# outpass_n_frame_config_mux

outpass_n_frame_config_mux, signal wires by layer:
Scale: 4 px per micron.
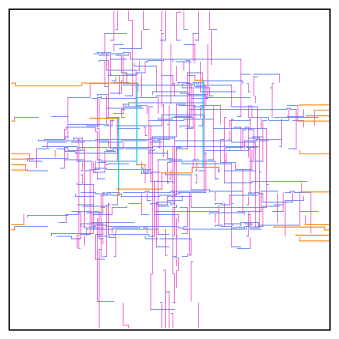
outpass_n_frame_config_mux, register map, names as in the netlist:
Scale: 3 px per micron. Other cells in gray.
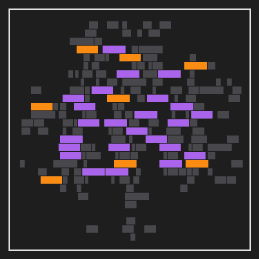
outpass_n_frame_config_mux, nets reached from selected ports:
Scale: 4 px per micron.
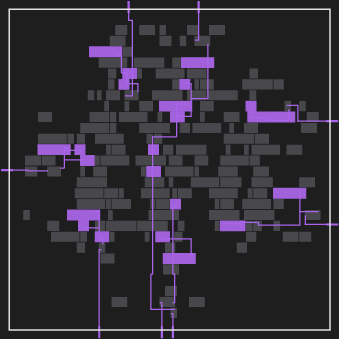
--- src/rtl/outpass_pkg.sv ---
// Shared definitions for the output-pass frame-config mux.
// Holds the per-channel 2-bit mode encodings and the legal delay-line depth range.
package outpass_pkg;

  // Per-channel mode encodings, taken from ConfigBits[2k+1:2k].
  localparam logic [1:0] MODE_BYPASS = 2'b00;
  localparam logic [1:0] MODE_REG    = 2'b01;
  localparam logic [1:0] MODE_DELAY  = 2'b10;
  localparam logic [1:0] MODE_EDGE   = 2'b11;

  // Legal range for the DELAY-mode shift chain length.
  localparam int unsigned DEPTH_MIN = 2;
  localparam int unsigned DEPTH_MAX = 8;

endpackage

--- src/rtl/cus_mux21.sv ---
// Custom 2:1 mux cell used on the channel output select path.
// Ports:
//   A0 - data selected when S=0
//   A1 - data selected when S=1
//   S  - select
//   X  - mux output
module cus_mux21 (
  input  logic A0,
  input  logic A1,
  input  logic S,
  output logic X
);

  assign X = S ? A1 : A0;

endmodule

--- src/rtl/outpass_chan.sv ---
// One output-pass channel: DEPTH-stage shift chain, rising-edge pulse register and a
// two-level cus_mux21 tree selecting BYPASS / REG / DELAY / EDGE.
// Ports:
//   UserCLK - clock
//   UserRST - synchronous active-high reset, clears chain and edge register
//   CE      - clock enable for all registers of this channel
//   dIn     - fabric-side data bit
//   mode    - 2-bit mode select
//   dOut    - selected output bit
module outpass_chan
  import outpass_pkg::*;
#(
  parameter int unsigned DEPTH = 3
) (
  input  logic       UserCLK,
  input  logic       UserRST,
  input  logic       CE,
  input  logic       dIn,
  input  logic [1:0] mode,
  output logic       dOut
);

  logic [DEPTH-1:0] sChainQ, sChainD;
  logic             edgeQ, edgeD;
  logic             selOdd, selHi;
  logic             muxLo, muxHi;

  // Registers advance in every mode so a mode switch shows live contents at once.
  always_comb begin
    sChainD = sChainQ;
    edgeD   = edgeQ;
    if (CE) begin
      sChainD = {sChainQ[DEPTH-2:0], dIn};
      edgeD   = dIn & ~sChainQ[0];
    end
  end

  always_ff @(posedge UserCLK) begin
    if (UserRST) begin
      sChainQ <= '0;
      edgeQ   <= 1'b0;
    end else begin
      sChainQ <= sChainD;
      edgeQ   <= edgeD;
    end
  end

  // First level picks within a pair (BYPASS/REG, DELAY/EDGE); second level picks the pair.
  assign selOdd = (mode == MODE_REG) || (mode == MODE_EDGE);
  assign selHi  = (mode == MODE_DELAY) || (mode == MODE_EDGE);

  cus_mux21 uMuxLo (
    .A0(dIn),
    .A1(sChainQ[0]),
    .S (selOdd),
    .X (muxLo)
  );

  cus_mux21 uMuxHi (
    .A0(sChainQ[DEPTH-1]),
    .A1(edgeQ),
    .S (selOdd),
    .X (muxHi)
  );

  cus_mux21 uMuxOut (
    .A0(muxLo),
    .A1(muxHi),
    .S (selHi),
    .X (dOut)
  );

endmodule

--- src/rtl/outpass_n_frame_config_mux.sv ---
// WIDTH independent output-pass channels, each configured by two frame config bits.
// Ports:
//   UserCLK    - single clock (EXTERNAL, SHARED_PORT)
//   UserRST    - synchronous active-high reset (EXTERNAL, SHARED_PORT)
//   I          - fabric-side data from the switch matrix
//   CE         - clock enable for all channel registers
//   O          - data to top level (EXTERNAL)
//   ConfigBits - frame config, bits [2k+1:2k] = mode of channel k (GLOBAL)
(* FABulous, BelMap, C0_mode0=0, C0_mode1=1, C1_mode0=2, C1_mode1=3 *)
(* C2_mode0=4, C2_mode1=5, C3_mode0=6, C3_mode1=7 *)
(* C4_mode0=8, C4_mode1=9, C5_mode0=10, C5_mode1=11 *)
(* C6_mode0=12, C6_mode1=13, C7_mode0=14, C7_mode1=15 *)
module outpass_n_frame_config_mux
  import outpass_pkg::*;
#(
  parameter int unsigned WIDTH        = 8,
  parameter int unsigned DEPTH        = 3,
  parameter int unsigned NoConfigBits = 16
) (
  input  logic                    UserCLK,    // EXTERNAL // SHARED_PORT
  input  logic                    UserRST,    // EXTERNAL // SHARED_PORT
  input  logic [WIDTH-1:0]        I,
  input  logic                    CE,
  output logic [WIDTH-1:0]        O,          // EXTERNAL
  input  logic [NoConfigBits-1:0] ConfigBits  // GLOBAL
);

  if (DEPTH < DEPTH_MIN || DEPTH > DEPTH_MAX) begin : gen_bad_depth
    $error("outpass_n_frame_config_mux: DEPTH out of range");
  end

  if (NoConfigBits != 2 * WIDTH) begin : gen_bad_cfg
    $error("outpass_n_frame_config_mux: NoConfigBits must equal 2*WIDTH");
  end

  for (genvar k = 0; k < WIDTH; k++) begin : gen_chan
    outpass_chan #(
      .DEPTH(DEPTH)
    ) uChan (
      .UserCLK(UserCLK),
      .UserRST(UserRST),
      .CE     (CE),
      .dIn    (I[k]),
      .mode   (ConfigBits[2*k+1:2*k]),
      .dOut   (O[k])
    );
  end

endmodule

--- config.mk ---
export PLATFORM = sky130hd
export DESIGN_NAME = outpass_n_frame_config_mux
export DESIGN_NICKNAME = d
export VERILOG_FILES = /design/src/rtl/outpass_pkg.sv /design/src/rtl/cus_mux21.sv /design/src/rtl/outpass_chan.sv /design/src/rtl/outpass_n_frame_config_mux.sv
export SDC_FILE = /design/constraint.sdc
export NUM_CORES = 1
export LEC_CHECK = 0
export ABC_CLOCK_PERIOD_IN_PS = 1300
export CAP_MARGIN = 20
export CORE_MARGIN = 2
export CORE_UTILIZATION = 25
export DETAILED_ROUTE_END_ITERATION = 16
export GPL_TIMING_DRIVEN = 0
export SYNTH_ARGS = -nofsm -noshare
export SYNTH_HDL_FRONTEND = slang
export SYNTH_SLANG_ARGS = --single-unit
--- constraint.sdc ---
create_clock -name UserCLK -period 1.3 [get_ports UserCLK]
set_input_delay 0.39 -clock UserCLK [delete_from_list [all_inputs] [get_ports UserCLK]]
set_output_delay 0.39 -clock UserCLK [all_outputs]
set_load 0.02 [all_outputs]
==> impl_metrics.csv <==
group,metric,value,unit
clock_tree,cts_hold_buf,0,
critical_path,worst_path_max_delay_cell,"sky130_fd_sc_hd__mux4_2",
job,tally_of_openroad_warnings,29,
route,drt_drc_violations_left,0,
logic_synthesis,asyncSetResetFlopFracSynth,0,
final_layout,layout.cell_area.non_filler,1950,sq um
critical_path,timing.rr.end,"gen_chan[3].uChan.edgeQ$_SDFFE_PP0P_",
final_timing,setup_ws,-0.339,ns
placed_design,place.detailed.instances,233,
outcome,violations,"setup timing",
logic_synthesis,synthMuxAreaShare,0.293,
logic_synthesis,synth_sequential_area_ratio,0.446,
outcome,outcome,"finished with violations",
grt,grt_antenna_before_repair,0,
final_timing,timing.final.setup_violations,8,
logic_synthesis,floorplan.nets,155,
critical_path,critical_path.top_delay_family,"multiplexers",
logic_synthesis,xor_area_frac,0,
worst_hold_path,min_delay_path_depth,3,
pwr,p_switching,520,uW
final_layout,n_antenna_cell,0,
clock_tree,tritoncts_num_sinks,32,
logic_synthesis,synth_area_leader_cell,"sky130_fd_sc_hd__dfxtp_1",
pwr,irDropWorstVdd,0.410,mV
worst_hold_path,worst_hold_path.endpoint,"gen_chan[0].uChan.edgeQ$_SDFFE_PP0P_",
critical_path,ff2ff_setup_slack,0.39,ns
Notes on 'signal wires by layer' of outpass_n_frame_config_mux above:
| color | layer | wire length |
|---|---|---|
| cyan | met4 | 59.8 microns |
| magenta | met2 | 1490 microns |
| orange | met3 | 166 microns |
| blue | met1 | 1470 microns |
WL/cell: 13.1 microns
sum of routed wire length over all layers: 3.19 mm
total via count in the routed design: 1056
All-Layer GR Usage: 0.109

Notes on 'register map, names as in the netlist' of outpass_n_frame_config_mux above:
| color | netlist name | flops |
|---|---|---|
| purple | gen_chan.uChan.sChainQ | 24 |
| orange | gen_chan.uChan.edgeQ | 8 |
final core utilization: 0.352
register cell area after layout: 658 sq um
sequential-cell power consumption: 1050 uW
sequential share of cell area: 0.338

Notes on 'nets reached from selected ports' of outpass_n_frame_config_mux above:
| color | port | bits | direction | edge | end cells | buffers | wire |
|---|---|---|---|---|---|---|---|
| purple | I | 8 | input | 3 bottom, 2 right, 2 top, 1 left | 24 | 8 | 327 microns |

## final cells by class
| class | instances | area [sq um] | share of cell area |
|---|---|---|---|
| Buffer | 8 | 78.8 | 0.0404 |
| Timing Repair Buffer | 43 | 372 | 0.191 |
| Clock buffer | 8 | 90.1 | 0.0462 |
| Tap cell | 72 | 90.1 | 0.0462 |
| Sequential cell | 32 | 658 | 0.338 |
| Multi-Input combinational cell | 80 | 661 | 0.339 |
## registers in the layout, indices dropped and copies added (netlist names)
register and flops:
gen_chan.uChan.sChainQ 24, gen_chan.uChan.edgeQ 8
## routing by layer
| layer | wire, microns | track usage |
|---|---|---|
| met2 | 1490 | 0.172 |
| met3 | 165 | 0.0317 |
| met4 | 59 | 0.0508 |
| met1 | 1470 | 0.138 |
| met5 | 0 | 0 |
## worst max path at each step
stage,to,slack [ns],cells past startpoint
final,O[2],-0.34,2
after floorplan,O[0],-0.10,2
after detailed placement,O[2],-1.15,4
after CTS,O[2],-0.35,2
after global placement,O[2],-1.15,4
after global routing,O[2],-0.37,2
## cells by family (layout without fill, tap and decap cells)
family,count (synthesis),after routing
and+or+nand+nor,40,40
muxes,32,32
DFF,32,32
buffers and inverters,16,59
AOI/OAI and AO/OA,8,8

# trap_sequencer_flat

[config.mk]
export PLATFORM = sky130hd
export DESIGN_NAME = trap_sequencer_flat
export DESIGN_NICKNAME = d
export VERILOG_FILES = /design/src/rtl/trap_sequencer_if.sv /design/src/rtl/trap_sequencer.sv /design/src/flat_wrapper.sv
export SDC_FILE = /design/constraint.sdc
export NUM_CORES = 1
export LEC_CHECK = 0
export CAP_MARGIN = 25
export CORE_AREA = 2 2 118 120
export CTS_BUF_LIST = sky130_fd_sc_hd__clkbuf_4
export CTS_CLUSTER_SIZE = 20
export DETAILED_ROUTE_END_ITERATION = 10
export DIE_AREA = 0 0 120 122
export PLACE_DENSITY = 0.79
export SETUP_SLACK_MARGIN = 0.5
export SLEW_MARGIN = 20
export SYNTH_ARGS = -nofsm -noshare
export SYNTH_HDL_FRONTEND = slang
export SYNTH_SLANG_ARGS = --single-unit
[constraint.sdc]
create_clock -name clock -period 3.5 [get_ports clock]
set_input_delay 0.35 -clock clock [delete_from_list [all_inputs] [get_ports clock]]
set_output_delay 0.35 -clock clock [all_outputs]
set_load 0.02 [all_outputs]
[src/rtl/trap_sequencer_if.sv]
// rtl/trap_sequencer_if.sv - CSR-file port shared between the trap sequencer and the CSR file
interface trap_sequencer_if;
    logic [11:0] csr_address;
    logic [31:0] csr_write_value;
    logic        csr_write_enable;
    logic [31:0] csr_read_value;

    modport master (
        output csr_address,
        output csr_write_value,
        output csr_write_enable,
        input  csr_read_value
    );

    modport slave (
        input  csr_address,
        input  csr_write_value,
        input  csr_write_enable,
        output csr_read_value
    );
endinterface

[src/rtl/trap_sequencer.sv]
// rtl/trap_sequencer.sv - machine-mode trap entry / mret sequencer owning the CSR-file port
module trap_sequencer (
    input  logic                    clock,
    input  logic                    reset,
    input  logic                    boundary,
    input  logic [31:0]             pc,
    input  logic                    exception_valid,
    input  logic [30:0]             exception_code,
    input  logic                    mret_valid,
    input  logic [2:0]              irq_pending,
    input  logic [2:0]              irq_enable,
    input  logic                    global_enable,
    input  logic [11:0]             core_csr_address,
    input  logic [31:0]             core_csr_write_value,
    input  logic                    core_csr_write_enable,
    output logic                    core_csr_grant,
    trap_sequencer_if.master        csr_port,
    output logic                    stall,
    output logic                    redirect_valid,
    output logic [31:0]             redirect_pc
);
    localparam logic [11:0] MSTATUS = 12'h300;
    localparam logic [11:0] MTVEC   = 12'h305;
    localparam logic [11:0] MEPC    = 12'h341;
    localparam logic [11:0] MCAUSE  = 12'h342;

    typedef enum logic [3:0] {
        IDLE, T_EPC, T_CAUSE, T_RDSTAT, T_WRSTAT, T_RDTVEC,
        M_RDSTAT, M_WRSTAT, M_RDEPC, REDIRECT
    } state_t;

    state_t      state;
    logic [31:0] saved_pc;
    logic [31:0] saved_status;
    logic        saved_irq;
    logic [30:0] saved_code;

    logic [2:0]  active_irq;
    logic        irq_take;
    logic [30:0] irq_code;
    logic        event_hit;

    assign active_irq = irq_pending & irq_enable;
    assign irq_take   = boundary & global_enable & (|active_irq);
    // MEI outranks MSI, which outranks MTI
    assign irq_code   = active_irq[2] ? 31'd11 : (active_irq[0] ? 31'd3 : 31'd7);
    assign event_hit  = exception_valid | mret_valid | irq_take;

    always_comb begin
        core_csr_grant            = 1'b0;
        csr_port.csr_address      = 12'h000;
        csr_port.csr_write_value  = 32'h0;
        csr_port.csr_write_enable = 1'b0;
        case (state)
            IDLE: begin
                core_csr_grant            = 1'b1;
                csr_port.csr_address      = core_csr_address;
                csr_port.csr_write_value  = core_csr_write_value;
                // the instruction that raised the event must not commit its own CSR write
                csr_port.csr_write_enable = core_csr_write_enable & ~event_hit;
            end
            T_EPC: begin
                csr_port.csr_address      = MEPC;
                csr_port.csr_write_value  = saved_pc;
                csr_port.csr_write_enable = 1'b1;
            end
            T_CAUSE: begin
                csr_port.csr_address      = MCAUSE;
                csr_port.csr_write_value  = {saved_irq, saved_code};
                csr_port.csr_write_enable = 1'b1;
            end
            T_RDSTAT, M_RDSTAT: csr_port.csr_address = MSTATUS;
            T_WRSTAT: begin
                csr_port.csr_address      = MSTATUS;
                csr_port.csr_write_value  = {saved_status[31:8], saved_status[3],
                                             saved_status[6:4], 1'b0, saved_status[2:0]};
                csr_port.csr_write_enable = 1'b1;
            end
            M_WRSTAT: begin
                csr_port.csr_address      = MSTATUS;
                csr_port.csr_write_value  = {saved_status[31:8], 1'b1,
                                             saved_status[6:4], saved_status[7], saved_status[2:0]};
                csr_port.csr_write_enable = 1'b1;
            end
            T_RDTVEC: csr_port.csr_address = MTVEC;
            M_RDEPC:  csr_port.csr_address = MEPC;
            default: ;
        endcase
    end

    always_ff @(posedge clock) begin
        if (reset) begin
            state          <= IDLE;
            stall          <= 1'b0;
            redirect_valid <= 1'b0;
            redirect_pc    <= 32'h0;
            saved_pc       <= 32'h0;
            saved_status   <= 32'h0;
            saved_irq      <= 1'b0;
            saved_code     <= 31'h0;
        end else begin
            case (state)
                IDLE: begin
                    if (event_hit) begin
                        saved_pc <= pc & ~32'h3;
                        stall    <= 1'b1;
                    end
                    if (exception_valid) begin
                        saved_irq  <= 1'b0;
                        saved_code <= exception_code;
                        state      <= T_EPC;
                    end else if (mret_valid) begin
                        state <= M_RDSTAT;
                    end else if (irq_take) begin
                        saved_irq  <= 1'b1;
                        saved_code <= irq_code;
                        state      <= T_EPC;
                    end
                end
                T_EPC:    state <= T_CAUSE;
                T_CAUSE:  state <= T_RDSTAT;
                T_RDSTAT: begin
                    saved_status <= csr_port.csr_read_value;
                    state        <= T_WRSTAT;
                end
                T_WRSTAT: state <= T_RDTVEC;
                T_RDTVEC: begin
                    redirect_pc    <= csr_port.csr_read_value & ~32'h3;
                    redirect_valid <= 1'b1;
                    state          <= REDIRECT;
                end
                M_RDSTAT: begin
                    saved_status <= csr_port.csr_read_value;
                    state        <= M_WRSTAT;
                end
                M_WRSTAT: state <= M_RDEPC;
                M_RDEPC: begin
                    redirect_pc    <= csr_port.csr_read_value & ~32'h3;
                    redirect_valid <= 1'b1;
                    state          <= REDIRECT;
                end
                REDIRECT: begin
                    redirect_valid <= 1'b0;
                    stall          <= 1'b0;
                    state          <= IDLE;
                end
                default: state <= IDLE;
            endcase
        end
    end
endmodule

[src/flat_wrapper.sv]
// flat-port wrapper written by rule: the top's interface ports become plain ports
module trap_sequencer_flat 
  (clock, reset, boundary, pc, exception_valid, exception_code, mret_valid, irq_pending, irq_enable, global_enable, core_csr_address, core_csr_write_value, core_csr_write_enable, core_csr_grant, stall, redirect_valid, redirect_pc, csr_port_csr_address, csr_port_csr_write_value, csr_port_csr_write_enable, csr_port_csr_read_value);
  trap_sequencer_if csr_port_i ();
  input  logic clock;
  input  logic reset;
  input  logic boundary;
  input  logic [31:0] pc;
  input  logic exception_valid;
  input  logic [30:0] exception_code;
  input  logic mret_valid;
  input  logic [2:0] irq_pending;
  input  logic [2:0] irq_enable;
  input  logic global_enable;
  input  logic [11:0] core_csr_address;
  input  logic [31:0] core_csr_write_value;
  input  logic core_csr_write_enable;
  output logic core_csr_grant;
  output logic stall;
  output logic redirect_valid;
  output logic [31:0] redirect_pc;
  output wire logic [$bits(csr_port_i.csr_address)-1:0] csr_port_csr_address;
  output wire logic [$bits(csr_port_i.csr_write_value)-1:0] csr_port_csr_write_value;
  output wire logic [$bits(csr_port_i.csr_write_enable)-1:0] csr_port_csr_write_enable;
  input wire logic [$bits(csr_port_i.csr_read_value)-1:0] csr_port_csr_read_value;
  assign csr_port_csr_address = csr_port_i.csr_address;
  assign csr_port_csr_write_value = csr_port_i.csr_write_value;
  assign csr_port_csr_write_enable = csr_port_i.csr_write_enable;
  assign csr_port_i.csr_read_value = csr_port_csr_read_value;
  trap_sequencer u_core (.clock(clock), .reset(reset), .boundary(boundary), .pc(pc), .exception_valid(exception_valid), .exception_code(exception_code), .mret_valid(mret_valid), .irq_pending(irq_pending), .irq_enable(irq_enable), .global_enable(global_enable), .core_csr_address(core_csr_address), .core_csr_write_value(core_csr_write_value), .core_csr_write_enable(core_csr_write_enable), .core_csr_grant(core_csr_grant), .csr_port(csr_port_i), .stall(stall), .redirect_valid(redirect_valid), .redirect_pc(redirect_pc));
endmodule
==> impl_metrics.csv <==
group,metric,value,unit
logic_synthesis,synth_area_leader_cell,"sky130_fd_sc_hd__dfxtp_1",
floorplan,floorplan.die.height,122,microns
route,final_antenna_net_count,0,
final_timing,setup_ws,0.590,ns
clock_tree,clk_transition_reported_paths,0.11,ns
final_timing,min_period,2.91,ns
clock_tree,h-tree-depth,4,
final_layout,layout.cells.non_filler,1109,
logic_synthesis,post_synthesis_cell_count_from_yosys,713,
logic_synthesis,ys_sh_adder,0,
pwr,p_switching,1770,uW
clock_tree,worst_skew_pair_latency,0.51,ns
critical_path,critical_path.top_delay_family,"buffers and inverters",
outcome,outcome,"complete, no violations",
pwr,clk-power,1290,uW
logic_synthesis,asyncSetResetFlopFracSynth,0,
critical_path,critical_path_buf_inv_count,3,
final_timing,final_max_slew_viol_count,0,
placed_design,routability_congestion,0.842,
final_timing,skew,0.0154,ns
floorplan,design.core.area,13500,sq um
grt,grt_use_met1,0.356,
final_timing,fmax,344,MHz
logic_synthesis,topCombFamilyByArea,"AND-OR/OR-AND gates",
final_layout,total_nets_final,1068,
grt,grt_overflow_total,0,
grt,vias_in_the_first_global_route,5705,
final_timing,fin_crit_sh,0.831,
final_layout,comb_area,2890,sq um
final_timing,finalHoldWorstSlack,0.387,ns
clock_tree,cts_buffer_depth,2,
critical_path,crit_type,"reg2out",
route,routed_wl,19.6,mm
pwr,power.share.combinational,0.394,
logic_synthesis,yosysUniqueCellTypes,51,
critical_path,timing.critical_path.required,3.15,ns
final_layout,final-seq-area,2610,sq um
job,tally_of_openroad_warnings,30,
## path summary, 6_finish.rpt
path	from	depth (start not counted)	slack [ns]	endpoint
setup / recovery	u_core.state[0]$_SDFFE_PP0P_	7	0.59	csr_port_csr_write_value[20]
hold / removal	reset	2	0.39	u_core.redirect_pc[13]$_SDFFE_PP0P_
setup reg to reg	u_core.state[3]$_SDFFE_PP0P_	6	1.41	u_core.redirect_pc[20]$_SDFFE_PP0P_
hold reg to reg	u_core.saved_code[27]$_SDFFE_PP0P_	2	0.46	u_core.saved_code[27]$_SDFFE_PP0P_
## cell families after synthesis
| kind of cell | after synthesis |
|---|---|
| simple gates | 255 |
| buf+inv | 77 |
| flops | 130 |
| xor+xnor | 1 |
| mux | 31 |
| compound gates | 218 |
| other cells | 1 |
## cell type report
type	instances	area share
repair buffers	256	0.293
inverters	4	0.00203
clock inverters	11	0.0242
well taps	180	0.0261
flip-flops and latches	130	0.302
multi-input cells	507	0.334
clock buffers	21	0.0182
## state kept, by name, indices dropped and copies added, names as in the netlist
signal	flops
u_core.saved_status	32
u_core.saved_pc	30
u_core.redirect_valid	1
u_core.redirect_pc	30
u_core.saved_irq	1
u_core.state	4
u_core.saved_code	31
u_core.stall	1
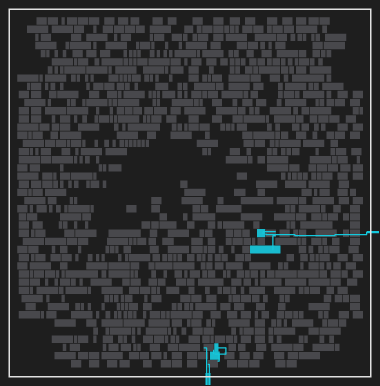
trap_sequencer_flat: nets reached from selected ports
Scale: 3 px per micron.
| color | port | bits | direction | edge | end cells | buffers | wire |
|---|---|---|---|---|---|---|---|
| cyan | irq_enable | 3 | input | 2 bottom, 1 right | 4 | 3 | 73.3 microns |
IO Pins: 232
buffers added on ports: 227


# sel_scan_seq

sel_scan_seq, register map, names as in the netlist:
Scale: 3 px per micron. Other sequential cells in the stronger gray, the rest of the logic in the fainter gray.
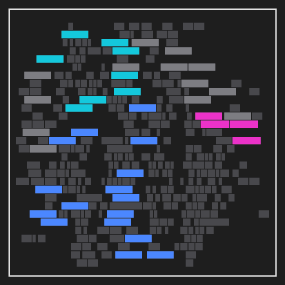
`config.mk`:
```
export PLATFORM = sky130hd
export DESIGN_NAME = sel_scan_seq
export DESIGN_NICKNAME = d
export VERILOG_FILES = /design/src/rtl/sel_scan_seq.sv
export SDC_FILE = /design/constraint.sdc
export NUM_CORES = 1
export LEC_CHECK = 0
export CAP_MARGIN = 20
export CORE_MARGIN = 1.5
export CORE_UTILIZATION = 36
export CTS_CLUSTER_DIAMETER = 100
export DETAILED_ROUTE_END_ITERATION = 10
export PLACE_DENSITY = 0.57
export SETUP_SLACK_MARGIN = 0.5
export SYNTH_ARGS = -nofsm -noshare
export SYNTH_HDL_FRONTEND = slang
export SYNTH_SLANG_ARGS = --single-unit
```
`constraint.sdc`:
```
create_clock -name clk1 -period 3 [get_ports clk1]
set_input_delay 0.6 -clock clk1 [delete_from_list [all_inputs] [get_ports clk1]]
set_output_delay 0.6 -clock clk1 [all_outputs]
set_load 0.005 [all_outputs]
```
`src/rtl/sel_scan_seq.sv`:
```
// Channel-select sequencer: steps through the enabled channels of a latched mask in
// ascending order, holding each for dwell+1 cycles, for one sweep or continuously.
module sel_scan_seq #(
    parameter int SEL_W   = 4,
    parameter int DWELL_W = 8
) (
    input  logic                  clk1,
    input  logic                  rst,
    input  logic                  start,
    input  logic                  stop,
    input  logic                  continuous,
    input  logic [2**SEL_W-1:0]   chan_mask,
    input  logic [DWELL_W-1:0]    dwell,
    output logic [SEL_W-1:0]      select,
    output logic                  sel_valid,
    output logic                  step_pulse,
    output logic                  sweep_done,
    output logic                  busy,
    output logic                  dbg_state
);

    localparam int NCH = 2**SEL_W;

    typedef enum logic {
        S_IDLE  = 1'b0,
        S_DWELL = 1'b1
    } state_t;

    // Returns {found, index}: lowest set bit of m, optionally restricted to bits above 'above'.
    function automatic logic [SEL_W:0] find_set(input logic [NCH-1:0] m,
                                                input logic [SEL_W-1:0] above,
                                                input logic strict);
        logic [SEL_W:0] res;
        res = '0;
        for (int i = NCH - 1; i >= 0; i--) begin
            if (m[i] && (!strict || (i > int'(above)))) begin
                res = {1'b1, SEL_W'(i)};
            end
        end
        return res;
    endfunction

    state_t               r_state, w_state_nx;
    logic [NCH-1:0]       r_mask, w_mask_nx;
    logic [DWELL_W-1:0]   r_dwell, w_dwell_nx;
    logic                 r_cont, w_cont_nx;
    logic [DWELL_W-1:0]   r_cnt, w_cnt_nx;
    logic [SEL_W-1:0]     r_sel, w_sel_nx;
    logic                 r_valid, w_valid_nx;
    logic                 r_step, w_step_nx;
    logic                 r_done, w_done_nx;
    logic                 r_busy, w_busy_nx;

    logic [SEL_W:0]       w_in_low;
    logic [SEL_W:0]       w_lat_low;
    logic [SEL_W:0]       w_lat_next;

    assign w_in_low   = find_set(chan_mask, '0, 1'b0);
    assign w_lat_low  = find_set(r_mask, '0, 1'b0);
    assign w_lat_next = find_set(r_mask, r_sel, 1'b1);

    always_ff @(posedge clk1 or posedge rst) begin
        if (rst) begin
            r_state <= S_IDLE;
            r_mask  <= '0;
            r_dwell <= '0;
            r_cont  <= 1'b0;
            r_cnt   <= '0;
            r_sel   <= '0;
            r_valid <= 1'b0;
            r_step  <= 1'b0;
            r_done  <= 1'b0;
            r_busy  <= 1'b0;
        end else begin
            r_state <= w_state_nx;
            r_mask  <= w_mask_nx;
            r_dwell <= w_dwell_nx;
            r_cont  <= w_cont_nx;
            r_cnt   <= w_cnt_nx;
            r_sel   <= w_sel_nx;
            r_valid <= w_valid_nx;
            r_step  <= w_step_nx;
            r_done  <= w_done_nx;
            r_busy  <= w_busy_nx;
        end
    end

    always_comb begin
        w_state_nx = r_state;
        w_mask_nx  = r_mask;
        w_dwell_nx = r_dwell;
        w_cont_nx  = r_cont;
        w_cnt_nx   = r_cnt;
        w_sel_nx   = r_sel;
        w_valid_nx = r_valid;
        w_busy_nx  = r_busy;
        w_step_nx  = 1'b0;
        w_done_nx  = 1'b0;

        case (r_state)
            S_IDLE: begin
                // An empty mask never starts a scan; stop overrides a coincident start.
                if (start && !stop && w_in_low[SEL_W]) begin
                    w_mask_nx  = chan_mask;
                    w_dwell_nx = dwell;
                    w_cont_nx  = continuous;
                    w_state_nx = S_DWELL;
                    w_sel_nx   = w_in_low[SEL_W-1:0];
                    w_valid_nx = 1'b1;
                    w_busy_nx  = 1'b1;
                    w_step_nx  = 1'b1;
                    w_cnt_nx   = '0;
                end
            end
            S_DWELL: begin
                if (stop) begin
                    w_state_nx = S_IDLE;
                    w_valid_nx = 1'b0;
                    w_busy_nx  = 1'b0;
                end else if (r_cnt == r_dwell) begin
                    w_cnt_nx = '0;
                    if (w_lat_next[SEL_W]) begin
                        w_sel_nx  = w_lat_next[SEL_W-1:0];
                        w_step_nx = 1'b1;
                    end else begin
                        w_done_nx = 1'b1;
                        if (r_cont && w_lat_low[SEL_W]) begin
                            w_sel_nx  = w_lat_low[SEL_W-1:0];
                            w_step_nx = 1'b1;
                        end else begin
                            // select deliberately keeps the last channel after a single sweep
                            w_state_nx = S_IDLE;
                            w_valid_nx = 1'b0;
                            w_busy_nx  = 1'b0;
                        end
                    end
                end else begin
                    w_cnt_nx = r_cnt + DWELL_W'(1);
                end
            end
            default: begin
                w_state_nx = S_IDLE;
            end
        endcase
    end

    assign select     = r_sel;
    assign sel_valid  = r_valid;
    assign step_pulse = r_step;
    assign sweep_done = r_done;
    assign busy       = r_busy;
    assign dbg_state  = r_state;

endmodule

```
==> impl_metrics.csv <==
group,metric,value,unit
final_timing,fmax,411,MHz
final_layout,top_logic_cell_by_instance_count_in_the_layout,"sky130_fd_sc_hd__dfrtp_1",
grt,grt_first_pass_wirelength,10.8,mm
final_timing,worst-slew-pin-transition,0.524,ns
final_layout,total_nets_final,360,
pwr,seq_power_share,0.427,
logic_synthesis,synth_area_leader_cell,"sky130_fd_sc_hd__dfrtp_1",
pwr,irDropWorstVdd,0.225,mV
route,via_count,2346,
final_layout,largest_cell_class_by_area,"logic gates",
clock_tree,h-tree-depth,2,
clock_tree,cts_buffer_depth,2,
logic_synthesis,post_synthesis_cell_count_from_yosys,282,
final_layout,number_of_flip_flops_and_latches,41,
final_layout,num-nonclk-inverters,10,
critical_path,critical_path.max_fanout,4,
worst_hold_path,holdCritPathClass,"reg2reg",
placed_design,preCtsSetupSlack,0.0334,ns
final_layout,final_layout_size_suffix_gt1_frac,0.205,
final_timing,grt_setup_unrepaired,"false",
final_layout,final.fill_count,687,
critical_path,timing.critical_path.from_type,"input port",
outcome,outcome,"complete, no violations",
worst_hold_path,worst_hold_path.endpoint,"r_dwell[2]$_DFFE_PP0P_",
logic_synthesis,synth.cellmix.compoundShare,0.234,
clock_tree,cts_made_buffers,5,
clock_tree,clk_transition_reported_paths,0.08,ns
logic_synthesis,netlist.top_cell.by_instances,"sky130_fd_sc_hd__dfrtp_1",
final_timing,skew,0.00807,ns
grt,grt_antenna_before_repair,0,
route,wl_cell,15.2,microns
final_layout,area.share.sequential,0.309,
route,drt_drc_violations_left,0,
logic_synthesis,synth.top_cells.by_count,"41 x sky130_fd_sc_hd__dfrtp_1, 25 x sky130_fd_sc_hd__nor2_1, 22 x sky130_fd_sc_hd__o21ai_0, 19 x sky130_fd_sc_hd__nand2_1, 18 x sky130_fd_sc_hd__mux2_2",
job,tally_of_openroad_warnings,26,
route,routed_wl,6.47,mm
grt,track_usage,0.181,
job,max_cap_viol_count,0,
final_layout,clkcell_share,0.0360,
clock_tree,tritoncts_num_sinks,41,
Notes on 'register map, names as in the netlist' of sel_scan_seq above:
| color | netlist name | flops |
|---|---|---|
| magenta | select | 4 |
| cyan | r_cnt | 8 |
| blue | r_mask | 16 |
not colored: 13
final core utilization: 0.483
register cell area after layout: 1030 sq um

critical path: stages:
cell                              delay, ns
sky130_fd_sc_hd__clkdlybuf4s50_1       0.42
sky130_fd_sc_hd__or4_4                 0.45
sky130_fd_sc_hd__nor4b_4               0.32
sky130_fd_sc_hd__a211o_2               0.22
sky130_fd_sc_hd__or2_4                 0.12
sky130_fd_sc_hd__and2_4                0.15
sky130_fd_sc_hd__inv_2                 0.05
sky130_fd_sc_hd__mux2_4                0.29
power groups by stage:
stage | registers, uW | logic [uW] | clock network, uW
after floorplan | 750 | 504 | 0
after global placement | 836 | 639 | 0
after detailed placement | 835 | 637 | 0
after CTS | 825 | 643 | 476
after global routing | 854 | 717 | 500
final | 828 | 645 | 465
repair_timing:
item | in CTS | in global routing
pin swaps | 3 | 5
endpoints found under the setup margin | 34 | 25
buffers inserted | 1 | 2
resized | 9 | 9
routing by layer:
| layer | GRT usage | part of all wire | up-vias |
|---|---|---|---|
| met5 | 0 | 0 | - |
| met1 | 0.259 | 0.48 | 1129 |
| met2 | 0.273 | 0.46 | 63 |
| li1 | - | - | 1148 |
| met3 | 0.0420 | 0.046 | 6 |
| met4 | 0.0554 | 0.013 | 0 |

# fp16_add_seq

fp16_add_seq, signal wires by layer:
Scale: 3 px per micron.
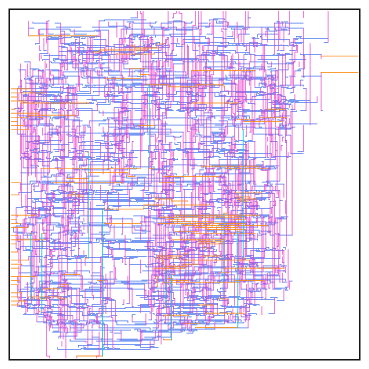
fp16_add_seq, register map, names as in the netlist:
Scale: 2 px per micron. Other sequential cells in the stronger gray, the rest of the logic in the fainter gray.
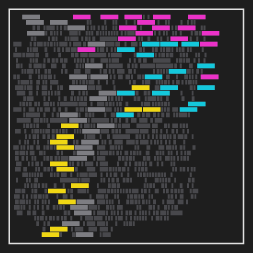
fp16_add_seq, nets reached from selected ports:
Scale: 3 px per micron.
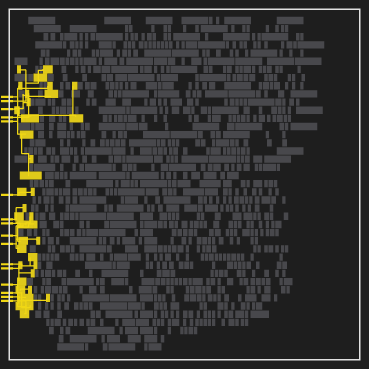
**src/rtl/fp16_add_seq.sv**
```systemverilog
// ============================================================================
//  Module   : fp16_add_seq
//  Purpose  : Multi-cycle IEEE-754 half-precision adder. It aligns the smaller
//             operand one bit per cycle, adds or subtracts in one cycle, then
//             normalizes one bit per cycle. Subnormal inputs and results are
//             flushed to zero.
//  Options  : FP16_ADD_SEQ_ROUND_EN - adds a ROUND state that applies
//             round-to-nearest-even. When it is undefined, the guard, round
//             and sticky bits are truncated.
//  Revision : 1.0 - initial release
// ============================================================================
`default_nettype none

module fp16_add_seq (
    input  logic        clk,
    input  logic        rst_n,
    input  logic        start,
    input  logic [15:0] a,
    input  logic [15:0] b,
    output logic        busy,
    output logic        done,
    output logic [15:0] result
);

`ifdef FP16_ADD_SEQ_ROUND_EN
    typedef enum logic [2:0] {
        IDLE  = 3'd0,
        ALIGN = 3'd1,
        ADD   = 3'd2,
        NORM  = 3'd3,
        ROUND = 3'd4,
        DONE  = 3'd5
    } state_t;
`else
    typedef enum logic [2:0] {
        IDLE  = 3'd0,
        ALIGN = 3'd1,
        ADD   = 3'd2,
        NORM  = 3'd3,
        DONE  = 3'd5
    } state_t;
`endif

    state_t      state_q, state_d;
    logic        sign_a_q, sign_a_d;
    logic        sign_b_q, sign_b_d;
    logic        sign_r_q, sign_r_d;
    logic [4:0]  exp_q, exp_d;
    logic [13:0] man_a_q, man_a_d;      // {hidden, fraction[9:0], guard, round, sticky}
    logic [13:0] man_b_q, man_b_d;
    logic [3:0]  cnt_q, cnt_d;
    logic [14:0] sum_q, sum_d;          // bit 14 is the add carry
    logic [15:0] result_q, result_d;

    // Operand decode used on the accepting edge
    logic        w_a_inf, w_b_inf, w_a_nan, w_b_nan;
    logic        w_special, w_cancel, w_b_bigger;
    logic [15:0] w_special_res;
    logic [13:0] w_man_a, w_man_b;
    logic [4:0]  w_diff;
    logic [3:0]  w_cnt_ld;
    logic [15:0] w_pack;

`ifdef FP16_ADD_SEQ_ROUND_EN
    logic        w_round_up;
    logic [11:0] w_round_man;
    logic [4:0]  w_round_exp;
`endif

    // Classify the incoming operands and compute the load-time values
    always_comb begin
        w_a_inf    = (a[14:10] == 5'd31) && (a[9:0] == 10'd0);
        w_b_inf    = (b[14:10] == 5'd31) && (b[9:0] == 10'd0);
        w_a_nan    = (a[14:10] == 5'd31) && (a[9:0] != 10'd0);
        w_b_nan    = (b[14:10] == 5'd31) && (b[9:0] != 10'd0);
        w_special  = (a[14:10] == 5'd31) || (b[14:10] == 5'd31);
        w_cancel   = (a[14:0] == b[14:0]) && (a[15] != b[15]);
        w_b_bigger = (b[14:10] > a[14:10]);
        if (w_a_nan || w_b_nan || (w_a_inf && w_b_inf && (a[15] != b[15]))) begin
            w_special_res = 16'h7E00;
        end else if (a[14:10] == 5'd31) begin
            w_special_res = a;
        end else begin
            w_special_res = b;
        end
        // A zero exponent means the operand is treated as zero
        w_man_a  = (a[14:10] == 5'd0) ? 14'd0 : {1'b1, a[9:0], 3'b000};
        w_man_b  = (b[14:10] == 5'd0) ? 14'd0 : {1'b1, b[9:0], 3'b000};
        w_diff   = w_b_bigger ? (b[14:10] - a[14:10]) : (a[14:10] - b[14:10]);
        w_cnt_ld = (w_diff > 5'd14) ? 4'd14 : w_diff[3:0];
    end

    // Pack the normalized sum into the final half-precision word
    always_comb begin
        w_pack = 16'h0000;
`ifdef FP16_ADD_SEQ_ROUND_EN
        w_round_up  = sum_q[2] & (sum_q[1] | sum_q[0] | sum_q[3]);
        w_round_man = {1'b0, sum_q[13:3]} + {11'd0, w_round_up};
        w_round_exp = exp_q + 5'd1;
`endif
        if (sum_q == 15'd0) begin
            w_pack = 16'h0000;
        end else if (exp_q == 5'd31) begin
            w_pack = {sign_r_q, 15'h7C00};
        end else if (!sum_q[13]) begin
            // Underflow after left normalization stopped at exponent 1
            w_pack = {sign_r_q, 15'h0000};
        end else begin
`ifdef FP16_ADD_SEQ_ROUND_EN
            if (w_round_man[11]) begin
                // A rounding carry out leaves the mantissa at 1.0, so the exponent goes up by one
                if (w_round_exp == 5'd31) begin
                    w_pack = {sign_r_q, 15'h7C00};
                end else begin
                    w_pack = {sign_r_q, w_round_exp, w_round_man[10:1]};
                end
            end else begin
                w_pack = {sign_r_q, exp_q, w_round_man[9:0]};
            end
`else
            w_pack = {sign_r_q, exp_q, sum_q[12:3]};
`endif
        end
    end

    // Next-state and datapath update for each FSM state
    always_comb begin
        state_d  = state_q;
        sign_a_d = sign_a_q;
        sign_b_d = sign_b_q;
        sign_r_d = sign_r_q;
        exp_d    = exp_q;
        man_a_d  = man_a_q;
        man_b_d  = man_b_q;
        cnt_d    = cnt_q;
        sum_d    = sum_q;
        result_d = result_q;
        case (state_q)
            IDLE: begin
                if (start) begin
                    if (w_special) begin
                        result_d = w_special_res;
                        state_d  = DONE;
                    end else if (w_cancel) begin
                        result_d = 16'h0000;
                        state_d  = DONE;
                    end else begin
                        // On an exponent tie the operands keep their original order
                        sign_a_d = w_b_bigger ? b[15] : a[15];
                        sign_b_d = w_b_bigger ? a[15] : b[15];
                        exp_d    = w_b_bigger ? b[14:10] : a[14:10];
                        man_a_d  = w_b_bigger ? w_man_b : w_man_a;
                        man_b_d  = w_b_bigger ? w_man_a : w_man_b;
                        cnt_d    = w_cnt_ld;
                        state_d  = ALIGN;
                    end
                end
            end
            ALIGN: begin
                if (cnt_q != 4'd0) begin
                    man_b_d = {1'b0, man_b_q[13:2], man_b_q[1] | man_b_q[0]};
                    cnt_d   = cnt_q - 4'd1;
                end else begin
                    state_d = ADD;
                end
            end
            ADD: begin
                if (sign_a_q == sign_b_q) begin
                    sum_d    = {1'b0, man_a_q} + {1'b0, man_b_q};
                    sign_r_d = sign_a_q;
                end else if (man_a_q >= man_b_q) begin
                    sum_d    = {1'b0, man_a_q - man_b_q};
                    sign_r_d = sign_a_q;
                end else begin
                    sum_d    = {1'b0, man_b_q - man_a_q};
                    sign_r_d = sign_b_q;
                end
                state_d = NORM;
            end
            NORM: begin
                if (sum_q[14]) begin
                    sum_d = {1'b0, sum_q[14:2], sum_q[1] | sum_q[0]};
                    exp_d = exp_q + 5'd1;
                end else if (!sum_q[13] && (exp_q > 5'd1)) begin
                    sum_d = {sum_q[13:0], 1'b0};
                    exp_d = exp_q - 5'd1;
                end else begin
`ifdef FP16_ADD_SEQ_ROUND_EN
                    state_d = ROUND;
`else
                    result_d = w_pack;
                    state_d  = DONE;
`endif
                end
            end
`ifdef FP16_ADD_SEQ_ROUND_EN
            ROUND: begin
                result_d = w_pack;
                state_d  = DONE;
            end
`endif
            DONE: begin
                state_d = IDLE;
            end
            default: begin
                state_d = IDLE;
            end
        endcase
    end

    // State and datapath registers; reset clears everything immediately
    always_ff @(posedge clk or negedge rst_n) begin
        if (!rst_n) begin
            state_q  <= IDLE;
            sign_a_q <= 1'b0;
            sign_b_q <= 1'b0;
            sign_r_q <= 1'b0;
            exp_q    <= 5'd0;
            man_a_q  <= 14'd0;
            man_b_q  <= 14'd0;
            cnt_q    <= 4'd0;
            sum_q    <= 15'd0;
            result_q <= 16'h0000;
        end else begin
            state_q  <= state_d;
            sign_a_q <= sign_a_d;
            sign_b_q <= sign_b_d;
            sign_r_q <= sign_r_d;
            exp_q    <= exp_d;
            man_a_q  <= man_a_d;
            man_b_q  <= man_b_d;
            cnt_q    <= cnt_d;
            sum_q    <= sum_d;
            result_q <= result_d;
        end
    end

    assign busy   = (state_q != IDLE);
    assign done   = (state_q == DONE);
    assign result = result_q;

endmodule

`default_nettype wire
```
**config.mk**
```make
export PLATFORM = sky130hd
export DESIGN_NAME = fp16_add_seq
export DESIGN_NICKNAME = d
export VERILOG_FILES = /design/src/rtl/fp16_add_seq.sv
export SDC_FILE = /design/constraint.sdc
export NUM_CORES = 1
export LEC_CHECK = 0
export ABC_AREA = 1
export CAP_MARGIN = 0
export CORE_UTILIZATION = 52
export DETAILED_ROUTE_END_ITERATION = 12
export DONT_BUFFER_PORTS = 1
export GPL_TIMING_DRIVEN = 1
export PLACE_DENSITY = 0.77
export SETUP_SLACK_MARGIN = 0.3
export SLEW_MARGIN = 20
export SYNTH_ARGS = -nofsm -noshare
export SYNTH_HDL_FRONTEND = slang
export SYNTH_SLANG_ARGS = --single-unit
```
**constraint.sdc**
```tcl
create_clock -name clk -period 3.46 [get_ports clk]
set_input_delay 1.038 -clock clk [delete_from_list [all_inputs] [get_ports clk]]
set_output_delay 1.038 -clock clk [all_outputs]
set_load 0.05 [all_outputs]
```
==> impl_metrics.csv <==
group,metric,value,unit
grt,grt_antenna_before_repair,0,
final_layout,final-seq-area,1780,sq um
final_layout,non_clock_buffer_area_fraction_after_layout,0.00319,
logic_synthesis,post_synth_and_or_nand_nor_area_fraction,0.331,
route,wl_met2,7.78,mm
placed_design,preCtsSetupSlack,0.413,ns
critical_path,crit_type,"in2reg",
final_timing,worst-slew-pin-transition,0.731,ns
logic_synthesis,topCombFamilyByArea,"simple AND/OR/NAND/NOR gates",
final_timing,max_slew_margin,0.508,
pwr,cellPowerDensity,1150,nW/um^2
floorplan,design.core.area,12700,sq um
critical_path,worst_path_max_delay_cell,"sky130_fd_sc_hd__ha_1",
job,max_cap_viol_count,0,
final_layout,final_layout_size_suffix_gt1_frac,0.0714,
grt,grt_first_pass_wirelength,27.6,mm
clock_tree,clk_transition_reported_paths,0.06,ns
clock_tree,cts_hold_buf,0,
critical_path,arrival,2.93,ns
final_timing,final_max_slew_viol_count,0,
clock_tree,h-tree-depth,3,
final_layout,layout.cell_area.non_filler,7070,sq um
logic_synthesis,post-synth-top-area-fraction,0.261,
route,drt_iter0_drc,435,
clock_tree,cts_tree,"done",
logic_synthesis,flops_latches_synth,71,
floorplan,num_io_pins,53,
final_timing,fmax,368,MHz
logic_synthesis,ys_chip_area,6800,sq um
outcome,outcome,"complete, no violations",
placed_design,dpl-instance-area,6780,sq um
logic_synthesis,syn-instance-count,1024,
final_layout,n_antenna_cell,0,
final_layout,n_clock_buffer,9,
final_layout,number_of_flip_flops_and_latches,71,
final_layout,layout.non_clock_buffers,3,
logic_synthesis,yosysUniqueCellTypes,49,
clock_tree,cts_post_setup_buffers_inserted,0,
## Picture notes: 'signal wires by layer' of fp16_add_seq
| color | layer | wire length |
|---|---|---|
| orange | met3 | 1090 microns |
| blue | met1 | 7600 microns |
| cyan | met4 | 297 microns |
| magenta | met2 | 7780 microns |
All-Layer GR Usage: 0.259
total via count in the routed design: 6415
sum of routed wire length over all layers: 16.8 mm

## Picture notes: 'register map, names as in the netlist' of fp16_add_seq
| color | netlist name | flops |
|---|---|---|
| yellow | man_b_q | 14 |
| cyan | sum_q | 15 |
| magenta | result | 16 |
sequential share of cell area: 0.251
final core utilization: 0.558

## Picture notes: 'nets reached from selected ports' of fp16_add_seq
| color | port | bits | direction | edge | end cells | buffers | wire |
|---|---|---|---|---|---|---|---|
| yellow | b | 16 | input | left | 41 | 0 | 283 microns |

power breakdown:
group	switching (uW)	leakage, uW	internal [uW]
sequential	620	0.000884	1230
combinational	3650	0.00273	1750
clock	398	0.000133	500
total	4670	0.00375	3480
worst paths after layout:
check	start	endpoint	cells after the start	slack, ns
max	a[12]	cnt_q[2]$_DFFE_PN0P_	13	0.74
min	rst_n	man_b_q[8]$_DFFE_PN0P_	0	0.39
max reg2reg	man_a_q[8]$_DFFE_PN0P_	sum_q[12]$_DFFE_PN0P_	14	1.03
min reg2reg	sign_r_q$_DFFE_PN0P_	sign_r_q$_DFFE_PN0P_	2	0.50
max in group asynchronous	rst_n	sum_q[14]$_DFFE_PN0P_	0	2.92
min in group clk	sign_r_q$_DFFE_PN0P_	sign_r_q$_DFFE_PN0P_	2	0.50
registers in the layout (all words and copies together), names as in the netlist:
register  flops
sign_a_q      1
man_a_q      11
sign_b_q      1
exp_q         5
cnt_q         4
state_q       3
man_b_q      14
sum_q        15
sign_r_q      1
result       16
layer usage:
metal	global-route usage	up-vias
met1	0.350	2898
met4	0.0821	0
met2	0.428	228
met5	0	-
li1	-	3267
met3	0.0374	22

# pixel_timing_gen_flat

pixel_timing_gen_flat, M2 wires:
Scale: 4 px per micron.
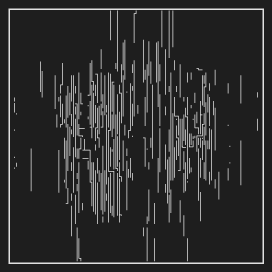
pixel_timing_gen_flat, signal wires by layer:
Scale: 6 px per micron.
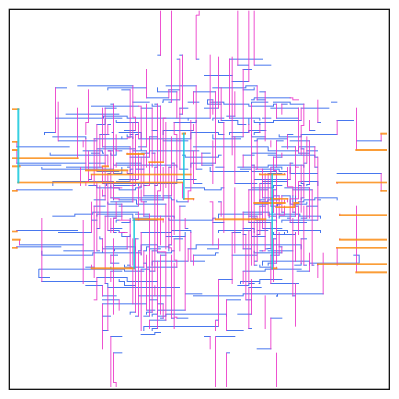
pixel_timing_gen_flat, pin map:
Scale: 4 px per micron. Pins as bars across the die edge, other pins in gray.
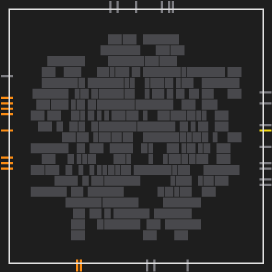
`config.mk`:
```
export PLATFORM = sky130hd
export DESIGN_NAME = pixel_timing_gen_flat
export DESIGN_NICKNAME = d
export VERILOG_FILES = /design/src/rtl/pixel_timing_if.sv /design/src/rtl/pixel_timing_gen.sv /design/src/flat_wrapper.sv
export SDC_FILE = /design/constraint.sdc
export NUM_CORES = 1
export LEC_CHECK = 0
export CAP_MARGIN = 20
export CORE_MARGIN = 5
export CORE_UTILIZATION = 50
export DETAILED_ROUTE_END_ITERATION = 12
export GPL_ROUTABILITY_DRIVEN = 0
export PLACE_DENSITY = 0.9
export SYNTH_ARGS = -nofsm -noshare
export SYNTH_HDL_FRONTEND = slang
export SYNTH_SLANG_ARGS = --single-unit
```
`constraint.sdc`:
```
create_clock -name clk -period 3 [get_ports clk]
set_input_delay 0.3 -clock clk [delete_from_list [all_inputs] [get_ports clk]]
set_output_delay 0.3 -clock clk [all_outputs]
set_load 0.05 [all_outputs]
```
`src/rtl/pixel_timing_if.sv`:
```
// Pixel timing bus between the raster timing generator and its consumers.
// Ports (generator view, modport master):
//   en          in   run enable; 0 freezes the generator
//   pix_en      out  one-clk pixel enable pulse
//   x, y        out  raster position
//   video_on    out  visible-area flag
//   hsync/vsync out  sync outputs at their configured polarity
//   line_start  out  one-clk strobe on entry to x=0
//   frame_start out  one-clk strobe on entry to (0,0)
interface pixel_timing_if #(
   parameter int unsigned X_W = 10,
   parameter int unsigned Y_W = 10
);
   logic           en;
   logic           pix_en;
   logic [X_W-1:0] x;
   logic [Y_W-1:0] y;
   logic           video_on;
   logic           hsync;
   logic           vsync;
   logic           line_start;
   logic           frame_start;

   modport master (
      input  en,
      output pix_en, x, y, video_on, hsync, vsync, line_start, frame_start
   );

   modport slave (
      output en,
      input  pix_en, x, y, video_on, hsync, vsync, line_start, frame_start
   );
endinterface

```
`src/rtl/pixel_timing_gen.sv`:
```
// Pixel-rate enable and raster timing generator for the VGA display path.
// Ports:
//   clk  system clock
//   rst  asynchronous active-high reset
//   bus  pixel_timing_if.master: en in; pix_en, x, y, video_on, hsync,
//        vsync, line_start, frame_start out (all registered)
// The interface X_W/Y_W must match this module's X_W/Y_W.
module pixel_timing_gen #(
   parameter int unsigned CLK_DIV  = 2,
   parameter int unsigned H_ACTIVE = 640,
   parameter int unsigned H_FP     = 16,
   parameter int unsigned H_SYNC   = 96,
   parameter int unsigned H_BP     = 48,
   parameter int unsigned V_ACTIVE = 480,
   parameter int unsigned V_FP     = 10,
   parameter int unsigned V_SYNC   = 2,
   parameter int unsigned V_BP     = 33,
   parameter bit          HS_POL   = 1'b0,
   parameter bit          VS_POL   = 1'b0,
   parameter int unsigned X_W      = 10,
   parameter int unsigned Y_W      = 10
) (
   input  logic            clk,
   input  logic            rst,
   pixel_timing_if.master  bus
);

   localparam int unsigned H_TOTAL = H_ACTIVE + H_FP + H_SYNC + H_BP;
   localparam int unsigned V_TOTAL = V_ACTIVE + V_FP + V_SYNC + V_BP;
   localparam int unsigned DIV_W   = (CLK_DIV > 1) ? $clog2(CLK_DIV) : 1;

   localparam logic [DIV_W-1:0] DIV_LAST = DIV_W'(CLK_DIV - 1);
   localparam logic [X_W-1:0]   X_LAST   = X_W'(H_TOTAL - 1);
   localparam logic [X_W-1:0]   X_ACT    = X_W'(H_ACTIVE);
   localparam logic [X_W-1:0]   HS_FIRST = X_W'(H_ACTIVE + H_FP);
   localparam logic [X_W-1:0]   HS_LAST  = X_W'(H_ACTIVE + H_FP + H_SYNC - 1);
   localparam logic [Y_W-1:0]   Y_LAST   = Y_W'(V_TOTAL - 1);
   localparam logic [Y_W-1:0]   Y_ACT    = Y_W'(V_ACTIVE);
   localparam logic [Y_W-1:0]   VS_FIRST = Y_W'(V_ACTIVE + V_FP);
   localparam logic [Y_W-1:0]   VS_LAST  = Y_W'(V_ACTIVE + V_FP + V_SYNC - 1);

   logic [DIV_W-1:0] div_cnt_q, div_cnt_d;
   logic             pix_en_q, pix_en_d;
   logic [X_W-1:0]   x_q, x_d;
   logic [Y_W-1:0]   y_q, y_d;
   logic             video_on_q, video_on_d;
   logic             hsync_q, hsync_d;
   logic             vsync_q, vsync_d;
   logic             line_start_q, line_start_d;
   logic             frame_start_q, frame_start_d;

   // Divider, position advance, and region decode of the next position
   always_comb begin
      div_cnt_d     = div_cnt_q;
      pix_en_d      = 1'b0;
      x_d           = x_q;
      y_d           = y_q;
      line_start_d  = 1'b0;
      frame_start_d = 1'b0;

      if (bus.en) begin
         div_cnt_d = (div_cnt_q == DIV_LAST) ? '0 : div_cnt_q + DIV_W'(1);
         pix_en_d  = (div_cnt_q == DIV_LAST);
      end

      // A pulse already issued is always consumed, even if en drops on this
      // edge, so a pause lengthens the line by exactly the paused clocks.
      if (pix_en_q) begin
         if (x_q == X_LAST) begin
            x_d          = '0;
            y_d          = (y_q == Y_LAST) ? '0 : y_q + Y_W'(1);
            line_start_d = 1'b1;
            frame_start_d = (y_q == Y_LAST);
         end else begin
            x_d = x_q + X_W'(1);
         end
      end

      video_on_d = (x_d < X_ACT) && (y_d < Y_ACT);
      hsync_d    = ((x_d >= HS_FIRST) && (x_d <= HS_LAST)) ? HS_POL : ~HS_POL;
      vsync_d    = ((y_d >= VS_FIRST) && (y_d <= VS_LAST)) ? VS_POL : ~VS_POL;
   end

   // State and output registers; reset parks at the back-porch corner
   always_ff @(posedge clk or posedge rst) begin
      if (rst) begin
         div_cnt_q     <= '0;
         pix_en_q      <= 1'b0;
         x_q           <= X_LAST;
         y_q           <= Y_LAST;
         video_on_q    <= 1'b0;
         hsync_q       <= ~HS_POL;
         vsync_q       <= ~VS_POL;
         line_start_q  <= 1'b0;
         frame_start_q <= 1'b0;
      end else begin
         div_cnt_q     <= div_cnt_d;
         pix_en_q      <= pix_en_d;
         x_q           <= x_d;
         y_q           <= y_d;
         video_on_q    <= video_on_d;
         hsync_q       <= hsync_d;
         vsync_q       <= vsync_d;
         line_start_q  <= line_start_d;
         frame_start_q <= frame_start_d;
      end
   end

   assign bus.pix_en      = pix_en_q;
   assign bus.x           = x_q;
   assign bus.y           = y_q;
   assign bus.video_on    = video_on_q;
   assign bus.hsync       = hsync_q;
   assign bus.vsync       = vsync_q;
   assign bus.line_start  = line_start_q;
   assign bus.frame_start = frame_start_q;

endmodule

```
`src/flat_wrapper.sv`:
```
// flat-port wrapper written by rule: the top's interface ports become plain ports
module pixel_timing_gen_flat 
#(
   parameter int unsigned CLK_DIV  = 2,
   parameter int unsigned H_ACTIVE = 640,
   parameter int unsigned H_FP     = 16,
   parameter int unsigned H_SYNC   = 96,
   parameter int unsigned H_BP     = 48,
   parameter int unsigned V_ACTIVE = 480,
   parameter int unsigned V_FP     = 10,
   parameter int unsigned V_SYNC   = 2,
   parameter int unsigned V_BP     = 33,
   parameter bit          HS_POL   = 1'b0,
   parameter bit          VS_POL   = 1'b0,
   parameter int unsigned X_W      = 10,
   parameter int unsigned Y_W      = 10
)
  (clk, rst, bus_en, bus_pix_en, bus_x, bus_y, bus_video_on, bus_hsync, bus_vsync, bus_line_start, bus_frame_start);
  pixel_timing_if #(.X_W(X_W), .Y_W(Y_W)) bus_i ();
  input  logic clk;
  input  logic rst;
  input wire logic [$bits(bus_i.en)-1:0] bus_en;
  output wire logic [$bits(bus_i.pix_en)-1:0] bus_pix_en;
  output wire logic [$bits(bus_i.x)-1:0] bus_x;
  output wire logic [$bits(bus_i.y)-1:0] bus_y;
  output wire logic [$bits(bus_i.video_on)-1:0] bus_video_on;
  output wire logic [$bits(bus_i.hsync)-1:0] bus_hsync;
  output wire logic [$bits(bus_i.vsync)-1:0] bus_vsync;
  output wire logic [$bits(bus_i.line_start)-1:0] bus_line_start;
  output wire logic [$bits(bus_i.frame_start)-1:0] bus_frame_start;
  assign bus_i.en = bus_en;
  assign bus_pix_en = bus_i.pix_en;
  assign bus_x = bus_i.x;
  assign bus_y = bus_i.y;
  assign bus_video_on = bus_i.video_on;
  assign bus_hsync = bus_i.hsync;
  assign bus_vsync = bus_i.vsync;
  assign bus_line_start = bus_i.line_start;
  assign bus_frame_start = bus_i.frame_start;
  pixel_timing_gen #(.CLK_DIV(CLK_DIV), .H_ACTIVE(H_ACTIVE), .H_FP(H_FP), .H_SYNC(H_SYNC), .H_BP(H_BP), .V_ACTIVE(V_ACTIVE), .V_FP(V_FP), .V_SYNC(V_SYNC), .V_BP(V_BP), .HS_POL(HS_POL), .VS_POL(VS_POL), .X_W(X_W), .Y_W(Y_W)) u_core (.clk(clk), .rst(rst), .bus(bus_i));
endmodule
```
==> impl_metrics.csv <==
group,metric,value,unit
critical_path,startpoint,"u_core.bus.x[0]$_DFF_PP1_",
logic_synthesis,syn-instance-count,138,
logic_synthesis,topCombFamilyByArea,"simple AND/OR/NAND/NOR gates",
clock_tree,cts_tree,"done",
floorplan,core.rowCount,19,
clock_tree,root_buffer,"sky130_fd_sc_hd__clkbuf_4",
logic_synthesis,xor_area_frac,0.0985,
clock_tree,h-tree-depth,1,
final_layout,final_cell_mix,"28 x sky130_fd_sc_hd__clkdlybuf4s50_1, 15 x sky130_fd_sc_hd__nand2_1, 15 x sky130_fd_sc_hd__dfrtp_1",
critical_path,critical_path_buf_inv_count,1,
critical_path,ff2ff_setup_slack,0.52,ns
grt,track_usage,0.157,
critical_path,timing.critical_path.from_type,"register",
grt,grt_antenna_before_repair,0,
final_timing,fmax,403,MHz
worst_hold_path,holdCritPathClass,"in2async",
critical_path,timing.critical_path.required,3.26,ns
final_layout,top_logic_cell_by_instance_count_in_the_layout,"sky130_fd_sc_hd__clkdlybuf4s50_1",
critical_path,critical_path.top_delay_family,"simple AND/OR/NAND/NOR gates",
final_timing,max_slew_margin,0.660,
floorplan,design.core.area,2730,sq um
logic_synthesis,asyncSetResetFlopFracSynth,1.00,
logic_synthesis,post_synth_and_or_nand_nor_area_fraction,0.226,
final_layout,total_nets_final,173,
final_timing,fin_crit_sh,0.827,
critical_path,crit_path_cell_trace,"ha_1, nand3_1, or4_4, clkinv_2, and2_4, a22o_4, nor4b_1, nand2_1",
clock_tree,clk_transition_reported_paths,0.14,ns
logic_synthesis,synth.cellmix.compoundShare,0.0816,
clock_tree,tritoncts_num_sinks,27,
logic_synthesis,count_of_warnings_emitted_by_yosys,0,
grt,maximum_number_of_pins_on_one_net_before_global_route_repair,28,
critical_path,worst_path_max_delay_cell,"sky130_fd_sc_hd__or4_4",
final_timing,skew,0.00469,ns
logic_synthesis,post-synth-top-area-fraction,0.266,
outcome,outcome,"complete, no violations",
floorplan,fp_util,0.516,
final_timing,finalHoldViolations,0,
logic_synthesis,netlist_area,1410,sq um
clock_tree,post_cts_resized,0,
pwr,power.leakage,0.000746,uW
logic_synthesis,synthMuxAreaShare,0.0222,
pwr,power,1040,uW
route,dr.pass1.iters,6,
## Picture notes: 'M2 wires' of pixel_timing_gen_flat
share of all routed wire: 50%
main direction: vertical
longest straight run: 26.9 microns

## Picture notes: 'signal wires by layer' of pixel_timing_gen_flat
| color | layer | wire length |
|---|---|---|
| orange | met3 | 168 microns |
| cyan | met4 | 46.9 microns |
| blue | met1 | 1290 microns |
| magenta | met2 | 1490 microns |

## Picture notes: 'pin map' of pixel_timing_gen_flat
| color | port | pins | direction | edge |
|---|---|---|---|---|
| yellow | bus_vsync | 1 | output | right |
| orange | bus_y | 10 | output | 8 left, 2 bottom |
all pins by edge: 9 right, 9 left, 6 top, 5 bottom
Die Span Y: 63.1 microns
overall die width: 63.1 microns

[layout make-up]
cell class,count,area (sq um)
Clock buffer,4,26.3
Fill cell,228,986
Inverter,11,42.5
Multi-Input combinational cell,95,642
Sequential cell,27,691
Tap cell,31,38.8
Timing Repair Buffer,29,308
[where the power goes]
| part | internal, uW | switching, uW |
|---|---|---|
| clock network | 51.9 | 100 |
| registers | 439 | 72.7 |
| logic | 140 | 233 |
[metrics by stage]
stage | utilization | setup WS [ns] | area [sq um]
finish | 0.639 | 0.520 | 1750
CTS | 0.629 | 0.513 | 1720
global route | 0.639 | 0.393 | 1750
floorplan | - | 0.508 | 1410
detailed placement | 0.620 | 0.539 | 1690
global placement | 0.620 | 0.674 | 1690
[sequential cells by signal (all words and copies together), names as in the netlist]
name	cells
u_core.bus.line_start	1
u_core.bus.video_on	1
u_core.bus.vsync	1
u_core.bus.y	10
u_core.bus.hsync	1
u_core.bus.x	10
u_core.bus.pix_en	1
u_core.bus.frame_start	1
u_core.div_cnt_q	1
[layer usage]
layer  share of wire  routed length, microns  track usage
met1            0.43                    1290        0.194
met2            0.50                    1490        0.263
met3           0.056                     168       0.0355
met4           0.015                      46       0.0637
met5               0                       0            0

# cic_integrator_chain

cic_integrator_chain, register map, names as in the netlist:
Scale: 1.5 px per micron. Other cells in gray.
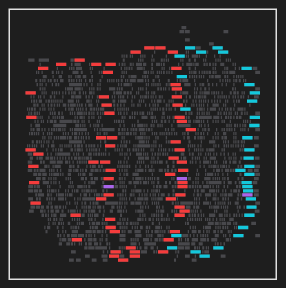
--- src/rtl/cic_integrator_chain.sv ---
// -----------------------------------------------------------------------------
// cic_integrator_chain
//
// Integrator section of a CIC decimator/interpolator: N_STAGES cascaded
// accumulators, each adding the previous stage's registered value into its own
// register whenever a valid sample wave passes through it. The arithmetic is
// plain two's-complement modulo 2^ACC_W. Wrap-around inside the chain is
// intentional, because the following comb section cancels it. The output is the
// top OUT_W bits of the last accumulator (truncation, no rounding).
//
// Parameters
//   IN_W      signed input sample width                (default 16)
//   ACC_W     signed accumulator width, ACC_W >= IN_W  (default 32)
//   N_STAGES  number of cascaded integrators, 1..8     (default 3)
//   OUT_W     output width, OUT_W <= ACC_W             (default 32)
//
// Ports
//   clk        clock, rising edge
//   rst        synchronous active-high reset; clears every register
//   bypass     (only with CIC_INTEGRATOR_BYPASS_EN) route the entering sample
//              around the integrators through an N_STAGES delay line
//   in_valid   d_in carries a sample this cycle
//   d_in       signed input sample, IN_W bits
//   out_valid  d_out carries a result this cycle (N_STAGES cycles after entry)
//   d_out      signed result, top OUT_W bits of the last accumulator; holds
//              its value between valid cycles
//
// Build option
//   CIC_INTEGRATOR_BYPASS_EN  adds the bypass port and its delay line. When
//                             undefined, the port and its logic do not exist.
// -----------------------------------------------------------------------------
module cic_integrator_chain #(
  parameter int IN_W     = 16,
  parameter int ACC_W    = 32,
  parameter int N_STAGES = 3,
  parameter int OUT_W    = 32
) (
  input  logic                    clk,
  input  logic                    rst,
`ifdef CIC_INTEGRATOR_BYPASS_EN
  input  logic                    bypass,
`endif
  input  logic                    in_valid,
  input  logic signed [IN_W-1:0]  d_in,
  output logic                    out_valid,
  output logic signed [OUT_W-1:0] d_out
);

  // Sign-extend an input sample to accumulator width.
  function automatic logic signed [ACC_W-1:0] sext_in(input logic signed [IN_W-1:0] x);
    logic signed [ACC_W-1:0] r;
    r = x;
    return r;
  endfunction

  // Keep the top OUT_W bits of an accumulator value. The discarded LSBs are
  // dropped without rounding.
  function automatic logic signed [OUT_W-1:0] trunc_out(input logic signed [ACC_W-1:0] a);
    return a[ACC_W-1 -: OUT_W];
  endfunction

  // The declaration initialisers match the reset values, so simulation starts
  // from the same state that reset produces.
  logic signed [ACC_W-1:0] acc_q [N_STAGES] = '{default: '0};
  logic signed [ACC_W-1:0] acc_d [N_STAGES];
  logic [N_STAGES-1:0]     vld_q = '0;
  logic [N_STAGES-1:0]     vld_d;

  // adv_en[i]: stage i takes an integrating step this cycle, meaning a valid
  // non-bypassed sample wave is entering it.
  logic [N_STAGES-1:0]     adv_en;

`ifdef CIC_INTEGRATOR_BYPASS_EN
  // The bypass delay line runs parallel to the integrators. Each slot holds
  // the mode flag and the raw (sign-extended) sample. Slots advance only
  // together with a valid wave, so the last slot keeps the mode of the most
  // recent output and d_out holds correctly between valid cycles.
  logic [N_STAGES-1:0]     byp_q = '0;
  logic [N_STAGES-1:0]     byp_d;
  logic signed [ACC_W-1:0] bdat_q [N_STAGES] = '{default: '0};
  logic signed [ACC_W-1:0] bdat_d [N_STAGES];

  always_comb begin
    adv_en    = '0;
    adv_en[0] = in_valid & ~bypass;
    for (int i = 1; i < N_STAGES; i++) begin
      adv_en[i] = vld_q[i-1] & ~byp_q[i-1];
    end
  end

  always_comb begin
    byp_d  = byp_q;
    bdat_d = bdat_q;
    if (in_valid) begin
      byp_d[0]  = bypass;
      bdat_d[0] = sext_in(d_in);
    end
    for (int i = 1; i < N_STAGES; i++) begin
      if (vld_q[i-1]) begin
        byp_d[i]  = byp_q[i-1];
        bdat_d[i] = bdat_q[i-1];
      end
    end
  end

  always_ff @(posedge clk) begin
    if (rst) begin
      byp_q  <= '0;
      bdat_q <= '{default: '0};
    end else begin
      byp_q  <= byp_d;
      bdat_q <= bdat_d;
    end
  end
`else
  always_comb begin
    adv_en    = '0;
    adv_en[0] = in_valid;
    for (int i = 1; i < N_STAGES; i++) begin
      adv_en[i] = vld_q[i-1];
    end
  end
`endif

  // Integrator stages: each stage reads the previous stage's registered value,
  // so a sample wave moves one stage per cycle. Gaps simply leave every stage
  // untouched, which keeps the output sequence independent of gap placement.
  always_comb begin
    acc_d    = acc_q;
    vld_d    = '0;
    vld_d[0] = in_valid;
    if (adv_en[0]) begin
      acc_d[0] = acc_q[0] + sext_in(d_in);
    end
    for (int i = 1; i < N_STAGES; i++) begin
      vld_d[i] = vld_q[i-1];
      if (adv_en[i]) begin
        acc_d[i] = acc_q[i] + acc_q[i-1];
      end
    end
  end

  // Stage registers. Reset takes priority over an incoming sample and flushes
  // every wave that is still in flight.
  always_ff @(posedge clk) begin
    if (rst) begin
      acc_q <= '{default: '0};
      vld_q <= '0;
    end else begin
      acc_q <= acc_d;
      vld_q <= vld_d;
    end
  end

  // Output stage: a registered value only, with no path from d_in.
  assign out_valid = vld_q[N_STAGES-1];

`ifdef CIC_INTEGRATOR_BYPASS_EN
  assign d_out = byp_q[N_STAGES-1] ? trunc_out(bdat_q[N_STAGES-1])
                                   : trunc_out(acc_q[N_STAGES-1]);
`else
  assign d_out = trunc_out(acc_q[N_STAGES-1]);
`endif

endmodule

--- config.mk ---
export PLATFORM = sky130hd
export DESIGN_NAME = cic_integrator_chain
export DESIGN_NICKNAME = d
export VERILOG_FILES = /design/src/rtl/cic_integrator_chain.sv
export SDC_FILE = /design/constraint.sdc
export NUM_CORES = 1
export LEC_CHECK = 0
export ABC_AREA = 1
export CAP_MARGIN = 20
export CORE_AREA = 10 10 167 169
export CTS_CLUSTER_DIAMETER = 100
export CTS_CLUSTER_SIZE = 28
export DETAILED_ROUTE_END_ITERATION = 10
export DIE_AREA = 0 0 177 179
export PLACE_DENSITY = 0.66
export SYNTH_ARGS = -nofsm -noshare
export SYNTH_HDL_FRONTEND = slang
export SYNTH_SLANG_ARGS = --single-unit
--- constraint.sdc ---
create_clock -name clk -period 2.19 [get_ports clk]
set_input_delay 0.438 -clock clk [delete_from_list [all_inputs] [get_ports clk]]
set_output_delay 0.438 -clock clk [all_outputs]
set_load 0.02 [all_outputs]
==> impl_metrics.csv <==
group,metric,value,unit
logic_synthesis,yosysUniqueCellTypes,27,
final_timing,skew,0.0105,ns
pwr,clockPowerShare,0.257,
final_layout,layout.non_clock_buffers,120,
outcome,outcome,"complete, no violations",
final_layout,layout.cell_area.non_filler,12300,sq um
final_timing,final_max_slew_viol_count,0,
logic_synthesis,netlist_area,10800,sq um
floorplan,design.die.area,31700,sq um
logic_synthesis,syn-instance-count,1966,
final_layout,num-nonclk-inverters,391,
clock_tree,cts_hold_buf,0,
final_layout,total_nets_final,2155,
critical_path,crit_type,"reg2reg",
final_layout,top_logic_cell_by_instance_count_in_the_layout,"sky130_fd_sc_hd__nand2_1",
critical_path,crit_path_cell_trace,"ha_1, fa_2, nand3_1, nand3_1, nand3_1, nand3_1, nand3_1, nand2_1, nand2_1, nand3_1, nand2_1, inv_1",
job,max_cap_viol_count,0,
logic_synthesis,synth-main-ff-cell,"sky130_fd_sc_hd__dfxtp_1",
route,drt-vias-per-instance,4.76,
clock_tree,tritoncts_num_sinks,99,
logic_synthesis,post-synth-top-area-fraction,0.232,
critical_path,path_common_cell,"sky130_fd_sc_hd__nand3_1",
logic_synthesis,count_of_warnings_emitted_by_yosys,0,
logic_synthesis,synth.top_cells.by_count,"670 x sky130_fd_sc_hd__nand2_1, 391 x sky130_fd_sc_hd__inv_1, 247 x sky130_fd_sc_hd__nor2_1, 138 x sky130_fd_sc_hd__nand3_1, 99 x sky130_fd_sc_hd__dfxtp_1",
grt,grt.met2_usage,0.332,
logic_synthesis,xor_area_frac,0.0388,
final_layout,n_antenna_cell,0,
clock_tree,h-tree-depth,3,
clock_tree,cts_made_buffers,9,
route,drt_drc_violations_left,0,
final_timing,fmax,482,MHz
critical_path,critical_path.max_stage_delay,0.39,ns
pwr,top_contributor_to_total_power,"combinational logic",
job,tally_of_openroad_warnings,26,
logic_synthesis,post_synth_main_area_contributors,"sky130_fd_sc_hd__nand2_1 23%, sky130_fd_sc_hd__dfxtp_1 18%, sky130_fd_sc_hd__inv_1 14%, sky130_fd_sc_hd__ha_1 11%, sky130_fd_sc_hd__nor2_1 8.5%",
final_timing,fin_crit_sh,0.947,
critical_path,critical_path_buf_inv_count,1,
route,drt-met1-wl,14.2,mm
pwr,clk-power,1590,uW
grt,grtUsageMet3,0.0278,
logic_synthesis,synth_sequential_area_ratio,0.183,
Notes on 'register map, names as in the netlist' of cic_integrator_chain above:
| color | netlist name | flops |
|---|---|---|
| purple | vld_q | 3 |
| cyan | d_out | 32 |
| red | acc_q | 64 |
final core utilization: 0.498
sequential-cell power consumption: 2150 uW
register cell area after layout: 1980 sq um
sequential share of cell area: 0.161

metrics by stage:
| stage | hold WS (ns) | total power [uW] | instances | setup WS (ns) |
|---|---|---|---|---|
| 5_1_grt | 0.533 | 6640 | 2375 | 0.00371 |
| 6_report | 0.516 | 6170 | 2375 | 0.117 |
| 3_5_place_dp | 0.510 | 4560 | 2356 | -0.269 |
| 3_3_place_gp | 0.505 | 4520 | 2356 | -0.247 |
| 4_1_cts | 0.521 | 6150 | 2372 | 0.0673 |
| 2_1_floorplan | 0.472 | 3780 | 1966 | 0.279 |
state kept, by name (all words and copies together), names as in the netlist:
| name | cells |
|---|---|
| vld_q | 3 |
| d_out | 32 |
| acc_q | 64 |
final timing paths:
kind                           from                endpoint  depth (start not counted)  slack, ns
max          acc_q[32]$_SDFFE_PP0P_  acc_q[52]$_SDFFE_PP0P_                         12       0.12
min          d_out[16]$_SDFFE_PP0P_  d_out[16]$_SDFFE_PP0P_                          2       0.52
max reg2reg  acc_q[32]$_SDFFE_PP0P_  acc_q[52]$_SDFFE_PP0P_                         12       0.12
min reg2reg  d_out[16]$_SDFFE_PP0P_  d_out[16]$_SDFFE_PP0P_                          2       0.52

# bus_arbiter_flat

bus_arbiter_flat, signal wires by layer:
Scale: 6 px per micron.
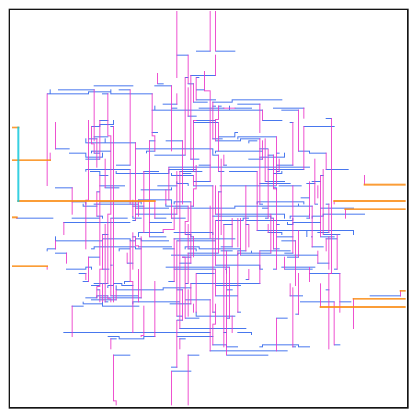
bus_arbiter_flat, nets reached from selected ports:
Scale: 6 px per micron.
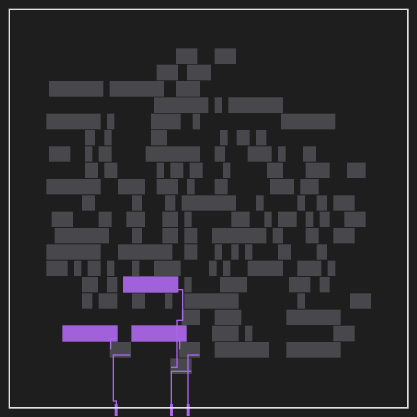
--- config.mk ---
export PLATFORM = sky130hd
export DESIGN_NAME = bus_arbiter_flat
export DESIGN_NICKNAME = d
export VERILOG_FILES = /design/src/rtl/bus_arbiter_pkg.sv /design/src/rtl/bus_arbiter_if.sv /design/src/rtl/bus_arbiter.sv /design/src/flat_wrapper.sv
export SDC_FILE = /design/constraint.sdc
export NUM_CORES = 1
export LEC_CHECK = 0
export CAP_MARGIN = 20
export CELL_PAD_IN_SITES_DETAIL_PLACEMENT = 1
export CELL_PAD_IN_SITES_GLOBAL_PLACEMENT = 2
export CORE_MARGIN = 5
export CORE_UTILIZATION = 32
export DETAILED_ROUTE_END_ITERATION = 8
export GPL_TIMING_DRIVEN = 0
export PLACE_DENSITY = 0.85
export SLEW_MARGIN = 25
export SYNTH_ARGS = -nofsm -noshare
export SYNTH_HDL_FRONTEND = slang
export SYNTH_SLANG_ARGS = --single-unit
--- constraint.sdc ---
create_clock -name clk -period 1.95 [get_ports clk]
set_input_delay 0.39 -clock clk [delete_from_list [all_inputs] [get_ports clk]]
set_output_delay 0.39 -clock clk [all_outputs]
set_load 0.05 [all_outputs]
--- src/rtl/bus_arbiter_pkg.sv ---
// Shared bus definitions: arbiter state encoding, master count, slave-port
// state constants and the round-robin pick helper.
package bus_arbiter_pkg;

  localparam int unsigned NUM_MASTERS = 2;

  typedef enum logic [1:0] {
    IDLE      = 2'd0,
    BUSY      = 2'd1,
    SPLIT_RET = 2'd2
  } arb_state_t;

  typedef enum logic [1:0] {
    SLV_IDLE   = 2'd0,
    SLV_ACTIVE = 2'd1,
    SLV_SPLIT  = 2'd2,
    SLV_RETURN = 2'd3
  } slv_state_t;

  // Search starts after the last winner; before any grant it starts at master 0.
  function automatic logic rr_pick(input logic [NUM_MASTERS-1:0] elig,
                                   input logic last, input logic seeded);
    logic first;
    first = seeded ? ~last : 1'b0;
    return elig[first] ? first : ~first;
  endfunction

endpackage

--- src/rtl/bus_arbiter_if.sv ---
// Arbitration bundle between the masters/split-capable slaves and the arbiter.
interface bus_arbiter_if #(
  parameter int unsigned NUM_SLAVES = 3
);
  import bus_arbiter_pkg::*;

  logic [NUM_MASTERS-1:0] mreq;
  logic [NUM_MASTERS-1:0] mgrant;
  logic                   msel;
  logic [NUM_MASTERS-1:0] msplit;
  logic [NUM_SLAVES-1:0]  ssplit;
  logic [NUM_SLAVES-1:0]  split_grant;
  logic                   split_err;

  modport master (
    input  mreq, ssplit,
    output mgrant, msel, msplit, split_grant, split_err
  );

  modport slave (
    output mreq, ssplit,
    input  mgrant, msel, msplit, split_grant, split_err
  );

endinterface

--- src/rtl/bus_arbiter.sv ---
// Two-master round-robin bus arbiter with single-outstanding split transaction
// support; all outputs are registered.
module bus_arbiter
  import bus_arbiter_pkg::*;
#(
  parameter int unsigned NUM_SLAVES = 3
) (
  input  logic           clk,
  input  logic           rstn,
  bus_arbiter_if.master  bus
);

  localparam int unsigned SW = (NUM_SLAVES > 1) ? $clog2(NUM_SLAVES) : 1;
  localparam logic [NUM_MASTERS-1:0] MASTER_ONE = NUM_MASTERS'(1);
  localparam logic [NUM_SLAVES-1:0]  SLAVE_ONE  = NUM_SLAVES'(1);

  arb_state_t             state_q, state_d;
  logic [NUM_MASTERS-1:0] mgrant_q, mgrant_d;
  logic                   msel_q, msel_d;
  logic [NUM_MASTERS-1:0] msplit_q, msplit_d;
  logic [NUM_SLAVES-1:0]  split_grant_q, split_grant_d;
  logic                   split_err_q, split_err_d;
  logic                   split_pending_q, split_pending_d;
  logic                   split_ready_q, split_ready_d;
  logic                   split_owner_q, split_owner_d;
  logic [SW-1:0]          split_slave_q, split_slave_d;
  logic                   rr_last_q, rr_last_d;
  logic                   rr_seeded_q, rr_seeded_d;
  logic [NUM_SLAVES-1:0]  ssplit_q;

  logic [NUM_SLAVES-1:0]  rise, fall;
  logic [NUM_MASTERS-1:0] mask, elig;
  logic                   pick;
  logic [SW-1:0]          rise_idx;

  assign rise = bus.ssplit & ~ssplit_q;
  assign fall = ~bus.ssplit & ssplit_q;
  assign mask = split_pending_q ? (MASTER_ONE << split_owner_q) : '0;
  assign elig = bus.mreq & ~mask;
  assign pick = rr_pick(elig, rr_last_q, rr_seeded_q);

  always_comb begin
    rise_idx = '0;
    for (int unsigned k = 0; k < NUM_SLAVES; k++) begin
      if (rise[NUM_SLAVES-1-k]) rise_idx = SW'(NUM_SLAVES-1-k);
    end
  end

  always_comb begin
    state_d         = state_q;
    mgrant_d        = mgrant_q;
    msel_d          = msel_q;
    msplit_d        = msplit_q;
    split_grant_d   = '0;
    split_err_d     = split_pending_q && (|rise);
    split_pending_d = split_pending_q;
    split_ready_d   = split_ready_q | (split_pending_q & fall[split_slave_q]);
    split_owner_d   = split_owner_q;
    split_slave_d   = split_slave_q;
    rr_last_d       = rr_last_q;
    rr_seeded_d     = rr_seeded_q;

    case (state_q)
      IDLE: begin
        if (split_ready_q) begin
          state_d = SPLIT_RET;
        end else if (|elig) begin
          mgrant_d    = MASTER_ONE << pick;
          msel_d      = pick;
          rr_last_d   = pick;
          rr_seeded_d = 1'b1;
          state_d     = BUSY;
        end
      end
      BUSY: begin
        // A release by the owner ends the transaction, so it outranks a split.
        if (!bus.mreq[msel_q]) begin
          mgrant_d = '0;
          state_d  = IDLE;
        end else if (!split_pending_q && (|rise)) begin
          mgrant_d        = '0;
          msplit_d        = MASTER_ONE << msel_q;
          split_owner_d   = msel_q;
          split_slave_d   = rise_idx;
          split_pending_d = 1'b1;
          state_d         = IDLE;
        end
      end
      SPLIT_RET: begin
        mgrant_d        = MASTER_ONE << split_owner_q;
        msel_d          = split_owner_q;
        rr_last_d       = split_owner_q;
        rr_seeded_d     = 1'b1;
        split_grant_d   = SLAVE_ONE << split_slave_q;
        msplit_d        = '0;
        split_pending_d = 1'b0;
        split_ready_d   = 1'b0;
        state_d         = BUSY;
      end
      default: state_d = IDLE;
    endcase
  end

  always_ff @(posedge clk or negedge rstn) begin
    if (!rstn) begin
      state_q         <= IDLE;
      mgrant_q        <= '0;
      msel_q          <= 1'b0;
      msplit_q        <= '0;
      split_grant_q   <= '0;
      split_err_q     <= 1'b0;
      split_pending_q <= 1'b0;
      split_ready_q   <= 1'b0;
      split_owner_q   <= 1'b0;
      split_slave_q   <= '0;
      rr_last_q       <= 1'b0;
      rr_seeded_q     <= 1'b0;
      ssplit_q        <= '0;
    end else begin
      state_q         <= state_d;
      mgrant_q        <= mgrant_d;
      msel_q          <= msel_d;
      msplit_q        <= msplit_d;
      split_grant_q   <= split_grant_d;
      split_err_q     <= split_err_d;
      split_pending_q <= split_pending_d;
      split_ready_q   <= split_ready_d;
      split_owner_q   <= split_owner_d;
      split_slave_q   <= split_slave_d;
      rr_last_q       <= rr_last_d;
      rr_seeded_q     <= rr_seeded_d;
      ssplit_q        <= bus.ssplit;
    end
  end

  assign bus.mgrant      = mgrant_q;
  assign bus.msel        = msel_q;
  assign bus.msplit      = msplit_q;
  assign bus.split_grant = split_grant_q;
  assign bus.split_err   = split_err_q;

endmodule

--- src/flat_wrapper.sv ---
// flat-port wrapper written by rule: the top's interface ports become plain ports
module bus_arbiter_flat import bus_arbiter_pkg::*;
#(
  parameter int unsigned NUM_SLAVES = 3
)
  (clk, rstn, bus_mreq, bus_ssplit, bus_mgrant, bus_msel, bus_msplit, bus_split_grant, bus_split_err);
  bus_arbiter_if #(.NUM_SLAVES(NUM_SLAVES)) bus_i ();
  input  logic clk;
  input  logic rstn;
  input wire logic [$bits(bus_i.mreq)-1:0] bus_mreq;
  input wire logic [$bits(bus_i.ssplit)-1:0] bus_ssplit;
  output wire logic [$bits(bus_i.mgrant)-1:0] bus_mgrant;
  output wire logic [$bits(bus_i.msel)-1:0] bus_msel;
  output wire logic [$bits(bus_i.msplit)-1:0] bus_msplit;
  output wire logic [$bits(bus_i.split_grant)-1:0] bus_split_grant;
  output wire logic [$bits(bus_i.split_err)-1:0] bus_split_err;
  assign bus_i.mreq = bus_mreq;
  assign bus_i.ssplit = bus_ssplit;
  assign bus_mgrant = bus_i.mgrant;
  assign bus_msel = bus_i.msel;
  assign bus_msplit = bus_i.msplit;
  assign bus_split_grant = bus_i.split_grant;
  assign bus_split_err = bus_i.split_err;
  bus_arbiter #(.NUM_SLAVES(NUM_SLAVES)) u_core (.clk(clk), .rstn(rstn), .bus(bus_i));
endmodule
==> impl_metrics.csv <==
group,metric,value,unit
grt,grt_antenna_before_repair,0,
final_timing,finalHoldViolations,0,
logic_synthesis,post_synth_main_area_contributors,"sky130_fd_sc_hd__dfrtp_1 50%, sky130_fd_sc_hd__ha_1 5.0%, sky130_fd_sc_hd__mux2_1 4.5%, sky130_fd_sc_hd__nand2_1 4.5%, sky130_fd_sc_hd__nand2b_1 4.3%",
logic_synthesis,asyncSetResetFlopFracSynth,1.00,
clock_tree,h-tree-depth,1,
clock_tree,clk_transition_reported_paths,0.11,ns
final_layout,area.share.sequential,0.402,
final_timing,max_slew_margin,0.666,
route,final_antenna_net_count,0,
grt,vias_in_the_first_global_route,842,
critical_path,critical_path_buf_inv_count,1,
placed_design,dp.final_hpwl,1.77,mm
final_layout,comb.multi_input.count,70,
logic_synthesis,enable_flop_cells,0,
logic_synthesis,netlist_area,1010,sq um
pwr,cellPowerDensity,1690,nW/um^2
grt,routing_layer_with_the_top_usage_in_global_route,"met2",
critical_path,crit_path_cell_trace,"clkdlybuf4s50_1",
route,drt_iter0_drc,11,
clock_tree,worst_skew_pair_latency,0.29,ns
floorplan,core.rowCount,20,
final_layout,num-nonclk-inverters,8,
job,tally_of_openroad_warnings,29,
logic_synthesis,floorplan.nets,110,
outcome,outcome,"complete, no violations",
floorplan,num_io_pins,16,
floorplan,design.core.area,3030,sq um
final_timing,min_period,1.86,ns
grt,grt.met2_usage,0.202,
clock_tree,tritoncts_num_sinks,20,
logic_synthesis,ys_chip_area,1010,sq um
critical_path,path_depth,1,
final_layout,comb_area,475,sq um
critical_path,timing.critical_path.required,1.56,ns
About 'signal wires by layer' of bus_arbiter_flat:
| color | layer | wire length |
|---|---|---|
| magenta | met2 | 1150 microns |
| blue | met1 | 1020 microns |
| orange | met3 | 87.9 microns |
| cyan | met4 | 12.2 microns |
total via count in the routed design: 783
sum of routed wire length over all layers: 2.27 mm
All-Layer GR Usage: 0.115

About 'nets reached from selected ports' of bus_arbiter_flat:
| color | port | bits | direction | edge | end cells | buffers | wire |
|---|---|---|---|---|---|---|---|
| purple | bus_split_grant | 3 | output | bottom | 3 | 3 | 51.5 microns |

## state kept, by name, indices dropped and copies added, names as in the netlist, 2 cells and up
| signal | count |
|---|---|
| u_core.bus.mgrant | 2 |
| u_core.bus.msplit | 2 |
| u_core.bus.split_grant | 3 |
| u_core.split_slave_q | 2 |
| u_core.ssplit_q | 3 |
| u_core.state_q | 2 |
## per-stage QoR
stage	total power, uW	cells	setup slack (ns)	utilization
floorplan	1530	99	0.0691	-
global placement	1850	158	-0.143	0.401
detailed placement	1890	158	-0.172	0.401
CTS	2130	162	0.0680	0.413
global route	2260	162	0.0385	0.411
finish	2100	162	0.0889	0.411
## report_power, final
part | switching [uW] | internal, uW | total (uW)
Clock | 126 | 114 | 240
Sequential | 141 | 561 | 702
Combinational | 699 | 458 | 1160
## layer usage
layer	vias to the layer above	wire, microns
met2	10	1150
met1	385	1020
li1	386	-
met4	0	12
met3	2	87
met5	-	0
## kinds of logic after synthesis
logic type,synth area share
AND-OR/OR-AND,0.154
multiplexers,0.0756
buffers and inverters,0.0335
flip-flops,0.496
AND/OR/NAND/NOR,0.192
adder cells (fa/ha/maj),0.0496

# lsu_ctrl

[config.mk]
export PLATFORM = sky130hd
export DESIGN_NAME = lsu_ctrl
export DESIGN_NICKNAME = d
export VERILOG_FILES = /design/src/rtl/riscv_pkg.sv /design/src/rtl/lsu_align.sv /design/src/rtl/lsu_ctrl.sv
export SDC_FILE = /design/constraint.sdc
export NUM_CORES = 1
export LEC_CHECK = 0
export ABC_AREA = 1
export ABC_CLOCK_PERIOD_IN_PS = 4900
export CELL_PAD_IN_SITES_DETAIL_PLACEMENT = 0
export CELL_PAD_IN_SITES_GLOBAL_PLACEMENT = 1
export CORE_MARGIN = 1.5
export CORE_UTILIZATION = 35
export CTS_CLUSTER_SIZE = 30
export DETAILED_ROUTE_END_ITERATION = 8
export PLACE_DENSITY_LB_ADDON = 0.1
export REMOVE_ABC_BUFFERS = 1
export SKIP_LAST_GASP = 1
export SYNTH_ARGS = -nofsm -noshare
export SYNTH_HDL_FRONTEND = slang
export SYNTH_SLANG_ARGS = --single-unit
[constraint.sdc]
create_clock -name clk -period 4.9 [get_ports clk]
set_input_delay 0.98 -clock clk [delete_from_list [all_inputs] [get_ports clk]]
set_output_delay 0.98 -clock clk [all_outputs]
set_load 0.01 [all_outputs]
[src/rtl/riscv_pkg.sv]
// Shared load/store definitions: LSU FSM states, access-size codes and
// funct3 legality/alignment helpers.
package riscv_pkg;

    typedef enum logic [1:0] {
        IDLE = 2'd0,
        REQ  = 2'd1,
        WAIT = 2'd2,
        DONE = 2'd3
    } lsu_state_e;

    localparam logic [2:0] F3_LB  = 3'b000;
    localparam logic [2:0] F3_LH  = 3'b001;
    localparam logic [2:0] F3_LW  = 3'b010;
    localparam logic [2:0] F3_LBU = 3'b100;
    localparam logic [2:0] F3_LHU = 3'b101;

    typedef enum logic [2:0] {
        MEM_B  = F3_LB,
        MEM_H  = F3_LH,
        MEM_W  = F3_LW,
        MEM_BU = F3_LBU,
        MEM_HU = F3_LHU
    } mem_size_e;

    function automatic logic f3_legal(input logic [2:0] f3);
        case (f3)
            F3_LB, F3_LH, F3_LW, F3_LBU, F3_LHU: return 1'b1;
            default:                             return 1'b0;
        endcase
    endfunction

    // Byte accesses can never be misaligned; halfwords need an even address.
    function automatic logic f3_misaligned(input logic [2:0] f3, input logic [1:0] off);
        case (f3)
            F3_LH, F3_LHU: return off[0];
            F3_LW:         return off != 2'b00;
            default:       return 1'b0;
        endcase
    endfunction

endpackage

[src/rtl/lsu_align.sv]
// Combinational lane logic: store steering with byte enables, and load
// byte/halfword extraction with sign or zero extension.
module lsu_align
    import riscv_pkg::*;
(
    input  logic [2:0]  f3,
    input  logic [1:0]  off,
    input  logic [31:0] st_in,
    input  logic [31:0] ld_raw,
    output logic [3:0]  be,
    output logic [31:0] st_data,
    output logic [31:0] ld_data
);

    mem_size_e   size;
    logic [3:0]  be_base;
    logic [7:0]  byte_sel;
    logic [15:0] half_sel;

    assign size = mem_size_e'(f3);

    always_comb begin
        be_base = 4'b1111;
        case (size)
            MEM_B, MEM_BU: be_base = 4'b0001;
            MEM_H, MEM_HU: be_base = 4'b0011;
            default:       be_base = 4'b1111;
        endcase
    end

    // Word accesses are always aligned, so shifting their full mask is harmless.
    assign be = be_base << off;

    genvar gi;
    generate
        for (gi = 0; gi < 4; gi++) begin : g_lane
            assign st_data[8*gi +: 8] = (f3[1:0] == 2'b00) ? st_in[7:0] :
                                        (f3[1:0] == 2'b01) ? st_in[8*(gi%2) +: 8] :
                                                             st_in[8*gi +: 8];
        end
    endgenerate

    assign byte_sel = ld_raw[8*off +: 8];
    assign half_sel = ld_raw[16*off[1] +: 16];

    always_comb begin
        ld_data = ld_raw;
        case (size)
            MEM_B:   ld_data = {{24{byte_sel[7]}}, byte_sel};
            MEM_H:   ld_data = {{16{half_sel[15]}}, half_sel};
            MEM_BU:  ld_data = {24'd0, byte_sel};
            MEM_HU:  ld_data = {16'd0, half_sel};
            default: ld_data = ld_raw;
        endcase
    end

endmodule

[src/rtl/lsu_ctrl.sv]
// Load/store unit: accepts one access from decode, runs a valid/grant/rvalid
// memory transaction with timeout, and returns extended load data for writeback.
module lsu_ctrl
    import riscv_pkg::*;
#(
    parameter int TIMEOUT = 16
) (
    input  logic        clk,
    input  logic        reset,
    input  logic        req_valid,
    input  logic        req_we,
    input  logic [2:0]  req_funct3,
    input  logic [31:0] req_addr,
    input  logic [31:0] req_wdata,
    input  logic [4:0]  req_rd,
    output logic        stall,
    output logic        mem_req,
    output logic        mem_we,
    output logic [31:0] mem_addr,
    output logic [3:0]  mem_be,
    output logic [31:0] mem_wdata,
    input  logic        mem_gnt,
    input  logic        mem_rvalid,
    input  logic [31:0] mem_rdata,
    output logic        wb_valid,
    output logic [4:0]  wb_rd,
    output logic [31:0] wb_data,
    output logic        err_misalign,
    output logic        err_bus
);

    localparam int CW = $clog2(TIMEOUT);

    lsu_state_e  state_reg, state_next;
    logic [CW-1:0] cnt_reg;
    logic        we_reg;
    logic [2:0]  f3_reg;
    logic [31:0] addr_reg;
    logic [31:0] wdata_reg;
    logic [4:0]  rd_reg;
    logic [31:0] rdata_reg;
    logic        err_misalign_reg;
    logic        err_bus_reg;

    logic        accept, misalign, illegal, timeout_hit, cnt_expired, in_req;
    logic [3:0]  be;
    logic [31:0] st_data, ld_data;

    lsu_align u_align (
        .f3      (f3_reg),
        .off     (addr_reg[1:0]),
        .st_in   (wdata_reg),
        .ld_raw  (mem_rdata),
        .be      (be),
        .st_data (st_data),
        .ld_data (ld_data)
    );

    assign cnt_expired = (cnt_reg == CW'(TIMEOUT - 1));

    always_comb begin
        state_next  = state_reg;
        accept      = 1'b0;
        misalign    = 1'b0;
        illegal     = 1'b0;
        timeout_hit = 1'b0;
        case (state_reg)
            IDLE: begin
                if (req_valid) begin
                    if (!f3_legal(req_funct3)) begin
                        illegal = 1'b1;
                    end else if (f3_misaligned(req_funct3, req_addr[1:0])) begin
                        misalign = 1'b1;
                    end else begin
                        accept     = 1'b1;
                        state_next = REQ;
                    end
                end
            end
            REQ: begin
                if (mem_gnt) begin
                    state_next = mem_rvalid ? DONE : WAIT;
                end else if (cnt_expired) begin
                    timeout_hit = 1'b1;
                    state_next  = IDLE;
                end
            end
            WAIT: begin
                if (mem_rvalid) begin
                    state_next = DONE;
                end else if (cnt_expired) begin
                    timeout_hit = 1'b1;
                    state_next  = IDLE;
                end
            end
            default: state_next = IDLE;
        endcase
    end

    always_ff @(posedge clk or negedge reset) begin
        if (!reset) begin
            state_reg        <= IDLE;
            cnt_reg          <= '0;
            we_reg           <= 1'b0;
            f3_reg           <= 3'b000;
            addr_reg         <= 32'd0;
            wdata_reg        <= 32'd0;
            rd_reg           <= 5'd0;
            rdata_reg        <= 32'd0;
            err_misalign_reg <= 1'b0;
            err_bus_reg      <= 1'b0;
        end else begin
            state_reg        <= state_next;
            err_misalign_reg <= misalign;
            err_bus_reg      <= illegal | timeout_hit;
            // Counter restarts on every state change so REQ and WAIT each get a full budget.
            if (state_next != state_reg) begin
                cnt_reg <= '0;
            end else if (state_reg == REQ || state_reg == WAIT) begin
                cnt_reg <= cnt_reg + CW'(1);
            end
            if (accept) begin
                we_reg    <= req_we;
                f3_reg    <= req_funct3;
                addr_reg  <= req_addr;
                wdata_reg <= req_wdata;
                rd_reg    <= req_rd;
            end
            if (state_next == DONE && !we_reg) begin
                rdata_reg <= ld_data;
            end
        end
    end

    assign in_req       = (state_reg == REQ);
    assign stall        = accept || in_req || (state_reg == WAIT);
    assign mem_req      = in_req;
    assign mem_we       = in_req && we_reg;
    assign mem_addr     = in_req ? {addr_reg[31:2], 2'b00} : 32'd0;
    assign mem_be       = in_req ? be : 4'b0000;
    assign mem_wdata    = (in_req && we_reg) ? st_data : 32'd0;
    assign wb_valid     = (state_reg == DONE) && !we_reg && (rd_reg != 5'd0);
    assign wb_rd        = wb_valid ? rd_reg : 5'd0;
    assign wb_data      = wb_valid ? rdata_reg : 32'd0;
    assign err_misalign = err_misalign_reg;
    assign err_bus      = err_bus_reg;

endmodule

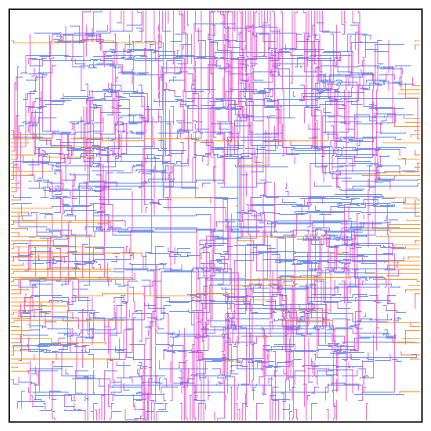
lsu_ctrl: signal wires by layer
Scale: 3 px per micron.
| color | layer | wire length |
|---|---|---|
| blue | met1 | 7980 microns |
| magenta | met2 | 8740 microns |
| orange | met3 | 1450 microns |
| cyan | met4 | 85.0 microns |

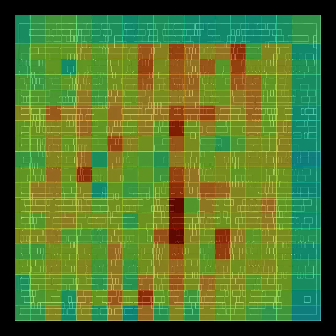
lsu_ctrl: congestion heat map
global-route met1 utilization: 0.243
All-Layer GR Usage: 0.199

-- routing by layer --
| layer | vias to the layer above | track usage |
|---|---|---|
| met4 | 0 | 0.0468 |
| met3 | 6 | 0.0789 |
| li1 | 2850 | - |
| met1 | 2609 | 0.243 |
| met2 | 154 | 0.329 |
| met5 | - | 0 |
-- power by group --
group	leakage [uW]	internal (uW)	total (uW)	switching (uW)
Sequential	0.00134	1390	1680	297
Clock	0.000291	783	1250	468
Combinational	0.00277	1210	2680	1460
-- stage by stage --
| step | hold WS, ns | total power, uW |
|---|---|---|
| floorplan | 0.453 | 3280 |
| global placement | 0.488 | 4390 |
| detailed placement | 0.493 | 4400 |
| CTS | 0.506 | 5690 |
| global route | 0.513 | 6070 |
| finish | 0.503 | 5610 |
-- cells by family after synthesis --
family | count (synthesis) | synth area share
simple gates | 295 | 0.195
buf+inv | 164 | 0.111
compound gates | 138 | 0.130
flops | 113 | 0.449
mux | 55 | 0.0982
fa+ha+maj | 6 | 0.0119
xor+xnor | 3 | 0.00418
other cells | 1 | 0.000596
==> impl_metrics.csv <==
group,metric,value,unit
final_layout,n_antenna_cell,0,
outcome,outcome,"complete, no violations",
final_layout,final.fill_count,1721,
placed_design,place.detailed.instances,1185,
final_layout,top_logic_cell_by_instance_count_in_the_layout,"sky130_fd_sc_hd__clkdlybuf4s50_1",
final_timing,timing.final.setup_violations,0,
final_timing,worst-slew-pin-transition,0.908,ns
clock_tree,clk_transition_reported_paths,0.06,ns
route,wl_met2,8.73,mm
final_layout,final_layout_size_suffix_gt1_frac,0.137,
logic_synthesis,flops_latches_synth,113,
floorplan,tap_cells,225,
floorplan,num_io_pins,221,
clock_tree,h-tree-depth,4,
pwr,power.leakage,0.00440,uW
logic_synthesis,netlist.top_cell.by_instances,"sky130_fd_sc_hd__nand2_1",
floorplan,design.die.area,18800,sq um
floorplan,core.rowCount,48,
grt,maximum_number_of_pins_on_one_net_before_global_route_repair,65,

# fb_reader

fb_reader, pin map:
Scale: 2 px per micron. Pins as bars across the die edge, other pins in gray.
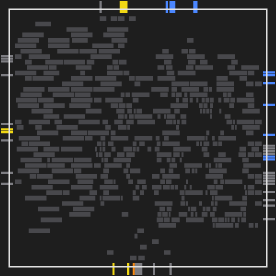
fb_reader, register map, names as in the netlist:
Scale: 2 px per micron. Other sequential cells in the stronger gray, the rest of the logic in the fainter gray.
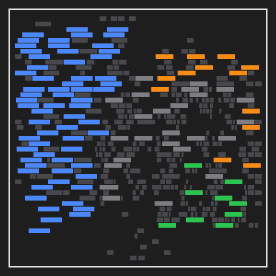
fb_reader, congestion heat map:
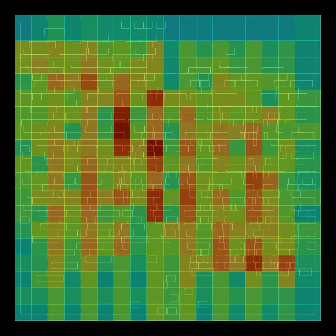
`src/rtl/rat_io_pkg.sv`:
```
// Shared MCU I/O definitions for the framebuffer read-back engine:
// port IDs, engine state encoding and STATUS register bit positions.
package rat_io_pkg;

  localparam logic [7:0] PORT_FB_Y      = 8'h94;
  localparam logic [7:0] PORT_FB_X      = 8'h95;
  localparam logic [7:0] PORT_FB_COUNT  = 8'h96;
  localparam logic [7:0] PORT_FB_DATA   = 8'h97;
  localparam logic [7:0] PORT_FB_STATUS = 8'h98;

  localparam int STAT_BUSY  = 7;
  localparam int STAT_FULL  = 6;
  localparam int STAT_EMPTY = 5;

  typedef enum logic [1:0] {
    ST_IDLE    = 2'd0,
    ST_ISSUE   = 2'd1,
    ST_CAPTURE = 2'd2
  } fb_state_t;

  function automatic logic [7:0] fb_status(input logic busy, input logic full,
                                           input logic empty, input logic [3:0] level);
    logic [7:0] s;
    s = {4'b0000, level};
    s[STAT_BUSY]  = busy;
    s[STAT_FULL]  = full;
    s[STAT_EMPTY] = empty;
    return s;
  endfunction

endpackage

```
`src/rtl/sync_fifo.sv`:
```
// Small first-word-fall-through FIFO: head is the oldest entry, readable
// combinationally; push and pop in the same cycle keep the level steady.
module sync_fifo #(
  parameter int WIDTH = 8,
  parameter int DEPTH = 8
) (
  input  logic                     CLK,
  input  logic                     RESET_N,
  input  logic                     push,
  input  logic [WIDTH-1:0]         push_data,
  input  logic                     pop,
  output logic                     full,
  output logic                     empty,
  output logic [$clog2(DEPTH):0]   level,
  output logic [WIDTH-1:0]         head
);

  localparam int AW = $clog2(DEPTH);
  localparam int LW = AW + 1;

  logic [WIDTH-1:0] mem_reg [DEPTH];
  logic [AW-1:0]    wr_ptr_reg, wr_ptr_next;
  logic [AW-1:0]    rd_ptr_reg, rd_ptr_next;
  logic [LW-1:0]    level_reg, level_next;
  logic             push_ok, pop_ok;

  assign full    = (level_reg == LW'(DEPTH));
  assign empty   = (level_reg == '0);
  assign level   = level_reg;
  assign head    = mem_reg[rd_ptr_reg];
  // A push into a full FIFO is accepted only when a pop frees the slot that cycle.
  assign push_ok = push && (!full || pop);
  assign pop_ok  = pop && !empty;

  always_comb begin
    wr_ptr_next = wr_ptr_reg;
    rd_ptr_next = rd_ptr_reg;
    level_next  = level_reg;
    if (push_ok) wr_ptr_next = wr_ptr_reg + AW'(1);
    if (pop_ok)  rd_ptr_next = rd_ptr_reg + AW'(1);
    case ({push_ok, pop_ok})
      2'b10:   level_next = level_reg + LW'(1);
      2'b01:   level_next = level_reg - LW'(1);
      default: level_next = level_reg;
    endcase
  end

  always_ff @(posedge CLK or negedge RESET_N) begin
    if (!RESET_N) begin
      wr_ptr_reg <= '0;
      rd_ptr_reg <= '0;
      level_reg  <= '0;
    end else begin
      wr_ptr_reg <= wr_ptr_next;
      rd_ptr_reg <= rd_ptr_next;
      level_reg  <= level_next;
    end
  end

  always_ff @(posedge CLK) begin
    if (push_ok) mem_reg[wr_ptr_reg] <= push_data;
  end

endmodule

```
`src/rtl/fb_reader.sv`:
```
// Framebuffer read-back engine: the MCU sets a start pixel and a count, the
// engine streams pixels into a FIFO that the MCU drains through an input port.
module fb_reader
  import rat_io_pkg::*;
#(
  parameter int FIFO_DEPTH = 8,
  parameter int FB_AW      = 13
) (
  input  logic             CLK,
  input  logic             RESET_N,
  input  logic [7:0]       PORT_ID,
  input  logic [7:0]       OUT_PORT,
  input  logic             IO_STRB,
  input  logic             RD_STRB,
  output logic [7:0]       IN_PORT,
  output logic [FB_AW-1:0] FB_RA,
  input  logic [7:0]       FB_RD,
  output logic             INTR
);

  localparam int XW = 7;
  localparam int LW = $clog2(FIFO_DEPTH) + 1;

  fb_state_t        state_reg, state_next;
  logic [FB_AW-1:0] addr_reg, addr_next;
  logic [FB_AW-1:0] ra_hold_reg, ra_hold_next;
  logic [8:0]       count_reg, count_next;
  logic             pop, fifo_push, fifo_full, fifo_empty, last_capture;
  logic [LW-1:0]    fifo_level;
  logic [7:0]       fifo_head;

  assign pop          = RD_STRB && (PORT_ID == PORT_FB_DATA);
  assign last_capture = (state_reg == ST_CAPTURE) && (count_reg == 9'd1);
  assign INTR         = last_capture;
  // The read address is only live while issuing; otherwise the last one is held.
  assign FB_RA        = (state_reg == ST_ISSUE) ? addr_reg : ra_hold_reg;

  always_comb begin
    state_next   = state_reg;
    addr_next    = addr_reg;
    count_next   = count_reg;
    ra_hold_next = ra_hold_reg;
    fifo_push    = 1'b0;
    case (state_reg)
      ST_IDLE: begin
        if (IO_STRB) begin
          case (PORT_ID)
            PORT_FB_Y:     addr_next = {OUT_PORT[FB_AW-XW-1:0], addr_reg[XW-1:0]};
            PORT_FB_X:     addr_next = {addr_reg[FB_AW-1:XW], OUT_PORT[XW-1:0]};
            PORT_FB_COUNT: begin
              count_next = (OUT_PORT == 8'h00) ? 9'd256 : {1'b0, OUT_PORT};
              state_next = ST_ISSUE;
            end
            default: ;
          endcase
        end
      end
      ST_ISSUE: begin
        ra_hold_next = addr_reg;
        if (!fifo_full || pop) state_next = ST_CAPTURE;
      end
      ST_CAPTURE: begin
        fifo_push  = 1'b1;
        addr_next  = addr_reg + FB_AW'(1);
        count_next = count_reg - 9'd1;
        state_next = (count_reg == 9'd1) ? ST_IDLE : ST_ISSUE;
      end
      default: state_next = ST_IDLE;
    endcase
  end

  always_ff @(posedge CLK or negedge RESET_N) begin
    if (!RESET_N) begin
      state_reg   <= ST_IDLE;
      addr_reg    <= '0;
      count_reg   <= '0;
      ra_hold_reg <= '0;
    end else begin
      state_reg   <= state_next;
      addr_reg    <= addr_next;
      count_reg   <= count_next;
      ra_hold_reg <= ra_hold_next;
    end
  end

  sync_fifo #(
    .WIDTH (8),
    .DEPTH (FIFO_DEPTH)
  ) u_fifo (
    .CLK       (CLK),
    .RESET_N   (RESET_N),
    .push      (fifo_push),
    .push_data (FB_RD),
    .pop       (pop),
    .full      (fifo_full),
    .empty     (fifo_empty),
    .level     (fifo_level),
    .head      (fifo_head)
  );

  always_comb begin
    IN_PORT = 8'h00;
    case (PORT_ID)
      PORT_FB_DATA:   IN_PORT = fifo_empty ? 8'h00 : fifo_head;
      PORT_FB_STATUS: IN_PORT = fb_status(state_reg != ST_IDLE, fifo_full, fifo_empty,
                                          4'(fifo_level));
      default: ;
    endcase
  end

endmodule

```
`config.mk`:
```
export PLATFORM = sky130hd
export DESIGN_NAME = fb_reader
export DESIGN_NICKNAME = d
export VERILOG_FILES = /design/src/rtl/rat_io_pkg.sv /design/src/rtl/sync_fifo.sv /design/src/rtl/fb_reader.sv
export SDC_FILE = /design/constraint.sdc
export NUM_CORES = 1
export LEC_CHECK = 0
export CELL_PAD_IN_SITES_DETAIL_PLACEMENT = 0
export CELL_PAD_IN_SITES_GLOBAL_PLACEMENT = 1
export CORE_MARGIN = 2
export CORE_UTILIZATION = 33
export CTS_CLUSTER_SIZE = 16
export DETAILED_ROUTE_END_ITERATION = 8
export PLACE_DENSITY = 0.64
export SETUP_SLACK_MARGIN = 0.5
export SLEW_MARGIN = 15
export SYNTH_ARGS = -nofsm -noshare
export SYNTH_HDL_FRONTEND = slang
export SYNTH_SLANG_ARGS = --single-unit
```
`constraint.sdc`:
```
create_clock -name CLK -period 5.2 [get_ports CLK]
set_input_delay 0.78 -clock CLK [delete_from_list [all_inputs] [get_ports CLK]]
set_output_delay 0.78 -clock CLK [all_outputs]
set_load 0.01 [all_outputs]
```
==> impl_metrics.csv <==
group,metric,value,unit
logic_synthesis,floorplan.nets,390,
final_timing,totalNegativeSetupSlack,0,ns
pwr,power,2120,uW
placed_design,dpl-instance-area,5800,sq um
placed_design,routability_congestion,0.773,
route,dr.pass1.iters,4,
worst_hold_path,min_delay_path_depth,1,
floorplan,die.size.x,128,microns
final_timing,skew,0.00763,ns
pwr,comb_cell_power,319,uW
logic_synthesis,synth.top_cells.by_count,"64 x sky130_fd_sc_hd__edfxtp_1, 47 x sky130_fd_sc_hd__dfrtp_1, 23 x sky130_fd_sc_hd__mux2_2, 23 x sky130_fd_sc_hd__nor2_1, 16 x sky130_fd_sc_hd__mux4_2",
final_timing,finalHoldWorstSlack,0.490,ns
floorplan,floorplan.die.height,128,microns
clock_tree,cts_buffer_depth,2,
worst_hold_path,worst_hold_path.endpoint,"addr_reg[12]$_DFFE_PN0P_",
final_timing,fmax,250,MHz
outcome,outcome,"complete, no violations",
clock_tree,h-tree-depth,3,
## Picture notes: 'pin map' of fb_reader
| color | port | pins | direction | edge |
|---|---|---|---|---|
| orange | RD_STRB | 1 | input | bottom |
| blue | FB_RA | 13 | output | 7 right, 6 top |
| yellow | IN_PORT | 8 | output | 4 top, 2 left, 2 bottom |

## Picture notes: 'register map, names as in the netlist' of fb_reader
| color | netlist name | flops |
|---|---|---|
| green | count_reg | 9 |
| blue | u_fifo.mem_reg | 64 |
| orange | ra_hold_reg | 13 |
not colored: 25

## Picture notes: 'congestion heat map' of fb_reader
WL/cell: 19.0 microns
final core utilization: 0.402
All-Layer GR Usage: 0.149
routing layer with the top usage in global route: met2

## cells by family (layout without fill, tap and decap cells)
group,count (synthesis),after routing,synth area share
flops,111,111,0.610
compound gates,50,50,0.0746
mux,41,41,0.126
fa+ha+maj,8,8,0.0197
simple gates,114,114,0.135
buf+inv,20,77,0.0177
xor+xnor,10,10,0.0172
## metrics by stage
stage | setup WS (ns) | instances
2_1_floorplan | 2.22 | 354
3_3_place_gp | 1.24 | 583
3_5_place_dp | 1.19 | 583
4_1_cts | 1.17 | 599
5_1_grt | 1.02 | 599
6_report | 1.20 | 599
## area by class of cell
class / instances / share of cell area
tap: 188 / 0.0386
timing repair buffer: 58 / 0.0907
clock buffer: 9 / 0.0369
sequential: 111 / 0.508
clock inverter: 7 / 0.0117
inverter: 3 / 0.00185
multi-input combinational: 223 / 0.312
## worst max-delay path, cell delays in order
cell and delay [ns]:
sky130_fd_sc_hd__clkdlybuf4s50_1 0.39, sky130_fd_sc_hd__nand4bb_1 0.65, sky130_fd_sc_hd__nor4b_2 0.43, sky130_fd_sc_hd__buf_4 0.22, sky130_fd_sc_hd__a22o_1 0.19, sky130_fd_sc_hd__clkdlybuf4s50_1 0.55

# gpr_seq_flat

gpr_seq_flat, signal wires by layer:
Scale: 4 px per micron.
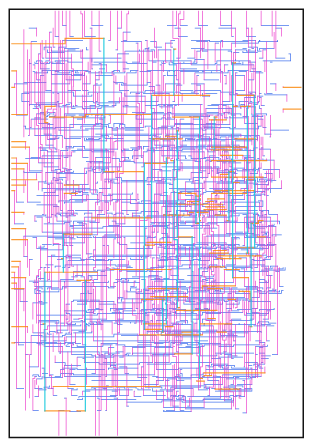
[src/rtl/gpr_seq_pkg.sv]
// Shared types and constants for the gpr_seq execution sequencer.
// The optional multiplier is enabled with `define GPR_SEQ_MUL_EN.
package gpr_seq_pkg;

    localparam int DATA_W = 10;
    localparam int ADDR_W = 4;

`ifdef GPR_SEQ_MUL_EN
    localparam bit MUL_EN = 1'b1;
`else
    localparam bit MUL_EN = 1'b0;
`endif

    typedef enum logic [2:0] {
        OP_MOV = 3'b000,
        OP_ADD = 3'b001,
        OP_SUB = 3'b010,
        OP_AND = 3'b011,
        OP_OR  = 3'b100,
        OP_XOR = 3'b101,
        OP_LDI = 3'b110,
        OP_MUL = 3'b111
    } op_e;

    typedef enum logic [2:0] {
        IDLE = 3'd0,
        RD_A = 3'd1,
        RD_B = 3'd2,
        EXEC = 3'd3,
        WB   = 3'd4
    } state_e;

    function automatic logic op_legal(input op_e op);
        return MUL_EN || (op != OP_MUL);
    endfunction

endpackage

[src/rtl/gpr_seq_if.sv]
// Instruction handshake plus register-file port of the sequencer.
// slave is the sequencer side, master the producer/register-file side.
interface gpr_seq_if;

    logic                          in_valid;
    logic                          in_ready;
    logic [2:0]                    op;
    logic [gpr_seq_pkg::ADDR_W-1:0] rd;
    logic [gpr_seq_pkg::ADDR_W-1:0] rs;
    logic [gpr_seq_pkg::DATA_W-1:0] imm;
    logic [gpr_seq_pkg::ADDR_W-1:0] gpr_addr;
    logic                          gpr_read;
    logic                          gpr_write;
    logic [gpr_seq_pkg::DATA_W-1:0] gpr_wdata;
    logic [gpr_seq_pkg::DATA_W-1:0] gpr_rdata;
    logic                          done;
    logic                          err;
    logic                          flag_z;
    logic                          flag_c;

    modport slave (
        input  in_valid, op, rd, rs, imm, gpr_rdata,
        output in_ready, gpr_addr, gpr_read, gpr_write, gpr_wdata,
               done, err, flag_z, flag_c
    );

    modport master (
        output in_valid, op, rd, rs, imm, gpr_rdata,
        input  in_ready, gpr_addr, gpr_read, gpr_write, gpr_wdata,
               done, err, flag_z, flag_c
    );

endinterface

[src/rtl/gpr_seq_alu.sv]
// Combinational datapath of gpr_seq: 10-bit result and carry/borrow.
// The multiplier exists only when GPR_SEQ_MUL_EN is defined.
module gpr_seq_alu
    import gpr_seq_pkg::*;
(
    input  op_e               op,
    input  logic [DATA_W-1:0] a,
    input  logic [DATA_W-1:0] b,
    input  logic [DATA_W-1:0] imm,
    output logic [DATA_W-1:0] result,
    output logic              c
);

    logic [DATA_W:0] ext;

    always_comb begin
        result = '0;
        c      = 1'b0;
        ext    = '0;
        case (op)
            OP_MOV: result = b;
            OP_ADD: begin
                ext    = {1'b0, a} + {1'b0, b};
                result = ext[DATA_W-1:0];
                c      = ext[DATA_W];
            end
            // bit 10 of the 11-bit difference is the borrow (a < b)
            OP_SUB: begin
                ext    = {1'b0, a} - {1'b0, b};
                result = ext[DATA_W-1:0];
                c      = ext[DATA_W];
            end
            OP_AND: result = a & b;
            OP_OR:  result = a | b;
            OP_XOR: result = a ^ b;
            OP_LDI: result = imm;
`ifdef GPR_SEQ_MUL_EN
            OP_MUL: result = a * b;
`else
            OP_MUL: result = '0;
`endif
            default: result = '0;
        endcase
    end

endmodule

[src/rtl/gpr_seq.sv]
// Multi-cycle sequencer: reads operands over the shared register-file port,
// executes, writes back, and keeps Z/C flags. MUL gated by GPR_SEQ_MUL_EN.
module gpr_seq
    import gpr_seq_pkg::*;
#(
    parameter int NREGS = 10
) (
    input  logic      clk,
    input  logic      rst,
    gpr_seq_if.slave  bus
);

    localparam logic [2:0] S_IDLE = IDLE;
    localparam logic [2:0] S_RD_A = RD_A;
    localparam logic [2:0] S_RD_B = RD_B;
    localparam logic [2:0] S_EXEC = EXEC;
    localparam logic [2:0] S_WB   = WB;

    localparam logic [ADDR_W:0] NREGS_W = (ADDR_W+1)'(NREGS);

    logic [2:0]        state, state_nxt;
    op_e               op_q;
    logic [ADDR_W-1:0] rd_q, rs_q;
    logic [DATA_W-1:0] imm_q, a_q, b_q, res_q;
    logic              abort_q;
    logic              flag_z, flag_c;

    op_e               op_in;
    logic              accept, reject;
    logic [DATA_W-1:0] alu_res;
    logic              alu_c;

    assign op_in  = op_e'(bus.op);
    assign accept = (state == S_IDLE) && bus.in_valid;
    // LDI never reads rs, so only rd is range-checked for it
    assign reject = ({1'b0, bus.rd} >= NREGS_W)
                 || ((op_in != OP_LDI) && ({1'b0, bus.rs} >= NREGS_W))
                 || !op_legal(op_in);

    gpr_seq_alu u_alu (
        .op     (op_q),
        .a      (a_q),
        .b      (b_q),
        .imm    (imm_q),
        .result (alu_res),
        .c      (alu_c)
    );

    always_comb begin
        state_nxt = state;
        case (state)
            S_IDLE: if (bus.in_valid) begin
                if (reject)                state_nxt = S_WB;
                else if (op_in == OP_LDI)  state_nxt = S_EXEC;
                else if (op_in == OP_MOV)  state_nxt = S_RD_B;
                else                       state_nxt = S_RD_A;
            end
            S_RD_A:  state_nxt = S_RD_B;
            S_RD_B:  state_nxt = S_EXEC;
            S_EXEC:  state_nxt = S_WB;
            S_WB:    state_nxt = S_IDLE;
            default: state_nxt = S_IDLE;
        endcase
    end

    always_ff @(posedge clk) begin
        if (rst) begin
            state   <= S_IDLE;
            op_q    <= OP_MOV;
            rd_q    <= '0;
            rs_q    <= '0;
            imm_q   <= '0;
            a_q     <= '0;
            b_q     <= '0;
            res_q   <= '0;
            abort_q <= 1'b0;
            flag_z  <= 1'b0;
            flag_c  <= 1'b0;
        end else begin
            state <= state_nxt;
            if (accept) begin
                op_q    <= op_in;
                rd_q    <= bus.rd;
                rs_q    <= bus.rs;
                imm_q   <= bus.imm;
                abort_q <= reject;
            end
            if (state == S_RD_A) a_q <= bus.gpr_rdata;
            if (state == S_RD_B) b_q <= bus.gpr_rdata;
            if (state == S_EXEC) begin
                res_q <= alu_res;
                if (op_q != OP_MOV && op_q != OP_LDI) begin
                    flag_z <= (alu_res == '0);
                    flag_c <= alu_c;
                end
            end
        end
    end

    assign bus.in_ready  = (state == S_IDLE);
    assign bus.gpr_read  = (state == S_RD_A) || (state == S_RD_B);
    assign bus.gpr_write = (state == S_WB) && !abort_q;
    assign bus.gpr_addr  = (state == S_RD_A || bus.gpr_write) ? rd_q :
                           (state == S_RD_B)                  ? rs_q : '0;
    assign bus.gpr_wdata = bus.gpr_write ? res_q : '0;
    assign bus.done      = (state == S_WB);
    assign bus.err       = (state == S_WB) && abort_q;
    assign bus.flag_z    = flag_z;
    assign bus.flag_c    = flag_c;

endmodule

[src/flat_wrapper.sv]
// flat-port wrapper written by rule: the top's interface ports become plain ports
module gpr_seq_flat import gpr_seq_pkg::*;
#(
    parameter int NREGS = 10
)
  (clk, rst, bus_in_valid, bus_op, bus_rd, bus_rs, bus_imm, bus_gpr_rdata, bus_in_ready, bus_gpr_addr, bus_gpr_read, bus_gpr_write, bus_gpr_wdata, bus_done, bus_err, bus_flag_z, bus_flag_c);
  gpr_seq_if bus_i ();
  input  logic clk;
  input  logic rst;
  input wire logic [$bits(bus_i.in_valid)-1:0] bus_in_valid;
  input wire logic [$bits(bus_i.op)-1:0] bus_op;
  input wire logic [$bits(bus_i.rd)-1:0] bus_rd;
  input wire logic [$bits(bus_i.rs)-1:0] bus_rs;
  input wire logic [$bits(bus_i.imm)-1:0] bus_imm;
  input wire logic [$bits(bus_i.gpr_rdata)-1:0] bus_gpr_rdata;
  output wire logic [$bits(bus_i.in_ready)-1:0] bus_in_ready;
  output wire logic [$bits(bus_i.gpr_addr)-1:0] bus_gpr_addr;
  output wire logic [$bits(bus_i.gpr_read)-1:0] bus_gpr_read;
  output wire logic [$bits(bus_i.gpr_write)-1:0] bus_gpr_write;
  output wire logic [$bits(bus_i.gpr_wdata)-1:0] bus_gpr_wdata;
  output wire logic [$bits(bus_i.done)-1:0] bus_done;
  output wire logic [$bits(bus_i.err)-1:0] bus_err;
  output wire logic [$bits(bus_i.flag_z)-1:0] bus_flag_z;
  output wire logic [$bits(bus_i.flag_c)-1:0] bus_flag_c;
  assign bus_i.in_valid = bus_in_valid;
  assign bus_i.op = bus_op;
  assign bus_i.rd = bus_rd;
  assign bus_i.rs = bus_rs;
  assign bus_i.imm = bus_imm;
  assign bus_i.gpr_rdata = bus_gpr_rdata;
  assign bus_in_ready = bus_i.in_ready;
  assign bus_gpr_addr = bus_i.gpr_addr;
  assign bus_gpr_read = bus_i.gpr_read;
  assign bus_gpr_write = bus_i.gpr_write;
  assign bus_gpr_wdata = bus_i.gpr_wdata;
  assign bus_done = bus_i.done;
  assign bus_err = bus_i.err;
  assign bus_flag_z = bus_i.flag_z;
  assign bus_flag_c = bus_i.flag_c;
  gpr_seq #(.NREGS(NREGS)) u_core (.clk(clk), .rst(rst), .bus(bus_i));
endmodule
[config.mk]
export PLATFORM = sky130hd
export DESIGN_NAME = gpr_seq_flat
export DESIGN_NICKNAME = d
export VERILOG_FILES = /design/src/rtl/gpr_seq_pkg.sv /design/src/rtl/gpr_seq_if.sv /design/src/rtl/gpr_seq_alu.sv /design/src/rtl/gpr_seq.sv /design/src/flat_wrapper.sv
export SDC_FILE = /design/constraint.sdc
export NUM_CORES = 1
export LEC_CHECK = 0
export CAP_MARGIN = 20
export CORE_ASPECT_RATIO = 1.5
export CORE_MARGIN = 3
export CORE_UTILIZATION = 60
export DETAILED_ROUTE_END_ITERATION = 7
export PLACE_DENSITY_LB_ADDON = 0.08
export SYNTH_ARGS = -nofsm -noshare
export SYNTH_HDL_FRONTEND = slang
export SYNTH_SLANG_ARGS = --single-unit
[constraint.sdc]
create_clock -name clk -period 6.5 [get_ports clk]
set_input_delay 1.625 -clock clk [delete_from_list [all_inputs] [get_ports clk]]
set_output_delay 1.625 -clock clk [all_outputs]
set_load 0.005 [all_outputs]
==> impl_metrics.csv <==
group,metric,value,unit
logic_synthesis,post-synth-top-area-fraction,0.281,
logic_synthesis,synth_area_leader_cell,"sky130_fd_sc_hd__dfxtp_1",
critical_path,ff2ff_setup_slack,3.20,ns
final_timing,setup_ws,2.59,ns
logic_synthesis,flops_latches_synth,57,
logic_synthesis,post_synthesis_cell_count_from_yosys,556,
pwr,seq_power_share,0.408,
clock_tree,h-tree-depth,3,
critical_path,worstReg2RegStart,"u_core.op_q[0]$_SDFFE_PP0P_",
worst_hold_path,min_delay_path_depth,2,
logic_synthesis,syn-instance-count,556,
clock_tree,cts_buffer_depth,2,
floorplan,design.core.area,6530,sq um
clock_tree,worst_skew_pair_latency,0.35,ns
job,tally_of_openroad_warnings,47,
route,drt-vias-per-instance,6.25,
logic_synthesis,netlist.top_cell.by_instances,"sky130_fd_sc_hd__nand2_1",
pwr,p_switching,299,uW
placed_design,place.detailed.instances,649,
outcome,outcome,"complete, no violations",
pwr,clockPowerShare,0.348,
route,final_antenna_net_count,0,
final_layout,final-seq-area,1140,sq um
clock_tree,cts_made_buffers,9,
final_layout,syn2layout_area_growth,16.8,%
pwr,cellInternalPower,645,uW
placed_design,preCtsSetupSlack,2.96,ns
placed_design,dpl-instance-area,4530,sq um
grt,grtUsageMet3,0.0394,
final_timing,skew,0.00851,ns
grt,grt.met2_usage,0.513,
grt,grt_use_met1,0.378,
route,drt-met1-wl,4.68,mm
clock_tree,cts_post_setup_buffers_inserted,0,
final_layout,n_antenna_cell,0,
worst_hold_path,worst_hold_path.endpoint,"u_core.res_q[0]$_SDFFE_PP0N_",
route,drt_iter0_drc,381,
final_timing,fmax,255,MHz
## Picture notes: 'signal wires by layer' of gpr_seq_flat
| color | layer | wire length |
|---|---|---|
| cyan | met4 | 584 microns |
| blue | met1 | 4680 microns |
| magenta | met2 | 5650 microns |
| orange | met3 | 596 microns |
total via count in the routed design: 4165
All-Layer GR Usage: 0.312
WL/cell: 17.3 microns
sum of routed wire length over all layers: 11.5 mm

[worst max-delay path, stage by stage, from the launching register on]
cell and delay, ns:
sky130_fd_sc_hd__dfxtp_1 0.46, sky130_fd_sc_hd__nor2_1 0.09, sky130_fd_sc_hd__nand2_1 0.36, sky130_fd_sc_hd__o21ai_0 0.30, sky130_fd_sc_hd__a22o_1 0.30, sky130_fd_sc_hd__clkdlybuf4s50_1 0.44
[power groups by stage]
stage               Clock, uW  Combinational [uW]  Sequential [uW]
detailed placement          0                 223              392
finish                    329                 230              385
floorplan                   0                 159              381
global placement            0                 217              391
global route              346                 253              388
CTS                       335                 224              384
[final cells by class]
type                       instances  area share
multi-input combinational        420       0.547
sequential                        57       0.241
timing repair buffer              58       0.120
inverter                          39      0.0309
clock buffer                      10      0.0290
tap                               76      0.0201
clock inverter                     6      0.0121
[cell families after synthesis]
logic type	synth area share
multiplexers	0.00771
adder cells (fa/ha/maj)	0.105
XOR/XNOR	0.00432
flip-flops	0.281
AND-OR/OR-AND	0.281
buffers and inverters	0.0799
AND/OR/NAND/NOR	0.240

# hs_cdc_rx_flat

<file path="src/rtl/hs_cdc_rx_if.sv">
`timescale 1ns/1ps
`default_nettype none
// ============================================================================
// Module      : hs_cdc_rx_if
// Description : Handshake bundle for the hs_cdc_rx receiver. Carries the
//               foreign-domain req/ack/data triplet and the local
//               valid/ready consumer channel.
// Revision    : 1.0 - initial release
// ============================================================================
interface hs_cdc_rx_if #(
  parameter int N = 8
);
  // Sender (foreign clock domain) side
  logic         req_in;
  logic [N-1:0] data_in;
  logic         ack_out;
  // Local consumer side
  logic [N-1:0] data_out;
  logic         valid_out;
  logic         ready_in;

  // Environment view: drives the request and the consumer ready
  modport master (
    output req_in,
    output data_in,
    output ready_in,
    input  ack_out,
    input  data_out,
    input  valid_out
  );

  // Receiver view
  modport slave (
    input  req_in,
    input  data_in,
    input  ready_in,
    output ack_out,
    output data_out,
    output valid_out
  );
endinterface
`default_nettype wire

</file>
<file path="src/rtl/hs_cdc_rx.sv">
`timescale 1ns/1ps
`default_nettype none
// ============================================================================
// Module      : hs_cdc_rx
// Description : Destination end of a four-phase req/ack clock-domain
//               crossing. Synchronizes the request, captures the bundled
//               data word, offers it to a local valid/ready consumer and
//               returns a registered acknowledge to the sender.
// Revision    : 1.0 - initial release
// ============================================================================
module hs_cdc_rx #(
  parameter int N           = 8,
  parameter int SYNC_STAGES = 2   // legal range 2..4
) (
  input  wire        clk,
  input  wire        rst_n,
  input  wire        ena,
  hs_cdc_rx_if.slave bus,
  output logic [7:0] xfer_cnt,
  output logic       proto_err
);

  typedef enum logic [1:0] {
    ST_IDLE    = 2'd0,
    ST_PRESENT = 2'd1,
    ST_ACK     = 2'd2
  } state_t;

  state_t                 state_q, state_d;
  logic [SYNC_STAGES-1:0] sync_q;
  logic                   req_s;
  logic [N-1:0]           data_q, data_d;
  logic                   valid_q, valid_d;
  logic                   ack_q, ack_d;
  logic [7:0]             cnt_q, cnt_d;
  logic                   perr_q, perr_d;

  // Request synchronizer: req_in shifts in at bit 0, the oldest sample is req_s.
  always_ff @(posedge clk or negedge rst_n) begin
    if (!rst_n) begin
      sync_q <= '0;
    end else begin
      sync_q <= {sync_q[SYNC_STAGES-2:0], bus.req_in};
    end
  end

  assign req_s = sync_q[SYNC_STAGES-1];

  // State and output registers; every output comes straight from a flop.
  always_ff @(posedge clk or negedge rst_n) begin
    if (!rst_n) begin
      state_q <= ST_IDLE;
      data_q  <= '0;
      valid_q <= 1'b0;
      ack_q   <= 1'b0;
      cnt_q   <= 8'd0;
      perr_q  <= 1'b0;
    end else begin
      state_q <= state_d;
      data_q  <= data_d;
      valid_q <= valid_d;
      ack_q   <= ack_d;
      cnt_q   <= cnt_d;
      perr_q  <= perr_d;
    end
  end

  // Next-state and next-output logic. data_in is only looked at once req_s
  // is high, at which point the sender guarantees it has been stable for
  // the whole synchronizer latency.
  always_comb begin
    state_d = state_q;
    data_d  = data_q;
    valid_d = valid_q;
    ack_d   = ack_q;
    cnt_d   = cnt_q;
    perr_d  = perr_q;
    case (state_q)
      ST_IDLE: begin
        // ena only gates new requests; it never aborts one in flight
        if (ena && req_s) begin
          data_d  = bus.data_in;
          valid_d = 1'b1;
          state_d = ST_PRESENT;
        end
      end
      ST_PRESENT: begin
        // req_s was high on entry, so seeing it low here means the sender
        // withdrew before being acknowledged. Flag it and carry on.
        if (!req_s) begin
          perr_d = 1'b1;
        end
        if (bus.ready_in) begin
          valid_d = 1'b0;
          ack_d   = 1'b1;
          cnt_d   = cnt_q + 8'd1;
          state_d = ST_ACK;
        end
      end
      ST_ACK: begin
        if (!req_s) begin
          ack_d   = 1'b0;
          state_d = ST_IDLE;
        end
      end
      default: begin
        valid_d = 1'b0;
        ack_d   = 1'b0;
        state_d = ST_IDLE;
      end
    endcase
  end

  assign bus.data_out  = data_q;
  assign bus.valid_out = valid_q;
  assign bus.ack_out   = ack_q;
  assign xfer_cnt      = cnt_q;
  assign proto_err     = perr_q;

endmodule
`default_nettype wire

</file>
<file path="src/flat_wrapper.sv">
// flat-port wrapper written by rule: the top's interface ports become plain ports
module hs_cdc_rx_flat 
#(
  parameter int N           = 8,
  parameter int SYNC_STAGES = 2                      
)
  (clk, rst_n, ena, xfer_cnt, proto_err, bus_req_in, bus_data_in, bus_ready_in, bus_ack_out, bus_data_out, bus_valid_out);
  hs_cdc_rx_if #(.N(N)) bus_i ();
  input  wire clk;
  input  wire rst_n;
  input  wire ena;
  output logic [7:0] xfer_cnt;
  output logic proto_err;
  input wire logic [$bits(bus_i.req_in)-1:0] bus_req_in;
  input wire logic [$bits(bus_i.data_in)-1:0] bus_data_in;
  input wire logic [$bits(bus_i.ready_in)-1:0] bus_ready_in;
  output wire logic [$bits(bus_i.ack_out)-1:0] bus_ack_out;
  output wire logic [$bits(bus_i.data_out)-1:0] bus_data_out;
  output wire logic [$bits(bus_i.valid_out)-1:0] bus_valid_out;
  assign bus_i.req_in = bus_req_in;
  assign bus_i.data_in = bus_data_in;
  assign bus_i.ready_in = bus_ready_in;
  assign bus_ack_out = bus_i.ack_out;
  assign bus_data_out = bus_i.data_out;
  assign bus_valid_out = bus_i.valid_out;
  hs_cdc_rx #(.N(N), .SYNC_STAGES(SYNC_STAGES)) u_core (.clk(clk), .rst_n(rst_n), .ena(ena), .bus(bus_i), .xfer_cnt(xfer_cnt), .proto_err(proto_err));
endmodule
</file>
<file path="config.mk">
export PLATFORM = sky130hd
export DESIGN_NAME = hs_cdc_rx_flat
export DESIGN_NICKNAME = d
export VERILOG_FILES = /design/src/rtl/hs_cdc_rx_if.sv /design/src/rtl/hs_cdc_rx.sv /design/src/flat_wrapper.sv
export SDC_FILE = /design/constraint.sdc
export NUM_CORES = 1
export LEC_CHECK = 0
export ABC_AREA = 1
export ABC_CLOCK_PERIOD_IN_PS = 1400
export CAP_MARGIN = 0
export CORE_MARGIN = 2
export CORE_UTILIZATION = 45
export DETAILED_ROUTE_END_ITERATION = 8
export GPL_TIMING_DRIVEN = 0
export HOLD_SLACK_MARGIN = 0.05
export PLACE_DENSITY = 0.82
export SYNTH_ARGS = -nofsm -noshare
export SYNTH_HDL_FRONTEND = slang
export SYNTH_SLANG_ARGS = --single-unit
</file>
<file path="constraint.sdc">
create_clock -name clk -period 1.4 [get_ports clk]
set_clock_uncertainty 0.05 [all_clocks]
set_input_delay 0.21 -clock clk [delete_from_list [all_inputs] [get_ports clk]]
set_output_delay 0.21 -clock clk [all_outputs]
set_load 0.02 [all_outputs]
</file>
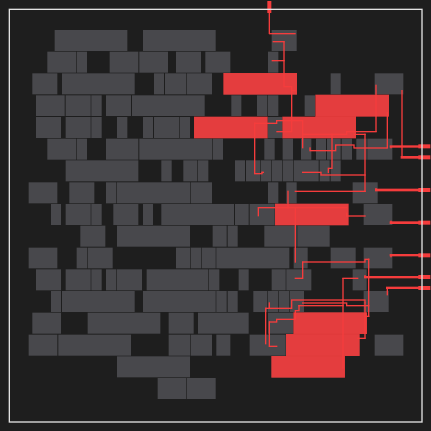
hs_cdc_rx_flat: nets reached from selected ports
Scale: 8 px per micron.
| color | port | bits | direction | edge | end cells | buffers | wire |
|---|---|---|---|---|---|---|---|
| red | xfer_cnt | 8 | output | 7 right, 1 top | 8 | 8 | 244 microns |
IO Pins: 32
buffers added on ports: 31

==> impl_metrics.csv <==
group,metric,value,unit
logic_synthesis,flops_latches_synth,23,
critical_path,worstReg2RegStart,"u_core.xfer_cnt[0]$_DFFE_PN0P_",
final_layout,final_cell_mix,"24 x sky130_fd_sc_hd__nand2_1, 23 x sky130_fd_sc_hd__dfrtp_1, 18 x sky130_fd_sc_hd__inv_1",
logic_synthesis,floorplan.nets,115,
route,dr.pass1.iters,4,
critical_path,timing.critical_path.required,1.14,ns
critical_path,timing.critical_path.from_type,"register",
final_layout,layout.cells.non_filler,164,
final_timing,setup_ws,0.0676,ns
route,met3_length,132,microns
final_layout,clkcell_share,0.0193,
final_timing,fin_crit_sh,0.952,
critical_path,worst_path_max_delay_cell,"sky130_fd_sc_hd__dfrtp_1",
critical_path,critical_path_buf_inv_count,1,
clock_tree,clk_transition_reported_paths,0.12,ns
worst_hold_path,min_delay_path_depth,1,
critical_path,worstRegToRegCells,6,
logic_synthesis,synth_area_leader_cell,"sky130_fd_sc_hd__dfrtp_1",
final_timing,timing.final.setup_violations,0,
outcome,outcome,"complete, no violations",
pwr,switching_share,0.377,
pwr,power.share.combinational,0.372,
final_timing,fmax,751,MHz
worst_hold_path,min-delay-start,"bus_req_in",
pwr,power,2020,uW
critical_path,worstSetupEndpointType,"primary output",
-- cell families after synthesis --
family	Yosys count	synth area share
simple gates	38	0.197
flops	23	0.569
buf+inv	21	0.0854
compound gates	14	0.101
xor+xnor	4	0.0347
fa+ha+maj	1	0.0124
-- cells in the mapped netlist (all sizes together) --
cell    count
nand2      24
dfrtp      23
nand4       1
inv        20
a21oi       1
ha          1
o21bai      1
nor2        4
nand3       9
xor2        2
buf         1
o21ai      12
xnor2       2
-- worst reg2reg max path, stage by stage (launching register included) --
cell                      delay [ns]
sky130_fd_sc_hd__dfrtp_1        0.43
sky130_fd_sc_hd__ha_1           0.20
sky130_fd_sc_hd__nand3_1        0.11
sky130_fd_sc_hd__nor2_4         0.15
sky130_fd_sc_hd__nand3_1        0.08
sky130_fd_sc_hd__nand2_1        0.07
sky130_fd_sc_hd__inv_1          0.03
-- registers in the layout (all words and copies together) (netlist names) --
register	cells
u_core.sync_q	2
u_core.bus.ack_out	1
u_core.bus.valid_out	1
u_core.bus.data_out	8
u_core.state_q	2
u_core.proto_err	1
u_core.xfer_cnt	8


==> notes/layouts.md <==
Pictures saved along the way, in no particular order.

Congestion heat map.
image #1
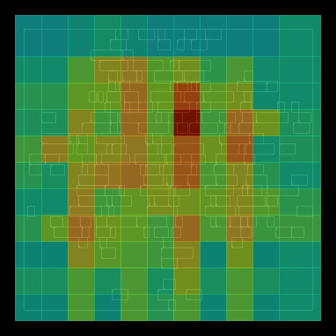
image #2
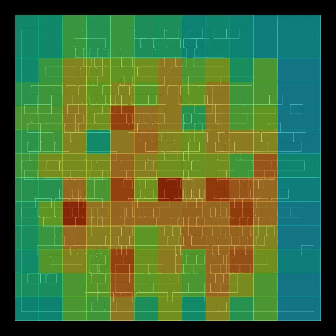
image #3
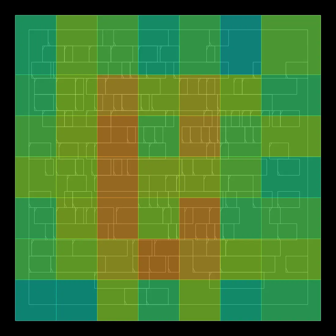
image #4
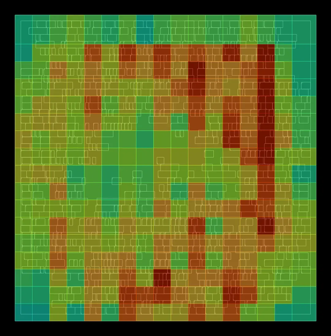
image #5
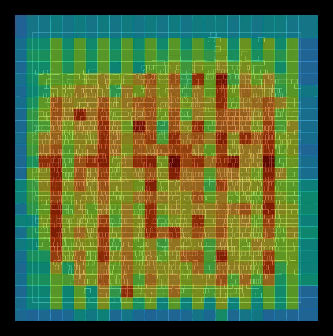
image #6
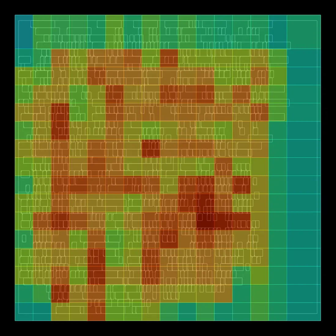
- least wire per cell: image #3
- image #3 = hs_cdc_rx_flat
- image #1 = outpass_n_frame_config_mux
- image #4 = trap_sequencer_flat
- image #5 = cic_integrator_chain
- image #6 = fp16_add_seq
- image #2 = sel_scan_seq


==> gallery <==
Signal wires by layer.
(a)
Scale: 8 px per micron.
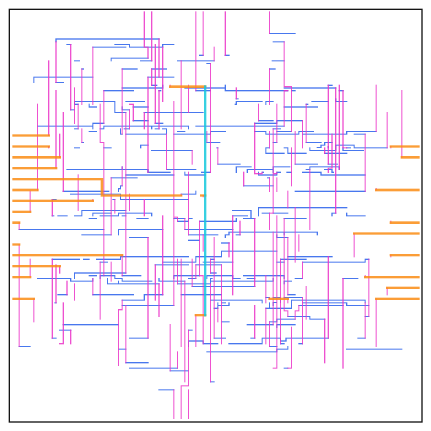
(b)
Scale: 4 px per micron.
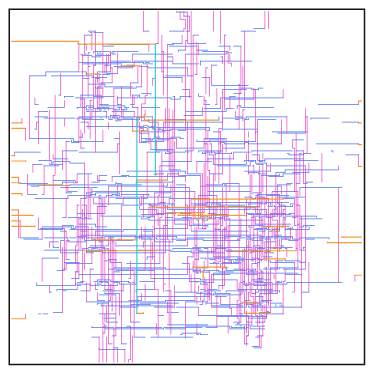
(c)
Scale: 3 px per micron.
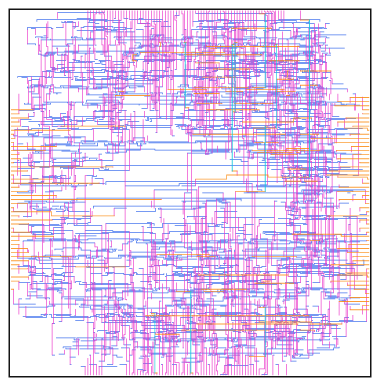
(d)
Scale: 2 px per micron.
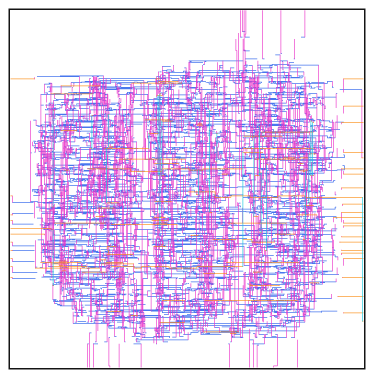
(e)
Scale: 3 px per micron.
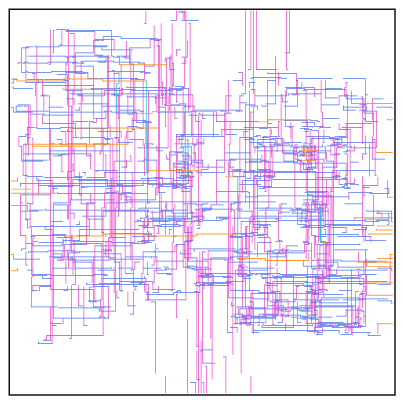
sel_scan_seq is (b).
fb_reader is (e).
trap_sequencer_flat is (c).
cic_integrator_chain is (d).
hs_cdc_rx_flat is (a).

Key to (a):
| color | layer | wire length |
|---|---|---|
| orange | met3 | 133 microns |
| cyan | met4 | 28.6 microns |
| magenta | met2 | 871 microns |
| blue | met1 | 754 microns |

Power and IR drop assume default switching activity.
